# design 1

### Pin map, design 1

Pins as bars across the die edge, other pins in gray.
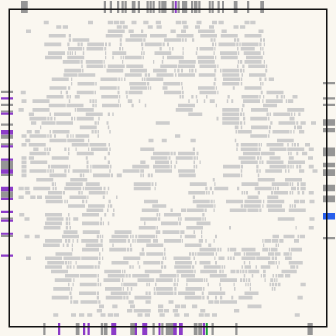
`src/rtl/inst_fetch_queue.sv`:
```
// ---------------------------------------------------------------------------
// inst_fetch_queue
//
// Instruction buffer between the fetch stage and the IF/ID pipeline register.
// Fetch can run ahead of decode by up to DEPTH instructions. A flush (branch,
// return or page fault) discards every buffered entry. While the buffer is
// empty, decode sees a NOP bubble.
//
// Optional feature (macro IFQ_BYPASS_EN):
//   defined   - When the queue is empty, a valid fetch is forwarded
//               combinationally to the head outputs. If decode takes it in
//               that cycle, it is never written into the array.
//   undefined - One-cycle latency from push to head. There is no
//               combinational path from if_* to id_*.
//
// Ports:
//   clk       in   core clock
//   rstn      in   asynchronous active-low reset
//   flush     in   discard all entries; any push/pop this cycle is ignored
//   if_valid  in   fetch presents an instruction this cycle
//   if_pc     in   PC of the fetched instruction
//   if_inst   in   fetched instruction word
//   if_ready  out  queue can accept a push (not full); depends on state only
//   id_stall  in   decode stalled, no pop this cycle
//   id_valid  out  id_pc/id_inst hold a real instruction
//   id_pc     out  PC at the head of the queue (0 when empty)
//   id_inst   out  instruction at the head, or NOP_INST when empty
//   level     out  current occupancy, 0..DEPTH
//   afull     out  registered flag, level >= AFULL_LVL
// ---------------------------------------------------------------------------
module inst_fetch_queue #(
  parameter int              DEPTH     = 4,
  parameter int              XLEN      = 32,
  parameter int              ILEN      = 32,
  parameter int              AFULL_LVL = DEPTH - 1,
  parameter logic [ILEN-1:0] NOP_INST  = 32'h00000013
) (
  input  logic                     clk,
  input  logic                     rstn,
  input  logic                     flush,
  input  logic                     if_valid,
  input  logic [XLEN-1:0]          if_pc,
  input  logic [ILEN-1:0]          if_inst,
  output logic                     if_ready,
  input  logic                     id_stall,
  output logic                     id_valid,
  output logic [XLEN-1:0]          id_pc,
  output logic [ILEN-1:0]          id_inst,
  output logic [$clog2(DEPTH):0]   level,
  output logic                     afull
);

  localparam int AW = $clog2(DEPTH);
  localparam int PW = AW + 1;
  localparam logic [PW-1:0] AFULL_THR = PW'(AFULL_LVL);

  // Storage array. There is no reset on the array: only the pointers decide
  // which entries are meaningful.
  logic [XLEN-1:0] pc_mem   [DEPTH];
  logic [ILEN-1:0] inst_mem [DEPTH];

  // The pointers carry one extra wrap bit. Equal pointers mean empty. Equal
  // index bits with different wrap bits mean full.
  logic [PW-1:0] wr_ptr, rd_ptr;
  logic [PW-1:0] wr_ptr_nxt, rd_ptr_nxt;
  logic [PW-1:0] level_nxt;
  logic          afull_q;

  logic empty, full;
  logic push, pop;
  logic bypass_hit;

  assign empty = (wr_ptr == rd_ptr);
  assign full  = (wr_ptr[AW-1:0] == rd_ptr[AW-1:0]) && (wr_ptr[AW] != rd_ptr[AW]);

  // Subtraction modulo 2^PW gives the occupancy across any number of wraps.
  assign level    = wr_ptr - rd_ptr;
  assign if_ready = ~full;
  assign afull    = afull_q;

`ifdef IFQ_BYPASS_EN
  // An empty queue forwards the incoming fetch straight to decode.
  assign bypass_hit = empty & if_valid & ~flush;
`else
  assign bypass_hit = 1'b0;
`endif

  // A bypassed instruction that decode consumes right away is not stored.
  // Pop only ever drains real entries. A bypassed word is not in the array,
  // so it must not advance rd_ptr.
  assign push = if_valid & if_ready & ~flush & ~(bypass_hit & ~id_stall);
  assign pop  = ~empty & ~id_stall & ~flush;

  // Next pointer values. Flush has the highest priority: it rewinds both
  // pointers to zero and ignores any push or pop in the same cycle.
  always_comb begin
    wr_ptr_nxt = wr_ptr;
    rd_ptr_nxt = rd_ptr;
    if (flush) begin
      wr_ptr_nxt = '0;
      rd_ptr_nxt = '0;
    end else begin
      if (push) wr_ptr_nxt = wr_ptr + {{(PW-1){1'b0}}, 1'b1};
      if (pop)  rd_ptr_nxt = rd_ptr + {{(PW-1){1'b0}}, 1'b1};
    end
  end

  assign level_nxt = wr_ptr_nxt - rd_ptr_nxt;

  // Pointer and almost-full state. afull is computed from the next-state
  // occupancy, so it changes in the cycle after the crossing push.
  always_ff @(posedge clk or negedge rstn) begin
    if (!rstn) begin
      wr_ptr  <= '0;
      rd_ptr  <= '0;
      afull_q <= 1'b0;
    end else begin
      wr_ptr  <= wr_ptr_nxt;
      rd_ptr  <= rd_ptr_nxt;
      afull_q <= (level_nxt >= AFULL_THR);
    end
  end

  // Array write on every accepted push.
  always_ff @(posedge clk) begin
    if (push) begin
      pc_mem[wr_ptr[AW-1:0]]   <= if_pc;
      inst_mem[wr_ptr[AW-1:0]] <= if_inst;
    end
  end

  // Head outputs. These are combinational reads of the entry at rd_ptr.
  // When empty, decode sees a NOP bubble, or the bypassed fetch if bypass
  // is enabled.
  always_comb begin
    id_valid = 1'b0;
    id_pc    = '0;
    id_inst  = NOP_INST;
    if (!empty) begin
      id_valid = 1'b1;
      id_pc    = pc_mem[rd_ptr[AW-1:0]];
      id_inst  = inst_mem[rd_ptr[AW-1:0]];
    end else if (bypass_hit) begin
      id_valid = 1'b1;
      id_pc    = if_pc;
      id_inst  = if_inst;
    end
  end

endmodule
```
`config.mk`:
```
export PLATFORM = sky130hd
export DESIGN_NAME = inst_fetch_queue
export DESIGN_NICKNAME = d
export VERILOG_FILES = /design/src/rtl/inst_fetch_queue.sv
export SDC_FILE = /design/constraint.sdc
export NUM_CORES = 1
export LEC_CHECK = 0
export ABC_AREA = 1
export CORE_MARGIN = 5
export CORE_UTILIZATION = 30
export DETAILED_ROUTE_END_ITERATION = 8
export GPL_TIMING_DRIVEN = 0
export PLACE_DENSITY = 0.49
export SYNTH_ARGS = -nofsm -noshare
export SYNTH_HDL_FRONTEND = slang
export SYNTH_SLANG_ARGS = --single-unit
```
`constraint.sdc`:
```
create_clock -name clk -period 14.3 [get_ports clk]
set_input_delay 2.86 -clock clk [delete_from_list [all_inputs] [get_ports clk]]
set_output_delay 2.86 -clock clk [all_outputs]
set_load 0.05 [all_outputs]
```
==> run notes <==
From the run reports.

- Sequential cells make up 58.4% of the cell area.
- Dividing the final minimum period by the clock period gives 46.0%.
- In this run the power density over the cells is 167 nW/um^2.
- 139 I/O pins were placed.
- The run finished with clean final reports.
- Combinational power for this build is 723 uW.
- Setup repair after global routing left no endpoint under its margin.
- The routed wire length is 27.8 mm.
- The maximum clock skew at final layout is 0.0115 ns.
- The biggest slice of the area belongs to sequential cells.
- Of the total synthesized cell area, the portion taken by full adders, half adders and majority gates is 1.34%.
- The endpoint arrival time on the critical path reads 3.72 ns.
- The number of diodes reads 0.
- The power report lists cell-internal power as 1.45 mW.
- After synthesis, the design contains 834 cells according to Yosys.
- The clock sink total is 263.
- Summing over the stages, the warning tally comes to 30.
- The sequential area share after synthesis reads 75.1%.
- The post-route cell area is 13500 sq um.
- The startpoint of the worst-slack reg-to-reg timing path is rd_ptr[1]$_DFF_PN0_.
- The number of global-route vias before repair was 7068.
- The simple-gate area share of the yosys netlist reads 11.1%.
About 'Pin map' of design 1:
`if_inst` -> purple  # pins 32, direction input, edge 16 bottom, 15 left, 1 top
`id_stall` -> green  # pins 1, direction input, edge bottom
`level` -> blue  # pins 3, direction output, edge right
all pins by edge = 42 bottom, 38 top, 32 left, 27 right


# design 2

### Pin map, design 2

Pins as bars across the die edge, other pins in gray.
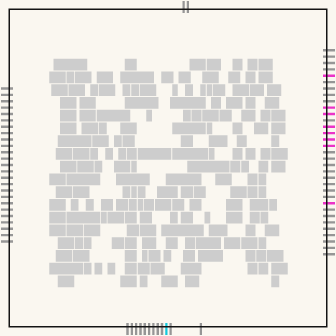
[src/rtl/pdp8_uart_arb_pkg.sv]
// pdp8_uart_arb_pkg: state encodings and client ids shared by the uart arbiter
package pdp8_uart_arb_pkg;
   typedef enum logic [1:0] {T_IDLE = 2'd0, T_REQ = 2'd1, T_ACK = 2'd2, T_DRAIN = 2'd3} tx_state_t;
   typedef enum logic {R_IDLE = 1'b0, R_BUSY = 1'b1} rx_state_t;
   localparam logic CL_TT  = 1'b0;
   localparam logic CL_MON = 1'b1;
endpackage

[src/rtl/pdp8_uart_arb.sv]
// pdp8_uart_arb: shares one uart between the PDP-8 console (tt) and the monitor (mon)
// Tx is round-robin with a grant held for a whole character; rx follows a deferred owner select.
module pdp8_uart_arb
   import pdp8_uart_arb_pkg::*;
#(
   parameter int DATA_W = 8
) (
   input  logic              clk,
   input  logic              reset,
   input  logic              tt_tx_req,
   input  logic [DATA_W-1:0] tt_tx_data,
   output logic              tt_tx_ack,
   output logic              tt_tx_empty,
   input  logic              mon_tx_req,
   input  logic [DATA_W-1:0] mon_tx_data,
   output logic              mon_tx_ack,
   output logic              mon_tx_empty,
   input  logic              tt_rx_req,
   input  logic              mon_rx_req,
   output logic              tt_rx_ack,
   output logic              mon_rx_ack,
   output logic              tt_rx_empty,
   output logic              mon_rx_empty,
   output logic [DATA_W-1:0] tt_rx_data,
   output logic [DATA_W-1:0] mon_rx_data,
   input  logic              rx_sel,
   output logic              uart_tx_req,
   output logic [DATA_W-1:0] uart_tx_data,
   input  logic              uart_tx_ack,
   input  logic              uart_tx_empty,
   output logic              uart_rx_req,
   input  logic              uart_rx_ack,
   input  logic              uart_rx_empty,
   input  logic [DATA_W-1:0] uart_rx_data,
   output logic              tx_owner,
   output logic              tx_busy,
   output logic              rx_owner
);
   tx_state_t         tx_state_q, tx_state_d;
   logic              grant_q, grant_d, last_q, last_d, pick;
   logic [DATA_W-1:0] tx_data_q, tx_data_d;
   rx_state_t         rx_state_q, rx_state_d;
   logic              rx_owner_q, rx_owner_d, owner_req, rx_switch;

   assign pick = (tt_tx_req & mon_tx_req) ? ~last_q : mon_tx_req;

   always_comb begin
      tx_state_d = tx_state_q;
      grant_d    = grant_q;
      last_d     = last_q;
      tx_data_d  = tx_data_q;
      case (tx_state_q)
         T_IDLE: if (tt_tx_req | mon_tx_req) begin
            grant_d    = pick;
            tx_data_d  = (pick == CL_MON) ? mon_tx_data : tt_tx_data;
            tx_state_d = T_REQ;
         end
         T_REQ:   if (uart_tx_ack) tx_state_d = T_ACK;
         T_ACK:   if (!uart_tx_ack) tx_state_d = T_DRAIN;
         T_DRAIN: if (uart_tx_empty) begin
            last_d     = grant_q;
            tx_state_d = T_IDLE;
         end
         default: tx_state_d = T_IDLE;
      endcase
   end

   always_ff @(posedge clk) begin
      if (reset) begin
         tx_state_q <= T_IDLE;
         grant_q    <= CL_TT;
         last_q     <= CL_MON;
         tx_data_q  <= '0;
      end else begin
         tx_state_q <= tx_state_d;
         grant_q    <= grant_d;
         last_q     <= last_d;
         tx_data_q  <= tx_data_d;
      end
   end

   assign tx_busy      = tx_state_q != T_IDLE;
   assign tx_owner     = grant_q;
   assign uart_tx_req  = tx_state_q == T_REQ;
   assign uart_tx_data = tx_data_q;
   assign tt_tx_ack    = tx_busy & (grant_q == CL_TT) & uart_tx_ack;
   assign mon_tx_ack   = tx_busy & (grant_q == CL_MON) & uart_tx_ack;
   assign tt_tx_empty  = uart_tx_empty & (~tx_busy | (grant_q == CL_TT));
   assign mon_tx_empty = uart_tx_empty & (~tx_busy | (grant_q == CL_MON));

   // An owner change only takes effect from R_IDLE, and that cycle carries no request.
   assign owner_req = (rx_owner_q == CL_MON) ? mon_rx_req : tt_rx_req;
   assign rx_switch = (rx_state_q == R_IDLE) & (rx_sel != rx_owner_q);

   always_comb begin
      rx_state_d = rx_state_q;
      rx_owner_d = rx_owner_q;
      case (rx_state_q)
         R_IDLE: if (rx_switch) rx_owner_d = rx_sel;
                 else if (owner_req) rx_state_d = R_BUSY;
         R_BUSY: if (!owner_req && !uart_rx_ack) rx_state_d = R_IDLE;
         default: rx_state_d = R_IDLE;
      endcase
   end

   always_ff @(posedge clk) begin
      if (reset) begin
         rx_state_q <= R_IDLE;
         rx_owner_q <= CL_TT;
      end else begin
         rx_state_q <= rx_state_d;
         rx_owner_q <= rx_owner_d;
      end
   end

   assign rx_owner     = rx_owner_q;
   assign uart_rx_req  = ~reset & ~rx_switch & owner_req;
   assign tt_rx_ack    = (rx_owner_q == CL_TT) & uart_rx_ack;
   assign mon_rx_ack   = (rx_owner_q == CL_MON) & uart_rx_ack;
   assign tt_rx_empty  = (rx_owner_q == CL_TT) ? uart_rx_empty : 1'b1;
   assign mon_rx_empty = (rx_owner_q == CL_MON) ? uart_rx_empty : 1'b1;
   assign tt_rx_data   = (rx_owner_q == CL_TT) ? uart_rx_data : '0;
   assign mon_rx_data  = (rx_owner_q == CL_MON) ? uart_rx_data : '0;
endmodule

[config.mk]
export PLATFORM = sky130hd
export DESIGN_NAME = pdp8_uart_arb
export DESIGN_NICKNAME = d
export VERILOG_FILES = /design/src/rtl/pdp8_uart_arb_pkg.sv /design/src/rtl/pdp8_uart_arb.sv
export SDC_FILE = /design/constraint.sdc
export NUM_CORES = 1
export LEC_CHECK = 0
export CORE_MARGIN = 8
export CORE_UTILIZATION = 32
export CTS_BUF_LIST = sky130_fd_sc_hd__clkbuf_4
export DETAILED_ROUTE_END_ITERATION = 10
export GPL_ROUTABILITY_DRIVEN = 0
export PLACE_DENSITY = 0.81
export SYNTH_ARGS = -nofsm -noshare
export SYNTH_HDL_FRONTEND = slang
export SYNTH_SLANG_ARGS = --single-unit
[constraint.sdc]
create_clock -name clk -period 1.72 [get_ports clk]
set_input_delay 0.344 -clock clk [delete_from_list [all_inputs] [get_ports clk]]
set_output_delay 0.344 -clock clk [all_outputs]
set_load 0.02 [all_outputs]
==> run notes <==
From the run reports.

- The power in combinational cells reads 980 uW.
- The total number of warnings across the stage logs is 31.
- The leakage power summed over all cells is 0.764 nW.
- For the final routed database, the setup TNS stands at 0 ns.
- After Yosys synthesis, XOR and XNOR cells account for 0% of the synthesized area.
- The end point of the critical path reads tt_rx_empty.
- Setup repair after global routing could not meet its margin everywhere.
- The relative contribution of the clock network to total power reads 11.5%.
- The part of the power in registers is 29.4%.
- The hold slack reads 0.481 ns.
- The maximum clock skew at final layout reads 0.00179 ns.
- Routing resource usage on met3 recorded by global route was 6.95%.
- The family of cells with the greatest summed delay on the critical path reads buffers and inverters.
- Each instance of the synthesized netlist takes up on average 8.37 sq um.
- The final critical path time including I/O delays and setup is 1.68 ns.
- For reference, the top cells by count after synthesis are sky130_fd_sc_hd__dfxtp_1 (14), sky130_fd_sc_hd__a21oi_1 (11), sky130_fd_sc_hd__nor2b_1 (10), sky130_fd_sc_hd__and2_1 (9).
- The utilization after layout is 66.6%.
- After technology mapping, the gate count stands at 101.
- The run finished with clean final reports.
- The post-synthesis adder-cell area fraction is 5.92%.
- The main area contributors are sky130_fd_sc_hd__dfxtp_1 (33%), sky130_fd_sc_hd__mux2i_1 (9.5%), sky130_fd_sc_hd__nor2b_1 (7.4%).
- The number of clock sinks came to 14.
- The chip area from the yosys synthesis statistics is 846 sq um.
- The logic share of the area reads 33.5%.
Notes on 'Pin map' of design 2 above:
`reset` -> cyan  # pins 1, direction input, edge bottom
`tt_rx_data` -> magenta  # pins 8, direction output, edge right
all pins by edge = 33 right, 25 left, 12 bottom, 2 top
height of the chip: 67.4 um
die width: 67.4 um
number of input and output port buffers inserted: 71


# design 3

[src/rtl/safe_pkg.sv]
// -----------------------------------------------------------------------------
// safe_pkg
// Shared definitions for the safe dial front end:
//   - default dial size, position width and debounce length
//   - combination digit select encodings and default combination digits
//   - quadrature (Gray) step classification helper
// No ports.
// -----------------------------------------------------------------------------
package safe_pkg;

  localparam int DIAL_MAX_DEF   = 40;
  localparam int CNT_W_DEF      = 6;
  localparam int DEB_CYCLES_DEF = 4;

  localparam logic [1:0] SEL_D0  = 2'd0;
  localparam logic [1:0] SEL_D1  = 2'd1;
  localparam logic [1:0] SEL_D2  = 2'd2;
  localparam logic [1:0] SEL_RSV = 2'd3;

  localparam int COMBO0_DEF = 12;
  localparam int COMBO1_DEF = 30;
  localparam int COMBO2_DEF = 7;

  typedef enum logic [1:0] {
    STEP_NONE = 2'd0,
    STEP_UP   = 2'd1,
    STEP_DN   = 2'd2,
    STEP_ERR  = 2'd3
  } step_t;

  // Up order is 00 -> 01 -> 11 -> 10 -> 00; AB is {a, b}.
  function automatic step_t gray_step(input logic [1:0] prev, input logic [1:0] nxt);
    logic [1:0] fwd;
    logic [1:0] bwd;
    fwd = 2'b00;
    bwd = 2'b00;
    case (prev)
      2'b00:   begin fwd = 2'b01; bwd = 2'b10; end
      2'b01:   begin fwd = 2'b11; bwd = 2'b00; end
      2'b11:   begin fwd = 2'b10; bwd = 2'b01; end
      default: begin fwd = 2'b00; bwd = 2'b11; end
    endcase
    if (nxt == prev)     return STEP_NONE;
    else if (nxt == fwd) return STEP_UP;
    else if (nxt == bwd) return STEP_DN;
    else                 return STEP_ERR;
  endfunction

endpackage

[src/rtl/safe_enc_debounce.sv]
// -----------------------------------------------------------------------------
// safe_enc_debounce
// Two-flop synchronizer followed by a level filter for one encoder pin. A new
// level is accepted only after DEB_CYCLES consecutive synchronized samples that
// all differ from the currently accepted level; any matching sample restarts
// the count.
// Ports:
//   clk    in  clock
//   rst    in  asynchronous active-high reset
//   pin    in  raw asynchronous pin
//   level  out accepted (debounced) level, resets to 0
// -----------------------------------------------------------------------------
module safe_enc_debounce
  import safe_pkg::*;
#(
  parameter int DEB_CYCLES = DEB_CYCLES_DEF
) (
  input  logic clk,
  input  logic rst,
  input  logic pin,
  output logic level
);

  localparam int CW = $clog2(DEB_CYCLES + 1);

  logic          sync1;
  logic          sync2;
  logic [CW-1:0] cnt;

  always_ff @(posedge clk or posedge rst) begin
    if (rst) begin
      sync1 <= 1'b0;
      sync2 <= 1'b0;
      level <= 1'b0;
      cnt   <= '0;
    end else begin
      sync1 <= pin;
      sync2 <= sync1;
      if (sync2 != level) begin
        // This sample is the DEB_CYCLES-th consecutive differing one.
        if (cnt == CW'(DEB_CYCLES - 1)) begin
          level <= sync2;
          cnt   <= '0;
        end else begin
          cnt <= cnt + CW'(1);
        end
      end else begin
        cnt <= '0;
      end
    end
  end

endmodule

[src/rtl/safe_dial_frontend.sv]
// -----------------------------------------------------------------------------
// safe_dial_frontend
// Rotary dial front end for the safe: debounces the quadrature pair, decodes
// Gray-code detent steps, tracks the dial position modulo DIAL_MAX and compares
// it with the combination digit chosen by sel.
// Optional build macro SAFE_DIAL_PROG_EN adds runtime-writable combination
// registers; without it the combination digits are the COMBO0..2 parameters.
// Ports:
//   clk        in  clock
//   rst        in  asynchronous active-high reset
//   enc_a      in  quadrature A pin (asynchronous)
//   enc_b      in  quadrature B pin (asynchronous)
//   clr_count  in  synchronous clear of position and direction history
//   sel[1:0]   in  combination digit select (3 = reserved, eq forced low)
//   cnten      out one-cycle pulse per accepted step
//   up         out direction of last step (1 = up)
//   dirch      out pulse with cnten when the direction reverses
//   pos        out dial position 0..DIAL_MAX-1
//   eq         out pos matches selected combination digit
//   enc_err    out one-cycle pulse on an illegal two-bit AB jump
//   prog_en, prog_we, prog_idx[1:0], prog_data  (SAFE_DIAL_PROG_EN only)
//              combination register write port
// -----------------------------------------------------------------------------
module safe_dial_frontend
  import safe_pkg::*;
#(
  parameter int DIAL_MAX   = DIAL_MAX_DEF,
  parameter int CNT_W      = CNT_W_DEF,
  parameter int DEB_CYCLES = DEB_CYCLES_DEF,
  parameter int COMBO0     = COMBO0_DEF,
  parameter int COMBO1     = COMBO1_DEF,
  parameter int COMBO2     = COMBO2_DEF
) (
  input  logic             clk,
  input  logic             rst,
  input  logic             enc_a,
  input  logic             enc_b,
  input  logic             clr_count,
  input  logic [1:0]       sel,
  output logic             cnten,
  output logic             up,
  output logic             dirch,
  output logic [CNT_W-1:0] pos,
  output logic             eq,
  output logic             enc_err
`ifdef SAFE_DIAL_PROG_EN
  ,
  input  logic             prog_en,
  input  logic             prog_we,
  input  logic [1:0]       prog_idx,
  input  logic [CNT_W-1:0] prog_data
`endif
);

  logic             deb_a;
  logic             deb_b;
  logic [1:0]       ab_cur;
  logic [1:0]       ab_acc;
  step_t            step;
  logic             step_v;
  logic             step_up;
  logic             hist;
  logic [CNT_W-1:0] pos_inc;
  logic [CNT_W-1:0] pos_dec;
  logic [CNT_W-1:0] combo0;
  logic [CNT_W-1:0] combo1;
  logic [CNT_W-1:0] combo2;
  logic [CNT_W-1:0] combo_sel;
  logic             sel_ok;

  safe_enc_debounce #(.DEB_CYCLES(DEB_CYCLES)) u_deb_a (
    .clk   (clk),
    .rst   (rst),
    .pin   (enc_a),
    .level (deb_a)
  );

  safe_enc_debounce #(.DEB_CYCLES(DEB_CYCLES)) u_deb_b (
    .clk   (clk),
    .rst   (rst),
    .pin   (enc_b),
    .level (deb_b)
  );

  always_comb begin
    step    = gray_step(ab_acc, ab_cur);
    step_v  = (step == STEP_UP) || (step == STEP_DN);
    step_up = (step == STEP_UP);
    pos_inc = (pos == CNT_W'(DIAL_MAX - 1)) ? '0 : pos + CNT_W'(1);
    pos_dec = (pos == '0) ? CNT_W'(DIAL_MAX - 1) : pos - CNT_W'(1);
  end

  // ab_cur is a registered copy of the debounced pair; ab_acc is the pair the
  // last decision was made on. The extra stage sets the pin-to-cnten latency
  // to 3 + DEB_CYCLES. pos moves one edge after cnten so the turnaround
  // position is still visible while dirch is high.
  always_ff @(posedge clk or posedge rst) begin
    if (rst) begin
      ab_cur  <= 2'b00;
      ab_acc  <= 2'b00;
      cnten   <= 1'b0;
      up      <= 1'b0;
      dirch   <= 1'b0;
      hist    <= 1'b0;
      pos     <= '0;
      enc_err <= 1'b0;
    end else begin
      ab_cur  <= {deb_a, deb_b};
      ab_acc  <= ab_cur;
      enc_err <= (step == STEP_ERR);
      if (clr_count) begin
        cnten <= 1'b0;
        dirch <= 1'b0;
        up    <= 1'b0;
        hist  <= 1'b0;
        pos   <= '0;
      end else begin
        cnten <= step_v;
        dirch <= step_v && hist && (step_up != up);
        if (step_v) begin
          up   <= step_up;
          hist <= 1'b1;
        end
        if (cnten) pos <= up ? pos_inc : pos_dec;
      end
    end
  end

`ifdef SAFE_DIAL_PROG_EN
  logic prog_ok;
  assign prog_ok = prog_en && prog_we && (prog_idx != SEL_RSV) &&
                   (int'(prog_data) < DIAL_MAX);

  always_ff @(posedge clk or posedge rst) begin
    if (rst) begin
      combo0 <= CNT_W'(COMBO0);
      combo1 <= CNT_W'(COMBO1);
      combo2 <= CNT_W'(COMBO2);
    end else if (prog_ok) begin
      case (prog_idx)
        SEL_D0:  combo0 <= prog_data;
        SEL_D1:  combo1 <= prog_data;
        default: combo2 <= prog_data;
      endcase
    end
  end
`else
  assign combo0 = CNT_W'(COMBO0);
  assign combo1 = CNT_W'(COMBO1);
  assign combo2 = CNT_W'(COMBO2);
`endif

  always_comb begin
    combo_sel = '0;
    sel_ok    = 1'b1;
    case (sel)
      SEL_D0:  combo_sel = combo0;
      SEL_D1:  combo_sel = combo1;
      SEL_D2:  combo_sel = combo2;
      default: sel_ok    = 1'b0;
    endcase
  end

  assign eq = sel_ok && (pos == combo_sel);

endmodule

[config.mk]
export PLATFORM = sky130hd
export DESIGN_NAME = safe_dial_frontend
export DESIGN_NICKNAME = d
export VERILOG_FILES = /design/src/rtl/safe_pkg.sv /design/src/rtl/safe_enc_debounce.sv /design/src/rtl/safe_dial_frontend.sv
export SDC_FILE = /design/constraint.sdc
export NUM_CORES = 1
export LEC_CHECK = 0
export ABC_AREA = 1
export CELL_PAD_IN_SITES_DETAIL_PLACEMENT = 0
export CELL_PAD_IN_SITES_GLOBAL_PLACEMENT = 1
export CORE_MARGIN = 4
export CORE_UTILIZATION = 43
export CTS_BUF_LIST = sky130_fd_sc_hd__clkbuf_8
export CTS_CLUSTER_SIZE = 14
export DETAILED_ROUTE_END_ITERATION = 16
export MAX_ROUTING_LAYER = met4
export PLACE_DENSITY_LB_ADDON = 0.1
export SETUP_SLACK_MARGIN = 0.2
export SYNTH_ARGS = -nofsm -noshare
export SYNTH_HDL_FRONTEND = slang
export SYNTH_HIERARCHICAL = 1
export SYNTH_SLANG_ARGS = --single-unit
[constraint.sdc]
create_clock -name clk -period 2 [get_ports clk]
set_input_delay 0.2 -clock clk [delete_from_list [all_inputs] [get_ports clk]]
set_output_delay 0.2 -clock clk [all_outputs]
set_load 0.01 [all_outputs]
### Clock routing, design 3

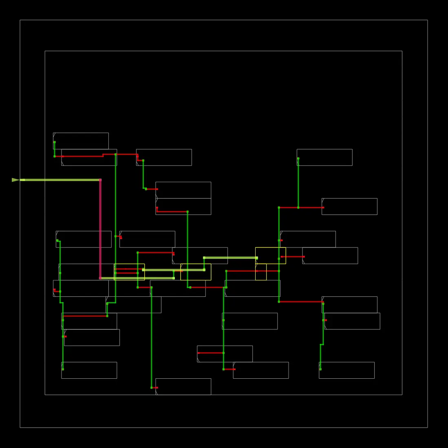
count of clock tree sinks: 27
count of clock buffers in the final design: 3
Clock group: 299 uW

==> run notes <==
From the run reports.

- The total power is 2.62 mW.
- The routed length on met2 reads 1.47 mm.
- The report lists the number of cells resized after CTS as 4.
- Per the synthesis report, the dominant area consumer among library cells is sky130_fd_sc_hd__dfrtp_1.
- The area share of the leading cell type in the synthesized netlist reads 44.1%.
- The number of different library cells in the post-synthesis netlist is 24.
- The clock root buffer reads sky130_fd_sc_hd__clkbuf_8.
- In this run, synthesis produced a sequential element count of 27.
- In the per-layer breakdown of the detailed-route log, met1 shows 1.30 mm.
- For the completed layout, the total cell area is recorded as 1860 sq um.
- The type of the worst min-delay path reads input port to asynchronous set/reset pin.
- The area used by sequential logic in the layout reads 676 sq um.
- The level count of the clock H-tree is 1.
- The count of final hold-check violations is 0.
- Per the cell usage report, the commonest logic cells after layout are sky130_fd_sc_hd__nand2_1 (38), sky130_fd_sc_hd__dfrtp_1 (27), sky130_fd_sc_hd__inv_1 (22).
- The fraction of registers with async set or reset after synthesis is 100%.
- The routed via count is 1210.
- The number of diodes reads 0.
- Max-slew check failures listed in the final report amount to 0.
- The flow ran to the end, and the final reports show no timing, DRC or antenna violations.
- The count of flip-flops with a built-in enable after synthesis reads 0.
- The most frequent logic cell in the layout is sky130_fd_sc_hd__nand2_1.
- The number of antenna violations at the first check in global routing was 0.
- The simple-gate area share of the yosys netlist is 26.5%.
- The cell group occupying the most layout area is combinational gates.
- The endpoint identified for the worst register-to-register timing path is up$_DFFE_PP0P_.
- The leading register cell type out of synthesis is sky130_fd_sc_hd__dfrtp_1.
- The maximum number of pins on one net before global-route repair is 16.
### Pin map, design 3

Pins as bars across the die edge, other pins in gray.
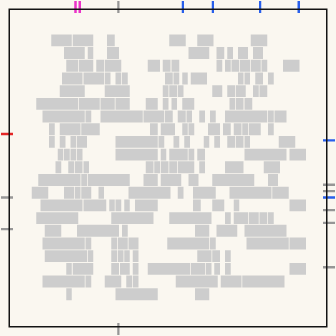
`clk` -> red  # pins 1, direction input, edge left
`pos` -> blue  # pins 6, direction output, edge 4 top, 2 right
`sel` -> magenta  # pins 2, direction input, edge top
all pins by edge = 7 right, 7 top, 3 left, 1 bottom


# design 4

`src/rtl/pwm_duty_slew_ctrl.sv`:
```
// PWM duty command stage: clamps CPU duty writes to the PWM period, slews the
// applied duty toward the target by at most STEP per PWM period, and forces the
// motor off through a command watchdog when the CPU stops writing.
//
// Ports:
//   clk, rst_n   system clock, asynchronous active-low reset
//   wr_en        one-cycle strobe, wr_data is a new target duty
//   wr_data      requested duty in clk counts (clamped to PERIOD)
//   clr_fault    one-cycle strobe, leaves FAULT
//   duty         applied duty to the PWM counter (registered)
//   enable       PWM enable to the PWM counter (registered)
//   period_tick  one-cycle pulse at the end of each PWM period
//   busy         high while ramping
//   fault        high while in FAULT
module pwm_duty_slew_ctrl #(
    parameter int unsigned PERIOD       = 500,
    parameter int unsigned STEP         = 25,
    parameter int unsigned WDOG_PERIODS = 100
) (
    input  logic        clk,
    input  logic        rst_n,
    input  logic        wr_en,
    input  logic [31:0] wr_data,
    input  logic        clr_fault,
    output logic [31:0] duty,
    output logic        enable,
    output logic        period_tick,
    output logic        busy,
    output logic        fault
);

    localparam int PW = (PERIOD < 2) ? 1 : $clog2(PERIOD + 1);
    localparam int WW = (WDOG_PERIODS < 2) ? 1 : $clog2(WDOG_PERIODS + 1);

    localparam logic [31:0]   PER32   = 32'(PERIOD);
    localparam logic [31:0]   STEP32  = 32'(STEP);
    localparam logic [PW-1:0] PER_TOP = PW'(PERIOD);
    localparam logic [WW-1:0] WD_LAST = WW'(WDOG_PERIODS - 1);

    typedef enum logic [1:0] {
        S_IDLE,
        S_RAMP,
        S_HOLD,
        S_FAULT
    } state_t;

    state_t        state_q;
    logic [PW-1:0] pcnt_q;
    logic [PW-1:0] pcnt_d;
    logic [WW-1:0] wdog_q;
    logic [31:0]   target_q;
    logic [31:0]   duty_q;
    logic          enable_q;
    logic          tick_q;
    logic          busy_q;
    logic          fault_q;

    logic [31:0]   wr_clamp;
    logic [31:0]   slew_d;
    logic [31:0]   target_d;
    logic          wdog_expire;

    always_comb begin
        pcnt_d   = (pcnt_q == PER_TOP) ? '0 : pcnt_q + PW'(1);
        wr_clamp = (wr_data > PER32) ? PER32 : wr_data;
        target_d = wr_en ? wr_clamp : target_q;
        // Subtract only on the side that cannot underflow.
        slew_d   = duty_q;
        if (target_q >= duty_q) begin
            if ((target_q - duty_q) <= STEP32) slew_d = target_q;
            else                              slew_d = duty_q + STEP32;
        end else begin
            if ((duty_q - target_q) <= STEP32) slew_d = target_q;
            else                              slew_d = duty_q - STEP32;
        end
        // A write in the expiry cycle rescues the command stream.
        wdog_expire = tick_q && !wr_en && (wdog_q == WD_LAST);
    end

    always_ff @(posedge clk or negedge rst_n) begin
        if (!rst_n) begin
            state_q  <= S_IDLE;
            pcnt_q   <= '0;
            wdog_q   <= '0;
            target_q <= '0;
            duty_q   <= '0;
            enable_q <= 1'b0;
            tick_q   <= 1'b0;
            busy_q   <= 1'b0;
            fault_q  <= 1'b0;
        end else begin
            pcnt_q <= pcnt_d;
            tick_q <= (pcnt_q == PER_TOP);
            unique case (state_q)
                S_IDLE: begin
                    duty_q <= '0;
                    wdog_q <= '0;
                    if (wr_en) begin
                        target_q <= wr_clamp;
                        if (wr_clamp != '0) begin
                            state_q  <= S_RAMP;
                            enable_q <= 1'b1;
                            busy_q   <= 1'b1;
                        end
                    end
                end
                S_RAMP, S_HOLD: begin
                    if (wdog_expire) begin
                        state_q  <= S_FAULT;
                        duty_q   <= '0;
                        target_q <= '0;
                        wdog_q   <= '0;
                        enable_q <= 1'b0;
                        busy_q   <= 1'b0;
                        fault_q  <= 1'b1;
                    end else begin
                        target_q <= target_d;
                        if (wr_en)       wdog_q <= '0;
                        else if (tick_q) wdog_q <= wdog_q + WW'(1);
                        if (state_q == S_RAMP) begin
                            // Slew uses the pre-edge target; arrival is
                            // judged against the target after this edge.
                            if (tick_q) begin
                                duty_q <= slew_d;
                                if (slew_d == target_d) begin
                                    busy_q <= 1'b0;
                                    if (target_d == '0) begin
                                        state_q  <= S_IDLE;
                                        enable_q <= 1'b0;
                                        wdog_q   <= '0;
                                    end else begin
                                        state_q <= S_HOLD;
                                    end
                                end
                            end
                        end else if (wr_en && (wr_clamp != duty_q)) begin
                            state_q <= S_RAMP;
                            busy_q  <= 1'b1;
                        end
                    end
                end
                S_FAULT: begin
                    duty_q   <= '0;
                    target_q <= '0;
                    wdog_q   <= '0;
                    if (clr_fault) begin
                        state_q <= S_IDLE;
                        fault_q <= 1'b0;
                    end
                end
                default: begin
                    state_q <= S_IDLE;
                end
            endcase
        end
    end

    assign duty        = duty_q;
    assign enable      = enable_q;
    assign period_tick = tick_q;
    assign busy        = busy_q;
    assign fault       = fault_q;

endmodule
```
`config.mk`:
```
export PLATFORM = sky130hd
export DESIGN_NAME = pwm_duty_slew_ctrl
export DESIGN_NICKNAME = d
export VERILOG_FILES = /design/src/rtl/pwm_duty_slew_ctrl.sv
export SDC_FILE = /design/constraint.sdc
export NUM_CORES = 1
export LEC_CHECK = 0
export CAP_MARGIN = 20
export CELL_PAD_IN_SITES_DETAIL_PLACEMENT = 0
export CELL_PAD_IN_SITES_GLOBAL_PLACEMENT = 2
export CORE_MARGIN = 1
export CORE_UTILIZATION = 28
export DETAILED_ROUTE_END_ITERATION = 7
export PLACE_DENSITY = 0.65
export SLEW_MARGIN = 40
export SYNTH_ARGS = -nofsm -noshare
export SYNTH_HDL_FRONTEND = slang
export SYNTH_SLANG_ARGS = --single-unit
```
`constraint.sdc`:
```
create_clock -name clk -period 11.2 [get_ports clk]
set_input_delay 2.24 -clock clk [delete_from_list [all_inputs] [get_ports clk]]
set_output_delay 2.24 -clock clk [all_outputs]
set_load 0.01 [all_outputs]
```
### Signal wires by layer, design 4

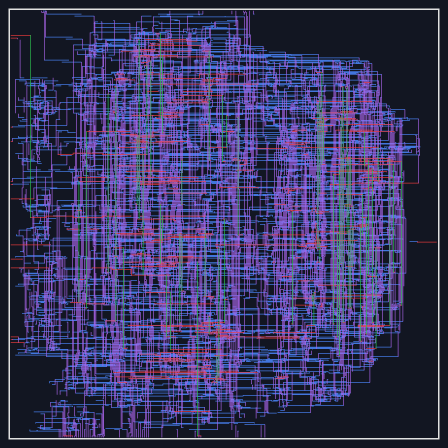
M1 -> blue  # wire length 25.6 mm
M3 -> red  # wire length 2880 um
M2 -> purple  # wire length 27.0 mm
M4 -> green  # wire length 2810 um
Wirelength per Cell: 27.9 um
total number of vias: 13.0k

### Pin map, design 4

Pins as bars across the die edge, other pins in gray.
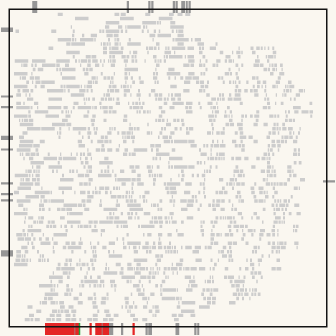
`wr_en` -> green  # pins 1, direction input, edge bottom
`wr_data` -> red  # pins 32, direction input, edge bottom

==> run notes <==
From the run reports.

- The area taken by multi-input logic gates is 8470 sq um.
- The checks that failed: DRC.
- Sequential cells placed in the final layout were counted as 86.
- After detailed routing, the number of remaining DRC violations is 2.
- The run finished, with violations left.
- The number of different library cells in the post-synthesis netlist is 90.
- The simple-gate area share of the yosys netlist is 26.1%.
- The critical path buffer and inverter count reads 2.
- The clock tree cell share of total cell area reads 2.41%.
- The buffering overhead is 6.67%.
- 0 antenna diodes ended up in the layout.
- The top cell types in the final layout, fill and taps aside, are sky130_fd_sc_hd__nand2_1 (136), sky130_fd_sc_hd__a21oi_1 (115), sky130_fd_sc_hd__nor2_1 (114).
- The chip footprint is 41100 sq um.
- The endpoint arrival time on the critical path reads 8.48 ns.
- The number of standard cells in the layout, taps in and fillers out is 2087.
- The net switching power of the design reads 180 uW.
- The number of global-route vias before repair reads 12.7k.
- The capture endpoint of the worst hold path reads pcnt_q[0]$_DFF_PN0_.
- The share of cells above drive strength 1 is 4.87%.
- The global-route wire length before repair reads 85.6 mm.
- The number of instances resized during post-cts repair is 0.
- The timing report attributes the biggest portion of critical-path delay to simple AND/OR/NAND/NOR gates.
- The post-synthesis average cell area reads 7.30 sq um.
- The startpoint of the worst-slack reg-to-reg timing path is duty[7]$_DFFE_PN0P_.

# design 5

### Signal wires by layer, design 5

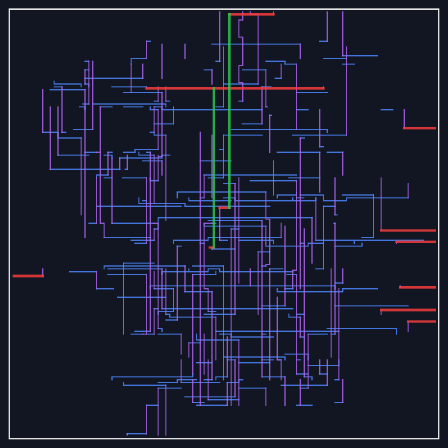
### Signal metal coverage by tile, design 5

The die is cut into 10 by 10 equal tiles; dark blue is low, red is high, scaled to the fullest tile. Values are wire area over tile area, all layers added.
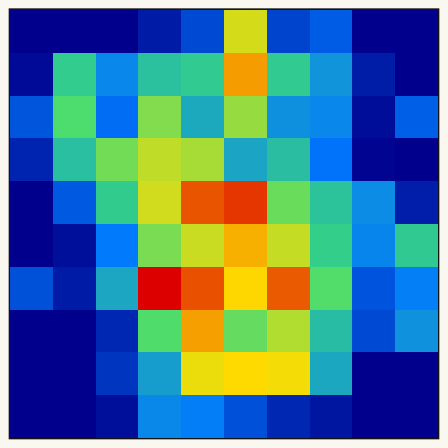
[src/rtl/gray_mod_counter_pkg.sv]
// Shared definitions for the modulo-MOD Gray-code counter.
//   - MAX_W           : widest code the helper functions handle.
//   - bin2gray()      : reflected binary to Gray conversion.
//   - gray2bin()      : Gray to binary conversion.
//   - gray_offset()   : first binary value used, so that the MOD codes are
//                       the middle slice of the reflected Gray sequence.
//   - params_ok()     : legality check on WIDTH / MOD, used at elaboration.
package gray_mod_counter_pkg;

    localparam int MAX_W = 32;

    function automatic logic [MAX_W-1:0] bin2gray(input logic [MAX_W-1:0] b);
        return b ^ (b >> 1);
    endfunction

    function automatic logic [MAX_W-1:0] gray2bin(input logic [MAX_W-1:0] g);
        logic [MAX_W-1:0] b;
        b = g;
        for (int i = 1; i < MAX_W; i++) begin
            b = b ^ (g >> i);
        end
        return b;
    endfunction

    // (2**w - m) / 2 : centres the MOD codes so the first and last differ only in the MSB.
    function automatic int gray_offset(input int w, input int m);
        return ((32'sd1 <<< w) - m) / 32'sd2;
    endfunction

    function automatic bit params_ok(input int w, input int m);
        return (w >= 32'sd2) && (w < MAX_W) && (m >= 32'sd2) &&
               ((m % 32'sd2) == 32'sd0) && (m <= (32'sd1 <<< w));
    endfunction

endpackage

[src/rtl/gray_mod_counter_if.sv]
// Control and status bundle of the Gray-code counter.
//   master : drives en, up, load, load_idx; observes the counter outputs.
//   slave  : the counter itself.
// Signals:
//   en        count enable
//   up        direction, 1 = increment index
//   load      synchronous load request
//   load_idx  index to load, valid 0..MOD-1
//   gray_out  registered Gray code
//   idx_out   registered sequence index
//   tc        combinational terminal count
//   load_err  registered one-cycle pulse after a rejected load
interface gray_mod_counter_if #(
    parameter int WIDTH = 3
);
    logic             en;
    logic             up;
    logic             load;
    logic [WIDTH-1:0] load_idx;
    logic [WIDTH-1:0] gray_out;
    logic [WIDTH-1:0] idx_out;
    logic             tc;
    logic             load_err;

    modport master (
        output en, up, load, load_idx,
        input  gray_out, idx_out, tc, load_err
    );

    modport slave (
        input  en, up, load, load_idx,
        output gray_out, idx_out, tc, load_err
    );
endinterface

[src/rtl/gray_mod_counter_tff_reg.sv]
// Bank of T flip-flops holding the Gray code.
//   clk    rising-edge clock
//   rst_n  asynchronous active-low reset, loads RST_VAL
//   t_i    toggle mask, bit i flips q_o[i] on the next edge
//   q_o    register contents
module gray_mod_counter_tff_reg #(
    parameter int               WIDTH   = 3,
    parameter logic [WIDTH-1:0] RST_VAL = {WIDTH{1'b0}}
) (
    input  logic             clk,
    input  logic             rst_n,
    input  logic [WIDTH-1:0] t_i,
    output logic [WIDTH-1:0] q_o
);

    logic [WIDTH-1:0] q_q;

    // Toggle register: each bit flips when its T input is set.
    always_ff @(posedge clk or negedge rst_n) begin
        if (!rst_n) begin
            q_q <= RST_VAL;
        end else begin
            q_q <= q_q ^ t_i;
        end
    end

    assign q_o = q_q;

endmodule

[src/rtl/gray_mod_counter.sv]
// Modulo-MOD cyclic Gray-code counter with enable, direction, checked
// index load and terminal-count flag. The code register is a T flip-flop
// bank; each count step toggles exactly one bit, including at wrap-around.
//   clk    rising-edge clock
//   reset  asynchronous active-low reset
//   bus    gray_mod_counter_if.slave (en, up, load, load_idx in;
//          gray_out, idx_out, tc, load_err out). bus WIDTH must match WIDTH.
module gray_mod_counter
    import gray_mod_counter_pkg::*;
#(
    parameter int WIDTH = 3,
    parameter int MOD   = 6
) (
    input  logic                    clk,
    input  logic                    reset,
    gray_mod_counter_if.slave       bus
);

    if (!params_ok(WIDTH, MOD)) begin : g_param_check
        $error("gray_mod_counter: MOD must be even with 2 <= MOD <= 2**WIDTH and WIDTH >= 2");
    end

    localparam int               OFFSET   = gray_offset(WIDTH, MOD);
    localparam logic [WIDTH:0]   OFFSET_W = (WIDTH+1)'(OFFSET);
    localparam logic [WIDTH:0]   MOD_W    = (WIDTH+1)'(MOD);
    localparam logic [WIDTH-1:0] LAST_IDX = WIDTH'(MOD - 1);
    localparam logic [WIDTH-1:0] ZERO_IDX = {WIDTH{1'b0}};
    localparam logic [WIDTH-1:0] ONE_IDX  = WIDTH'(1);
    localparam logic [WIDTH-1:0] RST_GRAY = WIDTH'(bin2gray(MAX_W'(OFFSET)));

    logic [WIDTH-1:0] idx_q;
    logic [WIDTH-1:0] idx_d;
    logic             load_err_q;
    logic             load_err_d;
    logic [WIDTH-1:0] gray_q;
    logic [WIDTH-1:0] gray_next_s;
    logic [WIDTH:0]   code_bin_s;
    logic [WIDTH-1:0] tff_t_s;
    logic             in_range_s;

    // Next index and load-error decision, load first, then counting.
    always_comb begin
        idx_d      = idx_q;
        load_err_d = 1'b0;
        // Extra MSB so MOD == 2**WIDTH still compares correctly.
        in_range_s = ({1'b0, bus.load_idx} < MOD_W);
        if (bus.load) begin
            if (in_range_s) begin
                idx_d      = bus.load_idx;
                load_err_d = 1'b0;
            end else begin
                idx_d      = idx_q;
                load_err_d = 1'b1;
            end
        end else if (bus.en) begin
            if (bus.up) begin
                idx_d = (idx_q == LAST_IDX) ? ZERO_IDX : (idx_q + ONE_IDX);
            end else begin
                idx_d = (idx_q == ZERO_IDX) ? LAST_IDX : (idx_q - ONE_IDX);
            end
        end else begin
            idx_d = idx_q;
        end
    end

    // Gray code of the next index; the sum is kept one bit wider and can
    // never exceed 2**WIDTH-1, so the truncation below loses nothing.
    always_comb begin
        code_bin_s  = {1'b0, idx_d} + OFFSET_W;
        gray_next_s = WIDTH'(bin2gray(MAX_W'(code_bin_s)));
        tff_t_s     = gray_q ^ gray_next_s;
    end

    // Index and load-error registers.
    always_ff @(posedge clk or negedge reset) begin
        if (!reset) begin
            idx_q      <= ZERO_IDX;
            load_err_q <= 1'b0;
        end else begin
            idx_q      <= idx_d;
            load_err_q <= load_err_d;
        end
    end

    gray_mod_counter_tff_reg #(
        .WIDTH   (WIDTH),
        .RST_VAL (RST_GRAY)
    ) u_code_reg (
        .clk   (clk),
        .rst_n (reset),
        .t_i   (tff_t_s),
        .q_o   (gray_q)
    );

    assign bus.gray_out = gray_q;
    assign bus.idx_out  = idx_q;
    assign bus.load_err = load_err_q;
    // Terminal count: high in the cycle whose step wraps the index.
    assign bus.tc = bus.en & ~bus.load &
                    ((bus.up & (idx_q == LAST_IDX)) | (~bus.up & (idx_q == ZERO_IDX)));

endmodule

[src/flat_wrapper.sv]
// flat-port wrapper written by rule: the top's interface ports become plain ports
module gray_mod_counter_flat import gray_mod_counter_pkg::*;
#(
    parameter int WIDTH = 3,
    parameter int MOD   = 6
)
  (clk, reset, bus_en, bus_up, bus_load, bus_load_idx, bus_gray_out, bus_idx_out, bus_tc, bus_load_err);
  gray_mod_counter_if #(.WIDTH(WIDTH)) bus_i ();
  input  logic clk;
  input  logic reset;
  input wire logic [$bits(bus_i.en)-1:0] bus_en;
  input wire logic [$bits(bus_i.up)-1:0] bus_up;
  input wire logic [$bits(bus_i.load)-1:0] bus_load;
  input wire logic [$bits(bus_i.load_idx)-1:0] bus_load_idx;
  output wire logic [$bits(bus_i.gray_out)-1:0] bus_gray_out;
  output wire logic [$bits(bus_i.idx_out)-1:0] bus_idx_out;
  output wire logic [$bits(bus_i.tc)-1:0] bus_tc;
  output wire logic [$bits(bus_i.load_err)-1:0] bus_load_err;
  assign bus_i.en = bus_en;
  assign bus_i.up = bus_up;
  assign bus_i.load = bus_load;
  assign bus_i.load_idx = bus_load_idx;
  assign bus_gray_out = bus_i.gray_out;
  assign bus_idx_out = bus_i.idx_out;
  assign bus_tc = bus_i.tc;
  assign bus_load_err = bus_i.load_err;
  gray_mod_counter #(.WIDTH(WIDTH), .MOD(MOD)) u_core (.clk(clk), .reset(reset), .bus(bus_i));
endmodule
[config.mk]
export PLATFORM = sky130hd
export DESIGN_NAME = gray_mod_counter_flat
export DESIGN_NICKNAME = d
export VERILOG_FILES = /design/src/rtl/gray_mod_counter_pkg.sv /design/src/rtl/gray_mod_counter_if.sv /design/src/rtl/gray_mod_counter_tff_reg.sv /design/src/rtl/gray_mod_counter.sv /design/src/flat_wrapper.sv
export SDC_FILE = /design/constraint.sdc
export NUM_CORES = 1
export LEC_CHECK = 0
export ABC_AREA = 1
export CAP_MARGIN = 40
export CELL_PAD_IN_SITES_DETAIL_PLACEMENT = 1
export CELL_PAD_IN_SITES_GLOBAL_PLACEMENT = 2
export CORE_UTILIZATION = 21
export CTS_CLUSTER_DIAMETER = 80
export DETAILED_ROUTE_END_ITERATION = 8
export PLACE_DENSITY_LB_ADDON = 0.3
export SLEW_MARGIN = 20
export SYNTH_ARGS = -nofsm -noshare
export SYNTH_HDL_FRONTEND = slang
export SYNTH_SLANG_ARGS = --single-unit
export TNS_END_PERCENT = 50
[constraint.sdc]
create_clock -name clk -period 1.4 [get_ports clk]
set_input_delay 0.21 -clock clk [delete_from_list [all_inputs] [get_ports clk]]
set_output_delay 0.21 -clock clk [all_outputs]
set_load 0.02 [all_outputs]
==> run notes <==
From the run reports.

- The timing report gives the biggest stage delay along the critical path as 0.48 ns.
- The worst setup path is launched from an input port.
- The run finished, with violations left.
- In this run, flip-flops and latches consume 28.4% of the power.
- Setup slack on the critical path of the routed design comes to -0.237 ns.
- The hold slack is 0.205 ns.
- The clock slew at the register clock pins of the worst setup and hold paths is 0.05 ns.
- The critical register-to-register path endpoint reads u_core.u_code_reg.q_o[1]$_DFF_PN0_.
- According to the floorplan report, the placeable core area is 2250 sq um.
- The number of well taps is 28.
- The checks that failed: setup timing.
- The clock tree cell share of total cell area is 2.76%.
- Per the finish-stage timing summary, setup violations number 3.
- The total number of warnings across the stage logs reads 29.
- The highest routed metal layer reads met4.
- Setup repair after global routing could not meet its margin everywhere.
Notes on 'Signal wires by layer' of design 5 above:
M2 -> purple  # wire length 791 um
M3 -> red  # wire length 59.5 um
M4 -> green  # wire length 42.2 um
M1 -> blue  # wire length 688 um
total routing resource utilization after global routing: 14.0%
Final Routed Wirelength: 1.58 mm
Wirelength per Cell: 11.4 um
total number of vias: 599

Notes on 'Signal metal coverage by tile' of design 5 above:
densest ninth of the die = center
fullest tile = 0.29
tiles over half the peak = 28%
nearly empty tiles = 20%


# design 6

### Sequential cells colored by netlist name, design 6

Other sequential cells in the stronger gray, the rest of the logic in the fainter gray.
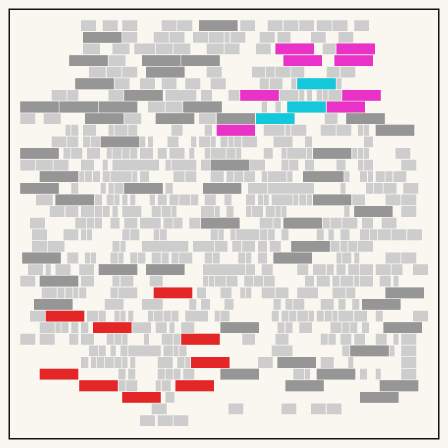
### Signal wires by layer, design 6

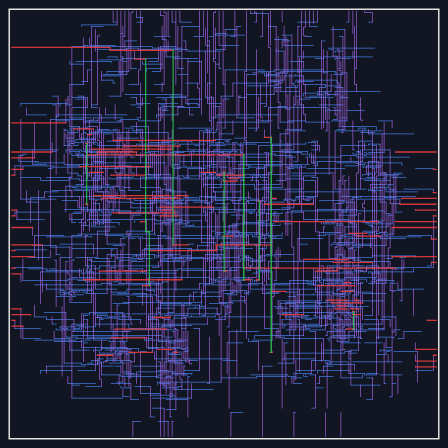
### Selected gate families, design 6

The bar under the picture is 20 um long.
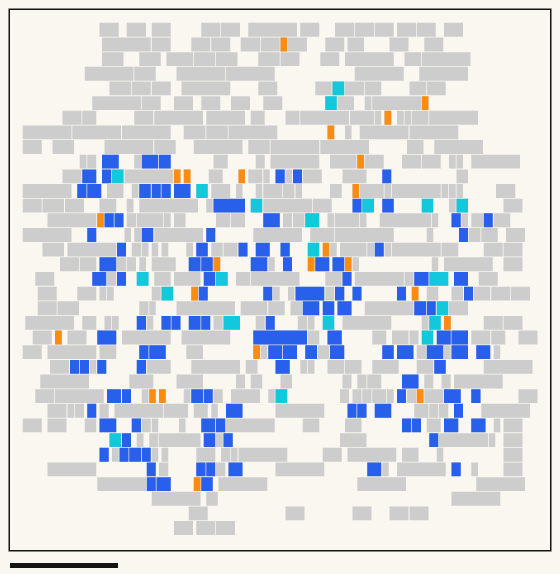
[config.mk]
export PLATFORM = sky130hd
export DESIGN_NAME = mem_vector_ctrl
export DESIGN_NICKNAME = d
export VERILOG_FILES = /design/src/rtl/mem_ctrl_pkg.sv /design/src/rtl/mem_vector_ctrl_row_onehot.sv /design/src/rtl/mem_vector_ctrl.sv
export SDC_FILE = /design/constraint.sdc
export NUM_CORES = 1
export LEC_CHECK = 0
export CAP_MARGIN = 20
export CORE_MARGIN = 2
export CORE_UTILIZATION = 45
export CTS_CLUSTER_DIAMETER = 30
export DETAILED_ROUTE_END_ITERATION = 10
export PLACE_DENSITY = 0.72
export SYNTH_ARGS = -nofsm -noshare
export SYNTH_HDL_FRONTEND = slang
export SYNTH_SLANG_ARGS = --single-unit
[constraint.sdc]
create_clock -name clk -period 4.1 [get_ports clk]
set_clock_uncertainty 0.1 [all_clocks]
set_input_delay 0.615 -clock clk [delete_from_list [all_inputs] [get_ports clk]]
set_output_delay 0.615 -clock clk [all_outputs]
set_load 0.02 [all_outputs]
[src/rtl/mem_ctrl_pkg.sv]
// mem_ctrl_pkg: shared constants for the memory-vector sequencer.
//   - Array geometry: NUM_ROWS wordlines, ROW_W row-index bits,
//     COL_W column-address bits, DATA_W element bits.
//   - Command opcodes carried on cmd_op.
//   - Sequencer FSM state type.
package mem_ctrl_pkg;

    localparam int unsigned NUM_ROWS = 8;
    localparam int unsigned ROW_W    = 3;
    localparam int unsigned COL_W    = 8;
    localparam int unsigned DATA_W   = 8;

    localparam logic [1:0] OP_LOAD    = 2'd0;
    localparam logic [1:0] OP_READOUT = 2'd1;
    localparam logic [1:0] OP_ADD     = 2'd2;
    localparam logic [1:0] OP_CLEAR   = 2'd3;

    typedef enum logic [2:0] {
        ST_IDLE,
        ST_LOAD,
        ST_RD,
        ST_RD_HOLD,
        ST_ADD_RD,
        ST_ADD_WR,
        ST_CLR,
        ST_DONE
    } state_e;

endpackage

[src/rtl/mem_vector_ctrl_row_onehot.sv]
// row_onehot: combinational row-index to one-hot wordline decoder.
//   idx_i    [ROW_W-1:0]    row index
//   onehot_o [NUM_ROWS-1:0] single bit set at position idx_i
module row_onehot
    import mem_ctrl_pkg::*;
#(
    parameter int unsigned NUM_ROWS = mem_ctrl_pkg::NUM_ROWS,
    parameter int unsigned ROW_W    = mem_ctrl_pkg::ROW_W
) (
    input  logic [ROW_W-1:0]    idx_i,
    output logic [NUM_ROWS-1:0] onehot_o
);

    always_comb begin
        onehot_o        = '0;
        onehot_o[idx_i] = 1'b1;
    end

endmodule

[src/rtl/mem_vector_ctrl.sv]
// mem_vector_ctrl: command sequencer for the 8-row x 256-column
// compute-in-memory vector array. Runs one command at a time
// (LOAD, READOUT, ADD, CLEAR) and drives the array control strobes.
//   clk, rst                  clock, async active-high reset
//   cmd_*                     command port (valid/ready), latched on accept
//   wr_data/wr_valid/wr_ready LOAD element stream (data goes to the array
//                             data-in directly; the controller only paces it)
//   rd_data/rd_valid/rd_ready READOUT element stream
//   done                      one-cycle pulse at command completion
//   mem_*                     registered array controls; mem_dout is the
//                             array's combinational data-out
module mem_vector_ctrl
    import mem_ctrl_pkg::*;
#(
    parameter int unsigned NUM_ROWS = mem_ctrl_pkg::NUM_ROWS,
    parameter int unsigned ROW_W    = mem_ctrl_pkg::ROW_W,
    parameter int unsigned COL_W    = mem_ctrl_pkg::COL_W,
    parameter int unsigned DATA_W   = mem_ctrl_pkg::DATA_W
) (
    input  logic                clk,
    input  logic                rst,
    input  logic                cmd_valid,
    output logic                cmd_ready,
    input  logic [1:0]          cmd_op,
    input  logic [ROW_W-1:0]    cmd_src_a,
    input  logic [ROW_W-1:0]    cmd_src_b,
    input  logic [ROW_W-1:0]    cmd_dst,
    input  logic [COL_W-1:0]    cmd_col,
    input  logic [COL_W:0]      cmd_len,
    input  logic [DATA_W-1:0]   wr_data,
    input  logic                wr_valid,
    output logic                wr_ready,
    output logic [DATA_W-1:0]   rd_data,
    output logic                rd_valid,
    input  logic                rd_ready,
    output logic                done,
    output logic                mem_en,
    output logic [NUM_ROWS-1:0] mem_rwl,
    output logic [NUM_ROWS-1:0] mem_wwl,
    output logic [COL_W-1:0]    mem_col,
    output logic                mem_read,
    output logic                mem_write,
    output logic                mem_clr,
    input  logic [DATA_W-1:0]   mem_dout
);

    localparam logic [COL_W:0]   LEN_FULL = {1'b1, {COL_W{1'b0}}};
    localparam logic [COL_W:0]   LEN_ONE  = {{COL_W{1'b0}}, 1'b1};
    localparam logic [COL_W-1:0] COL_ONE  = {{(COL_W-1){1'b0}}, 1'b1};

    state_e              state_q;
    logic                cmd_ready_q, wr_ready_q, rd_valid_q, done_q;
    logic [DATA_W-1:0]   rd_data_q;
    logic                mem_en_q, mem_read_q, mem_write_q, mem_clr_q;
    logic [NUM_ROWS-1:0] mem_rwl_q, mem_wwl_q;
    logic [COL_W-1:0]    mem_col_q, col_ptr_q;
    logic [COL_W:0]      remaining_q;
    logic [ROW_W-1:0]    src_a_q, src_b_q, dst_q;
    logic [ROW_W-1:0]    src_a_d, src_b_d, dst_d;
    logic [NUM_ROWS-1:0] oh_a, oh_b, oh_dst;
    logic                accept;
    logic                unused_wr_data;

    assign unused_wr_data = ^wr_data;

    assign accept = cmd_valid & cmd_ready_q;

    // Row indices bypass their registers on the accept cycle so the first
    // wordline pattern can be registered together with the state change.
    assign src_a_d = accept ? cmd_src_a : src_a_q;
    assign src_b_d = accept ? cmd_src_b : src_b_q;
    assign dst_d   = accept ? cmd_dst   : dst_q;

    row_onehot #(.NUM_ROWS(NUM_ROWS), .ROW_W(ROW_W)) u_oh_a   (.idx_i(src_a_d), .onehot_o(oh_a));
    row_onehot #(.NUM_ROWS(NUM_ROWS), .ROW_W(ROW_W)) u_oh_b   (.idx_i(src_b_d), .onehot_o(oh_b));
    row_onehot #(.NUM_ROWS(NUM_ROWS), .ROW_W(ROW_W)) u_oh_dst (.idx_i(dst_d),   .onehot_o(oh_dst));

    always_ff @(posedge clk or posedge rst) begin
        if (rst) begin
            state_q     <= ST_IDLE;
            cmd_ready_q <= 1'b1;
            wr_ready_q  <= 1'b0;
            rd_valid_q  <= 1'b0;
            rd_data_q   <= '0;
            done_q      <= 1'b0;
            mem_en_q    <= 1'b0;
            mem_read_q  <= 1'b0;
            mem_write_q <= 1'b0;
            mem_clr_q   <= 1'b0;
            mem_rwl_q   <= '0;
            mem_wwl_q   <= '0;
            mem_col_q   <= '0;
            col_ptr_q   <= '0;
            remaining_q <= '0;
            src_a_q     <= '0;
            src_b_q     <= '0;
            dst_q       <= '0;
        end else begin
            src_a_q <= src_a_d;
            src_b_q <= src_b_d;
            dst_q   <= dst_d;
            case (state_q)
                ST_IDLE: begin
                    if (accept) begin
                        cmd_ready_q <= 1'b0;
                        col_ptr_q   <= cmd_col;
                        remaining_q <= (cmd_len == '0) ? LEN_FULL : cmd_len;
                        case (cmd_op)
                            OP_LOAD: begin
                                state_q    <= ST_LOAD;
                                wr_ready_q <= 1'b1;
                            end
                            OP_READOUT: begin
                                state_q    <= ST_RD;
                                mem_en_q   <= 1'b1;
                                mem_read_q <= 1'b1;
                                mem_rwl_q  <= oh_a;
                                mem_col_q  <= cmd_col;
                            end
                            OP_ADD: begin
                                state_q    <= ST_ADD_RD;
                                mem_en_q   <= 1'b1;
                                mem_read_q <= 1'b1;
                                mem_rwl_q  <= oh_a | oh_b;
                                mem_col_q  <= cmd_col;
                            end
                            default: begin
                                state_q   <= ST_CLR;
                                mem_clr_q <= 1'b1;
                            end
                        endcase
                    end
                end
                ST_LOAD: begin
                    if (wr_valid) begin
                        mem_en_q    <= 1'b1;
                        mem_write_q <= 1'b1;
                        mem_wwl_q   <= oh_dst;
                        mem_col_q   <= col_ptr_q;
                        col_ptr_q   <= col_ptr_q + COL_ONE;
                        remaining_q <= remaining_q - LEN_ONE;
                        if (remaining_q == LEN_ONE) begin
                            wr_ready_q <= 1'b0;
                            done_q     <= 1'b1;
                            state_q    <= ST_DONE;
                        end
                    end else begin
                        mem_en_q    <= 1'b0;
                        mem_write_q <= 1'b0;
                        mem_wwl_q   <= '0;
                    end
                end
                ST_RD: begin
                    rd_data_q   <= mem_dout;
                    rd_valid_q  <= 1'b1;
                    mem_en_q    <= 1'b0;
                    mem_read_q  <= 1'b0;
                    mem_rwl_q   <= '0;
                    col_ptr_q   <= col_ptr_q + COL_ONE;
                    remaining_q <= remaining_q - LEN_ONE;
                    state_q     <= ST_RD_HOLD;
                end
                ST_RD_HOLD: begin
                    if (rd_ready) begin
                        rd_valid_q <= 1'b0;
                        if (remaining_q == '0) begin
                            done_q  <= 1'b1;
                            state_q <= ST_DONE;
                        end else begin
                            mem_en_q   <= 1'b1;
                            mem_read_q <= 1'b1;
                            mem_rwl_q  <= oh_a;
                            mem_col_q  <= col_ptr_q;
                            state_q    <= ST_RD;
                        end
                    end
                end
                ST_ADD_RD: begin
                    mem_read_q  <= 1'b0;
                    mem_rwl_q   <= '0;
                    mem_write_q <= 1'b1;
                    mem_wwl_q   <= oh_dst;
                    state_q     <= ST_ADD_WR;
                end
                ST_ADD_WR: begin
                    mem_write_q <= 1'b0;
                    mem_wwl_q   <= '0;
                    col_ptr_q   <= col_ptr_q + COL_ONE;
                    remaining_q <= remaining_q - LEN_ONE;
                    if (remaining_q == LEN_ONE) begin
                        mem_en_q <= 1'b0;
                        done_q   <= 1'b1;
                        state_q  <= ST_DONE;
                    end else begin
                        mem_read_q <= 1'b1;
                        mem_rwl_q  <= oh_a | oh_b;
                        mem_col_q  <= col_ptr_q + COL_ONE;
                        state_q    <= ST_ADD_RD;
                    end
                end
                ST_CLR: begin
                    mem_clr_q <= 1'b0;
                    done_q    <= 1'b1;
                    state_q   <= ST_DONE;
                end
                ST_DONE: begin
                    // LOAD reaches here with its final write still on the bus.
                    done_q      <= 1'b0;
                    mem_en_q    <= 1'b0;
                    mem_write_q <= 1'b0;
                    mem_wwl_q   <= '0;
                    cmd_ready_q <= 1'b1;
                    state_q     <= ST_IDLE;
                end
                default: begin
                    state_q     <= ST_IDLE;
                    cmd_ready_q <= 1'b1;
                end
            endcase
        end
    end

    assign cmd_ready = cmd_ready_q;
    assign wr_ready  = wr_ready_q;
    assign rd_data   = rd_data_q;
    assign rd_valid  = rd_valid_q;
    assign done      = done_q;
    assign mem_en    = mem_en_q;
    assign mem_rwl   = mem_rwl_q;
    assign mem_wwl   = mem_wwl_q;
    assign mem_col   = mem_col_q;
    assign mem_read  = mem_read_q;
    assign mem_write = mem_write_q;
    assign mem_clr   = mem_clr_q;

endmodule

==> run notes <==
From the run reports.

- The most frequent logic cell in the layout reads sky130_fd_sc_hd__clkdlybuf4s50_1.
- The clock slew at the register clock pins of the worst setup and hold paths is 0.08 ns.
- The final-layout setup total negative slack reads 0 ns.
- The total power reads 4.53 mW.
- The final number of setup-violating endpoints reads 0.
- The die width is 100 um.
- The met3 track utilization from global routing is 3.41%.
- The number of well taps reads 111.
- The dominant non-sequential cell family after synthesis is AND-OR/OR-AND gates.
- The number of non-clock inverters reads 23.
- The number of combinational gates with multiple inputs reads 344.
- The buffering overhead is 16.5%.
- The logic gate share of total power is 55.1%.
- The synthesized net count is 521.
- The number of buffers between clock root and the deepest sink is 2.
- The worst VDD IR drop from the latest analysis is 381 uV.
- The number of buffers added to fix hold violations after cts is 0.
- The routed via count reads 3971.
- The cell type with the largest total area reads sky130_fd_sc_hd__dfrtp_1.
- The logic share of the area is 42.1%.
- The number of instances resized during post-cts repair reads 0.
- The run finished with clean final reports.
- The net switching power of the design is 2.04 mW.
- STA on the placed design reports a worst setup slack of 0.637 ns.
- The level count of the clock H-tree is 3.
- The first global-routing pass estimated 18.7 mm of wire.
- The final timing report gives a worst setup slack of 1.01 ns.
- The count of cell instances traversed by the critical path reads 5.
- The switching part of the total power is 45.1%.
## Picture notes: 'Sequential cells colored by netlist name' of design 6
`dst_q` -> cyan  # placed flops 3
`remaining_q` -> red  # placed flops 9
`mem_wwl` -> magenta  # placed flops 8, where upper right
power dissipated in sequential cells: 1.35 mW
final design utilization: 58.1%
sequential share of cell area: 32.6%

## Picture notes: 'Signal wires by layer' of design 6
M1 -> blue  # wire length 4840 um
M4 -> green  # wire length 239 um
M2 -> purple  # wire length 5370 um
M3 -> red  # wire length 677 um

## Picture notes: 'Selected gate families' of design 6
and/or cells -> cyan  # cells 21, most used and2_1
aoi and oai cells -> blue  # cells 124, most used o21ai_0
inv cells -> orange  # cells 23, most used inv_1


# design 7

### Clock routing, design 7

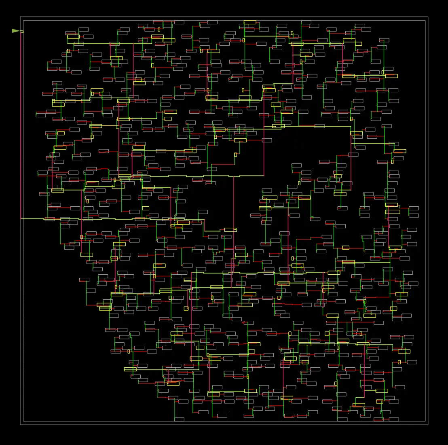
### Pin map, design 7

Pins as bars across the die edge, other pins in gray.
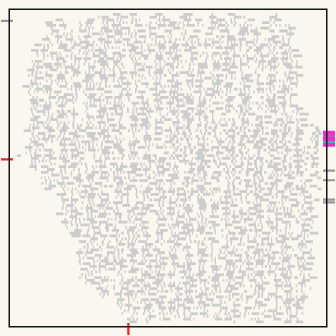
==> src/rtl/i2s_delay_sum_beamformer.sv <==
// Delay-and-sum beamformer on I2S: deserialises NUM_MICS/2 stereo lines,
// delays each mic by a programmable number of frames, averages the delayed
// samples and serialises the mono result into both slots of the next frame.
module i2s_delay_sum_beamformer #(
  parameter int NUM_MICS    = 4,
  parameter int SAMPLE_BITS = 16,
  parameter int SLOT_BITS   = 32,
  parameter int BUFFER_SIZE = 8
) (
  input  logic                        clk,
  input  logic                        reset,
  input  logic [NUM_MICS/2-1:0]       sd_in,
  output logic                        ws_out,
  output logic                        sd_out,
  output logic                        frame_strobe,
  input  logic                        cfg_we,
  input  logic [$clog2(NUM_MICS)-1:0] cfg_sel,
  input  logic [7:0]                  cfg_delay
);
  localparam int LINES = NUM_MICS / 2;
  localparam int MIC_W = $clog2(NUM_MICS);
  localparam int FC_W  = $clog2(2 * SLOT_BITS);
  localparam int PTR_W = $clog2(BUFFER_SIZE);
  localparam int SUM_W = SAMPLE_BITS + MIC_W;
  localparam logic [FC_W-1:0] SLOT_FC = FC_W'(SLOT_BITS);
  localparam logic [FC_W-1:0] LAST_FC = FC_W'(2 * SLOT_BITS - 1);
  localparam logic [FC_W-1:0] SAMP_FC = FC_W'(SAMPLE_BITS);
  localparam logic [7:0]      MAX_DLY = 8'(BUFFER_SIZE - 1);

  // Requested delays beyond the ring depth clamp to the oldest entry.
  function automatic logic [PTR_W-1:0] sat_delay(input logic [7:0] req);
    if (req > MAX_DLY) return PTR_W'(BUFFER_SIZE - 1);
    return req[PTR_W-1:0];
  endfunction

  // Floor average: arithmetic shift of the exact sum by log2(NUM_MICS).
  function automatic logic signed [SAMPLE_BITS-1:0] avg_floor(input logic signed [SUM_W-1:0] sum);
    return SAMPLE_BITS'(sum >>> MIC_W);
  endfunction

  // Bit position within the current slot (left and right slots look alike).
  function automatic logic [FC_W-1:0] slot_off(input logic [FC_W-1:0] fc);
    return (fc >= SLOT_FC) ? fc - SLOT_FC : fc;
  endfunction

  logic [FC_W-1:0]               fc_q, fc_d;
  logic                          ws_out_q, ws_out_d;
  logic                          frame_strobe_q, frame_strobe_d;
  logic                          sd_out_q, sd_out_d;
  logic [PTR_W-1:0]              wr_ptr_q, wr_ptr_d;
  logic [PTR_W-1:0]              shadow_q [NUM_MICS];
  logic [PTR_W-1:0]              shadow_d [NUM_MICS];
  logic [PTR_W-1:0]              active_q [NUM_MICS];
  logic [PTR_W-1:0]              active_d [NUM_MICS];
  logic signed [SAMPLE_BITS-1:0] shift_q  [NUM_MICS];
  logic signed [SAMPLE_BITS-1:0] shift_d  [NUM_MICS];
  logic signed [SAMPLE_BITS-1:0] ring_q   [BUFFER_SIZE][NUM_MICS];
  logic signed [SAMPLE_BITS-1:0] ring_d   [BUFFER_SIZE][NUM_MICS];
  logic signed [SAMPLE_BITS-1:0] out_word_q, out_word_d;
  logic                          boundary;
  logic                          capture;
  logic [FC_W-1:0]               s_cur, s_next;

  // Frame counter, word select and end-of-frame strobe, aligned to fc_q.
  always_comb begin
    boundary       = (fc_q == LAST_FC);
    fc_d           = boundary ? '0 : fc_q + 1'b1;
    ws_out_d       = (fc_d >= SLOT_FC);
    frame_strobe_d = (fc_d == LAST_FC);
    s_cur          = slot_off(fc_q);
    s_next         = slot_off(fc_d);
    capture        = (s_cur != '0) && (s_cur <= SAMP_FC);
  end

  // Shift sample bits in MSB first; the slot decides which mic of a line.
  always_comb begin
    shift_d = shift_q;
    if (capture) begin
      for (int k = 0; k < LINES; k++) begin
        if (fc_q >= SLOT_FC)
          shift_d[2*k+1] = {shift_q[2*k+1][SAMPLE_BITS-2:0], sd_in[k]};
        else
          shift_d[2*k] = {shift_q[2*k][SAMPLE_BITS-2:0], sd_in[k]};
      end
    end
  end

  // Shadow delays take writes any cycle; active copies follow only at a boundary.
  always_comb begin
    shadow_d = shadow_q;
    if (boundary) active_d = shadow_q;
    else          active_d = active_q;
    if (cfg_we) shadow_d[cfg_sel] = sat_delay(cfg_delay);
  end

  // At the boundary push the frame into the ring and form the delayed average.
  always_comb begin
    logic signed [SUM_W-1:0]       sum;
    logic [PTR_W-1:0]              rd_idx;
    logic signed [SAMPLE_BITS-1:0] tap;
    ring_d     = ring_q;
    wr_ptr_d   = wr_ptr_q;
    out_word_d = out_word_q;
    sum        = '0;
    rd_idx     = '0;
    tap        = '0;
    if (boundary) begin
      for (int m = 0; m < NUM_MICS; m++) begin
        ring_d[wr_ptr_q][m] = shift_q[m];
        rd_idx = wr_ptr_q - active_d[m];
        tap    = (active_d[m] == '0) ? shift_q[m] : ring_q[rd_idx][m];
        sum    = sum + {{MIC_W{tap[SAMPLE_BITS-1]}}, tap};
      end
      wr_ptr_d   = wr_ptr_q + 1'b1;
      out_word_d = avg_floor(sum);
    end
  end

  // Serialise the held word MSB first from slot offset 1; silence elsewhere.
  always_comb begin
    sd_out_d = 1'b0;
    if ((s_next != '0) && (s_next <= SAMP_FC))
      sd_out_d = |(out_word_q & (SAMPLE_BITS'(1) << (SAMP_FC - s_next)));
  end

  // State registers; reset aborts any frame in progress and clears all history.
  always_ff @(posedge clk) begin
    if (reset) begin
      fc_q           <= '0;
      ws_out_q       <= 1'b0;
      frame_strobe_q <= 1'b0;
      sd_out_q       <= 1'b0;
      wr_ptr_q       <= '0;
      out_word_q     <= '0;
      for (int m = 0; m < NUM_MICS; m++) begin
        shadow_q[m] <= '0;
        active_q[m] <= '0;
        shift_q[m]  <= '0;
        for (int b = 0; b < BUFFER_SIZE; b++) ring_q[b][m] <= '0;
      end
    end else begin
      fc_q           <= fc_d;
      ws_out_q       <= ws_out_d;
      frame_strobe_q <= frame_strobe_d;
      sd_out_q       <= sd_out_d;
      wr_ptr_q       <= wr_ptr_d;
      out_word_q     <= out_word_d;
      shadow_q       <= shadow_d;
      active_q       <= active_d;
      shift_q        <= shift_d;
      ring_q         <= ring_d;
    end
  end

  assign ws_out       = ws_out_q;
  assign sd_out       = sd_out_q;
  assign frame_strobe = frame_strobe_q;

endmodule

==> config.mk <==
export PLATFORM = sky130hd
export DESIGN_NAME = i2s_delay_sum_beamformer
export DESIGN_NICKNAME = d
export VERILOG_FILES = /design/src/rtl/i2s_delay_sum_beamformer.sv
export SDC_FILE = /design/constraint.sdc
export NUM_CORES = 2
export LEC_CHECK = 0
export CELL_PAD_IN_SITES_DETAIL_PLACEMENT = 2
export CELL_PAD_IN_SITES_GLOBAL_PLACEMENT = 2
export CORE_MARGIN = 2
export CORE_UTILIZATION = 30
export CTS_CLUSTER_SIZE = 20
export DETAILED_ROUTE_END_ITERATION = 7
export MAX_ROUTING_LAYER = met4
export PLACE_DENSITY = 0.66
export SLEW_MARGIN = 20
export SYNTH_ARGS = -nofsm -noshare
export SYNTH_HDL_FRONTEND = slang
export SYNTH_SLANG_ARGS = --single-unit
==> constraint.sdc <==
create_clock -name clk -period 8.5 [get_ports clk]
set_clock_uncertainty 0.2 [all_clocks]
set_input_delay 1.275 -clock clk [delete_from_list [all_inputs] [get_ports clk]]
set_output_delay 1.275 -clock clk [all_outputs]
set_load 0.02 [all_outputs]
==> run notes <==
From the run reports.

- The number of standard cells in the layout, taps in and fillers out reads 4583.
- Before antenna repair, the detailed router went through 5 iterations.
- The script logs the mean routed wire length per placed instance as 24.0 um.
- The post-route cell area is 32000 sq um.
- The slowest stage of the critical path is the sky130_fd_sc_hd__xnor2_4 cell.
- The final worst-path cycle share is 92.4%.
- Per the timing report, the most critical flop-to-flop path originates at fc_q[0]$_SDFF_PP0_.
- In the layout the commonest cells are sky130_fd_sc_hd__nand2_1 (1239), sky130_fd_sc_hd__dfxtp_1 (628), sky130_fd_sc_hd__a21oi_1 (621).
- The routed via count is 24.3k.
- The detailed-placement wirelength estimate reads 65.2 mm.
- The clock tree from TritonCTS is done.
- The number of instances resized during post-cts repair reads 0.
- Ranked by flip-flop count, first place goes to ring_q.
- Yosys attributes the largest share of cell area to sky130_fd_sc_hd__dfxtp_1 (45%), sky130_fd_sc_hd__nand2_1 (17%), sky130_fd_sc_hd__a21oi_1 (11%).
- By startpoint and endpoint, the worst setup path is classified as flip-flop to flip-flop.
- The final number of setup-violating endpoints is 0.
- The number of filler instances in the final layout is 10.4k.
- The relative area change from synthesis to final layout reads 13.7%.
- The flow ran to the end, and the final reports show no timing, DRC or antenna violations.
- The max-slew violation count is 0.
- The core outline area reads 93200 sq um.
- The type of element capturing the critical path reads a flip-flop.
- The total grt overflow is 0.
- The logic gate share of total power is 2.0%.
- The synthesized netlist cell count reads 3408.
- The cell count of the worst hold path reads 2.
## Picture notes: 'Clock routing' of design 7
count of clock buffers in the final design: 114
Clock group: 3.26 mW

## Picture notes: 'Pin map' of design 7
`cfg_delay` -> magenta  # pins 8, direction input, edge right
`cfg_we` -> cyan  # pins 1, direction input, edge right
`sd_in` -> red  # pins 2, direction input, edge 1 left, 1 bottom
all pins by edge = 15 right, 2 left, 1 bottom
number of input and output port buffers inserted: 17
die width: 310 um


# design 8

--- src/rtl/alu_pkg.sv ---
// Shared types for the RV32I ALU decode/execute stage.
// Command encoding, FSM states and decode field constants.
package alu_pkg;

  typedef enum logic [3:0] {
    ADD, SUB, AND, OR, XOR,
    SLT, SLTU, SLL, SRL, SRA
  } alu_cmd_e;

  typedef enum logic [1:0] {
    IDLE, SHIFT, DONE
  } fsm_state_e;

  localparam logic [1:0] ALU_OP_ADD = 2'b00;
  localparam logic [1:0] ALU_OP_SUB = 2'b01;
  localparam logic [1:0] ALU_OP_R   = 2'b10;
  localparam logic [1:0] ALU_OP_I   = 2'b11;

  localparam logic [2:0] F3_ADD  = 3'b000;
  localparam logic [2:0] F3_SLL  = 3'b001;
  localparam logic [2:0] F3_SLT  = 3'b010;
  localparam logic [2:0] F3_SLTU = 3'b011;
  localparam logic [2:0] F3_XOR  = 3'b100;
  localparam logic [2:0] F3_SR   = 3'b101;
  localparam logic [2:0] F3_OR   = 3'b110;
  localparam logic [2:0] F3_AND  = 3'b111;

  function automatic logic is_shift(
    input alu_cmd_e c
  );
    return c inside {SLL, SRL, SRA};
  endfunction

endpackage

--- src/rtl/alu_decode.sv ---
// Combinational ALU control: alu_op, funct3, funct7 -> command.
// Flags encodings outside the RV32I base ALU set as illegal.
import alu_pkg::*;

module alu_decode (
  input  logic [1:0] alu_op,
  input  logic [2:0] funct3,
  input  logic [6:0] funct7,
  output alu_cmd_e   cmd,
  output logic       illegal
);

  logic i30;
  logic r_type;
  logic f7_bad;
  logic f3_alt;

  assign i30    = funct7[5];
  assign r_type = (alu_op == ALU_OP_R);
  assign f7_bad = funct7[6] | (|funct7[4:0]);
  assign f3_alt = (funct3 == F3_ADD) ||
                  (funct3 == F3_SR);

  always_comb begin
    cmd     = ADD;
    illegal = 1'b0;
    unique case (alu_op)
      ALU_OP_ADD: cmd = ADD;
      ALU_OP_SUB: cmd = SUB;
      ALU_OP_R, ALU_OP_I: begin
        unique case (funct3)
          F3_ADD:  cmd = (r_type && i30) ? SUB : ADD;
          F3_SLL:  cmd = SLL;
          F3_SLT:  cmd = SLT;
          F3_SLTU: cmd = SLTU;
          F3_XOR:  cmd = XOR;
          F3_SR:   cmd = i30 ? SRA : SRL;
          F3_OR:   cmd = OR;
          F3_AND:  cmd = AND;
          default: cmd = ADD;
        endcase
        if (r_type) begin
          illegal = f7_bad | (i30 & ~f3_alt);
        end else begin
          illegal = (funct3 == F3_SLL) & i30;
        end
      end
      default: cmd = ADD;
    endcase
  end

endmodule

--- src/rtl/alu_decode_exec.sv ---
// Registered ALU decode + execute stage with valid/ready handshake.
// Shifts run 1 bit per cycle when SERIAL_SHIFT is set.
import alu_pkg::*;

module alu_decode_exec #(
  parameter int unsigned WIDTH        = 32,
  parameter int unsigned INSTR_WIDTH  = 32,
  parameter bit          SERIAL_SHIFT = 1'b1
) (
  input  logic                   clk,
  input  logic                   rst_n,
  input  logic                   in_valid,
  output logic                   in_ready,
  input  logic [INSTR_WIDTH-1:0] instruccion,
  input  logic [1:0]             alu_op,
  input  logic [WIDTH-1:0]       operand_a,
  input  logic [WIDTH-1:0]       operand_b,
  output logic                   out_valid,
  input  logic                   out_ready,
  output logic [WIDTH-1:0]       result,
  output logic                   zero,
  output logic                   illegal,
  output logic [3:0]             alu_inst
);

  localparam int SW = $clog2(WIDTH);

  fsm_state_e     state;
  fsm_state_e     state_nx;
  alu_cmd_e       dec_cmd;
  alu_cmd_e       cmd_q;
  logic           dec_illegal;
  logic           accept;
  logic           go_shift;
  logic [SW-1:0]  shamt;
  logic [SW-1:0]  cnt;
  logic [WIDTH-1:0] acc;
  logic [WIDTH-1:0] acc_step;
  logic [WIDTH-1:0] exec;
  logic           unused_instr;

  assign unused_instr = ^instruccion;

  alu_decode u_dec (
    .alu_op  (alu_op),
    .funct3  (instruccion[14:12]),
    .funct7  (instruccion[31:25]),
    .cmd     (dec_cmd),
    .illegal (dec_illegal)
  );

  assign shamt    = operand_b[SW-1:0];
  assign accept   = in_valid & in_ready;
  assign go_shift = SERIAL_SHIFT && !dec_illegal &&
                    is_shift(dec_cmd) && (shamt != '0);

  always_ff @(posedge clk) begin
    if (!rst_n) state <= IDLE;
    else        state <= state_nx;
  end

  always_comb begin
    state_nx = state;
    unique case (state)
      IDLE: begin
        if (accept) state_nx = go_shift ? SHIFT : DONE;
      end
      SHIFT: begin
        if (cnt == SW'(1)) state_nx = DONE;
      end
      DONE: begin
        if (out_ready) begin
          if (accept) state_nx = go_shift ? SHIFT : DONE;
          else        state_nx = IDLE;
        end
      end
      default: state_nx = IDLE;
    endcase
  end

  always_comb begin
    in_ready  = (state == IDLE) ||
                ((state == DONE) && out_ready);
    out_valid = (state == DONE);
  end

  // Serial config leaves the barrel out; only shamt==0 reaches here
  always_comb begin
    exec = '0;
    unique case (dec_cmd)
      ADD:  exec = operand_a + operand_b;
      SUB:  exec = operand_a - operand_b;
      AND:  exec = operand_a & operand_b;
      OR:   exec = operand_a | operand_b;
      XOR:  exec = operand_a ^ operand_b;
      SLT:  exec = {{(WIDTH-1){1'b0}},
                    $signed(operand_a) < $signed(operand_b)};
      SLTU: exec = {{(WIDTH-1){1'b0}},
                    operand_a < operand_b};
      SLL:  exec = SERIAL_SHIFT ? operand_a :
                   (operand_a << shamt);
      SRL:  exec = SERIAL_SHIFT ? operand_a :
                   (operand_a >> shamt);
      SRA:  exec = SERIAL_SHIFT ? operand_a :
                   $unsigned($signed(operand_a) >>> shamt);
      default: exec = '0;
    endcase
  end

  always_comb begin
    acc_step = acc;
    unique case (1'b1)
      (cmd_q == SLL): acc_step = {acc[WIDTH-2:0], 1'b0};
      (cmd_q == SRL): acc_step = {1'b0, acc[WIDTH-1:1]};
      (cmd_q == SRA): acc_step = {acc[WIDTH-1], acc[WIDTH-1:1]};
      default:        acc_step = acc;
    endcase
  end

  always_ff @(posedge clk) begin
    if (!rst_n) begin
      result  <= '0;
      zero    <= 1'b0;
      illegal <= 1'b0;
      cmd_q   <= ADD;
      acc     <= '0;
      cnt     <= '0;
    end else if (accept) begin
      cmd_q   <= dec_cmd;
      illegal <= dec_illegal;
      if (go_shift) begin
        acc <= operand_a;
        cnt <= shamt;
      end else if (dec_illegal) begin
        result <= '0;
        zero   <= 1'b1;
      end else begin
        result <= exec;
        zero   <= (exec == '0);
      end
    end else if (state == SHIFT) begin
      acc <= acc_step;
      cnt <= cnt - 1'b1;
      if (cnt == SW'(1)) begin
        result <= acc_step;
        zero   <= (acc_step == '0);
      end
    end
  end

  assign alu_inst = cmd_q;

endmodule
--- config.mk ---
export PLATFORM = sky130hd
export DESIGN_NAME = alu_decode_exec
export DESIGN_NICKNAME = d
export VERILOG_FILES = /design/src/rtl/alu_pkg.sv /design/src/rtl/alu_decode.sv /design/src/rtl/alu_decode_exec.sv
export SDC_FILE = /design/constraint.sdc
export NUM_CORES = 1
export LEC_CHECK = 0
export CAP_MARGIN = 5
export CORE_ASPECT_RATIO = 0.9
export CORE_MARGIN = 8
export CORE_UTILIZATION = 45
export DETAILED_ROUTE_END_ITERATION = 8
export DONT_BUFFER_PORTS = 1
export HOLD_SLACK_MARGIN = 0.15
export PLACE_DENSITY = 0.65
export SYNTH_ARGS = -nofsm -noshare
export SYNTH_HDL_FRONTEND = slang
export SYNTH_SLANG_ARGS = --single-unit
--- constraint.sdc ---
create_clock -name clk -period 4 [get_ports clk]
set_input_delay 0.6 -clock clk [delete_from_list [all_inputs] [get_ports clk]]
set_output_delay 0.6 -clock clk [all_outputs]
set_load 0.005 [all_outputs]
### Selected gate families, design 8

The bar under the picture is 50 um long.
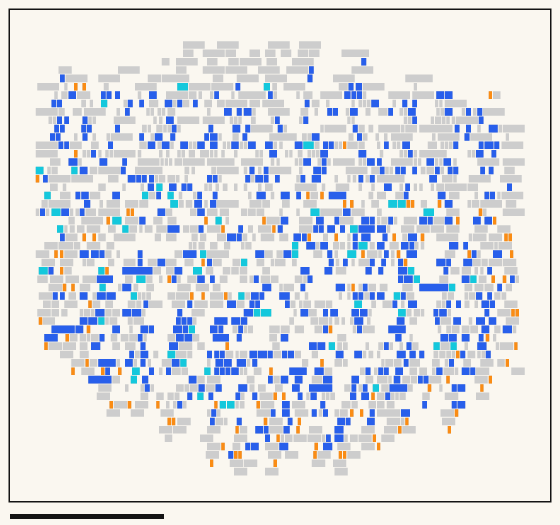
aoi and oai cells -> blue  # cells 458, most used a21oi_1
and/or cells -> cyan  # cells 57, most used and2_1
inv cells -> orange  # cells 105, most used inv_1

### Sequential cells colored by netlist name, design 8

Other sequential cells in the stronger gray, the rest of the logic in the fainter gray.
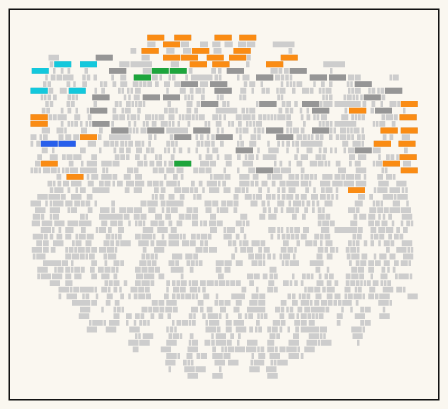
`result` -> orange  # placed flops 32
`alu_inst` -> green  # placed flops 4
`cnt` -> cyan  # placed flops 5, where upper left
`state` -> blue  # placed flops 2
power dissipated in sequential cells: 862 uW
final design utilization: 50.1%

==> run notes <==
From the run reports.

- The run finished with clean final reports.
- The area used by sequential logic in the layout is 1540 sq um.
- Per the STA report, the cell with the highest stage delay on the worst path is sky130_fd_sc_hd__a2111oi_0.
- The site row count is 52.
- The post-synth count of flops with an enable pin is 0.
- The area share of the leading cell type in the synthesized netlist is 15.0%.
- The cell type with the largest total area reads sky130_fd_sc_hd__dfxtp_1.
- The sequential cell area share is 13.7%.
- The number of antenna diodes in the final layout is 0.
- Ranked by instance count, the synthesized netlist is headed by sky130_fd_sc_hd__nand2_1 (189), sky130_fd_sc_hd__a21oi_1 (168), sky130_fd_sc_hd__nor2_1 (123), sky130_fd_sc_hd__ha_1 (115), sky130_fd_sc_hd__inv_1 (99).
- Counting buffers and inverters, the worst setup path is 14 cells deep.
- The pre-CTS worst setup slack reads -0.280 ns.
- The synthesized netlist occupies a cell area of 10300 sq um.
- The synthesized instance count is 1466.
- The dominant non-sequential cell family after synthesis is AND-OR/OR-AND gates.
- The routed length on met2 reads 16.6 mm.
- The hold slack reads 0.382 ns.
- In this run the cell area measured after placement is 11000 sq um.
### Pin map, design 8

Pins as bars across the die edge, other pins in gray.
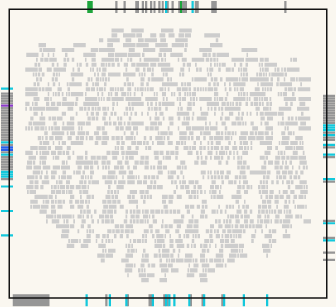
`in_ready` -> purple  # pins 1, direction output, edge left
`alu_op` -> blue  # pins 2, direction input, edge left
`alu_inst` -> green  # pins 4, direction output, edge top
`operand_b` -> cyan  # pins 32, direction input, edge 12 bottom, 9 left, 9 right, 2 top
all pins by edge = 43 bottom, 40 left, 31 right, 28 top
die width: 176 um
number of input and output port buffers inserted: 0


# design 9

### Pin map, design 9

Pins as bars across the die edge, other pins in gray.
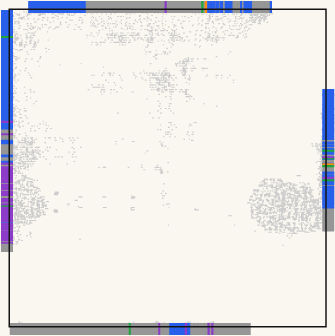
`src/rtl/ram_writer_if.sv`:
```
// AXI-Stream input plus AXI4 write-master bundle for ram_writer.
// master: the ram_writer side. slave: the stream source and memory model side.
interface ram_writer_if #(
  parameter int DW = 512
);
  // Stream input
  logic [DW-1:0]   AXIS_IN_TDATA;
  logic            AXIS_IN_TVALID;
  logic            AXIS_IN_TLAST;
  logic            AXIS_IN_TREADY;
  // Write address channel
  logic [63:0]     M_AXI_AWADDR;
  logic [7:0]      M_AXI_AWLEN;
  logic [2:0]      M_AXI_AWSIZE;
  logic [1:0]      M_AXI_AWBURST;
  logic [3:0]      M_AXI_AWID;
  logic [3:0]      M_AXI_AWCACHE;
  logic [3:0]      M_AXI_AWQOS;
  logic            M_AXI_AWLOCK;
  logic [2:0]      M_AXI_AWPROT;
  logic            M_AXI_AWVALID;
  logic            M_AXI_AWREADY;
  // Write data channel
  logic [DW-1:0]   M_AXI_WDATA;
  logic [DW/8-1:0] M_AXI_WSTRB;
  logic            M_AXI_WLAST;
  logic            M_AXI_WVALID;
  logic            M_AXI_WREADY;
  // Write response channel
  logic [1:0]      M_AXI_BRESP;
  logic            M_AXI_BVALID;
  logic            M_AXI_BREADY;
  // Read channels (not used by the writer)
  logic [63:0]     M_AXI_ARADDR;
  logic [7:0]      M_AXI_ARLEN;
  logic [2:0]      M_AXI_ARSIZE;
  logic [1:0]      M_AXI_ARBURST;
  logic [3:0]      M_AXI_ARID;
  logic [3:0]      M_AXI_ARCACHE;
  logic [3:0]      M_AXI_ARQOS;
  logic            M_AXI_ARLOCK;
  logic [2:0]      M_AXI_ARPROT;
  logic            M_AXI_ARVALID;
  logic            M_AXI_ARREADY;
  logic [DW-1:0]   M_AXI_RDATA;
  logic [1:0]      M_AXI_RRESP;
  logic            M_AXI_RLAST;
  logic            M_AXI_RVALID;
  logic            M_AXI_RREADY;

  modport master (
    input  AXIS_IN_TDATA, AXIS_IN_TVALID, AXIS_IN_TLAST,
    output AXIS_IN_TREADY,
    output M_AXI_AWADDR, M_AXI_AWLEN, M_AXI_AWSIZE, M_AXI_AWBURST, M_AXI_AWID,
           M_AXI_AWCACHE, M_AXI_AWQOS, M_AXI_AWLOCK, M_AXI_AWPROT, M_AXI_AWVALID,
    input  M_AXI_AWREADY,
    output M_AXI_WDATA, M_AXI_WSTRB, M_AXI_WLAST, M_AXI_WVALID,
    input  M_AXI_WREADY,
    input  M_AXI_BRESP, M_AXI_BVALID,
    output M_AXI_BREADY,
    output M_AXI_ARADDR, M_AXI_ARLEN, M_AXI_ARSIZE, M_AXI_ARBURST, M_AXI_ARID,
           M_AXI_ARCACHE, M_AXI_ARQOS, M_AXI_ARLOCK, M_AXI_ARPROT, M_AXI_ARVALID,
    input  M_AXI_ARREADY, M_AXI_RDATA, M_AXI_RRESP, M_AXI_RLAST, M_AXI_RVALID,
    output M_AXI_RREADY
  );

  modport slave (
    output AXIS_IN_TDATA, AXIS_IN_TVALID, AXIS_IN_TLAST,
    input  AXIS_IN_TREADY,
    input  M_AXI_AWADDR, M_AXI_AWLEN, M_AXI_AWSIZE, M_AXI_AWBURST, M_AXI_AWID,
           M_AXI_AWCACHE, M_AXI_AWQOS, M_AXI_AWLOCK, M_AXI_AWPROT, M_AXI_AWVALID,
    output M_AXI_AWREADY,
    input  M_AXI_WDATA, M_AXI_WSTRB, M_AXI_WLAST, M_AXI_WVALID,
    output M_AXI_WREADY,
    output M_AXI_BRESP, M_AXI_BVALID,
    input  M_AXI_BREADY,
    input  M_AXI_ARADDR, M_AXI_ARLEN, M_AXI_ARSIZE, M_AXI_ARBURST, M_AXI_ARID,
           M_AXI_ARCACHE, M_AXI_ARQOS, M_AXI_ARLOCK, M_AXI_ARPROT, M_AXI_ARVALID,
    output M_AXI_ARREADY, M_AXI_RDATA, M_AXI_RRESP, M_AXI_RLAST, M_AXI_RVALID,
    input  M_AXI_RREADY
  );
endinterface

```
`src/rtl/ram_writer.sv`:
```
// ram_writer: captures one AXI-Stream packet (TLAST delimited) into RAM as
// fixed-length INCR bursts starting at RAM_BASE_ADDR. The last block is padded
// with zero-strobe beats; data beyond RAM_BLOCKS blocks is drained and dropped.
// Optional feature macro: RAM_WRITER_BRESP_CHECK_EN (sticky BRESP error flag).
//
// Handshakes: every channel transfers on a cycle where valid and ready are both
// high at the rising clock edge; valid never depends on ready of the same
// channel, and the stream TREADY is a combinational copy of WREADY while
// data passes through.
module ram_writer #(
  parameter int          DW                   = 512,
  parameter int          CHANNEL              = 0,
  parameter logic [63:0] RAM_BASE_ADDR        = 64'h0,
  parameter int          CYCLES_PER_RAM_BLOCK = 64,
  parameter int          RAM_BLOCKS           = 1024
) (
  input  logic        clk,
  input  logic        resetn,
  input  logic        start,
  output logic        idle,
  output logic [31:0] full_blocks,
  output logic [7:0]  partial_block_cycles,
  output logic        overflow,
  output logic        bresp_error,
  output logic [2:0]  fsm_state,
  ram_writer_if.master bus
);

  localparam logic [7:0]  LAST_BEAT   = 8'(CYCLES_PER_RAM_BLOCK - 1);
  localparam logic [63:0] BLOCK_BYTES = 64'(CYCLES_PER_RAM_BLOCK) * 64'(DW / 8);
  localparam logic [31:0] MAX_BLOCKS  = 32'(RAM_BLOCKS);

  typedef enum logic [2:0] {
    IDLE    = 3'd0,
    AW      = 3'd1,
    DATA    = 3'd2,
    PAD     = 3'd3,
    DISCARD = 3'd4,
    WAIT_B  = 3'd5
  } state_t;

  state_t          state, state_n;
  logic [31:0]     blk;
  logic [7:0]      beat;
  logic [31:0]     bcnt, bcnt_n;
  logic [63:0]     awaddr;

  logic            awvalid, wvalid, wlast, tready;
  logic [DW-1:0]   wdata;
  logic [DW/8-1:0] wstrb;
  logic            w_fire, b_fire;

  assign w_fire = wvalid & bus.M_AXI_WREADY;
  assign b_fire = bus.M_AXI_BVALID & (state != IDLE);
  assign bcnt_n = bcnt + {31'd0, b_fire};

  // Next-state and channel outputs for the current state.
  always_comb begin
    state_n = state;
    awvalid = 1'b0;
    wvalid  = 1'b0;
    wdata   = '0;
    wstrb   = '0;
    tready  = 1'b0;
    wlast   = (beat == LAST_BEAT);
    case (state)
      IDLE: begin
        if (start) state_n = AW;
      end
      AW: begin
        awvalid = 1'b1;
        if (bus.M_AXI_AWREADY) state_n = DATA;
      end
      DATA: begin
        wvalid = bus.AXIS_IN_TVALID;
        tready = bus.M_AXI_WREADY;
        wdata  = bus.AXIS_IN_TDATA;
        wstrb  = '1;
        if (w_fire) begin
          if (wlast && !bus.AXIS_IN_TLAST)
            state_n = (blk == MAX_BLOCKS) ? DISCARD : AW;
          else if (wlast)
            state_n = WAIT_B;
          else if (bus.AXIS_IN_TLAST)
            state_n = PAD;
        end
      end
      PAD: begin
        wvalid = 1'b1;
        if (w_fire && wlast) state_n = WAIT_B;
      end
      DISCARD: begin
        tready = 1'b1;
        if (bus.AXIS_IN_TVALID && bus.AXIS_IN_TLAST) state_n = WAIT_B;
      end
      WAIT_B: begin
        if (bcnt_n == blk) state_n = IDLE;
      end
      default: state_n = IDLE;
    endcase
  end

  // State register plus block/beat/response counters and status.
  always_ff @(posedge clk) begin
    if (!resetn) begin
      state                <= IDLE;
      blk                  <= '0;
      beat                 <= '0;
      bcnt                 <= '0;
      awaddr               <= '0;
      full_blocks          <= '0;
      partial_block_cycles <= '0;
      overflow             <= 1'b0;
    end else begin
      state <= state_n;
      if (state != IDLE) bcnt <= bcnt_n;
      case (state)
        IDLE: begin
          if (start) begin
            blk                  <= '0;
            beat                 <= '0;
            bcnt                 <= '0;
            full_blocks          <= '0;
            partial_block_cycles <= '0;
            overflow             <= 1'b0;
            awaddr               <= RAM_BASE_ADDR;
          end
        end
        AW: begin
          if (bus.M_AXI_AWREADY) begin
            blk  <= blk + 32'd1;
            beat <= '0;
          end
        end
        DATA: begin
          if (w_fire) begin
            beat <= beat + 8'd1;
            if (wlast) full_blocks <= full_blocks + 32'd1;
            if (wlast && !bus.AXIS_IN_TLAST) begin
              awaddr <= awaddr + BLOCK_BYTES;
              if (blk == MAX_BLOCKS) overflow <= 1'b1;
            end
            if (bus.AXIS_IN_TLAST && !wlast) partial_block_cycles <= beat + 8'd1;
          end
        end
        PAD: begin
          if (w_fire) beat <= beat + 8'd1;
        end
        default: ;
      endcase
    end
  end

`ifdef RAM_WRITER_BRESP_CHECK_EN
  // Sticky flag for any error response; only a new capture clears it.
  always_ff @(posedge clk) begin
    if (!resetn)
      bresp_error <= 1'b0;
    else if (state == IDLE && start)
      bresp_error <= 1'b0;
    else if (b_fire && bus.M_AXI_BRESP != 2'b00)
      bresp_error <= 1'b1;
  end
`else
  assign bresp_error = 1'b0;
`endif

  assign idle      = (state == IDLE) & ~start;
  assign fsm_state = state;

  assign bus.AXIS_IN_TREADY = tready;

  assign bus.M_AXI_AWADDR  = awaddr;
  assign bus.M_AXI_AWLEN   = LAST_BEAT;
  assign bus.M_AXI_AWSIZE  = 3'($clog2(DW / 8));
  assign bus.M_AXI_AWBURST = 2'b01;
  assign bus.M_AXI_AWID    = '0;
  assign bus.M_AXI_AWCACHE = '0;
  assign bus.M_AXI_AWQOS   = '0;
  assign bus.M_AXI_AWLOCK  = 1'b0;
  assign bus.M_AXI_AWPROT  = '0;
  assign bus.M_AXI_AWVALID = awvalid;

  assign bus.M_AXI_WDATA  = wdata;
  assign bus.M_AXI_WSTRB  = wstrb;
  assign bus.M_AXI_WLAST  = wlast;
  assign bus.M_AXI_WVALID = wvalid;

  assign bus.M_AXI_BREADY = (state != IDLE);

  assign bus.M_AXI_ARADDR  = '0;
  assign bus.M_AXI_ARLEN   = '0;
  assign bus.M_AXI_ARSIZE  = '0;
  assign bus.M_AXI_ARBURST = '0;
  assign bus.M_AXI_ARID    = '0;
  assign bus.M_AXI_ARCACHE = '0;
  assign bus.M_AXI_ARQOS   = '0;
  assign bus.M_AXI_ARLOCK  = 1'b0;
  assign bus.M_AXI_ARPROT  = '0;
  assign bus.M_AXI_ARVALID = 1'b0;
  assign bus.M_AXI_RREADY  = 1'b0;

  // Read-side inputs and the channel tag have no function in the writer.
  logic unused_ok;
  assign unused_ok = ^{bus.M_AXI_ARREADY, bus.M_AXI_RDATA, bus.M_AXI_RRESP,
                       bus.M_AXI_RLAST, bus.M_AXI_RVALID, bus.M_AXI_BRESP,
                       32'(CHANNEL)};

endmodule
```
`src/flat_wrapper.sv`:
```
// flat-port wrapper written by rule: the top's interface ports become plain ports
module ram_writer_flat 
#(
  parameter int          DW                   = 512,
  parameter int          CHANNEL              = 0,
  parameter logic [63:0] RAM_BASE_ADDR        = 64'h0,
  parameter int          CYCLES_PER_RAM_BLOCK = 64,
  parameter int          RAM_BLOCKS           = 1024
)
  (clk, resetn, start, idle, full_blocks, partial_block_cycles, overflow, bresp_error, fsm_state, bus_AXIS_IN_TDATA, bus_AXIS_IN_TVALID, bus_AXIS_IN_TLAST, bus_AXIS_IN_TREADY, bus_M_AXI_AWADDR, bus_M_AXI_AWLEN, bus_M_AXI_AWSIZE, bus_M_AXI_AWBURST, bus_M_AXI_AWID, bus_M_AXI_AWCACHE, bus_M_AXI_AWQOS, bus_M_AXI_AWLOCK, bus_M_AXI_AWPROT, bus_M_AXI_AWVALID, bus_M_AXI_AWREADY, bus_M_AXI_WDATA, bus_M_AXI_WSTRB, bus_M_AXI_WLAST, bus_M_AXI_WVALID, bus_M_AXI_WREADY, bus_M_AXI_BRESP, bus_M_AXI_BVALID, bus_M_AXI_BREADY, bus_M_AXI_ARADDR, bus_M_AXI_ARLEN, bus_M_AXI_ARSIZE, bus_M_AXI_ARBURST, bus_M_AXI_ARID, bus_M_AXI_ARCACHE, bus_M_AXI_ARQOS, bus_M_AXI_ARLOCK, bus_M_AXI_ARPROT, bus_M_AXI_ARVALID, bus_M_AXI_ARREADY, bus_M_AXI_RDATA, bus_M_AXI_RRESP, bus_M_AXI_RLAST, bus_M_AXI_RVALID, bus_M_AXI_RREADY);
  ram_writer_if #(.DW(DW)) bus_i ();
  input  logic clk;
  input  logic resetn;
  input  logic start;
  output logic idle;
  output logic [31:0] full_blocks;
  output logic [7:0] partial_block_cycles;
  output logic overflow;
  output logic bresp_error;
  output logic [2:0] fsm_state;
  input wire logic [$bits(bus_i.AXIS_IN_TDATA)-1:0] bus_AXIS_IN_TDATA;
  input wire logic [$bits(bus_i.AXIS_IN_TVALID)-1:0] bus_AXIS_IN_TVALID;
  input wire logic [$bits(bus_i.AXIS_IN_TLAST)-1:0] bus_AXIS_IN_TLAST;
  output wire logic [$bits(bus_i.AXIS_IN_TREADY)-1:0] bus_AXIS_IN_TREADY;
  output wire logic [$bits(bus_i.M_AXI_AWADDR)-1:0] bus_M_AXI_AWADDR;
  output wire logic [$bits(bus_i.M_AXI_AWLEN)-1:0] bus_M_AXI_AWLEN;
  output wire logic [$bits(bus_i.M_AXI_AWSIZE)-1:0] bus_M_AXI_AWSIZE;
  output wire logic [$bits(bus_i.M_AXI_AWBURST)-1:0] bus_M_AXI_AWBURST;
  output wire logic [$bits(bus_i.M_AXI_AWID)-1:0] bus_M_AXI_AWID;
  output wire logic [$bits(bus_i.M_AXI_AWCACHE)-1:0] bus_M_AXI_AWCACHE;
  output wire logic [$bits(bus_i.M_AXI_AWQOS)-1:0] bus_M_AXI_AWQOS;
  output wire logic [$bits(bus_i.M_AXI_AWLOCK)-1:0] bus_M_AXI_AWLOCK;
  output wire logic [$bits(bus_i.M_AXI_AWPROT)-1:0] bus_M_AXI_AWPROT;
  output wire logic [$bits(bus_i.M_AXI_AWVALID)-1:0] bus_M_AXI_AWVALID;
  input wire logic [$bits(bus_i.M_AXI_AWREADY)-1:0] bus_M_AXI_AWREADY;
  output wire logic [$bits(bus_i.M_AXI_WDATA)-1:0] bus_M_AXI_WDATA;
  output wire logic [$bits(bus_i.M_AXI_WSTRB)-1:0] bus_M_AXI_WSTRB;
  output wire logic [$bits(bus_i.M_AXI_WLAST)-1:0] bus_M_AXI_WLAST;
  output wire logic [$bits(bus_i.M_AXI_WVALID)-1:0] bus_M_AXI_WVALID;
  input wire logic [$bits(bus_i.M_AXI_WREADY)-1:0] bus_M_AXI_WREADY;
  input wire logic [$bits(bus_i.M_AXI_BRESP)-1:0] bus_M_AXI_BRESP;
  input wire logic [$bits(bus_i.M_AXI_BVALID)-1:0] bus_M_AXI_BVALID;
  output wire logic [$bits(bus_i.M_AXI_BREADY)-1:0] bus_M_AXI_BREADY;
  output wire logic [$bits(bus_i.M_AXI_ARADDR)-1:0] bus_M_AXI_ARADDR;
  output wire logic [$bits(bus_i.M_AXI_ARLEN)-1:0] bus_M_AXI_ARLEN;
  output wire logic [$bits(bus_i.M_AXI_ARSIZE)-1:0] bus_M_AXI_ARSIZE;
  output wire logic [$bits(bus_i.M_AXI_ARBURST)-1:0] bus_M_AXI_ARBURST;
  output wire logic [$bits(bus_i.M_AXI_ARID)-1:0] bus_M_AXI_ARID;
  output wire logic [$bits(bus_i.M_AXI_ARCACHE)-1:0] bus_M_AXI_ARCACHE;
  output wire logic [$bits(bus_i.M_AXI_ARQOS)-1:0] bus_M_AXI_ARQOS;
  output wire logic [$bits(bus_i.M_AXI_ARLOCK)-1:0] bus_M_AXI_ARLOCK;
  output wire logic [$bits(bus_i.M_AXI_ARPROT)-1:0] bus_M_AXI_ARPROT;
  output wire logic [$bits(bus_i.M_AXI_ARVALID)-1:0] bus_M_AXI_ARVALID;
  input wire logic [$bits(bus_i.M_AXI_ARREADY)-1:0] bus_M_AXI_ARREADY;
  input wire logic [$bits(bus_i.M_AXI_RDATA)-1:0] bus_M_AXI_RDATA;
  input wire logic [$bits(bus_i.M_AXI_RRESP)-1:0] bus_M_AXI_RRESP;
  input wire logic [$bits(bus_i.M_AXI_RLAST)-1:0] bus_M_AXI_RLAST;
  input wire logic [$bits(bus_i.M_AXI_RVALID)-1:0] bus_M_AXI_RVALID;
  output wire logic [$bits(bus_i.M_AXI_RREADY)-1:0] bus_M_AXI_RREADY;
  assign bus_i.AXIS_IN_TDATA = bus_AXIS_IN_TDATA;
  assign bus_i.AXIS_IN_TVALID = bus_AXIS_IN_TVALID;
  assign bus_i.AXIS_IN_TLAST = bus_AXIS_IN_TLAST;
  assign bus_AXIS_IN_TREADY = bus_i.AXIS_IN_TREADY;
  assign bus_M_AXI_AWADDR = bus_i.M_AXI_AWADDR;
  assign bus_M_AXI_AWLEN = bus_i.M_AXI_AWLEN;
  assign bus_M_AXI_AWSIZE = bus_i.M_AXI_AWSIZE;
  assign bus_M_AXI_AWBURST = bus_i.M_AXI_AWBURST;
  assign bus_M_AXI_AWID = bus_i.M_AXI_AWID;
  assign bus_M_AXI_AWCACHE = bus_i.M_AXI_AWCACHE;
  assign bus_M_AXI_AWQOS = bus_i.M_AXI_AWQOS;
  assign bus_M_AXI_AWLOCK = bus_i.M_AXI_AWLOCK;
  assign bus_M_AXI_AWPROT = bus_i.M_AXI_AWPROT;
  assign bus_M_AXI_AWVALID = bus_i.M_AXI_AWVALID;
  assign bus_i.M_AXI_AWREADY = bus_M_AXI_AWREADY;
  assign bus_M_AXI_WDATA = bus_i.M_AXI_WDATA;
  assign bus_M_AXI_WSTRB = bus_i.M_AXI_WSTRB;
  assign bus_M_AXI_WLAST = bus_i.M_AXI_WLAST;
  assign bus_M_AXI_WVALID = bus_i.M_AXI_WVALID;
  assign bus_i.M_AXI_WREADY = bus_M_AXI_WREADY;
  assign bus_i.M_AXI_BRESP = bus_M_AXI_BRESP;
  assign bus_i.M_AXI_BVALID = bus_M_AXI_BVALID;
  assign bus_M_AXI_BREADY = bus_i.M_AXI_BREADY;
  assign bus_M_AXI_ARADDR = bus_i.M_AXI_ARADDR;
  assign bus_M_AXI_ARLEN = bus_i.M_AXI_ARLEN;
  assign bus_M_AXI_ARSIZE = bus_i.M_AXI_ARSIZE;
  assign bus_M_AXI_ARBURST = bus_i.M_AXI_ARBURST;
  assign bus_M_AXI_ARID = bus_i.M_AXI_ARID;
  assign bus_M_AXI_ARCACHE = bus_i.M_AXI_ARCACHE;
  assign bus_M_AXI_ARQOS = bus_i.M_AXI_ARQOS;
  assign bus_M_AXI_ARLOCK = bus_i.M_AXI_ARLOCK;
  assign bus_M_AXI_ARPROT = bus_i.M_AXI_ARPROT;
  assign bus_M_AXI_ARVALID = bus_i.M_AXI_ARVALID;
  assign bus_i.M_AXI_ARREADY = bus_M_AXI_ARREADY;
  assign bus_i.M_AXI_RDATA = bus_M_AXI_RDATA;
  assign bus_i.M_AXI_RRESP = bus_M_AXI_RRESP;
  assign bus_i.M_AXI_RLAST = bus_M_AXI_RLAST;
  assign bus_i.M_AXI_RVALID = bus_M_AXI_RVALID;
  assign bus_M_AXI_RREADY = bus_i.M_AXI_RREADY;
  ram_writer #(.DW(DW), .CHANNEL(CHANNEL), .RAM_BASE_ADDR(RAM_BASE_ADDR), .CYCLES_PER_RAM_BLOCK(CYCLES_PER_RAM_BLOCK), .RAM_BLOCKS(RAM_BLOCKS)) u_core (.clk(clk), .resetn(resetn), .start(start), .idle(idle), .full_blocks(full_blocks), .partial_block_cycles(partial_block_cycles), .overflow(overflow), .bresp_error(bresp_error), .fsm_state(fsm_state), .bus(bus_i));
endmodule
```
`config.mk`:
```
export PLATFORM = sky130hd
export DESIGN_NAME = ram_writer_flat
export DESIGN_NICKNAME = d
export VERILOG_FILES = /design/src/rtl/ram_writer_if.sv /design/src/rtl/ram_writer.sv /design/src/flat_wrapper.sv
export SDC_FILE = /design/constraint.sdc
export NUM_CORES = 1
export LEC_CHECK = 0
export ABC_AREA = 1
export ABC_CLOCK_PERIOD_IN_PS = 7870
export CAP_MARGIN = 5
export CORE_AREA = 2 2 725 727
export DETAILED_ROUTE_END_ITERATION = 8
export DIE_AREA = 0 0 727 729
export GPL_TIMING_DRIVEN = 0
export SLEW_MARGIN = 10
export SYNTH_ARGS = -nofsm -noshare
export SYNTH_HDL_FRONTEND = slang
export SYNTH_SLANG_ARGS = --single-unit
export TNS_END_PERCENT = 20
```
`constraint.sdc`:
```
create_clock -name clk -period 7.87 [get_ports clk]
set_input_delay 0.787 -clock clk [delete_from_list [all_inputs] [get_ports clk]]
set_output_delay 0.787 -clock clk [all_outputs]
set_load 0.01 [all_outputs]
```
==> run notes <==
From the run reports.

- The count of final hold-check violations reads 0.
- Sequential cells make up 8.91% of the cell area.
- The count of cell instances traversed by the critical path is 9.
- The register-to-register setup slack reads 3.80 ns.
- The transition at the pin with the smallest max-transition slack reads 1.57 ns.
- The max-slew violation count reads 1.
- The dominant non-sequential cell family after synthesis is simple AND/OR/NAND/NOR gates.
- Per the run summary, max-cap violations total 1.
- The number of well taps is 6968.
- The critical path buffer and inverter count is 6.
- The power in combinational cells is 4.64 mW.
- Post-synthesis, Yosys gives the total cell area as 15600 sq um.
- The register with the most flip-flops in the layout has 52 of them.
- The checks that failed: capacitance limit, slew limit.
- Entering global routing, the biggest net connects 65 pins.
- The residual DRC count is 0.
- The flow ran to the end, but the final reports show violations.
- The routed design uses 48.1 mm of met3 wire.
- The part of the power in registers reads 13.3%.
Notes on 'Pin map' of design 9 above:
`bus_M_AXI_AWLEN` -> green  # pins 8, direction output, edge 4 right, 2 left, 1 bottom, 1 top
`bus_M_AXI_WDATA` -> blue  # pins 512, direction output, edge 200 left, 158 top, 115 right, 39 bottom
`bus_M_AXI_AWADDR` -> purple  # pins 64, direction output, edge 57 left, 4 bottom, 2 right, 1 top
`bus_M_AXI_AWBURST` -> orange  # pins 2, direction output, edge 1 top, 1 right


# design 10

### Selected gate families, design 10

The bar under the picture is 20 um long.
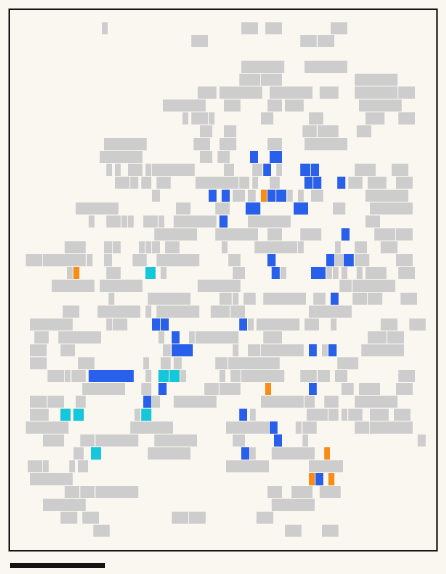
### Pin map, design 10

Pins as bars across the die edge, other pins in gray.
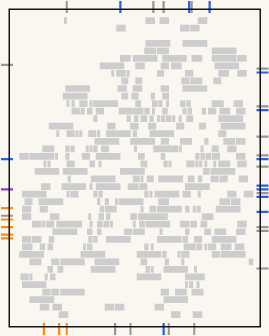
<file path="config.mk">
export PLATFORM = sky130hd
export DESIGN_NAME = spi_adc_sequencer
export DESIGN_NICKNAME = d
export VERILOG_FILES = /design/src/rtl/spi_adc_sequencer.sv
export SDC_FILE = /design/constraint.sdc
export NUM_CORES = 1
export LEC_CHECK = 0
export CORE_AREA = 2 2 88 112
export DETAILED_ROUTE_END_ITERATION = 16
export DIE_AREA = 0 0 90 114
export MAX_ROUTING_LAYER = met4
export PLACE_DENSITY = 0.48
export SLEW_MARGIN = 20
export SYNTH_ARGS = -nofsm -noshare
export SYNTH_HDL_FRONTEND = slang
export SYNTH_SLANG_ARGS = --single-unit
</file>
<file path="constraint.sdc">
create_clock -name clk -period 2.8 [get_ports clk]
set_input_delay 0.42 -clock clk [delete_from_list [all_inputs] [get_ports clk]]
set_output_delay 0.42 -clock clk [all_outputs]
set_load 0.02 [all_outputs]
</file>
<file path="src/rtl/spi_adc_sequencer.sv">
// Periodic conversion scheduler for the SPI ADC engine with 2^AVG_LOG2 sample averaging.
// Optional watchdog on hung conversions is built in when ADC_TIMEOUT_EN is defined.
module spi_adc_sequencer #(
  parameter int unsigned DATA_W         = 12,
  parameter int unsigned PERIOD_CYCLES  = 1000,
  parameter int unsigned AVG_LOG2       = 2,
  parameter int unsigned TIMEOUT_CYCLES = 256
) (
  input  logic              clk,
  input  logic              rst_n,
  input  logic              enable,
  output logic              spi_start,
  input  logic [DATA_W-1:0] spi_data,
  input  logic              spi_data_valid,
  output logic [DATA_W-1:0] avg_data,
  output logic              avg_valid,
  output logic              busy,
  output logic [7:0]        overrun_cnt,
  output logic              timeout
);

  localparam int unsigned CNT_W = $clog2(PERIOD_CYCLES);
  localparam int unsigned ACC_W = DATA_W + AVG_LOG2;
  localparam int unsigned SMP_W = (AVG_LOG2 > 0) ? AVG_LOG2 : 1;
  localparam int unsigned WD_W  = $clog2(TIMEOUT_CYCLES + 1);

  localparam logic [CNT_W-1:0] TICK_VAL = CNT_W'(PERIOD_CYCLES - 1);
  localparam logic [SMP_W-1:0] LAST_SMP = SMP_W'((2 ** AVG_LOG2) - 1);
  localparam logic [WD_W-1:0]  WD_LAST  = WD_W'(TIMEOUT_CYCLES - 1);

`ifdef ADC_TIMEOUT_EN
  localparam bit TIMEOUT_EN = 1'b1;
`else
  localparam bit TIMEOUT_EN = 1'b0;
`endif

  localparam logic [1:0] IDLE      = 2'd0;
  localparam logic [1:0] START     = 2'd1;
  localparam logic [1:0] WAIT_DATA = 2'd2;
  localparam logic [1:0] WAIT_TICK = 2'd3;

  logic [1:0]       state, state_nxt;
  logic [CNT_W-1:0] period_cnt;
  logic [WD_W-1:0]  wd;
  logic [ACC_W-1:0] acc;
  logic [ACC_W-1:0] sum;
  logic [SMP_W-1:0] smp_cnt;
  logic             tick, wd_expired;
  logic             accept, abort, drop;

  // Period counter reads k in the k-th cycle after a start, so starts land PERIOD_CYCLES apart
  assign tick       = (state != IDLE) && (period_cnt == TICK_VAL);
  assign wd_expired = TIMEOUT_EN && (wd == WD_LAST);
  assign sum        = acc + ACC_W'(spi_data);

  always_ff @(posedge clk or negedge rst_n) begin
    if (!rst_n) state <= IDLE;
    else        state <= state_nxt;
  end

  // Next state and per-cycle events
  always_comb begin
    state_nxt = state;
    accept    = 1'b0;
    abort     = 1'b0;
    drop      = 1'b0;
    unique case (state)
      IDLE:  if (enable) state_nxt = START;
      START: state_nxt = WAIT_DATA;
      WAIT_DATA: begin
        if (spi_data_valid || wd_expired) begin
          // A sample completing after enable drops is not accumulated
          accept    = spi_data_valid && enable;
          abort     = !spi_data_valid;
          if (!enable)   state_nxt = IDLE;
          else if (tick) state_nxt = START;
          else           state_nxt = WAIT_TICK;
        end else if (tick) begin
          drop = 1'b1;
        end
      end
      WAIT_TICK: if (tick) state_nxt = enable ? START : IDLE;
      default:   state_nxt = IDLE;
    endcase
  end

  // Registered outputs, counters and averaging datapath
  always_ff @(posedge clk or negedge rst_n) begin
    if (!rst_n) begin
      spi_start   <= 1'b0;
      busy        <= 1'b0;
      avg_valid   <= 1'b0;
      avg_data    <= '0;
      overrun_cnt <= '0;
      timeout     <= 1'b0;
      period_cnt  <= '0;
      wd          <= '0;
      acc         <= '0;
      smp_cnt     <= '0;
    end else begin
      spi_start  <= (state_nxt == START);
      busy       <= (state_nxt == WAIT_DATA);
      timeout    <= abort;
      avg_valid  <= 1'b0;
      period_cnt <= (state == IDLE || tick) ? '0 : period_cnt + CNT_W'(1);

      if (state == START)          wd <= WD_W'(1);
      else if (state == WAIT_DATA) wd <= wd + WD_W'(1);

      if (drop && overrun_cnt != 8'hFF) overrun_cnt <= overrun_cnt + 8'd1;

      if (accept) begin
        if (smp_cnt == LAST_SMP) begin
          avg_data  <= DATA_W'(sum >> AVG_LOG2);
          avg_valid <= 1'b1;
          acc       <= '0;
          smp_cnt   <= '0;
        end else begin
          acc     <= sum;
          smp_cnt <= smp_cnt + SMP_W'(1);
        end
      end else if (state_nxt == IDLE) begin
        acc     <= '0;
        smp_cnt <= '0;
      end
    end
  end

endmodule
</file>
==> run notes <==
From the run reports.

- The number of flip-flops in the largest register reads 14.
- The port buffer count is 38.
- The flow ran to the end, and the final reports show no timing, DRC or antenna violations.
- The total power is 2.97 mW.
- The initialized floorplan defines 40 standard-cell rows.
- The startpoint of the worst-slack reg-to-reg timing path reads acc[3]$_DFFE_PN0P_.
- The number of global-route vias before repair is 2165.
- The logic gate share of total power reads 39.5%.
- The endpoint identified for the worst register-to-register timing path is acc[13]$_DFFE_PN0P_.
- The register-to-register setup slack is 0.55 ns.
- Counting flops with a built-in enable in the synthesized netlist gives 0.
- The sequential area share after synthesis reads 47.2%.
- The count of plain and timing-repair buffers reads 48.
- The final weighted congestion recorded by global placement is 0.810.
- The group drawing the most power is combinational logic.
- The relative area change from synthesis to final layout reads 27.2%.
- Once the clock tree was built, the resizer swapped 0 gates to a different size.
- The detailed-placement wirelength estimate reads 4.29 mm.
- Dividing the detail-routed wire length by the instance count gives 13.3 um.
About 'Selected gate families' of design 10:
and/or cells -> cyan  # cells 7, most used and3_1
inv cells -> orange  # cells 6, most used inv_1
aoi and oai cells -> blue  # cells 38, most used o21ai_0

About 'Pin map' of design 10:
`enable` -> purple  # pins 1, direction input, edge left
`avg_data` -> blue  # pins 12, direction output, edge 7 right, 3 top, 1 bottom, 1 left
`overrun_cnt` -> orange  # pins 8, direction output, edge 5 left, 3 bottom


# design 11

$ cat src/rtl/simple_p1adder_129.sv
// 129-bit + 129-bit unsigned adder, one register stage, carry chain split at LOW_W.
// Lower partial sum and upper operand halves are registered; upper add plus carry finishes after the register.
module simple_p1adder_129 #(
  parameter int LOW_W = 64
) (
  input  logic         clk,
  input  logic         rst_n,
  input  logic [128:0] ain,
  input  logic [128:0] bin,
  output logic [129:0] full_sum
);

  localparam int HI_W = 129 - LOW_W;

  logic [LOW_W:0]   lo_reg;
  logic [LOW_W:0]   lo_next;
  logic [HI_W-1:0]  ah_reg;
  logic [HI_W-1:0]  bh_reg;
  logic [HI_W:0]    hi;
  logic             c;

  // Operands are zero-extended by one bit so the carry lands in the sum's MSB.
  assign lo_next = {1'b0, ain[LOW_W-1:0]} + {1'b0, bin[LOW_W-1:0]};

  always_ff @(posedge clk or negedge rst_n) begin
    if (!rst_n) begin
      lo_reg <= '0;
      ah_reg <= '0;
      bh_reg <= '0;
    end else begin
      lo_reg <= lo_next;
      ah_reg <= ain[128:LOW_W];
      bh_reg <= bin[128:LOW_W];
    end
  end

  // Output is driven from registers only, so input changes cannot reach it.
  assign c        = lo_reg[LOW_W];
  assign hi       = {1'b0, ah_reg} + {1'b0, bh_reg} + {{HI_W{1'b0}}, c};
  assign full_sum = {hi, lo_reg[LOW_W-1:0]};

endmodule

$ cat config.mk
export PLATFORM = sky130hd
export DESIGN_NAME = simple_p1adder_129
export DESIGN_NICKNAME = d
export VERILOG_FILES = /design/src/rtl/simple_p1adder_129.sv
export SDC_FILE = /design/constraint.sdc
export NUM_CORES = 1
export LEC_CHECK = 0
export ABC_AREA = 1
export ABC_CLOCK_PERIOD_IN_PS = 5650
export CORE_MARGIN = 1
export CORE_UTILIZATION = 56
export CTS_CLUSTER_SIZE = 12
export DETAILED_ROUTE_END_ITERATION = 7
export GPL_TIMING_DRIVEN = 0
export PLACE_DENSITY = 0.88
export REMOVE_ABC_BUFFERS = 1
export SYNTH_ARGS = -nofsm -noshare
export SYNTH_HDL_FRONTEND = slang
export SYNTH_SLANG_ARGS = --single-unit
$ cat constraint.sdc
create_clock -name clk -period 5.65 [get_ports clk]
set_input_delay 0.8475 -clock clk [delete_from_list [all_inputs] [get_ports clk]]
set_output_delay 0.8475 -clock clk [all_outputs]
set_load 0.005 [all_outputs]
### Pin map, design 11

Pins as bars across the die edge, other pins in gray.
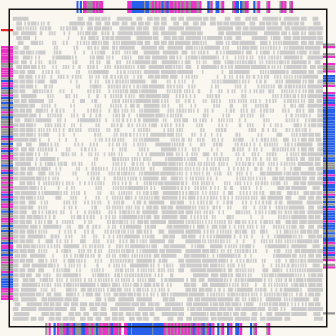
`full_sum` -> blue  # pins 130, direction output, edge 51 right, 35 bottom, 24 left, 20 top
`ain` -> magenta  # pins 129, direction input, edge 40 left, 39 bottom, 33 top, 17 right
`clk` -> red  # pins 1, direction input, edge left

==> run notes <==
From the run reports.

- The post-synthesis adder-cell area fraction reads 9.62%.
- Setup repair after global routing left no endpoint under its margin.
- The checks that failed: DRC.
- Synthesis handed over a netlist of 2896 instances.
- The post-placement cell count is 3611.
- By instance count, the cell type seen most on the critical path is sky130_fd_sc_hd__nand3_1.
- The total number of warnings across the stage logs is 27.
- Summing the sequential cell areas from Yosys gives 28.3% of the chip area.
- In the synthesized netlist, mux cells make up 0% of the area.
- The highest routed metal layer is met5.
- The residual DRC count reads 2.
- For this run, the leading register cell type out of synthesis is sky130_fd_sc_hd__dfrtp_1.
- The group drawing the most power is combinational logic.
- Entering global routing, the biggest net connects 127 pins.
- The net switching power of the design reads 1.78 mW.
- The final critical path time including I/O delays and setup reads 4.63 ns.
- For reference, the post-synthesis area per instance comes to 5.96 sq um.
- The relative contribution of the clock network to total power is 27.0%.
- The flow ran to the end, but the final reports show violations.
- The cell area after synthesis is 17300 sq um.
- The type of the worst min-delay path is input port to asynchronous set/reset pin.
### Clock routing, design 11

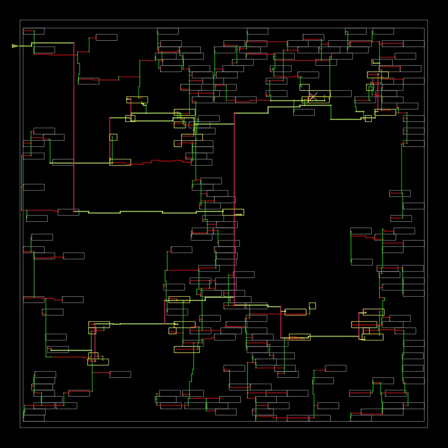
Inserted Clock Buffers: 17
seq_cells: 195
count of clock tree sinks: 195
Clock group: 1.31 mW
count of clock buffers in the final design: 18


# design 12

**src/rtl/seg_display_arbiter.sv**
```systemverilog
// Round-robin owner of the 8-digit seven-segment display with a minimum hold
// time and optional preemption by requester 0. Grant, owner and disp_x are registered.
module seg_display_arbiter #(
  parameter int unsigned HOLD_CYCLES = 100_000_000,
  parameter bit          BLANK_IDLE  = 1'b1
) (
  input  logic        clk,
  input  logic        rst_n,
  input  logic [3:0]  req,
  input  logic [31:0] data0,
  input  logic [31:0] data1,
  input  logic [31:0] data2,
  input  logic [31:0] data3,
  input  logic        prio_en,
  output logic [3:0]  grant,
  output logic [1:0]  owner,
  output logic        busy,
  output logic [31:0] disp_x,
  output logic        switch_pulse
);

  localparam logic [31:0] CNT_MAX = 32'(HOLD_CYCLES - 1);

  typedef enum logic {IDLE, GRANT} state_t;

  state_t           state, state_n;
  logic [1:0]       last_owner, owner_n;
  logic [31:0]      cnt, cnt_n;
  logic             sw;
  logic [3:0][31:0] data;
  logic [3:0]       owner_oh, owner_n_oh, other_req;

  assign data = {data3, data2, data1, data0};

  for (genvar i = 0; i < 4; i++) begin : g_oh
    assign owner_oh[i]   = (owner == 2'(i));
    assign owner_n_oh[i] = (owner_n == 2'(i));
  end

  assign other_req = req & ~owner_oh;

  // Round-robin search starting after last_owner; the "ex" variant skips the
  // current owner, the "all" variant is used from IDLE.
  logic       rr_all_vld, rr_ex_vld;
  logic [1:0] rr_all_idx, rr_ex_idx, cand;

  always_comb begin
    rr_all_vld = 1'b0;
    rr_all_idx = 2'd0;
    rr_ex_vld  = 1'b0;
    rr_ex_idx  = 2'd0;
    cand       = 2'd0;
    for (int k = 1; k <= 4; k++) begin
      cand = last_owner + 2'(k);
      if (req[cand] && !rr_all_vld) begin
        rr_all_vld = 1'b1;
        rr_all_idx = cand;
      end
      if (req[cand] && (cand != owner) && !rr_ex_vld) begin
        rr_ex_vld = 1'b1;
        rr_ex_idx = cand;
      end
    end
  end

  always_comb begin
    state_n = state;
    owner_n = owner;
    cnt_n   = cnt;
    sw      = 1'b0;
    unique case (state)
      IDLE: begin
        if (|req) begin
          state_n = GRANT;
          owner_n = rr_all_idx;
          cnt_n   = '0;
          sw      = 1'b1;
        end
      end
      GRANT: begin
        if (!req[owner]) begin
          // Release wins over preempt; its pick already covers requester 0.
          cnt_n = '0;
          if (rr_ex_vld) begin
            owner_n = rr_ex_idx;
            sw      = 1'b1;
          end else begin
            state_n = IDLE;
          end
        end else if (prio_en && req[0] && (owner != 2'd0)) begin
          owner_n = 2'd0;
          cnt_n   = '0;
          sw      = 1'b1;
        end else if ((cnt == CNT_MAX) && (|other_req)) begin
          owner_n = rr_ex_idx;
          cnt_n   = '0;
          sw      = 1'b1;
        end else if (cnt != CNT_MAX) begin
          cnt_n = cnt + 32'd1;
        end
      end
      default: state_n = IDLE;
    endcase
  end

  always_ff @(posedge clk or negedge rst_n) begin
    if (!rst_n) begin
      state        <= IDLE;
      owner        <= 2'd0;
      last_owner   <= 2'd3;
      cnt          <= '0;
      grant        <= '0;
      busy         <= 1'b0;
      switch_pulse <= 1'b0;
    end else begin
      state        <= state_n;
      owner        <= owner_n;
      cnt          <= cnt_n;
      switch_pulse <= sw;
      busy         <= (state_n == GRANT);
      grant        <= (state_n == GRANT) ? owner_n_oh : 4'b0000;
      if (sw) last_owner <= owner_n;
    end
  end

  // Display value follows the registered owner, so it lags a switch by one cycle.
  always_ff @(posedge clk or negedge rst_n) begin
    if (!rst_n) begin
      disp_x <= '0;
    end else if (state == GRANT) begin
      disp_x <= data[owner];
    end else if (BLANK_IDLE) begin
      disp_x <= '0;
    end
  end

endmodule
```
**config.mk**
```make
export PLATFORM = sky130hd
export DESIGN_NAME = seg_display_arbiter
export DESIGN_NICKNAME = d
export VERILOG_FILES = /design/src/rtl/seg_display_arbiter.sv
export SDC_FILE = /design/constraint.sdc
export NUM_CORES = 1
export LEC_CHECK = 0
export ABC_AREA = 1
export CORE_ASPECT_RATIO = 1.2
export CORE_MARGIN = 2
export CORE_UTILIZATION = 50
export CTS_CLUSTER_DIAMETER = 60
export CTS_CLUSTER_SIZE = 8
export DETAILED_ROUTE_END_ITERATION = 6
export PLACE_DENSITY = 0.93
export SYNTH_ARGS = -nofsm -noshare
export SYNTH_HDL_FRONTEND = slang
export SYNTH_SLANG_ARGS = --single-unit
```
**constraint.sdc**
```tcl
create_clock -name clk -period 5.7 [get_ports clk]
set_input_delay 1.71 -clock clk [delete_from_list [all_inputs] [get_ports clk]]
set_output_delay 1.71 -clock clk [all_outputs]
set_load 0.02 [all_outputs]
```
==> run notes <==
From the run reports.

- The initial core utilization is 51.6%.
- The area taken by multi-input logic gates is 2720 sq um.
- For reference, the critical path cell chain is clkdlybuf4s50_1, inv_1, nor2_1, nor3_4, buf_4, inv_2, nand3_2, nor2_2, a21oi_4, nor2_8, inv_2, nand3_1, nand2_1.
- Yosys stat counts 670 cells in the synthesized netlist.
- The cell area after synthesis reads 4940 sq um.
- The share of cells above drive strength 1 reads 5.10%.
- The flow ran to the end, and the final reports show no timing, DRC or antenna violations.
- On the final layout, the worst hold slack is 0.545 ns.
- Looking at the post-CTS report, the setup buffer insertion count equals 0.
- The final critical path time including I/O delays and setup is 4.06 ns.
- The number of buffers between clock root and the deepest sink reads 2.
- The number of global-route vias before repair is 5886.
- The tally of max-capacitance violations is 0.
- The routed layout reports a DRC error count of 0.
- The aoi/oai-family share of the synthesized area is 14.6%.
- The pre-CTS worst setup slack is 1.32 ns.
- In this run the tool buffered the top-level ports with 174 buffer cells.
- The most critical setup path has its startpoint at req[2].
- The largest registers in the layout are cnt x32, disp_x x32, grant x4.
- Setup slack closes at 1.64 ns.
- The end point of the critical path is cnt[24]$_DFFE_PN0P_.
- The count of plain and timing-repair buffers reads 179.
- For this design the top-level I/O count stands at 175.
- The area after detailed placement reads 6680 sq um.
- The buffering overhead reads 25.4%.
- For reference, the top cells by area after synthesis are sky130_fd_sc_hd__dfrtp_1 (37%), sky130_fd_sc_hd__nand2_1 (12%), sky130_fd_sc_hd__nand3_1 (11%).
- The initial detailed-routing violation count reads 510.
- Ranked by power, first place goes to combinational logic.
### Sequential cells colored by netlist name, design 12

Other sequential cells in the stronger gray, the rest of the logic in the fainter gray.
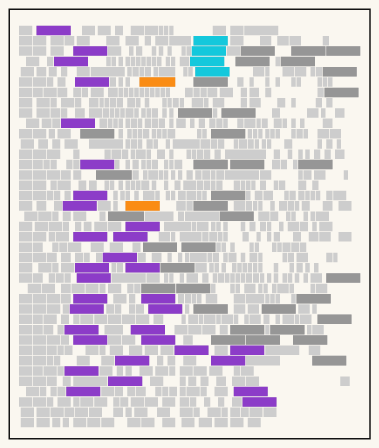
`owner` -> orange  # placed flops 2
`grant` -> cyan  # placed flops 4, where top center
`disp_x` -> purple  # placed flops 32
not colored = 36
sequential share of cell area: 26.5%
final design utilization: 73.1%
sequential cell area: 1860 sq um
power dissipated in sequential cells: 790 uW


# design 13

File: src/rtl/mem_port_arbiter.sv
// Round-robin arbiter sharing one memory_controller port between CPU, accelerator and DMA,
// with bounded bursts and read-tag steering. Define ARB_PERF_CNT_EN to build per-requester beat counters.
module mem_port_arbiter #(
  parameter int DATA_WIDTH = 32,
  parameter int ADDR_WIDTH = 28,
  parameter int MAX_BURST  = 8,
  parameter int TAG_DEPTH  = 4
) (
  input  logic                    clk,
  input  logic                    rst,
  input  logic [2:0]              req,
  input  logic [2:0]              we,
  input  logic [3*ADDR_WIDTH-1:0] addr,
  input  logic [3*DATA_WIDTH-1:0] wdata,
  output logic [2:0]              gnt,
  output logic [DATA_WIDTH-1:0]   rdata,
  output logic [2:0]              rvalid,
  output logic                    mem_en,
  output logic                    mem_we,
  output logic [ADDR_WIDTH-1:0]   mem_addr,
  output logic [DATA_WIDTH-1:0]   mem_wdata,
  input  logic [DATA_WIDTH-1:0]   mem_rdata,
  input  logic                    mem_rvalid,
  output logic                    err,
  output logic [3*32-1:0]         perf_cnt
);

  localparam int PTR_W = $clog2(TAG_DEPTH);

  typedef enum logic {IDLE, GRANT} state_t;

  state_t                  state, state_next;
  logic [1:0]              owner, owner_next;
  logic [1:0]              rr_ptr, rr_next;
  logic [7:0]              beat_cnt, beat_cnt_next;
  logic [1:0]              tag_mem [TAG_DEPTH];
  logic [PTR_W-1:0]        wr_ptr, rd_ptr;
  logic [PTR_W:0]          tag_cnt;
  logic                    tag_full, tag_empty;
  logic                    beat, push, pop;
  logic                    own_req, own_we;
  logic [ADDR_WIDTH-1:0]   own_addr;
  logic [DATA_WIDTH-1:0]   own_wdata;
  logic [1:0]              head_tag;

  function automatic logic [1:0] inc3(input logic [1:0] x);
    return (x == 2'd2) ? 2'd0 : x + 2'd1;
  endfunction

  // First requesting index at or after p, wrapping modulo 3.
  function automatic logic [1:0] pick_winner(input logic [2:0] r, input logic [1:0] p);
    logic [1:0] c1, c2;
    c1 = inc3(p);
    c2 = inc3(c1);
    if (r[p])       return p;
    else if (r[c1]) return c1;
    else            return c2;
  endfunction

  always_comb begin
    own_req   = req[0];
    own_we    = we[0];
    own_addr  = addr[0 +: ADDR_WIDTH];
    own_wdata = wdata[0 +: DATA_WIDTH];
    case (owner)
      2'd1: begin
        own_req   = req[1];
        own_we    = we[1];
        own_addr  = addr[ADDR_WIDTH +: ADDR_WIDTH];
        own_wdata = wdata[DATA_WIDTH +: DATA_WIDTH];
      end
      2'd2: begin
        own_req   = req[2];
        own_we    = we[2];
        own_addr  = addr[2*ADDR_WIDTH +: ADDR_WIDTH];
        own_wdata = wdata[2*DATA_WIDTH +: DATA_WIDTH];
      end
      default: ;
    endcase
  end

  assign tag_full  = (tag_cnt == (PTR_W+1)'(TAG_DEPTH));
  assign tag_empty = (tag_cnt == '0);
  assign head_tag  = tag_mem[rd_ptr];

  // A full tag FIFO withholds the grant for writes too, so ownership is simply paused.
  assign gnt       = (state == GRANT && !tag_full) ? (3'b001 << owner) : 3'b000;
  assign beat      = (state == GRANT) && own_req && !tag_full;
  assign mem_en    = beat;
  assign mem_we    = beat && own_we;
  assign mem_addr  = beat ? own_addr : '0;
  assign mem_wdata = beat ? own_wdata : '0;

  assign push   = beat && !own_we;
  assign pop    = mem_rvalid && !tag_empty;
  assign rdata  = mem_rdata;
  assign rvalid = pop ? (3'b001 << head_tag) : 3'b000;

  always_comb begin
    state_next    = state;
    owner_next    = owner;
    rr_next       = rr_ptr;
    beat_cnt_next = beat_cnt;
    case (state)
      IDLE: begin
        if (|req) begin
          owner_next    = pick_winner(req, rr_ptr);
          beat_cnt_next = '0;
          state_next    = GRANT;
        end
      end
      GRANT: begin
        if (!own_req || (beat && beat_cnt == 8'(MAX_BURST - 1))) begin
          state_next = IDLE;
          rr_next    = inc3(owner);
        end else if (beat) begin
          beat_cnt_next = beat_cnt + 8'd1;
        end
      end
    endcase
  end

  always_ff @(posedge clk) begin
    if (rst) begin
      state    <= IDLE;
      owner    <= '0;
      rr_ptr   <= '0;
      beat_cnt <= '0;
      wr_ptr   <= '0;
      rd_ptr   <= '0;
      tag_cnt  <= '0;
      err      <= 1'b0;
    end else begin
      state    <= state_next;
      owner    <= owner_next;
      rr_ptr   <= rr_next;
      beat_cnt <= beat_cnt_next;
      if (push) wr_ptr <= wr_ptr + 1'b1;
      if (pop)  rd_ptr <= rd_ptr + 1'b1;
      case ({push, pop})
        2'b10:   tag_cnt <= tag_cnt + 1'b1;
        2'b01:   tag_cnt <= tag_cnt - 1'b1;
        default: tag_cnt <= tag_cnt;
      endcase
      if (mem_rvalid && tag_empty) err <= 1'b1;
    end
  end

  always_ff @(posedge clk) begin
    if (push) tag_mem[wr_ptr] <= owner;
  end

`ifdef ARB_PERF_CNT_EN
  function automatic logic [31:0] sat_inc(input logic [31:0] v);
    return (v == 32'hFFFF_FFFF) ? v : v + 32'd1;
  endfunction

  logic [31:0] perf_q [3];

  always_ff @(posedge clk) begin
    for (int i = 0; i < 3; i++) begin
      if (rst)                           perf_q[i] <= '0;
      else if (beat && owner == 2'(i))   perf_q[i] <= sat_inc(perf_q[i]);
    end
  end

  assign perf_cnt = {perf_q[2], perf_q[1], perf_q[0]};
`else
  assign perf_cnt = '0;
`endif

endmodule
File: config.mk
export PLATFORM = sky130hd
export DESIGN_NAME = mem_port_arbiter
export DESIGN_NICKNAME = d
export VERILOG_FILES = /design/src/rtl/mem_port_arbiter.sv
export SDC_FILE = /design/constraint.sdc
export NUM_CORES = 1
export LEC_CHECK = 0
export CAP_MARGIN = 20
export CORE_AREA = 2 2 161 163
export CTS_BUF_LIST = sky130_fd_sc_hd__clkbuf_8
export DETAILED_ROUTE_END_ITERATION = 10
export DIE_AREA = 0 0 163 165
export PLACE_DENSITY_LB_ADDON = 0.25
export SLEW_MARGIN = 20
export SYNTH_ARGS = -nofsm -noshare
export SYNTH_HDL_FRONTEND = slang
export SYNTH_SLANG_ARGS = --single-unit
File: constraint.sdc
create_clock -name clk -period 2.7 [get_ports clk]
set_input_delay 0.405 -clock clk [delete_from_list [all_inputs] [get_ports clk]]
set_output_delay 0.405 -clock clk [all_outputs]
set_load 0.01 [all_outputs]
==> run notes <==
From the run reports.

- The flow ran to the end, and the final reports show no timing, DRC or antenna violations.
- Looking at the power breakdown, combinational cells take 62.1% of the total.
- The synthesized netlist cell count reads 525.
- For reference, compound AND-OR and OR-AND cells occupy 29.8% of the area reported after synthesis.
- The number of diodes is 0.
- The total power is 2.72 mW.
- The most frequent logic cell in the layout reads sky130_fd_sc_hd__clkdlybuf4s50_1.
- The power report lists cell-internal power as 1.60 mW.
- The highest routed metal layer reads met4.
- According to the CTS report, the clock sink count is 31.
- The count of cell instances traversed by the critical path is 13.
- The net count reported at finish is 977.
- The family of cells with the greatest summed delay on the critical path is adder cells.
- The number of cells in Yosys stat is 525.
- The warning count from the yosys run is 0.
- The post-synthesis adder-cell area fraction reads 4.01%.
- The number of instances resized during post-cts repair is 68.
- The beginning of the worst hold path is err$_SDFFE_PP0P_.
- The final worst-path cycle share reads 95.8%.
- TritonCTS built the clock tree.
- The routed via count reads 4287.
### Clock routing, design 13

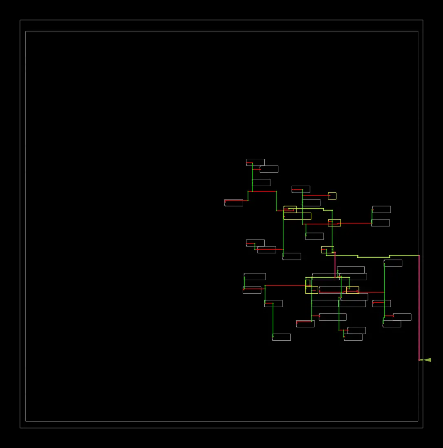
Worst Clk Skew: 0.00854 ns
seq_cells: 31

### Signal wires by layer, design 13

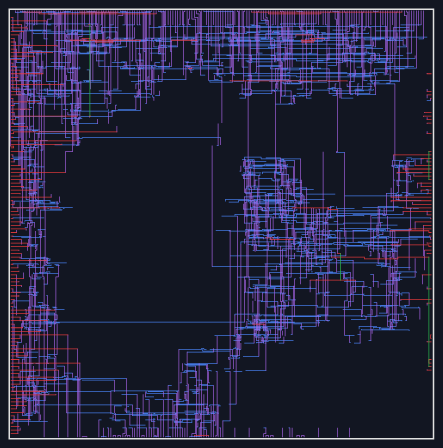
M1 -> blue  # wire length 6650 um
M3 -> red  # wire length 1360 um
M4 -> green  # wire length 98.6 um
M2 -> purple  # wire length 8590 um

### Pin map, design 13

Pins as bars across the die edge, other pins in gray.
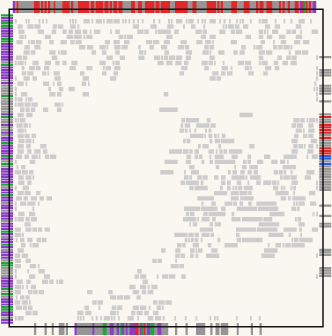
`addr` -> purple  # pins 84, direction input, edge 65 left, 15 bottom, 4 top
`gnt` -> blue  # pins 3, direction output, edge right
`mem_addr` -> green  # pins 28, direction output, edge 21 left, 6 bottom, 1 top
`wdata` -> red  # pins 96, direction input, edge 84 top, 9 right, 3 bottom
all pins by edge = 172 top, 119 left, 77 bottom, 50 right
number of input and output port buffers inserted: 257
height of the chip: 165 um
die width: 163 um


# design 14

**src/rtl/pipe_pkg.sv**
```systemverilog
// Shared types and defaults for the pipeline hazard controller.
// A scoreboard slot records one in-flight destination between issue and write-back.
package pipe_pkg;

  localparam int ADDR_LEN_DEF  = 5;
  localparam int HAZ_DEPTH_DEF = 3;
  localparam int CNT_W_DEF     = 16;

  typedef struct packed {
    logic                    v;
    logic [ADDR_LEN_DEF-1:0] addr;
  } sb_slot_t;

  // A bubble carries no read and no write-back, so it never occupies the scoreboard.
  localparam logic     NOP_R_EN   = 1'b0;
  localparam logic     NOP_DST_WR = 1'b0;
  localparam sb_slot_t NOP_SLOT   = '{v: NOP_DST_WR, addr: '0};

endpackage

```
**src/rtl/hazard_cmp.sv**
```systemverilog
// Read-after-write match of one scoreboard slot against the sources of the
// instruction in ID; src2 only participates when the instruction reads it.
module hazard_cmp
  import pipe_pkg::*;
(
  input  logic                    slot_v,
  input  logic [ADDR_LEN_DEF-1:0] slot_addr,
  input  logic [ADDR_LEN_DEF-1:0] src1,
  input  logic [ADDR_LEN_DEF-1:0] src2,
  input  logic                    src2_used,
  output logic                    match
);

  assign match = slot_v & ((slot_addr == src1) | (src2_used & (slot_addr == src2)));

endmodule

```
**src/rtl/pipe_hazard_ctrl.sv**
```systemverilog
// Hazard controller: scoreboard of pending destinations, RAW detection for ID,
// stall/bubble/issue generation and stall statistics.
module pipe_hazard_ctrl
  import pipe_pkg::*;
#(
  parameter int ADDR_LEN  = ADDR_LEN_DEF,
  parameter int HAZ_DEPTH = HAZ_DEPTH_DEF,
  parameter int CNT_W     = CNT_W_DEF
) (
  input  logic                 clk,
  input  logic                 rstn,
  input  logic                 id_valid,
  input  logic [ADDR_LEN-1:0]  id_src1,
  input  logic [ADDR_LEN-1:0]  id_src2,
  input  logic                 id_src2_used,
  input  logic [ADDR_LEN-1:0]  id_dst,
  input  logic                 id_dst_wr,
  output logic                 stall,
  output logic                 bubble,
  output logic                 issue,
  output logic [HAZ_DEPTH-1:0] sb_valid,
  output logic [CNT_W-1:0]     stall_cnt,
  output logic                 stall_err
);

  localparam int RUN_W = $clog2(HAZ_DEPTH + 2);

  sb_slot_t [HAZ_DEPTH-1:0] sb_pipe;
  logic     [HAZ_DEPTH-1:0] match;
  logic                     hazard;
  logic     [RUN_W-1:0]     run_cnt;

  function automatic logic [CNT_W-1:0] sat_inc_cnt(input logic [CNT_W-1:0] x);
    return (&x) ? x : x + 1'b1;
  endfunction

  function automatic logic [RUN_W-1:0] sat_inc_run(input logic [RUN_W-1:0] x);
    return (x == RUN_W'(HAZ_DEPTH + 1)) ? x : x + 1'b1;
  endfunction

  // Compare stage: every pending slot against the ID sources
  for (genvar i = 0; i < HAZ_DEPTH; i++) begin : g_cmp
    hazard_cmp u_cmp (
      .slot_v    (sb_pipe[i].v),
      .slot_addr (sb_pipe[i].addr),
      .src1      (id_src1),
      .src2      (id_src2),
      .src2_used (id_src2_used),
      .match     (match[i])
    );
    assign sb_valid[i] = sb_pipe[i].v;
  end

  assign hazard = id_valid & (|match);
  assign stall  = hazard;
  assign bubble = hazard;
  assign issue  = id_valid & ~hazard;

  // Scoreboard shift: keeps moving during a stall so pending writes drain
  always_ff @(posedge clk or negedge rstn) begin
    if (!rstn) begin
      sb_pipe <= '0;
    end else begin
      sb_pipe[0] <= issue ? '{v: id_dst_wr, addr: id_dst} : NOP_SLOT;
      for (int i = 1; i < HAZ_DEPTH; i++) begin
        sb_pipe[i] <= sb_pipe[i-1];
      end
    end
  end

  // Statistics: total stall cycles and the length of the current stall run
  always_ff @(posedge clk or negedge rstn) begin
    if (!rstn) begin
      stall_cnt <= '0;
      run_cnt   <= '0;
      stall_err <= 1'b0;
    end else begin
      if (stall) begin
        stall_cnt <= sat_inc_cnt(stall_cnt);
        run_cnt   <= sat_inc_run(run_cnt);
        if (run_cnt >= RUN_W'(HAZ_DEPTH)) stall_err <= 1'b1;
      end else begin
        run_cnt <= '0;
      end
    end
  end

endmodule

```
**config.mk**
```make
export PLATFORM = sky130hd
export DESIGN_NAME = pipe_hazard_ctrl
export DESIGN_NICKNAME = d
export VERILOG_FILES = /design/src/rtl/pipe_pkg.sv /design/src/rtl/hazard_cmp.sv /design/src/rtl/pipe_hazard_ctrl.sv
export SDC_FILE = /design/constraint.sdc
export NUM_CORES = 1
export LEC_CHECK = 0
export ABC_AREA = 0
export CORE_ASPECT_RATIO = 2
export CORE_MARGIN = 2
export CORE_UTILIZATION = 40
export CTS_CLUSTER_SIZE = 20
export DETAILED_ROUTE_END_ITERATION = 10
export PLACE_DENSITY = 0.77
export SYNTH_ARGS = -nofsm -noshare
export SYNTH_HDL_FRONTEND = slang
export SYNTH_HIERARCHICAL = 1
export SYNTH_SLANG_ARGS = --single-unit
```
**constraint.sdc**
```tcl
create_clock -name clk -period 1.9 [get_ports clk]
set_clock_uncertainty 0.05 [all_clocks]
set_input_delay 0.19 -clock clk [delete_from_list [all_inputs] [get_ports clk]]
set_output_delay 0.19 -clock clk [all_outputs]
set_load 0.05 [all_outputs]
```
### Clock routing, design 14

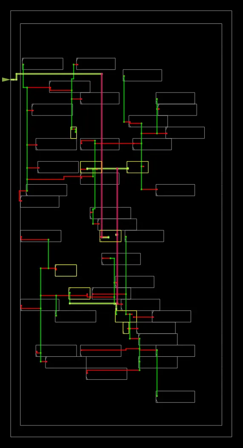
Clk Latency, worst-skew pair: 0.28 ns
Clock group: 560 uW

### Sequential cells colored by netlist name, design 14

Other sequential cells in the stronger gray, the rest of the logic in the fainter gray.
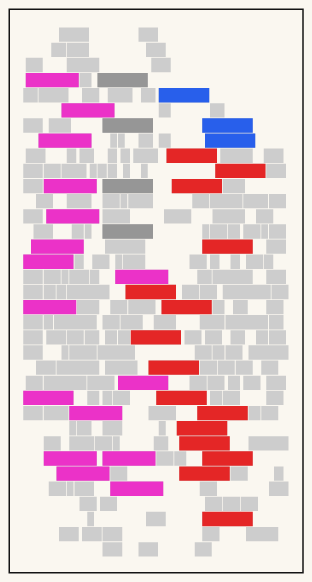
`sb_valid` -> blue  # placed flops 3
`sb_pipe` -> red  # placed flops 15
`stall_cnt` -> magenta  # placed flops 16
not colored = 4
final design utilization: 61.1%
sequential cell area: 967 sq um
power dissipated in sequential cells: 916 uW
sequential share of cell area: 34.8%

==> run notes <==
From the run reports.

- The maximum single-stage delay on the critical path is 0.41 ns.
- The simple-gate area share of the yosys netlist is 18.8%.
- The clock sink total reads 38.
- The dominant non-sequential cell family after synthesis reads XOR/XNOR gates.
- The relative contribution of the clock network to total power reads 30.0%.
- The flow ran to the end, but the final reports show violations.
- For this block, the initial DRC count from the detailed router was 7.
- The routed via count reads 1425.
- The global-route wire length before repair is 7.15 mm.
- The maximum achievable frequency reads 0.463 GHz.
- The final number of setup-violating endpoints reads 18.
- The number of different library cells in the post-synthesis netlist reads 31.
- Cell internal power was estimated by the tool at 1.34 mW.
- The maximum VDD drop is 591 uV.
- The final timing report gives a worst setup slack of -0.258 ns.
- OpenSTA lists the critical path startpoint as sb_pipe[15]$_DFF_PN0_.
- The checks that failed: setup timing.

# design 15

### Signal wires by layer, design 15

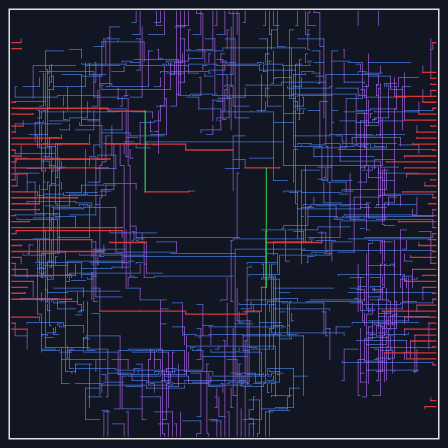
## config.mk

```make
export PLATFORM = sky130hd
export DESIGN_NAME = uart_rx_buffer_reg_flat
export DESIGN_NICKNAME = d
export VERILOG_FILES = /design/src/rtl/uart_rx_buffer_reg_if.sv /design/src/rtl/uart_rx_buffer_reg.sv /design/src/flat_wrapper.sv
export SDC_FILE = /design/constraint.sdc
export NUM_CORES = 1
export LEC_CHECK = 0
export CORE_UTILIZATION = 30
export CTS_BUF_LIST = sky130_fd_sc_hd__clkbuf_16
export CTS_CLUSTER_DIAMETER = 200
export CTS_CLUSTER_SIZE = 24
export DETAILED_ROUTE_END_ITERATION = 7
export GPL_ROUTABILITY_DRIVEN = 0
export HOLD_SLACK_MARGIN = 0.05
export PLACE_DENSITY = 0.66
export SETUP_SLACK_MARGIN = 0.5
export SLEW_MARGIN = 10
export SYNTH_ARGS = -nofsm -noshare
export SYNTH_HDL_FRONTEND = slang
export SYNTH_SLANG_ARGS = --single-unit
```

## constraint.sdc

```tcl
create_clock -name clk_125 -period 2.09 [get_ports clk_125]
set_input_delay 0.418 -clock clk_125 [delete_from_list [all_inputs] [get_ports clk_125]]
set_output_delay 0.418 -clock clk_125 [all_outputs]
set_load 0.02 [all_outputs]
```

## src/rtl/uart_rx_buffer_reg_if.sv

```systemverilog
// -----------------------------------------------------------------------------
// uart_rx_buffer_reg_if
//
// Groups the RX FIFO read port and the peripheral register-bus signals of the
// UART receive buffer.
//
// Signal summary:
//   rx_fifo_rd           buffer -> FIFO   pop strobe, one cycle wide
//   rx_fifo_rd_data[31:0] FIFO -> buffer  pop data, valid the cycle after rx_fifo_rd
//   rx_fifo_rd_num[7:0]  FIFO -> buffer   FIFO occupancy
//   slv_reg_rden         bus -> buffer    read strobe for the RX data register
//   slv_reg_clr          bus -> buffer    write-1-to-clear strobe for underflow
//   peripheral_data_out  buffer -> bus    registered read data
//   rfi[31:0]            buffer -> bus    RX status word
//
// Modports:
//   master : environment side (FIFO + bus), drives the strobes and FIFO data
//   slave  : the buffer itself
// -----------------------------------------------------------------------------
interface uart_rx_buffer_reg_if;
    logic        rx_fifo_rd;
    logic [31:0] rx_fifo_rd_data;
    logic [7:0]  rx_fifo_rd_num;
    logic        slv_reg_rden;
    logic        slv_reg_clr;
    logic [31:0] peripheral_data_out;
    logic [31:0] rfi;

    modport master (
        input  rx_fifo_rd,
        input  peripheral_data_out,
        input  rfi,
        output rx_fifo_rd_data,
        output rx_fifo_rd_num,
        output slv_reg_rden,
        output slv_reg_clr
    );

    modport slave (
        output rx_fifo_rd,
        output peripheral_data_out,
        output rfi,
        input  rx_fifo_rd_data,
        input  rx_fifo_rd_num,
        input  slv_reg_rden,
        input  slv_reg_clr
    );
endinterface

```

## src/rtl/uart_rx_buffer_reg.sv

```systemverilog
// -----------------------------------------------------------------------------
// uart_rx_buffer_reg
//
// Bus-side read buffer for the UART receive path. One word is prefetched from
// the RX FIFO into a holding register so it is ready when the bus reads the RX
// data register. A read of an empty holding register returns zero and sets a
// sticky underflow flag. A status word (prog-full, underflow, hold valid,
// readable word count) is published for software polling.
//
// Ports:
//   clk_125          single clock
//   rst_125          synchronous reset, active-high
//   bus              uart_rx_buffer_reg_if.slave (FIFO read port + register bus)
//   fsm_state[1:0]   debug view of the holding FSM: 0 EMPTY, 1 FETCH, 2 FULL
//   hold_data[31:0]  debug view of the holding register
//
// Strobe semantics (no valid/ready backpressure on either side):
//   rx_fifo_rd is a one-cycle pop request, issued only while rx_fifo_rd_num is
//   non-zero; the FIFO returns the word on rx_fifo_rd_data exactly one cycle
//   later. slv_reg_rden is a one-cycle read request that is always accepted;
//   peripheral_data_out carries the result from the next cycle until the next
//   read. slv_reg_clr is a one-cycle clear request for the underflow flag.
// -----------------------------------------------------------------------------
module uart_rx_buffer_reg #(
    parameter int unsigned RX_PROG_FULL_TH = 253
) (
    input  logic                  clk_125,
    input  logic                  rst_125,
    uart_rx_buffer_reg_if.slave   bus,
    output logic [1:0]            fsm_state,
    output logic [31:0]           hold_data
);

    typedef enum logic [1:0] {
        EMPTY = 2'd0,
        FETCH = 2'd1,
        FULL  = 2'd2
    } state_t;

    // Nine bits so a threshold of 256 (never prog-full) is still representable.
    localparam logic [8:0] PROG_FULL_TH = 9'(RX_PROG_FULL_TH);

    state_t      state_q;
    state_t      state_d;
    logic        rd_q;
    logic        rd_d;
    logic [31:0] hold_q;
    logic        hold_load;
    logic [31:0] pdo_q;
    logic [31:0] pdo_next;
    logic        pdo_load;
    logic        underflow_q;
    logic        underflow_set;
    logic        fifo_has_data;
    logic        prog_full;
    logic [8:0]  rfcn;

    assign fifo_has_data = (bus.rx_fifo_rd_num != 8'd0);

    // Next-state and datapath controls.
    always_comb begin
        state_d       = state_q;
        rd_d          = 1'b0;
        hold_load     = 1'b0;
        pdo_load      = 1'b0;
        pdo_next      = 32'h0000_0000;
        underflow_set = 1'b0;

        case (state_q)
            EMPTY: begin
                if (fifo_has_data) begin
                    rd_d    = 1'b1;
                    state_d = FETCH;
                end
            end
            FETCH: begin
                // While the pop strobe is still high the FIFO data is not yet
                // valid; it arrives the cycle after, and is captured then.
                if (!rd_q) begin
                    hold_load = 1'b1;
                    state_d   = FULL;
                end
            end
            FULL: begin
                if (bus.slv_reg_rden) begin
                    pdo_load = 1'b1;
                    pdo_next = hold_q;
                    if (fifo_has_data) begin
                        rd_d    = 1'b1;
                        state_d = FETCH;
                    end else begin
                        state_d = EMPTY;
                    end
                end
            end
            default: begin
                state_d = EMPTY;
            end
        endcase

        // A read with nothing held returns zero; an in-flight fetch is left alone.
        if (bus.slv_reg_rden && (state_q != FULL)) begin
            pdo_load      = 1'b1;
            pdo_next      = 32'h0000_0000;
            underflow_set = 1'b1;
        end
    end

    always_ff @(posedge clk_125) begin
        if (rst_125) begin
            state_q     <= EMPTY;
            rd_q        <= 1'b0;
            hold_q      <= 32'h0000_0000;
            pdo_q       <= 32'h0000_0000;
            underflow_q <= 1'b0;
        end else begin
            state_q <= state_d;
            rd_q    <= rd_d;
            if (hold_load) begin
                hold_q <= bus.rx_fifo_rd_data;
            end
            if (pdo_load) begin
                pdo_q <= pdo_next;
            end
            // Set has priority over a simultaneous clear.
            if (underflow_set) begin
                underflow_q <= 1'b1;
            end else if (bus.slv_reg_clr) begin
                underflow_q <= 1'b0;
            end
        end
    end

    // Status word. rfcn counts words software can still read: those in the
    // FIFO plus the one held or being fetched; 255 + 1 = 256 needs nine bits.
    assign prog_full = ({1'b0, bus.rx_fifo_rd_num} >= PROG_FULL_TH);
    assign rfcn      = {1'b0, bus.rx_fifo_rd_num} + {8'd0, (state_q != EMPTY)};

    assign bus.rfi                 = {prog_full, underflow_q, (state_q == FULL), 20'd0, rfcn};
    assign bus.rx_fifo_rd          = rd_q;
    assign bus.peripheral_data_out = pdo_q;

    assign fsm_state = state_q;
    assign hold_data = hold_q;

endmodule
```

## src/flat_wrapper.sv

```systemverilog
// flat-port wrapper written by rule: the top's interface ports become plain ports
module uart_rx_buffer_reg_flat 
#(
    parameter int unsigned RX_PROG_FULL_TH = 253
)
  (clk_125, rst_125, fsm_state, hold_data, bus_rx_fifo_rd, bus_peripheral_data_out, bus_rfi, bus_rx_fifo_rd_data, bus_rx_fifo_rd_num, bus_slv_reg_rden, bus_slv_reg_clr);
  uart_rx_buffer_reg_if bus_i ();
  input  logic clk_125;
  input  logic rst_125;
  output logic [1:0] fsm_state;
  output logic [31:0] hold_data;
  output wire logic [$bits(bus_i.rx_fifo_rd)-1:0] bus_rx_fifo_rd;
  output wire logic [$bits(bus_i.peripheral_data_out)-1:0] bus_peripheral_data_out;
  output wire logic [$bits(bus_i.rfi)-1:0] bus_rfi;
  input wire logic [$bits(bus_i.rx_fifo_rd_data)-1:0] bus_rx_fifo_rd_data;
  input wire logic [$bits(bus_i.rx_fifo_rd_num)-1:0] bus_rx_fifo_rd_num;
  input wire logic [$bits(bus_i.slv_reg_rden)-1:0] bus_slv_reg_rden;
  input wire logic [$bits(bus_i.slv_reg_clr)-1:0] bus_slv_reg_clr;
  assign bus_rx_fifo_rd = bus_i.rx_fifo_rd;
  assign bus_peripheral_data_out = bus_i.peripheral_data_out;
  assign bus_rfi = bus_i.rfi;
  assign bus_i.rx_fifo_rd_data = bus_rx_fifo_rd_data;
  assign bus_i.rx_fifo_rd_num = bus_rx_fifo_rd_num;
  assign bus_i.slv_reg_rden = bus_slv_reg_rden;
  assign bus_i.slv_reg_clr = bus_slv_reg_clr;
  uart_rx_buffer_reg #(.RX_PROG_FULL_TH(RX_PROG_FULL_TH)) u_core (.clk_125(clk_125), .rst_125(rst_125), .bus(bus_i), .fsm_state(fsm_state), .hold_data(hold_data));
endmodule
```

==> run notes <==
From the run reports.

- Leaving out fill and tap cells, the most frequent cells in the layout are sky130_fd_sc_hd__dlygate4sd2_1 (68), sky130_fd_sc_hd__dfxtp_1 (66), sky130_fd_sc_hd__nand2_1 (65).
- The relative contribution of the clock network to total power reads 42.4%.
- The final layout contains a sequential cell count of 68.
- For this run, the leading register cell type out of synthesis is sky130_fd_sc_hd__dfxtp_1.
- The type of element capturing the critical path reads an output pin.
- The final report gives the core utilization as 50.4%.
- The detailed router placed 2460 vias in this run.
- The start point of the critical path reads u_core.fsm_state[0]$_SDFFE_PP0P_.
- The count of cell instances traversed by the critical path reads 7.
- The flow ran to the end, and the final reports show no timing, DRC or antenna violations.
- The residual DRC count is 0.
- The count of cells in the finished layout, fillers not included, comes to 553.
- The first global-routing pass estimated 11.6 mm of wire.
- The fraction of registers with async set or reset after synthesis reads 0%.
- The final-layout setup total negative slack is 0 ns.
- The number of antenna-violating nets in the routed design is 0.
- The final number of setup-violating endpoints is 0.
- The detailed-placement wirelength estimate is 5.09 mm.
- The clock tree from TritonCTS is done.
- The count of flip-flops with a built-in enable after synthesis is 0.
- Per the run summary, max-cap violations total 0.
Notes on 'Signal wires by layer' of design 15 above:
M1 -> blue  # wire length 3190 um
M2 -> purple  # wire length 3300 um
M4 -> green  # wire length 45.6 um
M3 -> red  # wire length 628 um


# design 16

==> src/rtl/rv64_muldiv_pkg.sv <==
// Shared constants, funct3 encodings and FSM state type for the RV64M mul/div unit.
package rv64_muldiv_pkg;
  localparam int XLEN  = 64;
  localparam int W_LEN = 32;

  localparam logic [2:0] MD_MUL    = 3'b000;
  localparam logic [2:0] MD_MULH   = 3'b001;
  localparam logic [2:0] MD_MULHSU = 3'b010;
  localparam logic [2:0] MD_MULHU  = 3'b011;
  localparam logic [2:0] MD_DIV    = 3'b100;
  localparam logic [2:0] MD_DIVU   = 3'b101;
  localparam logic [2:0] MD_REM    = 3'b110;
  localparam logic [2:0] MD_REMU   = 3'b111;

  typedef enum logic [1:0] {IDLE, CALC, FIX, DONE} md_state_t;

  function automatic logic [XLEN-1:0] sext32(input logic [XLEN-1:0] x);
    return {{(XLEN-W_LEN){x[W_LEN-1]}}, x[W_LEN-1:0]};
  endfunction
endpackage

==> src/rtl/rv64_muldiv_if.sv <==
// Request/result handshake bundle between register-file read stage, the mul/div unit and writeback.
interface rv64_muldiv_if;
  logic        in_valid;
  logic        in_ready;
  logic [3:0]  op;
  logic [63:0] rs1_val;
  logic [63:0] rs2_val;
  logic [4:0]  rd_in;
  logic        kill;
  logic        out_valid;
  logic        out_ready;
  logic [63:0] result;
  logic [4:0]  rd_out;
  logic        busy;

  modport slave (
    input  in_valid, op, rs1_val, rs2_val, rd_in, kill, out_ready,
    output in_ready, out_valid, result, rd_out, busy
  );
  modport master (
    output in_valid, op, rs1_val, rs2_val, rd_in, kill, out_ready,
    input  in_ready, out_valid, result, rd_out, busy
  );
endinterface

==> src/rtl/rv64_muldiv_core.sv <==
// Radix-2 iteration datapath on unsigned magnitudes: MSB-first shift-add multiply and
// restoring divide, one operand bit (selected by bit_idx) per step; init clears all state.
module rv64_muldiv_core
  import rv64_muldiv_pkg::*;
(
  input  logic              clk,
  input  logic              init,
  input  logic              step,
  input  logic              is_div,
  input  logic [5:0]        bit_idx,
  input  logic [XLEN-1:0]   a,
  input  logic [XLEN-1:0]   b,
  output logic [2*XLEN-1:0] prod,
  output logic [XLEN-1:0]   quo,
  output logic [XLEN-1:0]   rem
);
  logic [XLEN:0] r_shift;
  logic [XLEN:0] r_sub;
  logic          ge;

  // One extra bit so the shifted partial remainder never overflows before the compare.
  assign r_shift = {rem, a[bit_idx]};
  assign r_sub   = r_shift - {1'b0, b};
  assign ge      = r_shift >= {1'b0, b};

  always_ff @(posedge clk) begin
    if (init) begin
      prod <= '0;
      quo  <= '0;
      rem  <= '0;
    end else if (step) begin
      if (is_div) begin
        rem <= ge ? r_sub[XLEN-1:0] : r_shift[XLEN-1:0];
        quo <= {quo[XLEN-2:0], ge};
      end else begin
        prod <= {prod[2*XLEN-2:0], 1'b0} + (b[bit_idx] ? {{XLEN{1'b0}}, a} : {(2*XLEN){1'b0}});
      end
    end
  end
endmodule

==> src/rtl/rv64_muldiv_unit.sv <==
// Iterative RV64M execute unit: special cases retire in 1 cycle, others take N+2 (N=64, W: 32).
// Result is held in DONE until out_ready; kill aborts any in-flight work.
module rv64_muldiv_unit
  import rv64_muldiv_pkg::*;
(
  input  logic          clk,
  input  logic          rst,
  rv64_muldiv_if.slave  io
);
  md_state_t       state;
  logic [5:0]      cnt;
  logic            is_w_q;
  logic [2:0]      f3_q;
  logic [XLEN-1:0] a_mag, b_mag;
  logic            neg_a, neg_b;
  logic [4:0]      rd_q;
  logic [XLEN-1:0] result_q;
  logic [4:0]      rd_out_q;
  logic            out_valid_q;

  logic            is_w, is_div, sgn_a, sgn_b, accept, special;
  logic [2:0]      f3;
  logic [XLEN-1:0] ext_a, ext_b, special_res, min_val;

  logic [2*XLEN-1:0] prod, prod_s;
  logic [XLEN-1:0]   quo, rem, quo_s, rem_s, fix_val, fix_res;

  assign is_w   = io.op[3];
  assign f3     = io.op[2:0];
  assign is_div = f3[2];
  assign accept = io.in_valid & io.in_ready & ~io.kill;

  always_comb begin
    sgn_a = (f3 == MD_MULH) | (f3 == MD_MULHSU) | (f3 == MD_DIV) | (f3 == MD_REM);
    sgn_b = (f3 == MD_MULH) | (f3 == MD_DIV) | (f3 == MD_REM);
    ext_a = io.rs1_val;
    ext_b = io.rs2_val;
    if (is_w) begin
      ext_a = sgn_a ? sext32(io.rs1_val) : {32'b0, io.rs1_val[31:0]};
      ext_b = sgn_b ? sext32(io.rs2_val) : {32'b0, io.rs2_val[31:0]};
    end
    min_val     = is_w ? 64'hFFFF_FFFF_8000_0000 : 64'h8000_0000_0000_0000;
    special     = 1'b0;
    special_res = '0;
    // Only MULW exists among W multiplies; the other W mul encodings produce zero.
    if (is_w && !is_div && f3 != MD_MUL) begin
      special = 1'b1;
    end else if (is_div && ext_b == '0) begin
      special     = 1'b1;
      special_res = f3[1] ? (is_w ? sext32(io.rs1_val) : io.rs1_val) : '1;
    end else if (is_div && sgn_a && ext_a == min_val && &ext_b) begin
      special     = 1'b1;
      special_res = f3[1] ? '0 : ext_a;
    end
  end

  always_comb begin
    prod_s  = (neg_a ^ neg_b) ? -prod : prod;
    quo_s   = (neg_a ^ neg_b) ? -quo : quo;
    rem_s   = neg_a ? -rem : rem;
    if (f3_q[2])
      fix_val = f3_q[1] ? rem_s : quo_s;
    else
      fix_val = (f3_q == MD_MUL) ? prod_s[XLEN-1:0] : prod_s[2*XLEN-1:XLEN];
    fix_res = is_w_q ? sext32(fix_val) : fix_val;
  end

  rv64_muldiv_core u_core (
    .clk     (clk),
    .init    (accept),
    .step    (state == CALC),
    .is_div  (f3_q[2]),
    .bit_idx (cnt),
    .a       (a_mag),
    .b       (b_mag),
    .prod    (prod),
    .quo     (quo),
    .rem     (rem)
  );

  always_ff @(posedge clk) begin
    if (rst) begin
      state       <= IDLE;
      out_valid_q <= 1'b0;
      result_q    <= '0;
      rd_out_q    <= '0;
      cnt         <= '0;
    end else if (io.kill && state != IDLE) begin
      state       <= IDLE;
      out_valid_q <= 1'b0;
    end else begin
      case (state)
        IDLE: if (accept) begin
          is_w_q <= is_w;
          f3_q   <= f3;
          rd_q   <= io.rd_in;
          neg_a  <= sgn_a & ext_a[XLEN-1];
          neg_b  <= sgn_b & ext_b[XLEN-1];
          a_mag  <= (sgn_a & ext_a[XLEN-1]) ? -ext_a : ext_a;
          b_mag  <= (sgn_b & ext_b[XLEN-1]) ? -ext_b : ext_b;
          if (special) begin
            result_q    <= special_res;
            rd_out_q    <= io.rd_in;
            out_valid_q <= 1'b1;
            state       <= DONE;
          end else begin
            cnt   <= is_w ? 6'd31 : 6'd63;
            state <= CALC;
          end
        end
        CALC: begin
          cnt <= cnt - 6'd1;
          if (cnt == 6'd0) state <= FIX;
        end
        FIX: begin
          result_q    <= fix_res;
          rd_out_q    <= rd_q;
          out_valid_q <= 1'b1;
          state       <= DONE;
        end
        DONE: if (io.out_ready) begin
          out_valid_q <= 1'b0;
          state       <= IDLE;
        end
      endcase
    end
  end

  assign io.in_ready  = (state == IDLE) & ~rst;
  assign io.out_valid = out_valid_q;
  assign io.result    = result_q;
  assign io.rd_out    = rd_out_q;
  assign io.busy      = (state != IDLE);
endmodule

==> src/flat_wrapper.sv <==
// flat-port wrapper written by rule: the top's interface ports become plain ports
module rv64_muldiv_unit_flat import rv64_muldiv_pkg::*;
  (clk, rst, io_in_valid, io_op, io_rs1_val, io_rs2_val, io_rd_in, io_kill, io_out_ready, io_in_ready, io_out_valid, io_result, io_rd_out, io_busy);
  rv64_muldiv_if io_i ();
  input  logic clk;
  input  logic rst;
  input wire logic [$bits(io_i.in_valid)-1:0] io_in_valid;
  input wire logic [$bits(io_i.op)-1:0] io_op;
  input wire logic [$bits(io_i.rs1_val)-1:0] io_rs1_val;
  input wire logic [$bits(io_i.rs2_val)-1:0] io_rs2_val;
  input wire logic [$bits(io_i.rd_in)-1:0] io_rd_in;
  input wire logic [$bits(io_i.kill)-1:0] io_kill;
  input wire logic [$bits(io_i.out_ready)-1:0] io_out_ready;
  output wire logic [$bits(io_i.in_ready)-1:0] io_in_ready;
  output wire logic [$bits(io_i.out_valid)-1:0] io_out_valid;
  output wire logic [$bits(io_i.result)-1:0] io_result;
  output wire logic [$bits(io_i.rd_out)-1:0] io_rd_out;
  output wire logic [$bits(io_i.busy)-1:0] io_busy;
  assign io_i.in_valid = io_in_valid;
  assign io_i.op = io_op;
  assign io_i.rs1_val = io_rs1_val;
  assign io_i.rs2_val = io_rs2_val;
  assign io_i.rd_in = io_rd_in;
  assign io_i.kill = io_kill;
  assign io_i.out_ready = io_out_ready;
  assign io_in_ready = io_i.in_ready;
  assign io_out_valid = io_i.out_valid;
  assign io_result = io_i.result;
  assign io_rd_out = io_i.rd_out;
  assign io_busy = io_i.busy;
  rv64_muldiv_unit u_core (.clk(clk), .rst(rst), .io(io_i));
endmodule
==> config.mk <==
export PLATFORM = sky130hd
export DESIGN_NAME = rv64_muldiv_unit_flat
export DESIGN_NICKNAME = d
export VERILOG_FILES = /design/src/rtl/rv64_muldiv_pkg.sv /design/src/rtl/rv64_muldiv_if.sv /design/src/rtl/rv64_muldiv_core.sv /design/src/rtl/rv64_muldiv_unit.sv /design/src/flat_wrapper.sv
export SDC_FILE = /design/constraint.sdc
export NUM_CORES = 2
export LEC_CHECK = 0
export CORE_ASPECT_RATIO = 1.5
export CORE_MARGIN = 2
export CORE_UTILIZATION = 56
export DETAILED_ROUTE_END_ITERATION = 10
export HOLD_SLACK_MARGIN = 0.02
export PLACE_DENSITY = 0.75
export SLEW_MARGIN = 20
export SYNTH_ARGS = -nofsm -noshare
export SYNTH_HDL_FRONTEND = slang
export SYNTH_HIERARCHICAL = 1
export SYNTH_SLANG_ARGS = --single-unit
==> constraint.sdc <==
create_clock -name clk -period 17.02 [get_ports clk]
set_input_delay 2.553 -clock clk [delete_from_list [all_inputs] [get_ports clk]]
set_output_delay 2.553 -clock clk [all_outputs]
set_load 0.01 [all_outputs]
### Selected gate families, design 16

The bar under the picture is 50 um long.
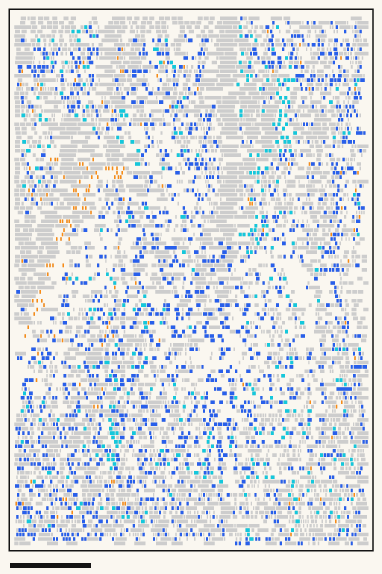
inv cells -> orange  # cells 153, most used inv_1, where all over the die
and/or cells -> cyan  # cells 328, most used and2_1, where all over the die
aoi and oai cells -> blue  # cells 1484, most used a21oi_1, where all over the die

==> run notes <==
From the run reports.

- Per the CTS log, the buffer count on the longest clock path is 3.
- The max-slew violation count is 0.
- The aoi/oai-family share of the synthesized area is 25.6%.
- The beginning of the worst hold path reads u_core/u_core/quo[4]$_SDFFE_PP0P_.
- The most flop-heavy register is u_core/u_core/prod.
- By area, the class that comes first in the final layout consists of combinational gates.
- In this run, the synthesized area fraction spent on xor and xnor cells is recorded as 9.72%.
- The chip footprint is 74300 sq um.
- The transition at the pin with the smallest max-transition slack is 1.21 ns.
- The area taken by multi-input logic gates reads 27700 sq um.
- The cell area after synthesis reads 40400 sq um.
- The family of cells with the greatest summed delay on the critical path is simple AND/OR/NAND/NOR gates.
- Per the detail_route log, met3 wirelength is 20.5 mm.
- The leading register cell type out of synthesis is sky130_fd_sc_hd__dfxtp_1.
- Cells fill 62.6% of the core in the end.
- The post-placement cell count is 6219.
- In this run the number of H-tree levels came out at 2.
- Signal nets in the final route climb as high as met5.
- The initial core utilization reads 56.5%.
- The pre-CTS worst setup slack reads 9.04 ns.
- The flow ran to the end, and the final reports show no timing, DRC or antenna violations.
- The detailed-routing iteration count for the pre-antenna-repair pass reads 10.
### Signal wires by layer, design 16

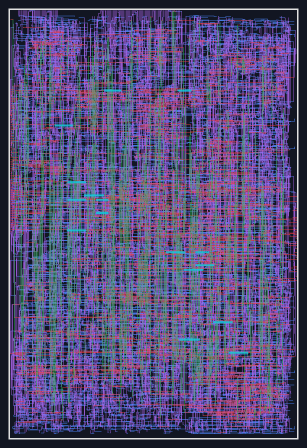
M4 -> green  # wire length 22.3 mm
M5 -> cyan  # wire length 196 um
M2 -> purple  # wire length 85.5 mm
M1 -> blue  # wire length 63.0 mm
M3 -> red  # wire length 20.5 mm
Wirelength per Cell: 30.2 um
Final Routed Wirelength: 191 mm
total number of vias: 45.7k
total routing resource utilization after global routing: 50.0%


# design 17

<file path="config.mk">
export PLATFORM = sky130hd
export DESIGN_NAME = serial_adder_ctrl
export DESIGN_NICKNAME = d
export VERILOG_FILES = /design/src/rtl/serial_adder_pkg.sv /design/src/rtl/serial_adder_ctrl_full_adder.sv /design/src/rtl/serial_adder_ctrl.sv
export SDC_FILE = /design/constraint.sdc
export NUM_CORES = 1
export LEC_CHECK = 0
export CAP_MARGIN = 0
export CORE_ASPECT_RATIO = 0.7
export CORE_MARGIN = 4
export CORE_UTILIZATION = 52
export DETAILED_ROUTE_END_ITERATION = 16
export HOLD_SLACK_MARGIN = 0.03
export PLACE_DENSITY = 0.95
export SLEW_MARGIN = 20
export SYNTH_ARGS = -nofsm -noshare
export SYNTH_HDL_FRONTEND = slang
export SYNTH_SLANG_ARGS = --single-unit
</file>
<file path="constraint.sdc">
create_clock -name clk -period 3.58 [get_ports clk]
set_input_delay 0.358 -clock clk [delete_from_list [all_inputs] [get_ports clk]]
set_output_delay 0.358 -clock clk [all_outputs]
set_load 0.02 [all_outputs]
</file>
<file path="src/rtl/serial_adder_pkg.sv">
// Shared types and constants for the bit-serial adder controller.
package serial_adder_pkg;

  localparam int unsigned DEFAULT_WIDTH = 8;

  localparam logic [1:0] ST_IDLE = 2'd0;
  localparam logic [1:0] ST_RUN  = 2'd1;
  localparam logic [1:0] ST_DONE = 2'd2;

  typedef enum logic [1:0] {
    IDLE = ST_IDLE,
    RUN  = ST_RUN,
    DONE = ST_DONE
  } state_e;

  // Bit counter width; a 1-bit operand still needs a 1-bit counter.
  function automatic int unsigned cnt_width(input int unsigned w);
    return (w > 1) ? $clog2(w) : 1;
  endfunction

endpackage

</file>
<file path="src/rtl/serial_adder_ctrl_full_adder.sv">
// Shared 1-bit full adder cell; the only arithmetic in the serial adder datapath.
module full_adder (
  input  logic a,
  input  logic b,
  input  logic cin,
  output logic sum,
  output logic cout
);

  always_comb begin
    sum  = a ^ b ^ cin;
    cout = (a & b) | (cin & (a ^ b));
  end

endmodule

</file>
<file path="src/rtl/serial_adder_ctrl.sv">
// Bit-serial adder controller: WIDTH-cycle LSB-first add through one full_adder.
// Define SERIAL_ADDER_SUB_EN to add the Sub port and subtraction support.
module serial_adder_ctrl
  import serial_adder_pkg::*;
#(
  parameter int unsigned WIDTH = DEFAULT_WIDTH
) (
  input  logic             clk,
  input  logic             rst_n,
  input  logic             req_valid,
  output logic             req_ready,
  input  logic [WIDTH-1:0] A,
  input  logic [WIDTH-1:0] B,
  input  logic             Cin,
`ifdef SERIAL_ADDER_SUB_EN
  input  logic             Sub,
`endif
  output logic             rsp_valid,
  input  logic             rsp_ready,
  output logic [WIDTH-1:0] Sum,
  output logic             Cout,
  output logic             busy
);

  localparam int unsigned CW = cnt_width(WIDTH);

  state_e           state_q, state_d;
  logic [WIDTH-1:0] a_q, a_d;
  logic [WIDTH-1:0] b_q, b_d;
  logic [WIDTH-1:0] res_q, res_d;
  logic             carry_q, carry_d;
  logic [CW-1:0]    cnt_q, cnt_d;

  logic             accept;
  logic             last_bit;
  logic [WIDTH-1:0] b_load;
  logic             carry_load;
  logic             fa_sum;
  logic             fa_cout;

  full_adder u_fa (
    .a    (a_q[0]),
    .b    (b_q[0]),
    .cin  (carry_q),
    .sum  (fa_sum),
    .cout (fa_cout)
  );

  // Subtraction is A + ~B + 1, so only the load values change.
  always_comb begin
`ifdef SERIAL_ADDER_SUB_EN
    b_load     = Sub ? ~B : B;
    carry_load = Sub ? 1'b1 : Cin;
`else
    b_load     = B;
    carry_load = Cin;
`endif
  end

  always_comb begin
    accept   = req_valid && (state_q == IDLE);
    last_bit = (cnt_q == CW'(WIDTH - 1));
  end

  // State register
  always_ff @(posedge clk or negedge rst_n) begin
    if (!rst_n) begin
      state_q <= IDLE;
    end else begin
      state_q <= state_d;
    end
  end

  // Next-state logic
  always_comb begin
    state_d = state_q;
    unique case (state_q)
      IDLE:    if (accept) state_d = RUN;
      RUN:     if (last_bit) state_d = DONE;
      DONE:    if (rsp_ready) state_d = IDLE;
      default: state_d = IDLE;
    endcase
  end

  // Outputs decoded from state or taken straight from registers
  always_comb begin
    req_ready = (state_q == IDLE);
    rsp_valid = (state_q == DONE);
    busy      = (state_q == RUN) || (state_q == DONE);
    Sum       = res_q;
    Cout      = carry_q;
  end

  always_comb begin
    a_d     = a_q;
    b_d     = b_q;
    res_d   = res_q;
    carry_d = carry_q;
    cnt_d   = cnt_q;
    if (accept) begin
      a_d     = A;
      b_d     = b_load;
      carry_d = carry_load;
      cnt_d   = '0;
    end else if (state_q == RUN) begin
      a_d             = a_q >> 1;
      b_d             = b_q >> 1;
      res_d           = res_q >> 1;
      res_d[WIDTH-1]  = fa_sum;
      carry_d         = fa_cout;
      cnt_d           = cnt_q + CW'(1);
    end
  end

  always_ff @(posedge clk or negedge rst_n) begin
    if (!rst_n) begin
      a_q     <= '0;
      b_q     <= '0;
      res_q   <= '0;
      carry_q <= 1'b0;
      cnt_q   <= '0;
    end else begin
      a_q     <= a_d;
      b_q     <= b_d;
      res_q   <= res_d;
      carry_q <= carry_d;
      cnt_q   <= cnt_d;
    end
  end

endmodule
</file>
==> run notes <==
From the run reports.

- The run finished with clean final reports.
- On the final layout, the worst hold slack is 0.467 ns.
- The critical register-to-register path endpoint is state_q[1]$_DFFE_PN0P_.
- The startpoint of the worst-slack reg-to-reg timing path is state_q[1]$_DFFE_PN0P_.
- The type of the worst min-delay path is input port to asynchronous set/reset pin.
- The count of cell instances traversed by the critical path is 3.
- The kind of critical path is flip-flop to output pin.
- The fraction of registers with async set or reset after synthesis reads 100%.
- The routed metal-1 wire length is 1.17 mm.
- The number of global-route vias before repair was 1031.
- The number of instances resized during post-cts repair is 0.
- The aoi/oai-family share of the synthesized area reads 6.89%.
- The boundary pin count is 33.
- The number of diodes is 0.
- Hold repair after CTS inserted 0 buffers.
- The detail route stage leaves a number of antenna-violating nets equal to 0.
- The final number of setup-violating endpoints reads 0.
- Global routing consumed, on the met1 layer, 19.9% of the routing resources.
- The count of plain and timing-repair buffers is 34.
- In the power breakdown, the biggest contributor is combinational logic.
- By instance count, the leading cell after synthesis is sky130_fd_sc_hd__dfrtp_1.
- The smallest setup slack after layout reads 1.53 ns.
- The number of buffers between clock root and the deepest sink is 2.
- In the global route stage, met3 resource usage came out at 6.68%.
- The relative contribution of the clock network to total power reads 18.1%.
- The routed length per instance is 15.0 um.
- The leading register cell type out of synthesis reads sky130_fd_sc_hd__dfrtp_1.
- The fraction of synthesized area in multiplexers is 20.5%.
- In this run the worst setup path begins at state_q[1]$_DFFE_PN0P_.
- The mean number of vias per cell reads 5.24.
### Signal wires by layer, design 17

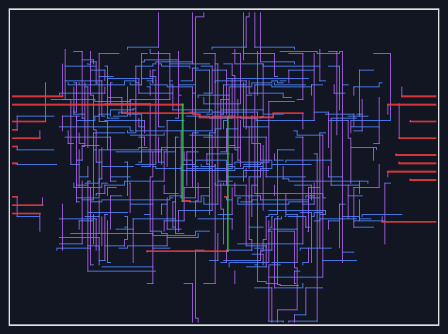
M3 -> red  # wire length 159 um
M2 -> purple  # wire length 1440 um
M4 -> green  # wire length 37.4 um
M1 -> blue  # wire length 1170 um

### Selected gate families, design 17

The bar under the picture is 20 um long.
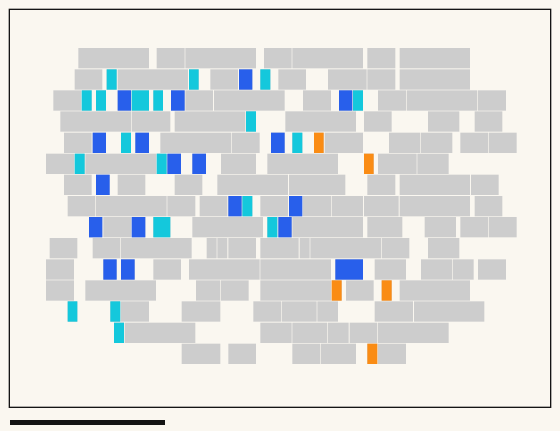
aoi and oai cells -> blue  # cells 18, most used o21ai_1
nand cells -> cyan  # cells 19, most used nand2_1
inv cells -> orange  # cells 5, most used inv_1


# design 18

### Signal wires by layer, design 18

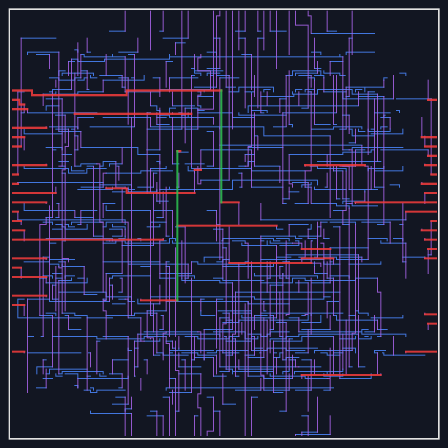
### Pin map, design 18

Pins as bars across the die edge, other pins in gray.
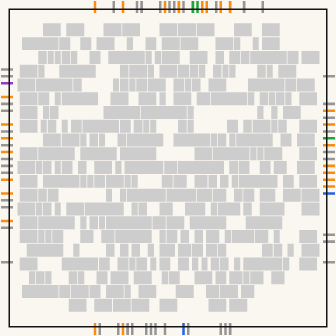
File: config.mk
export PLATFORM = sky130hd
export DESIGN_NAME = mc_control_unit
export DESIGN_NICKNAME = d
export VERILOG_FILES = /design/src/rtl/mc_control_unit.sv
export SDC_FILE = /design/constraint.sdc
export NUM_CORES = 1
export LEC_CHECK = 0
export CORE_UTILIZATION = 45
export CTS_BUF_LIST = sky130_fd_sc_hd__clkbuf_16
export DETAILED_ROUTE_END_ITERATION = 10
export MAX_ROUTING_LAYER = met4
export PLACE_DENSITY = 0.84
export RECOVER_POWER = 25
export REMOVE_ABC_BUFFERS = 1
export SYNTH_ARGS = -nofsm -noshare
export SYNTH_HDL_FRONTEND = slang
export SYNTH_SLANG_ARGS = --single-unit
export TNS_END_PERCENT = 30
File: constraint.sdc
create_clock -name clk -period 2.74 [get_ports clk]
set_input_delay 0.548 -clock clk [delete_from_list [all_inputs] [get_ports clk]]
set_output_delay 0.548 -clock clk [all_outputs]
set_load 0.005 [all_outputs]
File: src/rtl/mc_control_unit.sv
// rtl/mc_control_unit.sv - multicycle sequencer and decoder for the 24-bit MIPS-style datapath
// Optional feature macro: MC_ILLEGAL_TRAP_EN (illegal opcode halts and sets sticky illegal flag)
module mc_control_unit (
  input  logic        clk,
  input  logic        reset,
  input  logic [23:0] instr_in,
  input  logic        mem_ready,
  input  logic        alu_zero,
  output logic [2:0]  Ra,
  output logic [2:0]  Rb,
  output logic [2:0]  Rw,
  output logic        enWrite,
  output logic [23:0] imm_ext,
  output logic        pc_write,
  output logic [1:0]  pc_src,
  output logic        alu_src,
  output logic [2:0]  alu_op,
  output logic        mem_read,
  output logic        mem_write,
  output logic        mem_to_reg,
  output logic        halted,
  output logic        illegal
);

  typedef enum logic [2:0] {
    S_FETCH  = 3'd0,
    S_DECODE = 3'd1,
    S_EXEC   = 3'd2,
    S_MEM    = 3'd3,
    S_WB     = 3'd4,
    S_HALT   = 3'd5
  } state_e;

  localparam logic [3:0] OP_R    = 4'd0;
  localparam logic [3:0] OP_ADDI = 4'd1;
  localparam logic [3:0] OP_LW   = 4'd2;
  localparam logic [3:0] OP_SW   = 4'd3;
  localparam logic [3:0] OP_BEQ  = 4'd4;
  localparam logic [3:0] OP_J    = 4'd5;
  localparam logic [3:0] OP_HALT = 4'd15;

  state_e      state_q, state_d;
  logic [23:0] ir_q, ir_d;
  logic        illegal_q, illegal_d;
  logic [3:0]  opcode;

  assign opcode = ir_q[23:20];

  always_comb begin
    state_d   = state_q;
    ir_d      = ir_q;
    illegal_d = illegal_q;
    case (state_q)
      S_FETCH: begin
        if (mem_ready) begin
          ir_d    = instr_in;
          state_d = S_DECODE;
        end
      end
      S_DECODE: begin
        case (opcode)
          OP_J:    state_d = S_FETCH;
          OP_HALT: state_d = S_HALT;
          OP_R, OP_ADDI, OP_LW, OP_SW, OP_BEQ: state_d = S_EXEC;
          default: begin
`ifdef MC_ILLEGAL_TRAP_EN
            illegal_d = 1'b1;
            state_d   = S_HALT;
`else
            state_d   = S_FETCH;
`endif
          end
        endcase
      end
      S_EXEC: begin
        case (opcode)
          OP_BEQ:       state_d = S_FETCH;
          OP_LW, OP_SW: state_d = S_MEM;
          default:      state_d = S_WB;
        endcase
      end
      S_MEM: begin
        if (mem_ready) state_d = (opcode == OP_LW) ? S_WB : S_FETCH;
      end
      S_WB:    state_d = S_FETCH;
      S_HALT:  state_d = S_HALT;
      default: state_d = S_FETCH;
    endcase
  end

  always_ff @(posedge clk) begin
    if (reset) begin
      state_q   <= S_FETCH;
      ir_q      <= 24'd0;
      illegal_q <= 1'b0;
    end else begin
      state_q   <= state_d;
      ir_q      <= ir_d;
      illegal_q <= illegal_d;
    end
  end

  // Every output is forced low while reset is high, including FETCH's mem_read.
  always_comb begin
    Ra         = 3'd0;
    Rb         = 3'd0;
    Rw         = 3'd0;
    imm_ext    = 24'd0;
    alu_op     = 3'd0;
    alu_src    = 1'b0;
    enWrite    = 1'b0;
    pc_write   = 1'b0;
    pc_src     = 2'd0;
    mem_read   = 1'b0;
    mem_write  = 1'b0;
    mem_to_reg = 1'b0;
    halted     = 1'b0;
    illegal    = 1'b0;
    if (!reset) begin
      Ra      = ir_q[16:14];
      Rb      = (opcode == OP_R) ? ir_q[13:11] : ir_q[19:17];
      Rw      = ir_q[19:17];
      imm_ext = (opcode == OP_J) ? {4'b0, ir_q[19:0]} : {{10{ir_q[13]}}, ir_q[13:0]};
      alu_op  = (opcode == OP_R) ? ir_q[2:0] : ((opcode == OP_BEQ) ? 3'b001 : 3'b000);
      alu_src = (opcode == OP_ADDI) || (opcode == OP_LW) || (opcode == OP_SW);
      illegal = illegal_q;
      case (state_q)
        S_FETCH: begin
          mem_read = 1'b1;
          pc_write = mem_ready;
        end
        S_DECODE: begin
          if (opcode == OP_J) begin
            pc_write = 1'b1;
            pc_src   = 2'd2;
          end
        end
        S_EXEC: begin
          if (opcode == OP_BEQ) begin
            pc_write = alu_zero;
            pc_src   = 2'd1;
          end
        end
        S_MEM: begin
          mem_read  = (opcode == OP_LW);
          mem_write = (opcode == OP_SW);
        end
        S_WB: begin
          enWrite    = 1'b1;
          mem_to_reg = (opcode == OP_LW);
        end
        S_HALT:  halted = 1'b1;
        default: ;
      endcase
    end
  end

endmodule

==> run notes <==
From the run reports.

- The run finished with clean final reports.
- The largest register by flop count is ir_q.
- Per report_power, the clock group accounts for 28.4% of the total.
- The smallest setup slack after layout is 0.149 ns.
- The maximum single-stage delay on the critical path reads 0.55 ns.
- After synthesis the cells add up to 1640 sq um.
- Entering global routing, the biggest net connects 25 pins.
- The power density over cell area is 469 nW/um^2.
- The tally of max-capacitance violations reads 0.
- The clock tree from TritonCTS reads done.
- Per STA, the endpoint of the critical path is pc_write.
- The warning count from the yosys run is 0.
- The core outline area reads 3420 sq um.
- The endpoint arrival time on the critical path is 2.04 ns.
- The top cell type by instance count after synthesis reads sky130_fd_sc_hd__nand2_1.
- The site row count is 21.
- The simple-gate area share of the yosys netlist reads 38.8%.
- The power in the clock group is 329 uW.
- The startpoint identified for the worst register-to-register timing path is state_q[0]$_SDFFE_PP0P_.
- The mean number of vias per cell is 5.06.
About 'Signal wires by layer' of design 18:
M1 -> blue  # wire length 1800 um
M4 -> green  # wire length 38.1 um
M2 -> purple  # wire length 1910 um
M3 -> red  # wire length 242 um
Wirelength per Cell: 11.8 um
Final Routed Wirelength: 3.99 mm
total routing resource utilization after global routing: 21.8%
total number of vias: 1705

About 'Pin map' of design 18:
`pc_src` -> blue  # pins 2, direction output, edge 1 bottom, 1 right
`reset` -> purple  # pins 1, direction input, edge left
`imm_ext` -> orange  # pins 24, direction output, edge 8 top, 7 left, 7 right, 2 bottom
`Rw` -> green  # pins 3, direction output, edge 2 top, 1 right
all pins by edge = 21 left, 20 top, 18 right, 15 bottom
die width: 62.4 um
height of the chip: 62.4 um
number of input and output port buffers inserted: 73


# design 19

### Pin map, design 19

Pins as bars across the die edge, other pins in gray.
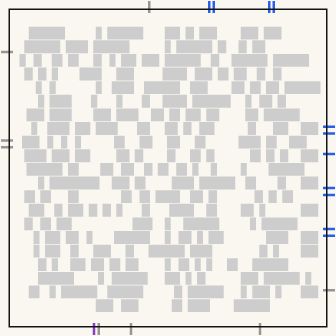
**src/rtl/usb_rx_pkg.sv**
```systemverilog
// Shared types and pin encodings for the USB receive front end.
package usb_rx_pkg;

    typedef enum logic [1:0] {LsJ, LsK, LsSe0, LsSe1} line_state_t;

    typedef enum logic [2:0] {
        StIdle,
        StSync,
        StData,
        StEop1,
        StEop2,
        StAbort
    } rx_state_t;

    // Pin encodings as {rx_dp, rx_dm}.
    localparam logic [1:0] PinsJ   = 2'b10;
    localparam logic [1:0] PinsK   = 2'b01;
    localparam logic [1:0] PinsSe0 = 2'b00;
    localparam logic [1:0] PinsSe1 = 2'b11;

    localparam int unsigned SyncMinZeros = 5;

endpackage

```
**src/rtl/usb_nrzi_decode.sv**
```systemverilog
// Classifies the D+/D- sample into a line state and NRZI-decodes it against the previous J/K level.
module usb_nrzi_decode
    import usb_rx_pkg::*;
(
    input  logic        clock,
    input  logic        reset,
    input  logic        rx_dp,
    input  logic        rx_dm,
    output line_state_t line_state,
    output logic        dec_bit
);

    // 1 = J level, 0 = K level; SE0/SE1 leave it untouched.
    logic prev_level;

    always_comb begin
        line_state = LsSe1;
        case ({rx_dp, rx_dm})
            PinsJ:   line_state = LsJ;
            PinsK:   line_state = LsK;
            PinsSe0: line_state = LsSe0;
            default: line_state = LsSe1;
        endcase
    end

    assign dec_bit = (rx_dp == prev_level);

    always_ff @(posedge clock) begin
        if (reset) begin
            prev_level <= 1'b1;
        end else if (line_state == LsJ || line_state == LsK) begin
            prev_level <= rx_dp;
        end
    end

endmodule

```
**src/rtl/usb_rx_unstuff.sv**
```systemverilog
// Receive FSM: SYNC/EOP detection, bit unstuffing and packet length policing.
module usb_rx_unstuff
    import usb_rx_pkg::*;
#(
    parameter int unsigned STUFF_LEN = 6,
    parameter int unsigned MAX_BITS  = 1100,
    parameter int unsigned CNT_W     = 11
) (
    input  logic             clock,
    input  logic             reset,
    input  logic             rx_dp,
    input  logic             rx_dm,
    output logic             out_bit,
    output logic             bs_sending,
    output logic             rx_active,
    output logic             pkt_end,
    output logic             rx_error,
    output logic [CNT_W-1:0] bit_count
);

    localparam int unsigned OnesW = $clog2(STUFF_LEN + 1);

    line_state_t      line_state;
    logic             dec_bit;
    rx_state_t        state;
    logic [2:0]       zero_cnt;
    logic [OnesW-1:0] ones_cnt;

    usb_nrzi_decode u_nrzi (
        .clock      (clock),
        .reset      (reset),
        .rx_dp      (rx_dp),
        .rx_dm      (rx_dm),
        .line_state (line_state),
        .dec_bit    (dec_bit)
    );

    always_ff @(posedge clock) begin
        if (reset) begin
            state      <= StIdle;
            zero_cnt   <= '0;
            ones_cnt   <= '0;
            out_bit    <= 1'b0;
            bs_sending <= 1'b0;
            rx_active  <= 1'b0;
            pkt_end    <= 1'b0;
            rx_error   <= 1'b0;
            bit_count  <= '0;
        end else begin
            bs_sending <= 1'b0;
            pkt_end    <= 1'b0;
            rx_error   <= 1'b0;
            unique case (state)
                StIdle: begin
                    if (line_state == LsK) begin
                        state    <= StSync;
                        zero_cnt <= 3'd1;
                    end
                end
                StSync: begin
                    if (line_state == LsSe0 || line_state == LsSe1) begin
                        rx_error <= 1'b1;
                        state    <= StAbort;
                    end else if (!dec_bit) begin
                        if (zero_cnt != 3'd7) zero_cnt <= zero_cnt + 3'd1;
                    end else if (zero_cnt < 3'(SyncMinZeros)) begin
                        // Too few alternations to be a SYNC: treat as line noise.
                        state <= StIdle;
                    end else begin
                        // The repeated K that ends SYNC counts as the first 1 of the stuffing run.
                        state     <= StData;
                        rx_active <= 1'b1;
                        bit_count <= '0;
                        ones_cnt  <= OnesW'(1);
                    end
                end
                StData: begin
                    unique case (line_state)
                        LsSe0: state <= StEop1;
                        LsSe1: begin
                            rx_error  <= 1'b1;
                            rx_active <= 1'b0;
                            state     <= StAbort;
                        end
                        default: begin
                            if (ones_cnt == OnesW'(STUFF_LEN)) begin
                                if (dec_bit) begin
                                    rx_error  <= 1'b1;
                                    rx_active <= 1'b0;
                                    state     <= StAbort;
                                end else begin
                                    ones_cnt <= '0;
                                end
                            end else if (bit_count == CNT_W'(MAX_BITS)) begin
                                rx_error  <= 1'b1;
                                rx_active <= 1'b0;
                                state     <= StAbort;
                            end else begin
                                bs_sending <= 1'b1;
                                out_bit    <= dec_bit;
                                bit_count  <= bit_count + CNT_W'(1);
                                ones_cnt   <= dec_bit ? ones_cnt + OnesW'(1) : '0;
                            end
                        end
                    endcase
                end
                StEop1: begin
                    unique case (line_state)
                        LsSe0: state <= StEop2;
                        LsJ: begin
                            pkt_end   <= 1'b1;
                            rx_active <= 1'b0;
                            state     <= StIdle;
                        end
                        default: begin
                            rx_error  <= 1'b1;
                            rx_active <= 1'b0;
                            state     <= StAbort;
                        end
                    endcase
                end
                StEop2: begin
                    if (line_state == LsJ) begin
                        pkt_end <= 1'b1;
                        state   <= StIdle;
                    end else begin
                        rx_error <= 1'b1;
                        state    <= StAbort;
                    end
                    rx_active <= 1'b0;
                end
                StAbort: begin
                    rx_active <= 1'b0;
                    if (line_state == LsJ) state <= StIdle;
                end
                default: state <= StIdle;
            endcase
        end
    end

endmodule
```
**config.mk**
```make
export PLATFORM = sky130hd
export DESIGN_NAME = usb_rx_unstuff
export DESIGN_NICKNAME = d
export VERILOG_FILES = /design/src/rtl/usb_rx_pkg.sv /design/src/rtl/usb_nrzi_decode.sv /design/src/rtl/usb_rx_unstuff.sv
export SDC_FILE = /design/constraint.sdc
export NUM_CORES = 1
export LEC_CHECK = 0
export CAP_MARGIN = 25
export CELL_PAD_IN_SITES_DETAIL_PLACEMENT = 1
export CELL_PAD_IN_SITES_GLOBAL_PLACEMENT = 1
export CORE_UTILIZATION = 44
export DETAILED_ROUTE_END_ITERATION = 6
export PLACE_DENSITY_LB_ADDON = 0.1
export SKIP_LAST_GASP = 1
export SLEW_MARGIN = 20
export SYNTH_ARGS = -nofsm -noshare
export SYNTH_HDL_FRONTEND = slang
export SYNTH_SLANG_ARGS = --single-unit
```
**constraint.sdc**
```tcl
create_clock -name clock -period 5.8 [get_ports clock]
set_input_delay 1.45 -clock clock [delete_from_list [all_inputs] [get_ports clock]]
set_output_delay 1.45 -clock clock [all_outputs]
set_load 0.005 [all_outputs]
```
==> run notes <==
From the run reports.

- The clock slew at the register clock pins of the worst setup and hold paths reads 0.09 ns.
- The detail route stage leaves a number of antenna-violating nets equal to 0.
- The mean number of vias per cell is 5.98.
- The commonest cells after synthesis are sky130_fd_sc_hd__dfxtp_1 (26), sky130_fd_sc_hd__nand2_1 (18), sky130_fd_sc_hd__a21oi_1 (17), sky130_fd_sc_hd__ha_1 (12), sky130_fd_sc_hd__nor2_1 (12).
- The routed metal-1 wire length is 1.98 mm.
- The transition at the pin with the smallest max-transition slack is 0.629 ns.
- The die width is 63.1 um.
- The area used by sequential logic in the layout is 520 sq um.
- The dominant non-sequential cell family after synthesis is simple AND/OR/NAND/NOR gates.
- The run finished with clean final reports.
- Global route summary, busiest routing layer listed as met2.
- The number of antenna violations at the first check in global routing is 0.
- The total setup buffers inserted after CTS is 0.
- Of the total synthesized cell area, the portion taken by full adders, half adders and majority gates is 9.14%.
- Recorded from the global router log, the overflow total was 0.
- The clock root buffer reads sky130_fd_sc_hd__clkbuf_8.
- The fraction of synthesized area in multiplexers reads 1.83%.
- The clock buffer instance count of the final layout is 4.
- Pins over their slew limit in the final report were tallied at 0.
- The routed wire length reads 4.21 mm.
About 'Pin map' of design 19:
`reset` -> purple  # pins 1, direction input, edge bottom
`bit_count` -> blue  # pins 11, direction output, edge 7 right, 4 top


# design 20

### Sequential cells colored by netlist name, design 20

Other sequential cells in the stronger gray, the rest of the logic in the fainter gray.
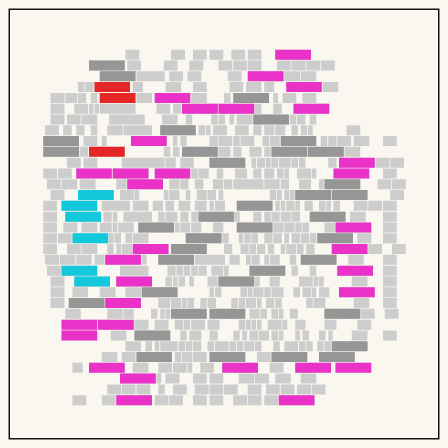
### Pin map, design 20

Pins as bars across the die edge, other pins in gray.
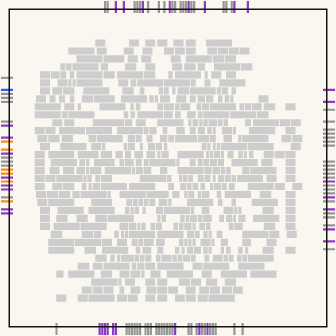
<file path="config.mk">
export PLATFORM = sky130hd
export DESIGN_NAME = pc_sequencer_flat
export DESIGN_NICKNAME = d
export VERILOG_FILES = /design/src/rtl/cpu_pkg.sv /design/src/rtl/pc_sequencer_if.sv /design/src/rtl/pc_sequencer_br_cond_eval.sv /design/src/rtl/pc_sequencer.sv /design/src/flat_wrapper.sv
export SDC_FILE = /design/constraint.sdc
export NUM_CORES = 1
export LEC_CHECK = 0
export ABC_CLOCK_PERIOD_IN_PS = 2500
export CAP_MARGIN = 10
export CORE_MARGIN = 8
export CORE_UTILIZATION = 50
export CTS_BUF_LIST = sky130_fd_sc_hd__clkbuf_4
export DETAILED_ROUTE_END_ITERATION = 12
export PLACE_DENSITY = 0.82
export SETUP_SLACK_MARGIN = 0.05
export SYNTH_ARGS = -nofsm -noshare
export SYNTH_HDL_FRONTEND = slang
export SYNTH_HIERARCHICAL = 1
export SYNTH_SLANG_ARGS = --single-unit
</file>
<file path="constraint.sdc">
create_clock -name clk -period 2.5 [get_ports clk]
set_input_delay 0.375 -clock clk [delete_from_list [all_inputs] [get_ports clk]]
set_output_delay 0.375 -clock clk [all_outputs]
set_load 0.01 [all_outputs]
</file>
<file path="src/rtl/cpu_pkg.sv">
// Shared opcode constants and sequencer state encoding for the PC sequencer.
package cpu_pkg;
  localparam int OP_W = 6;
  localparam logic [OP_W-1:0] OP_BR_FIRST = 6'd15;
  localparam logic [OP_W-1:0] OP_BR_LAST  = 6'd20;
  localparam logic [OP_W-1:0] OP_JMP      = 6'd21;
  localparam logic [OP_W-1:0] OP_HALT     = 6'd63;

  typedef enum logic [2:0] {IDLE, FETCH, EXEC, UPDATE, HALT} state_t;
endpackage

</file>
<file path="src/rtl/pc_sequencer_if.sv">
// Fetch and execute handshake between the sequencer and memory/datapath.
interface pc_sequencer_if #(parameter int PC_W = 32);
  logic                     imem_req;
  logic [PC_W-1:0]          imem_addr;
  logic                     imem_ack;
  logic                     instr_valid;
  logic                     ex_done;
  logic [cpu_pkg::OP_W-1:0] op;
  logic                     zero;
  logic [PC_W-1:0]          target;

  modport master (output imem_req, imem_addr, instr_valid,
                  input  imem_ack, ex_done, op, zero, target);
  modport slave  (input  imem_req, imem_addr, instr_valid,
                  output imem_ack, ex_done, op, zero, target);
endinterface

</file>
<file path="src/rtl/pc_sequencer_br_cond_eval.sv">
// Branch decision from the captured opcode and zero flag.
module br_cond_eval import cpu_pkg::*; (
  input  logic [OP_W-1:0] op,
  input  logic            zero,
  output logic            take,
  output logic            is_halt
);
  assign is_halt = (op == OP_HALT);
  assign take    = ((op >= OP_BR_FIRST) && (op <= OP_BR_LAST) && zero) || (op == OP_JMP);
endmodule

</file>
<file path="src/rtl/pc_sequencer.sv">
// Multi-cycle PC sequencer: fetch, wait for execute, resolve branch, load next PC.
module pc_sequencer import cpu_pkg::*; #(
  parameter int              PC_W     = 32,
  parameter logic [PC_W-1:0] RESET_PC = '0,
  parameter int              PC_STEP  = 1
) (
  input  logic            clk,
  input  logic            rstn,
  input  logic            start,
  pc_sequencer_if.master  bus,
  output logic [PC_W-1:0] pc,
  output logic            br_taken,
  output logic            busy,
  output logic            halted
);
  localparam logic [PC_W-1:0] STEP_V = PC_W'(PC_STEP);

  state_t          state, state_nxt;
  logic [OP_W-1:0] op_q;
  logic            zero_q;
  logic [PC_W-1:0] tgt_q;
  logic            req_q, iv_q;
  logic            take, is_halt;

  br_cond_eval u_br (
    .op      (op_q),
    .zero    (zero_q),
    .take    (take),
    .is_halt (is_halt)
  );

  assign bus.imem_req    = req_q;
  assign bus.imem_addr   = pc;
  assign bus.instr_valid = iv_q;

  always_comb begin
    state_nxt = state;
    case (state)
      IDLE:    if (start)        state_nxt = FETCH;
      FETCH:   if (bus.imem_ack) state_nxt = EXEC;
      EXEC:    if (bus.ex_done)  state_nxt = UPDATE;
      UPDATE:  state_nxt = is_halt ? HALT : FETCH;
      HALT:    state_nxt = HALT;
      default: state_nxt = IDLE;
    endcase
  end

  // Status outputs are registered from the next state so they line up with it.
  always_ff @(posedge clk or negedge rstn) begin
    if (!rstn) begin
      state    <= IDLE;
      pc       <= RESET_PC;
      op_q     <= '0;
      zero_q   <= 1'b0;
      tgt_q    <= '0;
      req_q    <= 1'b0;
      iv_q     <= 1'b0;
      br_taken <= 1'b0;
      busy     <= 1'b0;
      halted   <= 1'b0;
    end else begin
      state <= state_nxt;
      if (state == EXEC && bus.ex_done) begin
        op_q   <= bus.op;
        zero_q <= bus.zero;
        tgt_q  <= bus.target;
      end
      if (state == UPDATE && !is_halt)
        pc <= take ? tgt_q : pc + STEP_V;
      req_q    <= (state_nxt == FETCH);
      iv_q     <= (state == FETCH) && bus.imem_ack;
      br_taken <= (state == UPDATE) && take && !is_halt;
      busy     <= (state_nxt == FETCH) || (state_nxt == EXEC) || (state_nxt == UPDATE);
      halted   <= (state_nxt == HALT);
    end
  end
endmodule

</file>
<file path="src/flat_wrapper.sv">
// flat-port wrapper written by rule: the top's interface ports become plain ports
module pc_sequencer_flat import cpu_pkg::*;
#(
  parameter int              PC_W     = 32,
  parameter logic [PC_W-1:0] RESET_PC = '0,
  parameter int              PC_STEP  = 1
)
  (clk, rstn, start, pc, br_taken, busy, halted, bus_imem_req, bus_imem_addr, bus_instr_valid, bus_imem_ack, bus_ex_done, bus_op, bus_zero, bus_target);
  pc_sequencer_if #(.PC_W(PC_W)) bus_i ();
  input  logic clk;
  input  logic rstn;
  input  logic start;
  output logic [PC_W-1:0] pc;
  output logic br_taken;
  output logic busy;
  output logic halted;
  output wire logic [$bits(bus_i.imem_req)-1:0] bus_imem_req;
  output wire logic [$bits(bus_i.imem_addr)-1:0] bus_imem_addr;
  output wire logic [$bits(bus_i.instr_valid)-1:0] bus_instr_valid;
  input wire logic [$bits(bus_i.imem_ack)-1:0] bus_imem_ack;
  input wire logic [$bits(bus_i.ex_done)-1:0] bus_ex_done;
  input wire logic [$bits(bus_i.op)-1:0] bus_op;
  input wire logic [$bits(bus_i.zero)-1:0] bus_zero;
  input wire logic [$bits(bus_i.target)-1:0] bus_target;
  assign bus_imem_req = bus_i.imem_req;
  assign bus_imem_addr = bus_i.imem_addr;
  assign bus_instr_valid = bus_i.instr_valid;
  assign bus_i.imem_ack = bus_imem_ack;
  assign bus_i.ex_done = bus_ex_done;
  assign bus_i.op = bus_op;
  assign bus_i.zero = bus_zero;
  assign bus_i.target = bus_target;
  pc_sequencer #(.PC_W(PC_W), .RESET_PC(RESET_PC), .PC_STEP(PC_STEP)) u_core (.clk(clk), .rstn(rstn), .start(start), .bus(bus_i), .pc(pc), .br_taken(br_taken), .busy(busy), .halted(halted));
endmodule
</file>
==> run notes <==
From the run reports.

- The worst-case reg-to-reg path depth is 7.
- The routed wire length is 11.1 mm.
- The logic share of the area is 35.1%.
- Sorting the synthesis cell report by count puts at the top sky130_fd_sc_hd__dfrtp_1.
- For this run the aggregate overflow at the end of global routing stands at 0.
- The clock tree cell share of total cell area reads 2.30%.
- The most critical setup path has its endpoint at u_core/bus.imem_addr[24]$_DFFE_PN0P_.
- The cell internal power dissipation reads 3.42 mW.
- The sequential cell area share is 36.4%.
- The count of flip-flops with a built-in enable after synthesis reads 0.
- Across all stage logs, warnings added up to 26.
- Counting instances in the post-synthesis netlist gives the leading cell types as sky130_fd_sc_hd__dfrtp_1 (79), sky130_fd_sc_hd__mux2_2 (38), sky130_fd_sc_hd__buf_4 (32), sky130_fd_sc_hd__nand2_1 (30), sky130_fd_sc_hd__a21oi_1 (25).
- The critical path runs through a total of 7 cells.
- The buffering overhead reads 23.4%.
- The critical register-to-register path endpoint reads u_core/bus.imem_addr[24]$_DFFE_PN0P_.
- The aoi/oai-family share of the synthesized area reads 12.0%.
- The area after detailed placement reads 5300 sq um.
- The flow ran to the end, and the final reports show no timing, DRC or antenna violations.
- The number of well taps is 105.
- Per the layout report, the design carries 125 non-clock buffers.
- The required time at the worst endpoint is listed as 2.84 ns.
- The leading register cell type out of synthesis is sky130_fd_sc_hd__dfrtp_1.
Notes on 'Sequential cells colored by netlist name' of design 20 above:
`u_core/state` -> red  # placed flops 3
`u_core/op_q` -> cyan  # placed flops 6, where middle left
`u_core/tgt_q` -> magenta  # placed flops 32
not colored = 38

Notes on 'Pin map' of design 20 above:
`bus_instr_valid` -> blue  # pins 1, direction output, edge left
`bus_op` -> orange  # pins 6, direction input, edge left
`bus_target` -> purple  # pins 32, direction input, edge 9 bottom, 8 left, 8 top, 7 right
all pins by edge = 36 bottom, 27 right, 26 top, 24 left


# design 21

### Pin map, design 21

Pins as bars across the die edge, other pins in gray.
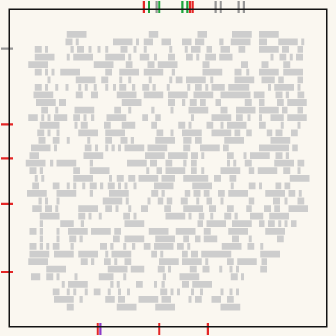
### Sequential cells colored by netlist name, design 21

Other sequential cells in the stronger gray, the rest of the logic in the fainter gray.
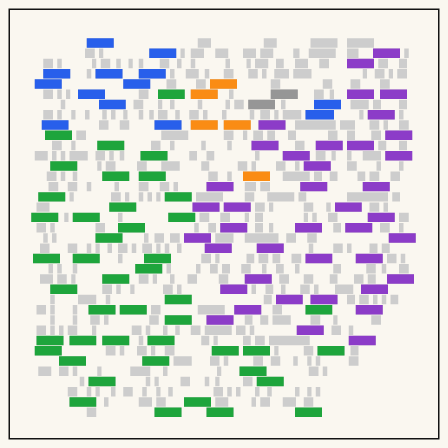
### Clock routing, design 21

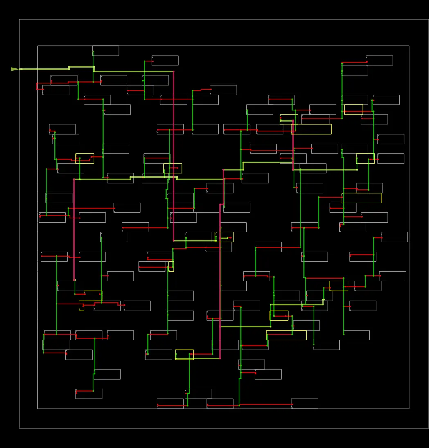
`src/rtl/systolic_pkg.sv`:
```
`default_nettype none
// ============================================================================
// Module      : systolic_pkg
// Description : Shared cell operation encoding and the single-bit cell function
//               used by the systolic array cells.
// Revision    : 1.0 - initial release
// ============================================================================
package systolic_pkg;

    typedef enum logic [1:0] {
        OP_NOR = 2'd0,
        OP_AND = 2'd1,
        OP_OR  = 2'd2,
        OP_XOR = 2'd3
    } op_t;

    function automatic logic cell_op(input op_t op, input logic a, input logic b);
        logic res;
        case (op)
            OP_NOR:  res = ~(a | b);
            OP_AND:  res = a & b;
            OP_OR:   res = a | b;
            default: res = a ^ b;
        endcase
        return res;
    endfunction

endpackage
`default_nettype wire

```
`src/rtl/systolic_cell.sv`:
```
`default_nettype none
// ============================================================================
// Module      : systolic_cell
// Description : One array cell: applies the cell op to its left/up operands and
//               registers the result when the array advances.
// Revision    : 1.0 - initial release
// ============================================================================
module systolic_cell
    import systolic_pkg::*;
(
    input  logic       clk,
    input  logic       rst_n,
    input  logic       i_en,
    input  logic [1:0] i_op,
    input  logic       i_left,
    input  logic       i_up,
    output logic       o_q
);

    always_ff @(posedge clk) begin
        if (!rst_n) begin
            o_q <= 1'b0;
        end else if (i_en) begin
            o_q <= cell_op(op_t'(i_op), i_left, i_up);
        end
    end

endmodule
`default_nettype wire

```
`src/rtl/systolic_pipe.sv`:
```
`default_nettype none
// ============================================================================
// Module      : systolic_pipe
// Description : Pipelined ROW x COLUMN systolic logic array with valid/ready
//               streaming; one token per cycle, latency ROW+COLUMN-1.
//               Optional runtime cell-op select: SYSTOLIC_OP_SELECT_EN.
// Revision    : 1.0 - initial release
// ============================================================================
module systolic_pipe
    import systolic_pkg::*;
#(
    parameter int ROW    = 4,
    parameter int COLUMN = 10
) (
    input  logic              clk,
    input  logic              rst_n,
    input  logic              in_valid,
    output logic              in_ready,
    input  logic [ROW-1:0]    in_row,
    input  logic [COLUMN-1:0] in_col,
    output logic              out_valid,
    input  logic              out_ready,
    output logic              out
`ifdef SYSTOLIC_OP_SELECT_EN
    ,
    input  logic              cfg_valid,
    output logic              cfg_ready,
    input  logic [1:0]        cfg_op
`endif
);

    localparam int LAT    = ROW + COLUMN - 1;
    localparam int c_occW = $clog2(LAT + 1);
    localparam logic [c_occW-1:0] c_occOne = c_occW'(1);
    localparam logic [c_occW-1:0] c_occMax = c_occW'(LAT);

    logic                  w_advance;
    logic                  w_accept;
    logic                  w_outHs;
    logic [1:0]            w_opBits;
    logic [ROW-1:0]        w_rowIn;
    logic [COLUMN-1:0]     w_colIn;
    logic [ROW*COLUMN-1:0] w_cellQ;
    logic [LAT-1:0]        r_vld;
    logic [c_occW-1:0]     r_occ;

    assign w_advance = !out_valid || out_ready;
    assign in_ready  = w_advance;
    assign w_accept  = in_valid && w_advance;
    assign w_outHs   = out_valid && out_ready;

    // Row i is delayed i stages so it meets the token's diagonal wavefront.
    for (genvar r = 0; r < ROW; r++) begin : g_rowSkew
        if (r == 0) begin : g_direct
            assign w_rowIn[r] = in_row[r];
        end else if (r == 1) begin : g_single
            logic r_sr;
            always_ff @(posedge clk) begin
                if (!rst_n)         r_sr <= 1'b0;
                else if (w_advance) r_sr <= in_row[r];
            end
            assign w_rowIn[r] = r_sr;
        end else begin : g_chain
            logic [r-1:0] r_sr;
            always_ff @(posedge clk) begin
                if (!rst_n)         r_sr <= '0;
                else if (w_advance) r_sr <= {r_sr[r-2:0], in_row[r]};
            end
            assign w_rowIn[r] = r_sr[r-1];
        end
    end

    for (genvar c = 0; c < COLUMN; c++) begin : g_colSkew
        if (c == 0) begin : g_direct
            assign w_colIn[c] = in_col[c];
        end else if (c == 1) begin : g_single
            logic r_sr;
            always_ff @(posedge clk) begin
                if (!rst_n)         r_sr <= 1'b0;
                else if (w_advance) r_sr <= in_col[c];
            end
            assign w_colIn[c] = r_sr;
        end else begin : g_chain
            logic [c-1:0] r_sr;
            always_ff @(posedge clk) begin
                if (!rst_n)         r_sr <= '0;
                else if (w_advance) r_sr <= {r_sr[c-2:0], in_col[c]};
            end
            assign w_colIn[c] = r_sr[c-1];
        end
    end

    for (genvar r = 0; r < ROW; r++) begin : g_cellRow
        for (genvar c = 0; c < COLUMN; c++) begin : g_cellCol
            localparam int c_idx = r * COLUMN + c;
            logic w_left;
            logic w_up;
            if (c == 0) begin : g_leftEdge
                assign w_left = w_rowIn[r];
            end else begin : g_leftNbr
                assign w_left = w_cellQ[c_idx-1];
            end
            if (r == 0) begin : g_upEdge
                assign w_up = w_colIn[c];
            end else begin : g_upNbr
                assign w_up = w_cellQ[c_idx-COLUMN];
            end
            systolic_cell u_cell (
                .clk    (clk),
                .rst_n  (rst_n),
                .i_en   (w_advance),
                .i_op   (w_opBits),
                .i_left (w_left),
                .i_up   (w_up),
                .o_q    (w_cellQ[c_idx])
            );
        end
    end

    if (LAT == 1) begin : g_vldSingle
        always_ff @(posedge clk) begin
            if (!rst_n)         r_vld <= '0;
            else if (w_advance) r_vld <= w_accept;
        end
    end else begin : g_vldChain
        always_ff @(posedge clk) begin
            if (!rst_n)         r_vld <= '0;
            else if (w_advance) r_vld <= {r_vld[LAT-2:0], w_accept};
        end
    end

    assign out_valid = r_vld[LAT-1];
    assign out       = r_vld[LAT-1] & w_cellQ[ROW*COLUMN-1];

    always_ff @(posedge clk) begin
        if (!rst_n) begin
            r_occ <= '0;
        end else if (w_accept && !w_outHs) begin
            r_occ <= r_occ + c_occOne;
        end else if (w_outHs && !w_accept) begin
            r_occ <= r_occ - c_occOne;
        end
    end

    a_occBound: assert property (@(posedge clk) disable iff (!rst_n) (r_occ <= c_occMax));

`ifdef SYSTOLIC_OP_SELECT_EN
    // Op only changes on an empty array so no token ever mixes two ops.
    op_t r_op;
    assign cfg_ready = (r_occ == '0) && !w_accept;
    always_ff @(posedge clk) begin
        if (!rst_n)                      r_op <= OP_NOR;
        else if (cfg_valid && cfg_ready) r_op <= op_t'(cfg_op);
    end
    assign w_opBits = r_op;
`else
    assign w_opBits = OP_NOR;
`endif

endmodule
`default_nettype wire

```
`config.mk`:
```
export PLATFORM = sky130hd
export DESIGN_NAME = systolic_pipe
export DESIGN_NICKNAME = d
export VERILOG_FILES = /design/src/rtl/systolic_pkg.sv /design/src/rtl/systolic_cell.sv /design/src/rtl/systolic_pipe.sv
export SDC_FILE = /design/constraint.sdc
export NUM_CORES = 1
export LEC_CHECK = 0
export ABC_CLOCK_PERIOD_IN_PS = 1400
export CELL_PAD_IN_SITES_DETAIL_PLACEMENT = 1
export CELL_PAD_IN_SITES_GLOBAL_PLACEMENT = 2
export CORE_MARGIN = 5
export CORE_UTILIZATION = 37
export DETAILED_ROUTE_END_ITERATION = 16
export PLACE_DENSITY = 0.76
export SLEW_MARGIN = 20
export SYNTH_ARGS = -nofsm -noshare
export SYNTH_HDL_FRONTEND = slang
export SYNTH_SLANG_ARGS = --single-unit
```
`constraint.sdc`:
```
create_clock -name clk -period 1.4 [get_ports clk]
set_input_delay 0.21 -clock clk [delete_from_list [all_inputs] [get_ports clk]]
set_output_delay 0.21 -clock clk [all_outputs]
set_load 0.05 [all_outputs]
```
==> run notes <==
From the run reports.

- The run finished with clean final reports.
- In the finished design the tool counted flip-flops and latches totalling 104.
- The clock passes through at most 2 buffers.
- The largest registers in the layout are g_colSkew.g_chain.r_sr x44, g_cellRow.g_cellCol.u_cell.o_q x40, r_vld x13.
- The library cell appearing most often on the critical path reads sky130_fd_sc_hd__buf_12.
- For the worst reg-to-reg path, the startpoint reported by OpenROAD is r_vld[12]$_SDFFE_PN0P_.
- For the worst-skew pair, the clock arrives at the later sink with an insertion delay of 0.38 ns.
- STA classifies the critical path endpoint as a flip-flop.
- The number of antenna-violating nets in the routed design is 0.
- Setup violations remaining at the end of the flow were counted as 0.
- The count of plain and timing-repair buffers reads 51.
- The area after detailed placement is 4440 sq um.
- The fraction of synthesized area in multiplexers is 0%.
- The cell type with the largest total area is sky130_fd_sc_hd__dfxtp_1.
- After layout, the clock buffer instance count stands at 12.
- According to the I/O placement log, the pin count is 21.
- STA puts the critical path data arrival time at 1.70 ns.
- The number of filler instances in the final layout is 1226.
- In the Yosys stats the netlist draws on 14 distinct library cells.
- The core outline area is 10400 sq um.
- The met3 wirelength from detailed routing is 194 um.
- The smallest setup slack after layout reads 0.0153 ns.
- The buffering overhead reads 11.9%.
- The warning count from the yosys run is 0.
- The residual DRC count reads 0.
- The met2 demand-to-capacity share in global routing reads 21.2%.
- The routed via count reads 2951.
- The relative area change from synthesis to final layout is 19.7%.
About 'Pin map' of design 21:
`in_col` -> red  # pins 10, direction input, edge 4 left, 3 top, 3 bottom
`in_ready` -> purple  # pins 1, direction output, edge bottom
`in_row` -> green  # pins 4, direction input, edge top
all pins by edge = 12 top, 5 left, 4 bottom
die width: 113 um
height of the chip: 113 um

About 'Sequential cells colored by netlist name' of design 21:
`g_colSkew.g_chain.r_sr` -> green  # placed flops 44
`g_cellRow.g_cellCol.u_cell.o_q` -> purple  # placed flops 40
`g_rowSkew.g_chain.r_sr` -> orange  # placed flops 5, where top center
`r_vld` -> blue  # placed flops 13
not colored = 2
sequential share of cell area: 44.0%
final design utilization: 45.7%
sequential cell area: 2080 sq um
power dissipated in sequential cells: 3.18 mW

About 'Clock routing' of design 21:
Worst Clk Skew: 0.00657 ns
Inserted Clock Buffers: 9


# design 22

### Clock routing, design 22

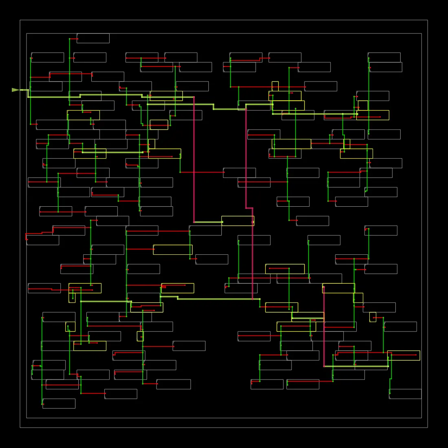
[config.mk]
export PLATFORM = sky130hd
export DESIGN_NAME = cordic_byte_sequencer
export DESIGN_NICKNAME = d
export VERILOG_FILES = /design/src/rtl/cordic_byte_sequencer.sv
export SDC_FILE = /design/constraint.sdc
export NUM_CORES = 1
export LEC_CHECK = 0
export CORE_MARGIN = 1.5
export CORE_UTILIZATION = 40
export CTS_BUF_LIST = sky130_fd_sc_hd__clkbuf_4 sky130_fd_sc_hd__clkbuf_8 sky130_fd_sc_hd__clkbuf_16
export CTS_CLUSTER_DIAMETER = 50
export DETAILED_ROUTE_END_ITERATION = 10
export PLACE_DENSITY = 0.65
export SYNTH_ARGS = -nofsm -noshare
export SYNTH_HDL_FRONTEND = slang
export SYNTH_SLANG_ARGS = --single-unit
[constraint.sdc]
create_clock -name clk -period 2.14 [get_ports clk]
set_input_delay 0.428 -clock clk [delete_from_list [all_inputs] [get_ports clk]]
set_output_delay 0.428 -clock clk [all_outputs]
set_load 0.05 [all_outputs]
[src/rtl/cordic_byte_sequencer.sv]
// rtl/cordic_byte_sequencer.sv - byte-serial operand/result sequencer for the CORDIC magnitude/phase core
// Optional watchdog on the WAIT state: define CORDIC_SEQ_TIMEOUT_EN.
module cordic_byte_sequencer #(
  parameter int WIDTH          = 16,
  parameter int PHASE_W        = 32,
  parameter int TIMEOUT_CYCLES = 255
) (
  input  logic               clk,
  input  logic               rst_n,
  input  logic [7:0]         in_data,
  input  logic               in_valid,
  output logic               in_ready,
  output logic [7:0]         out_data,
  output logic               out_valid,
  input  logic               out_ready,
  output logic               core_start,
  output logic [WIDTH-1:0]   core_x,
  output logic [WIDTH-1:0]   core_y,
  input  logic               core_done,
  input  logic [WIDTH-1:0]   core_mag,
  input  logic [PHASE_W-1:0] core_phase,
  output logic               busy,
  output logic               err
);

  localparam int NIN  = 2 * WIDTH / 8;
  localparam int NOUT = (WIDTH + PHASE_W) / 8;
  localparam int NMAX = (NIN > NOUT) ? NIN : NOUT;
  localparam int CW   = $clog2(NMAX + 1);
  localparam int RW   = WIDTH + PHASE_W;

  typedef enum logic [1:0] {S_RX, S_START, S_WAIT, S_TX} state_t;

  state_t             state;
  logic [CW-1:0]      cnt;
  logic [2*WIDTH-1:0] opnd;
  logic [RW-1:0]      res;
  logic [2*WIDTH-1:0] opnd_next;

`ifdef CORDIC_SEQ_TIMEOUT_EN
  localparam int WDW = $clog2(TIMEOUT_CYCLES + 1);
  logic [WDW-1:0] wdog;
`else
  // Watchdog compiled out: err is a constant 0 for any legal TIMEOUT_CYCLES.
  assign err = (TIMEOUT_CYCLES < 0);
`endif

  // Bytes enter at the top; after NIN shifts the first byte (X LSB) sits at bit 0.
  assign opnd_next = {in_data, opnd[2*WIDTH-1:8]};

  always_ff @(posedge clk or negedge rst_n) begin
    if (!rst_n) begin
      state      <= S_RX;
      cnt        <= '0;
      opnd       <= '0;
      res        <= '0;
      in_ready   <= 1'b1;
      out_valid  <= 1'b0;
      out_data   <= 8'h00;
      core_start <= 1'b0;
      core_x     <= '0;
      core_y     <= '0;
      busy       <= 1'b0;
`ifdef CORDIC_SEQ_TIMEOUT_EN
      wdog       <= '0;
      err        <= 1'b0;
`endif
    end else begin
      core_start <= 1'b0;
      case (state)
        S_RX: begin
          if (in_valid) begin
            opnd <= opnd_next;
            busy <= 1'b1;
            if (cnt == CW'(NIN - 1)) begin
              cnt        <= '0;
              state      <= S_START;
              in_ready   <= 1'b0;
              core_start <= 1'b1;
              core_x     <= opnd_next[WIDTH-1:0];
              core_y     <= opnd_next[2*WIDTH-1:WIDTH];
            end else begin
              cnt <= cnt + CW'(1);
            end
          end
        end
        S_START: begin
          state <= S_WAIT;
`ifdef CORDIC_SEQ_TIMEOUT_EN
          wdog  <= '0;
`endif
        end
        S_WAIT: begin
          if (core_done) begin
            res       <= {core_phase, core_mag};
            out_data  <= core_mag[7:0];
            out_valid <= 1'b1;
            cnt       <= '0;
            state     <= S_TX;
          end
`ifdef CORDIC_SEQ_TIMEOUT_EN
          else if (wdog == WDW'(TIMEOUT_CYCLES - 1)) begin
            state    <= S_RX;
            cnt      <= '0;
            in_ready <= 1'b1;
            busy     <= 1'b0;
            err      <= 1'b1;
          end else begin
            wdog <= wdog + WDW'(1);
          end
`endif
        end
        S_TX: begin
          if (out_ready) begin
            res      <= res >> 8;
            out_data <= res[15:8];
            if (cnt == CW'(NOUT - 1)) begin
              cnt       <= '0;
              out_valid <= 1'b0;
              in_ready  <= 1'b1;
              busy      <= 1'b0;
              state     <= S_RX;
            end else begin
              cnt <= cnt + CW'(1);
            end
          end
        end
        default: state <= S_RX;
      endcase
    end
  end

endmodule

==> run notes <==
From the run reports.

- The number of instances resized during post-cts repair reads 0.
- The highest routed metal layer reads met4.
- The number of global-route vias before repair is 3354.
- The number of diodes is 0.
- The worst setup path is of the flip-flop to output pin kind.
- The aoi/oai-family share of the synthesized area reads 3.87%.
- Setup repair after global routing left no endpoint under its margin.
- The flow ran to the end, and the final reports show no timing, DRC or antenna violations.
- Per the cell usage report, the commonest logic cells after layout are sky130_fd_sc_hd__mux2_2 (135), sky130_fd_sc_hd__dfrtp_1 (112), sky130_fd_sc_hd__clkdlybuf4s50_1 (102).
- The final worst-path cycle share reads 94.2%.
- The number of antenna violations at the first check in global routing is 0.
- The global placement routability congestion is 0.740.
- For reference, the mux area share after synthesis is 31.2%.
- The final critical path time including I/O delays and setup is 2.02 ns.
- After the first detailed-routing iteration, the DRC count stood at 139.
- The pre-CTS worst setup slack reads -0.0116 ns.
- The timing report notes that buffer and inverter cells on the critical path total 1.
- The clock tree from TritonCTS reads done.
- The detailed-routing iteration count for the pre-antenna-repair pass is 4.
- Looking at the clock tree report, the H-tree level count equals 4.
- The group drawing the most power reads combinational logic.
- In this run the critical register-to-register path is captured at res[18]$_DFFE_PN0P_.
- The post-route cell area is 6840 sq um.
- The number of buffers between clock root and the deepest sink is 2.
## Picture notes: 'Clock routing' of design 22
Clk Latency, worst-skew pair: 0.40 ns
Inserted Clock Buffers: 17
count of clock buffers in the final design: 19
seq_cells: 113


# design 23

`src/rtl/code_conv_seq.sv`:
```
// Sequential code converter: binary<->Gray in one cycle, binary->BCD / excess-3 BCD
// by shift-add-3 at one bit per cycle (WIDTH cycles); new requests taken only in IDLE.
module code_conv_seq #(
    parameter int WIDTH  = 8,
    parameter int DIGITS = 3
) (
    input  logic                  clk_in,
    input  logic                  rst_n_in,
    input  logic [WIDTH-1:0]      a_in,
    input  logic [1:0]            mode_in,
    input  logic                  valid_in,
    input  logic                  clear_in,
    output logic                  ready_out,
    output logic                  done_out,
    output logic [4*DIGITS-1:0]   y_out
);

    localparam int OUT_W = 4 * DIGITS;
    localparam int CW    = $clog2(WIDTH + 1);
    localparam logic [CW-1:0] CNT_LAST = CW'(WIDTH - 1);

    function automatic bit digits_ok(input int w, input int d);
        logic [127:0] p;
        logic [127:0] m;
        p = 128'd1;
        for (int i = 0; i < d; i++) p = p * 128'd10;
        m = (128'd1 << w) - 128'd1;
        return p > m;
    endfunction

    generate
        if (WIDTH < 2 || !digits_ok(WIDTH, DIGITS)) begin : g_param_err
            $error("code_conv_seq: WIDTH must be >= 2 and 10**DIGITS must exceed 2**WIDTH-1");
        end
    endgenerate

    typedef enum logic [1:0] {IDLE, CONV, SHIFT} state_t;

    state_t             state;
    logic [1:0]         mode_q;
    logic [WIDTH-1:0]   bin_q;
    logic [OUT_W-1:0]   bcd_q;
    logic [CW-1:0]      cnt_q;

    logic [OUT_W-1:0]   bcd_adj;
    logic [OUT_W-1:0]   bcd_next;
    logic [OUT_W-1:0]   xs3_next;
    logic [WIDTH-1:0]   gray;
    logic [WIDTH-1:0]   gbin;

    assign ready_out = (state == IDLE);

    // bin_q holds the captured operand; in BCD modes it doubles as the shift register.
    always_comb begin
        bcd_adj  = bcd_q;
        xs3_next = '0;
        gbin     = '0;
        for (int i = 0; i < DIGITS; i++) begin
            if (bcd_q[4*i +: 4] >= 4'd5)
                bcd_adj[4*i +: 4] = bcd_q[4*i +: 4] + 4'd3;
        end
        bcd_next = {bcd_adj[OUT_W-2:0], bin_q[WIDTH-1]};
        for (int i = 0; i < DIGITS; i++)
            xs3_next[4*i +: 4] = bcd_next[4*i +: 4] + 4'd3;
        gray = bin_q ^ (bin_q >> 1);
        for (int i = 0; i < WIDTH; i++)
            gbin[i] = ^(bin_q >> i);
    end

    always_ff @(posedge clk_in or negedge rst_n_in) begin
        if (!rst_n_in) begin
            state    <= IDLE;
            mode_q   <= 2'b00;
            bin_q    <= '0;
            bcd_q    <= '0;
            cnt_q    <= '0;
            y_out    <= '0;
            done_out <= 1'b0;
        end else begin
            done_out <= 1'b0;
            case (state)
                IDLE: begin
                    if (valid_in && !clear_in) begin
                        bin_q  <= a_in;
                        mode_q <= mode_in;
                        bcd_q  <= '0;
                        cnt_q  <= '0;
                        state  <= mode_in[1] ? SHIFT : CONV;
                    end
                end
                CONV: begin
                    if (!clear_in) begin
                        y_out    <= mode_q[0] ? OUT_W'(gbin) : OUT_W'(gray);
                        done_out <= 1'b1;
                    end
                    state <= IDLE;
                end
                SHIFT: begin
                    if (clear_in) begin
                        state <= IDLE;
                    end else begin
                        bcd_q <= bcd_next;
                        bin_q <= bin_q << 1;
                        cnt_q <= cnt_q + CW'(1);
                        // Completion uses the just-shifted value so latency is exactly WIDTH.
                        if (cnt_q == CNT_LAST) begin
                            y_out    <= mode_q[0] ? bcd_next : xs3_next;
                            done_out <= 1'b1;
                            state    <= IDLE;
                        end
                    end
                end
                default: state <= IDLE;
            endcase
        end
    end

endmodule

```
`config.mk`:
```
export PLATFORM = sky130hd
export DESIGN_NAME = code_conv_seq
export DESIGN_NICKNAME = d
export VERILOG_FILES = /design/src/rtl/code_conv_seq.sv
export SDC_FILE = /design/constraint.sdc
export NUM_CORES = 1
export LEC_CHECK = 0
export ABC_AREA = 1
export CAP_MARGIN = 20
export CORE_MARGIN = 2
export CORE_UTILIZATION = 51
export CTS_CLUSTER_DIAMETER = 80
export DETAILED_ROUTE_END_ITERATION = 7
export GPL_TIMING_DRIVEN = 0
export PLACE_DENSITY_LB_ADDON = 0.1
export RECOVER_POWER = 50
export SLEW_MARGIN = 20
export SYNTH_ARGS = -nofsm -noshare
export SYNTH_HDL_FRONTEND = slang
export SYNTH_SLANG_ARGS = --single-unit
```
`constraint.sdc`:
```
create_clock -name clk_in -period 1.65 [get_ports clk_in]
set_input_delay 0.33 -clock clk_in [delete_from_list [all_inputs] [get_ports clk_in]]
set_output_delay 0.33 -clock clk_in [all_outputs]
set_load 0.01 [all_outputs]
```
### Selected gate families, design 23

The bar under the picture is 20 um long.
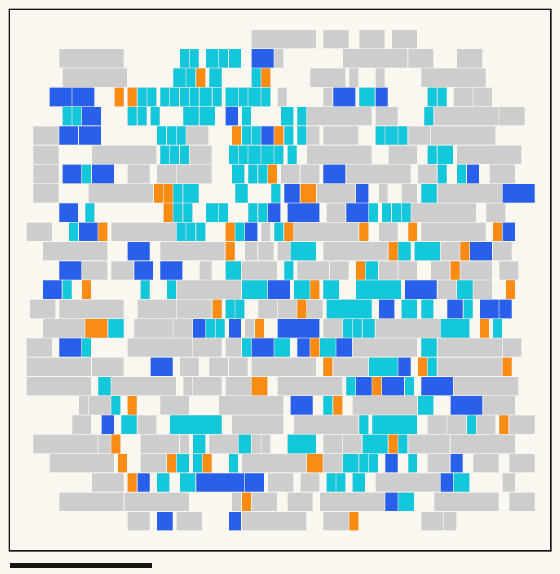
inv cells -> orange  # cells 48, most used inv_1, where all over the die
nand cells -> cyan  # cells 149, most used nand2_1
aoi and oai cells -> blue  # cells 60, most used o21ai_2, where all over the die

### Pin map, design 23

Pins as bars across the die edge, other pins in gray.
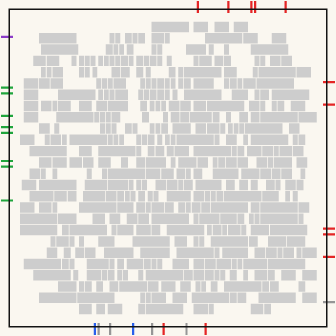
`clk_in` -> purple  # pins 1, direction input, edge left
`mode_in` -> blue  # pins 2, direction input, edge bottom
`y_out` -> red  # pins 12, direction output, edge 5 top, 5 right, 2 bottom
`a_in` -> green  # pins 8, direction input, edge left

==> run notes <==
From the run reports.

- The hold slack reads 0.481 ns.
- The synthesized net count is 376.
- The final-layout setup total negative slack is -0.371 ns.
- In this run the count of I/O pins placed on the die edge is 28.
- The clock buffer instance count of the final layout is 7.
- The area used by sequential logic in the layout is 1000 sq um.
- The final number of setup-violating endpoints is 3.
- Signal nets in the final route climb as high as met4.
- Combinational logic burns 64.2% of the power.
- The die width reads 76.2 um.
- The finished design was reported to have a net count of 447.
- The number of buffers between clock root and the deepest sink is 2.
- The tally of max-capacitance violations is 0.
- The met1 global-route usage reads 30.4%.
- Summed over all sequential cells, the power is 1.64 mW.
- The transition at the pin with the smallest max-transition slack is 0.579 ns.
- The relative contribution of the clock network to total power reads 10.7%.
- The vertical die dimension reported for this design is 76.2 um.
- The final critical path time including I/O delays and setup reads 1.81 ns.
- The end point of the critical path is y_out[7]$_DFFE_PN0P_.
- The post-route cell area reads 3700 sq um.
- The max-slew violation count reads 0.
- The number of different library cells in the post-synthesis netlist reads 35.
- The run finished, with violations left.
- The sequential area share after synthesis is 37.7%.
- The smallest setup slack after layout reads -0.157 ns.
- The number of global-route vias before repair was 2383.
- The number of combinational gates with multiple inputs reads 255.
- The checks that failed: setup timing.
- The maximum VDD drop is 1010 uV.

# design 24

### Signal metal coverage by tile, design 24

The die is cut into 33 by 33 equal tiles; dark blue is low, red is high, scaled to the fullest tile. Values are wire area over tile area, all layers added.
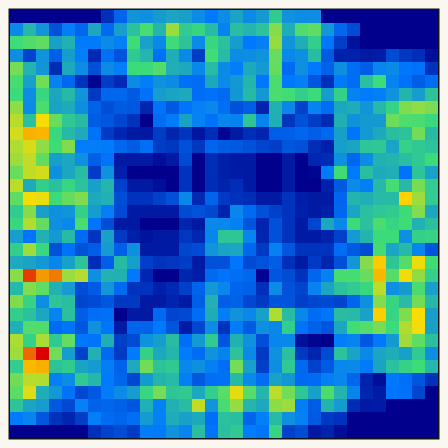
### Selected gate families, design 24

The bar under the picture is 50 um long.
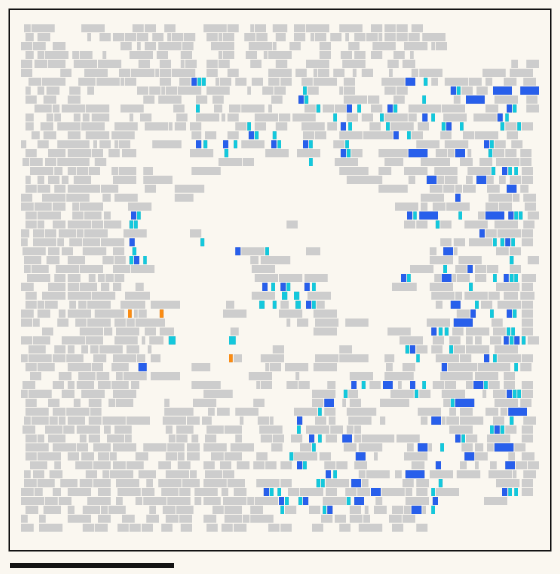
### Clock routing, design 24

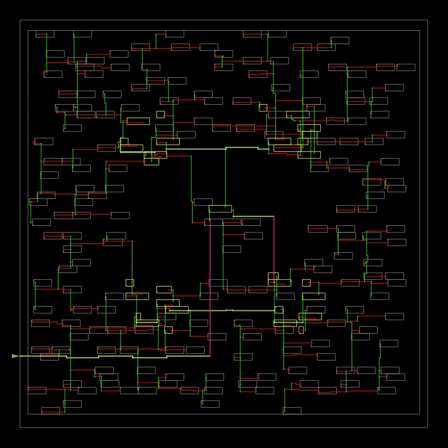
File: src/rtl/pkg_cpu.sv
// Shared CPU definitions: word/flag/opcode widths, flag bit positions,
// ALU operation encoding and the ALU issue controller state encoding.
package pkg_cpu;

  localparam int WORD_WIDTH    = 32;
  localparam int FLAGS_WIDTH   = 4;
  localparam int OPER_WIDTH    = 5;
  localparam int REG_IDX_WIDTH = 4;

  typedef enum logic [1:0] {
    FlagZ = 2'd0,
    FlagC = 2'd1,
    FlagV = 2'd2,
    FlagN = 2'd3
  } flag_idx_e;

  typedef enum logic [OPER_WIDTH-1:0] {
    Alu_Add = 5'd0,
    Alu_Adc = 5'd1,
    Alu_Sub = 5'd2,
    Alu_Sbc = 5'd3,
    Alu_And = 5'd4,
    Alu_Or  = 5'd5,
    Alu_Xor = 5'd6,
    Alu_Not = 5'd7,
    Alu_Shl = 5'd8,
    Alu_Shr = 5'd9,
    Alu_Sar = 5'd10,
    Alu_Mov = 5'd11,
    Alu_Mac = 5'd12
  } alu_oper_e;

  typedef enum logic [1:0] {
    IDLE = 2'd0,
    READ = 2'd1,
    EXEC = 2'd2,
    WB   = 2'd3
  } st_alu_issue;

  function automatic logic [FLAGS_WIDTH-1:0] pack_flags(
    input logic z, input logic c, input logic v, input logic n);
    logic [FLAGS_WIDTH-1:0] f;
    f        = '0;
    f[FlagZ] = z;
    f[FlagC] = c;
    f[FlagV] = v;
    f[FlagN] = n;
    return f;
  endfunction

endpackage

File: src/rtl/alu_issue_ctrl.sv
// ALU issue controller: accept, RF read, execute, write back (3 cycles to rf_wr_en, 1 op per 4).
// Optional `ALU_ISSUE_ZERO_REG_EN makes register 0 read as zero and ignore writes.
module alu_issue_ctrl
  import pkg_cpu::*;
#(
  parameter int WORD_WIDTH    = pkg_cpu::WORD_WIDTH,
  parameter int FLAGS_WIDTH   = pkg_cpu::FLAGS_WIDTH,
  parameter int OPER_WIDTH    = pkg_cpu::OPER_WIDTH,
  parameter int REG_IDX_WIDTH = pkg_cpu::REG_IDX_WIDTH
) (
  input  logic                     clk,
  input  logic                     rst,
  input  logic                     in_valid,
  output logic                     in_ready,
  input  logic [OPER_WIDTH-1:0]    in_oper,
  input  logic [REG_IDX_WIDTH-1:0] in_ra_idx,
  input  logic [REG_IDX_WIDTH-1:0] in_rb_idx,
  input  logic [REG_IDX_WIDTH-1:0] in_rc_idx,
  input  logic [REG_IDX_WIDTH-1:0] in_rd_idx,
  input  logic                     in_use_imm,
  input  logic [WORD_WIDTH-1:0]    in_imm,
  input  logic                     in_wr_flags,
  output logic [REG_IDX_WIDTH-1:0] rf_rd_idx_a,
  output logic [REG_IDX_WIDTH-1:0] rf_rd_idx_b,
  output logic [REG_IDX_WIDTH-1:0] rf_rd_idx_c,
  input  logic [WORD_WIDTH-1:0]    rf_rd_data_a,
  input  logic [WORD_WIDTH-1:0]    rf_rd_data_b,
  input  logic [WORD_WIDTH-1:0]    rf_rd_data_c,
  output logic [WORD_WIDTH-1:0]    alu_a,
  output logic [WORD_WIDTH-1:0]    alu_b,
  output logic [WORD_WIDTH-1:0]    alu_c,
  output logic [OPER_WIDTH-1:0]    alu_oper,
  output logic [FLAGS_WIDTH-1:0]   alu_flags_in,
  input  logic [WORD_WIDTH-1:0]    alu_out,
  input  logic [FLAGS_WIDTH-1:0]   alu_flags_out,
  output logic                     rf_wr_en,
  output logic [REG_IDX_WIDTH-1:0] rf_wr_idx,
  output logic [WORD_WIDTH-1:0]    rf_wr_data,
  output logic [FLAGS_WIDTH-1:0]   flags,
  output logic                     busy
);

  st_alu_issue r_state;
  st_alu_issue w_state_nxt;

  logic [OPER_WIDTH-1:0]    r_oper;
  logic [REG_IDX_WIDTH-1:0] r_ra;
  logic [REG_IDX_WIDTH-1:0] r_rb;
  logic [REG_IDX_WIDTH-1:0] r_rc;
  logic [REG_IDX_WIDTH-1:0] r_rd;
  logic                     r_use_imm;
  logic [WORD_WIDTH-1:0]    r_imm;
  logic                     r_wr_flags;
  logic [WORD_WIDTH-1:0]    r_res_data;
  logic [FLAGS_WIDTH-1:0]   r_res_flags;
  logic [FLAGS_WIDTH-1:0]   r_flags;
  logic [WORD_WIDTH-1:0]    r_alu_a;
  logic [WORD_WIDTH-1:0]    r_alu_b;
  logic [WORD_WIDTH-1:0]    r_alu_c;

  logic                     w_accept;
  logic                     w_exec;
  logic                     w_wb;
  logic                     w_wr_allowed;
  logic [WORD_WIDTH-1:0]    w_a_exec;
  logic [WORD_WIDTH-1:0]    w_b_exec;
  logic [WORD_WIDTH-1:0]    w_c_exec;

  always_comb begin
    w_state_nxt = r_state;
    in_ready    = 1'b0;
    w_exec      = 1'b0;
    w_wb        = 1'b0;
    case (r_state)
      IDLE: begin
        in_ready = 1'b1;
        if (in_valid) w_state_nxt = READ;
      end
      READ: w_state_nxt = EXEC;
      EXEC: begin
        w_exec      = 1'b1;
        w_state_nxt = WB;
      end
      WB: begin
        w_wb        = 1'b1;
        w_state_nxt = IDLE;
      end
      default: w_state_nxt = IDLE;
    endcase
  end

  assign w_accept = in_valid & in_ready;

`ifdef ALU_ISSUE_ZERO_REG_EN
  assign w_a_exec     = (r_ra == '0) ? '0 : rf_rd_data_a;
  assign w_b_exec     = r_use_imm ? r_imm : ((r_rb == '0) ? '0 : rf_rd_data_b);
  assign w_c_exec     = (r_rc == '0) ? '0 : rf_rd_data_c;
  assign w_wr_allowed = (r_rd != '0);
`else
  assign w_a_exec     = rf_rd_data_a;
  assign w_b_exec     = r_use_imm ? r_imm : rf_rd_data_b;
  assign w_c_exec     = rf_rd_data_c;
  assign w_wr_allowed = 1'b1;
`endif

  always_ff @(posedge clk) begin
    if (rst) begin
      r_state     <= IDLE;
      r_oper      <= '0;
      r_ra        <= '0;
      r_rb        <= '0;
      r_rc        <= '0;
      r_rd        <= '0;
      r_use_imm   <= 1'b0;
      r_imm       <= '0;
      r_wr_flags  <= 1'b0;
      r_res_data  <= '0;
      r_res_flags <= '0;
      r_flags     <= '0;
      r_alu_a     <= '0;
      r_alu_b     <= '0;
      r_alu_c     <= '0;
    end else begin
      r_state <= w_state_nxt;
      if (w_accept) begin
        r_oper     <= in_oper;
        r_ra       <= in_ra_idx;
        r_rb       <= in_rb_idx;
        r_rc       <= in_rc_idx;
        r_rd       <= in_rd_idx;
        r_use_imm  <= in_use_imm;
        r_imm      <= in_imm;
        r_wr_flags <= in_wr_flags;
      end
      if (w_exec) begin
        r_res_data  <= alu_out;
        r_res_flags <= alu_flags_out;
        r_alu_a     <= w_a_exec;
        r_alu_b     <= w_b_exec;
        r_alu_c     <= w_c_exec;
      end
      if (w_wb && r_wr_flags) r_flags <= r_res_flags;
    end
  end

  // Operands pass straight through in EXEC and are held afterwards so the ALU never sees X.
  assign alu_a        = w_exec ? w_a_exec : r_alu_a;
  assign alu_b        = w_exec ? w_b_exec : r_alu_b;
  assign alu_c        = w_exec ? w_c_exec : r_alu_c;
  assign alu_oper     = r_oper;
  assign alu_flags_in = r_flags;

  assign rf_rd_idx_a  = r_ra;
  assign rf_rd_idx_b  = r_rb;
  assign rf_rd_idx_c  = r_rc;

  // A reset landing on the WB cycle aborts the op, so the strobe is suppressed too.
  assign rf_wr_en     = w_wb & w_wr_allowed & ~rst;
  assign rf_wr_idx    = r_rd;
  assign rf_wr_data   = r_res_data;

  assign flags        = r_flags;
  assign busy         = (r_state != IDLE);

endmodule

File: config.mk
export PLATFORM = sky130hd
export DESIGN_NAME = alu_issue_ctrl
export DESIGN_NICKNAME = d
export VERILOG_FILES = /design/src/rtl/pkg_cpu.sv /design/src/rtl/alu_issue_ctrl.sv
export SDC_FILE = /design/constraint.sdc
export NUM_CORES = 1
export LEC_CHECK = 0
export CAP_MARGIN = 40
export CELL_PAD_IN_SITES_DETAIL_PLACEMENT = 0
export CELL_PAD_IN_SITES_GLOBAL_PLACEMENT = 1
export CORE_MARGIN = 3
export CORE_UTILIZATION = 31
export CTS_CLUSTER_SIZE = 40
export DETAILED_ROUTE_END_ITERATION = 16
export PLACE_DENSITY = 0.82
export SYNTH_ARGS = -nofsm -noshare
export SYNTH_HDL_FRONTEND = slang
export SYNTH_SLANG_ARGS = --single-unit
File: constraint.sdc
create_clock -name clk -period 2.1 [get_ports clk]
set_clock_uncertainty 0.1 [all_clocks]
set_input_delay 0.42 -clock clk [delete_from_list [all_inputs] [get_ports clk]]
set_output_delay 0.42 -clock clk [all_outputs]
set_load 0.03 [all_outputs]
==> run notes <==
From the run reports.

- The most frequent logic cell in the layout reads sky130_fd_sc_hd__clkdlybuf4s50_1.
- The global placement routability congestion reads 0.766.
- The post-placement cell count is 1412.
- The cell group occupying the most layout area reads non-clock buffers.
- In this run the biggest area consumer among cell types represents 49.5% of the synthesized area.
- The critical path in the final layout is reported with a setup slack of -0.275 ns.
- Per the synthesis report, the number of distinct cell types is 22.
- The count of flip-flops with a built-in enable after synthesis reads 0.
- The final number of setup-violating endpoints reads 96.
- The highest-utilization routing layer at the global route stage reads met2.
- The synthesized net count reads 969.
- The cell area after synthesis reads 7810 sq um.
- The buffering overhead reads 34.3%.
- The chip footprint is 27100 sq um.
- The fraction of synthesized area in multiplexers reads 20.4%.
- Measured in cells, the most critical reg-to-reg path has a length of 9.
- The final reports fail on setup timing.
- The total number of warnings across the stage logs reads 32.
- The flow ran to the end, but the final reports show violations.
- The number of non-clock inverters is 3.
- The total power is 18.1 mW.
- The routed metal-1 wire length is 10.5 mm.
## Picture notes: 'Signal metal coverage by tile' of design 24
tiles over half the peak = 12%
mean over tiles = 0.15
nearly empty tiles = 7.7%
Final Routed Wirelength: 25.2 mm
total routing resource utilization after global routing: 17.6%
total number of vias: 6564

## Picture notes: 'Selected gate families' of design 24
nand cells -> cyan  # cells 121, most used nand2_1
inv cells -> orange  # cells 3, most used inv_1
aoi and oai cells -> blue  # cells 92, most used a21oi_1

## Picture notes: 'Clock routing' of design 24
Clock group: 3.31 mW
Inserted Clock Buffers: 17
count of clock tree sinks: 193
Clk Latency, worst-skew pair: 0.42 ns
count of clock buffers in the final design: 17


# design 25

### Signal wires by layer, design 25

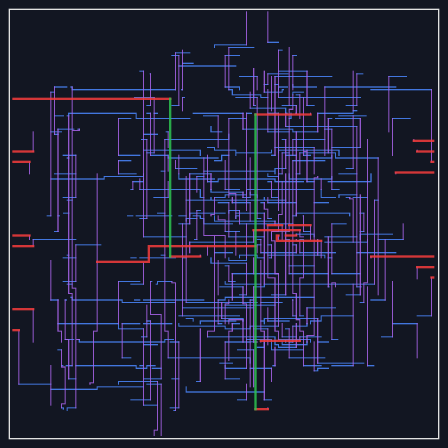
### Selected gate families, design 25

The bar under the picture is 20 um long.
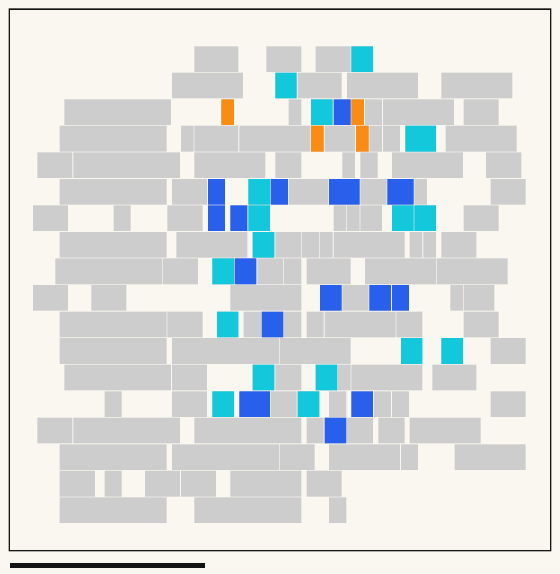
**src/rtl/itrx_aib_phy_tx_ser_feed.sv**
```systemverilog
// itrx_aib_phy_tx_ser_feed: 2-entry word FIFO feeding an LSB-first (even,odd) pair serialiser
// for the AIB TX half-cycle latch stage.
module itrx_aib_phy_tx_ser_feed #(
  parameter int   WORD_W   = 8,
  parameter logic IDLE_VAL = 1'b0
) (
  input  logic              clk,
  input  logic              rstn,
  input  logic [WORD_W-1:0] word_in,
  input  logic              word_vld,
  output logic              word_rdy,
  input  logic              ser_en,
  output logic              dout_even,
  output logic              dout_odd,
  output logic              lat_en,
  output logic              busy,
  output logic              underrun
);
  localparam int NPAIR = WORD_W / 2;
  localparam int CW = (NPAIR > 1) ? $clog2(NPAIR) : 1;
  localparam logic [0:0] IDLE = 1'b0;
  localparam logic [0:0] SHIFT = 1'b1;

  logic [0:0]        state_q, state_d;
  logic [WORD_W-1:0] mem_q [2];
  logic              wp_q, rp_q;
  logic [1:0]        count_q, count_d;
  logic [WORD_W-1:0] sh_q, sh_d;
  logic [CW-1:0]     cnt_q, cnt_d;
  logic              even_q, even_d, odd_q, odd_d, lat_q, lat_d, und_q, und_d;
  logic              shifting, last, push, pop;

  assign word_rdy = rstn & (count_q != 2'd2);
  assign push     = word_vld & word_rdy;
  assign shifting = state_q == SHIFT;
  assign last     = shifting & (cnt_q == CW'(NPAIR - 1));
  // A reload on the last pair keeps the pair stream gap-free across words.
  assign pop      = (~shifting | last) & ser_en & (count_q != 2'd0);

  always_comb begin
    state_d = pop ? SHIFT : (last ? IDLE : state_q);
    sh_d    = pop ? mem_q[rp_q] : (shifting ? sh_q >> 2 : sh_q);
    cnt_d   = pop ? '0 : (shifting ? cnt_q + CW'(1) : cnt_q);
    even_d  = shifting ? sh_q[0] : IDLE_VAL;
    odd_d   = shifting ? sh_q[1] : IDLE_VAL;
    lat_d   = shifting;
    und_d   = last & ser_en & (count_q == 2'd0);
    count_d = count_q + 2'(push) - 2'(pop);
  end

  always_ff @(posedge clk) begin
    if (push) mem_q[wp_q] <= word_in;
  end

  always_ff @(posedge clk) begin
    if (!rstn) begin
      state_q <= IDLE;
      wp_q    <= 1'b0;
      rp_q    <= 1'b0;
      count_q <= 2'd0;
      sh_q    <= '0;
      cnt_q   <= '0;
      even_q  <= IDLE_VAL;
      odd_q   <= IDLE_VAL;
      lat_q   <= 1'b0;
      und_q   <= 1'b0;
    end else begin
      state_q <= state_d;
      wp_q    <= wp_q ^ push;
      rp_q    <= rp_q ^ pop;
      count_q <= count_d;
      sh_q    <= sh_d;
      cnt_q   <= cnt_d;
      even_q  <= even_d;
      odd_q   <= odd_d;
      lat_q   <= lat_d;
      und_q   <= und_d;
    end
  end

  assign dout_even = even_q;
  assign dout_odd  = odd_q;
  assign lat_en    = lat_q;
  assign underrun  = und_q;
  assign busy      = (count_q != 2'd0) | shifting;
endmodule

```
**config.mk**
```make
export PLATFORM = sky130hd
export DESIGN_NAME = itrx_aib_phy_tx_ser_feed
export DESIGN_NICKNAME = d
export VERILOG_FILES = /design/src/rtl/itrx_aib_phy_tx_ser_feed.sv
export SDC_FILE = /design/constraint.sdc
export NUM_CORES = 1
export LEC_CHECK = 0
export CORE_MARGIN = 2
export CORE_UTILIZATION = 55
export CTS_BUF_LIST = sky130_fd_sc_hd__clkbuf_2
export DETAILED_ROUTE_END_ITERATION = 16
export GPL_TIMING_DRIVEN = 0
export PLACE_DENSITY = 0.87
export SLEW_MARGIN = 20
export SYNTH_ARGS = -nofsm -noshare
export SYNTH_HDL_FRONTEND = slang
export SYNTH_SLANG_ARGS = --single-unit
export TNS_END_PERCENT = 5
```
**constraint.sdc**
```tcl
create_clock -name clk -period 6.3 [get_ports clk]
set_clock_uncertainty 0.1 [all_clocks]
set_input_delay 1.575 -clock clk [delete_from_list [all_inputs] [get_ports clk]]
set_output_delay 1.575 -clock clk [all_outputs]
set_load 0.02 [all_outputs]
```
==> run notes <==
From the run reports.

- The relative contribution of the clock network to total power is 17.2%.
- The type of the worst min-delay path reads flip-flop to flip-flop.
- Entering global routing, the biggest net connects 12 pins.
- The aoi/oai-family share of the synthesized area reads 6.90%.
- The count of flip-flops with a built-in enable after synthesis is 16.
- The layer flagged by global routing as most heavily used is met2.
- The flow inserted 30 tap cells.
- The die width reads 55.4 um.
- The initial core utilization reads 58.5%.
- The met3 wirelength from detailed routing is 111 um.
- The fraction of registers with async set or reset after synthesis is 0%.
- The register with the most flip-flops in the layout has 16 of them.
- In this run the worst setup path terminates at word_rdy.
- The type of element capturing the critical path is an output pin.
- The initial detailed-routing violation count reads 26.
- The synthesized netlist cell count is 121.
- The global-route total usage across every layer reads 17.8%.
- Multi-input combinational cells in the finished layout were counted as 74.
- The startpoint of the worst-slack reg-to-reg timing path is cnt_q[0]$_SDFFE_PP0P_.
- The routed wirelength on the met1 layer is recorded as 971 um.
- The transition at the pin with the smallest max-transition slack is 0.557 ns.
- The maximum fanout along the worst path is 6.
- The clock buffers instantiated in the layout total 7.
- The buffering overhead is 12.4%.
- The max-slew violation count reads 0.
- The part of the power in registers reads 52.1%.
- Setup repair after global routing left no endpoint under its margin.
- The worst-path cell with the longest stage delay reads sky130_fd_sc_hd__clkdlybuf4s50_1.
- The run finished with clean final reports.
- The number of antenna-violating nets in the routed design reads 0.
## Picture notes: 'Signal wires by layer' of design 25
M2 -> purple  # wire length 1230 um
M4 -> green  # wire length 58.5 um
M1 -> blue  # wire length 972 um
M3 -> red  # wire length 112 um

## Picture notes: 'Selected gate families' of design 25
and/or cells -> cyan  # cells 17, most used or3_1
inv cells -> orange  # cells 4, most used inv_1, where top center
aoi and oai cells -> blue  # cells 15, most used a31oi_1
top logic cell by instance count in the layout: sky130_fd_sc_hd__dfxtp_1
final cell count without fillers: 176
logic share of the area: 30.3%



==> gallery <==
Signal wires by layer.
shot_01.png
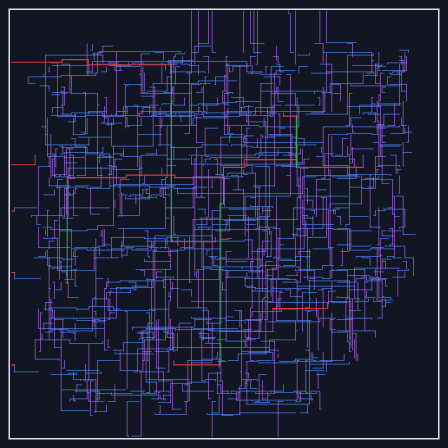
shot_02.png
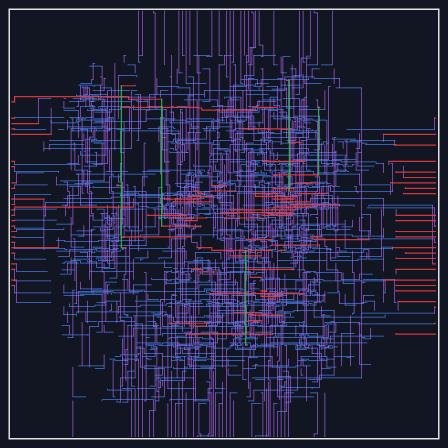
shot_03.png
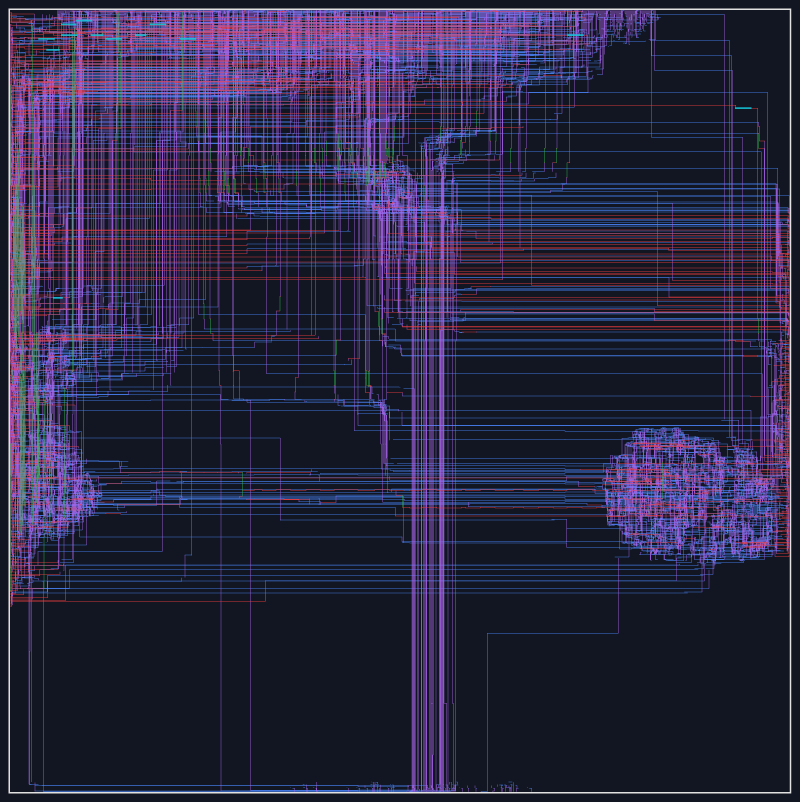
shot_04.png
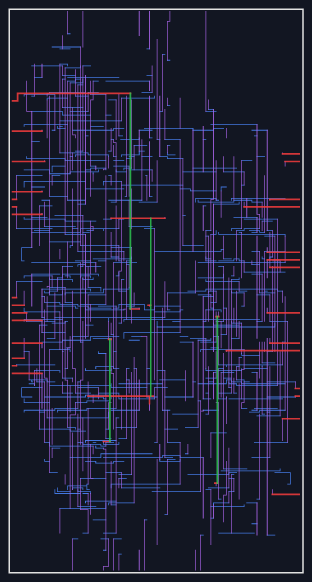
shot_05.png
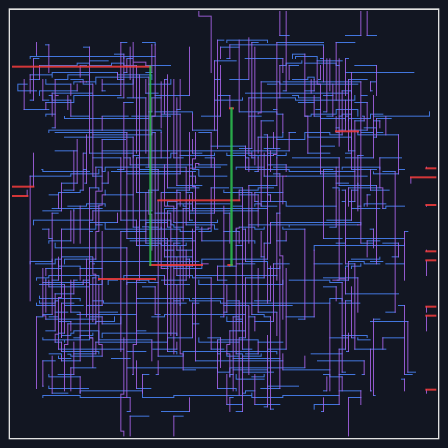
shot_06.png
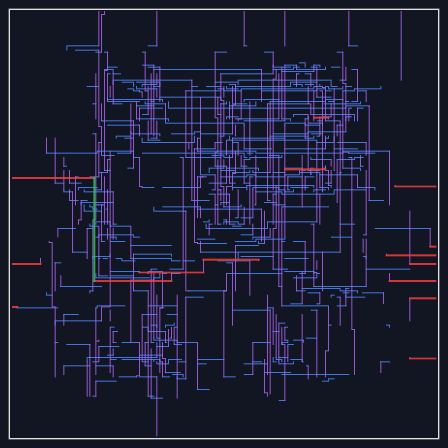
The one with the least wire is shot_06.png.
The one with the most wire is shot_03.png.
- shot_05.png = design 19
- shot_01.png = design 21
- shot_06.png = design 3
- shot_04.png = design 14
- shot_02.png = design 20
- shot_03.png = design 9


==> screenshots <==
Sequential cells colored by netlist name.
Other sequential cells in the stronger gray, the rest of the logic in the fainter gray.
image #1
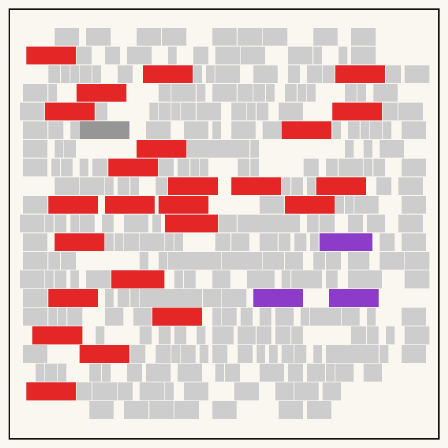
image #2
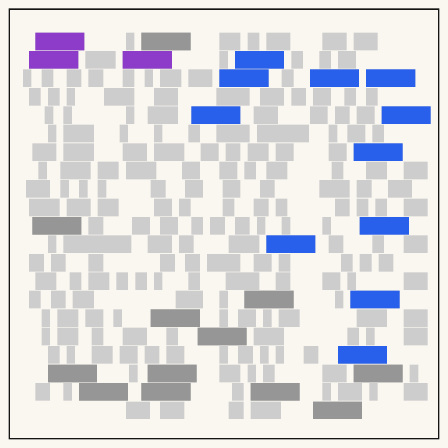
image #3
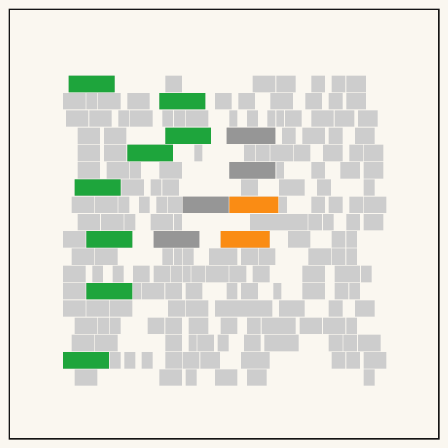
image #4
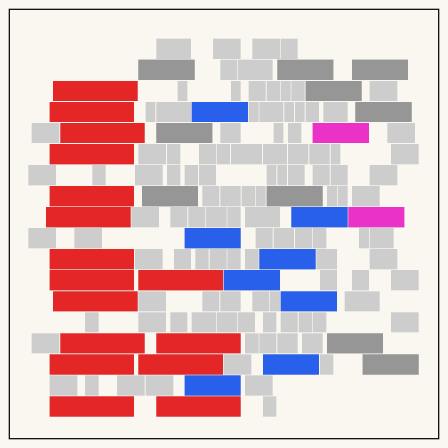
image #5
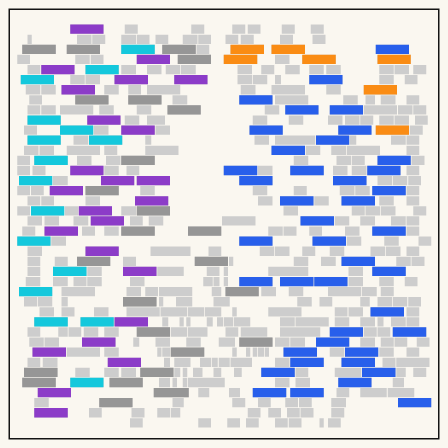
image #6
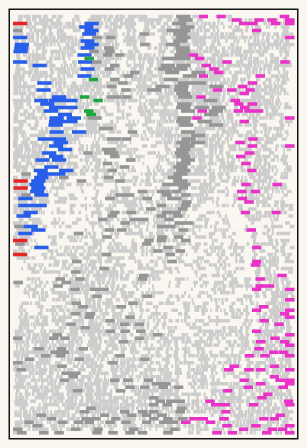
design 19: image #2
design 18: image #1
design 16: image #6
design 2: image #3
design 25: image #4
design 22: image #5

Key to image #5:
`out_data` -> orange  # placed flops 7
`res` -> blue  # placed flops 41
`opnd` -> purple  # placed flops 24
`core_y` -> cyan  # placed flops 16

Power figures rest on the tool's default switching activity, not on a simulated workload.
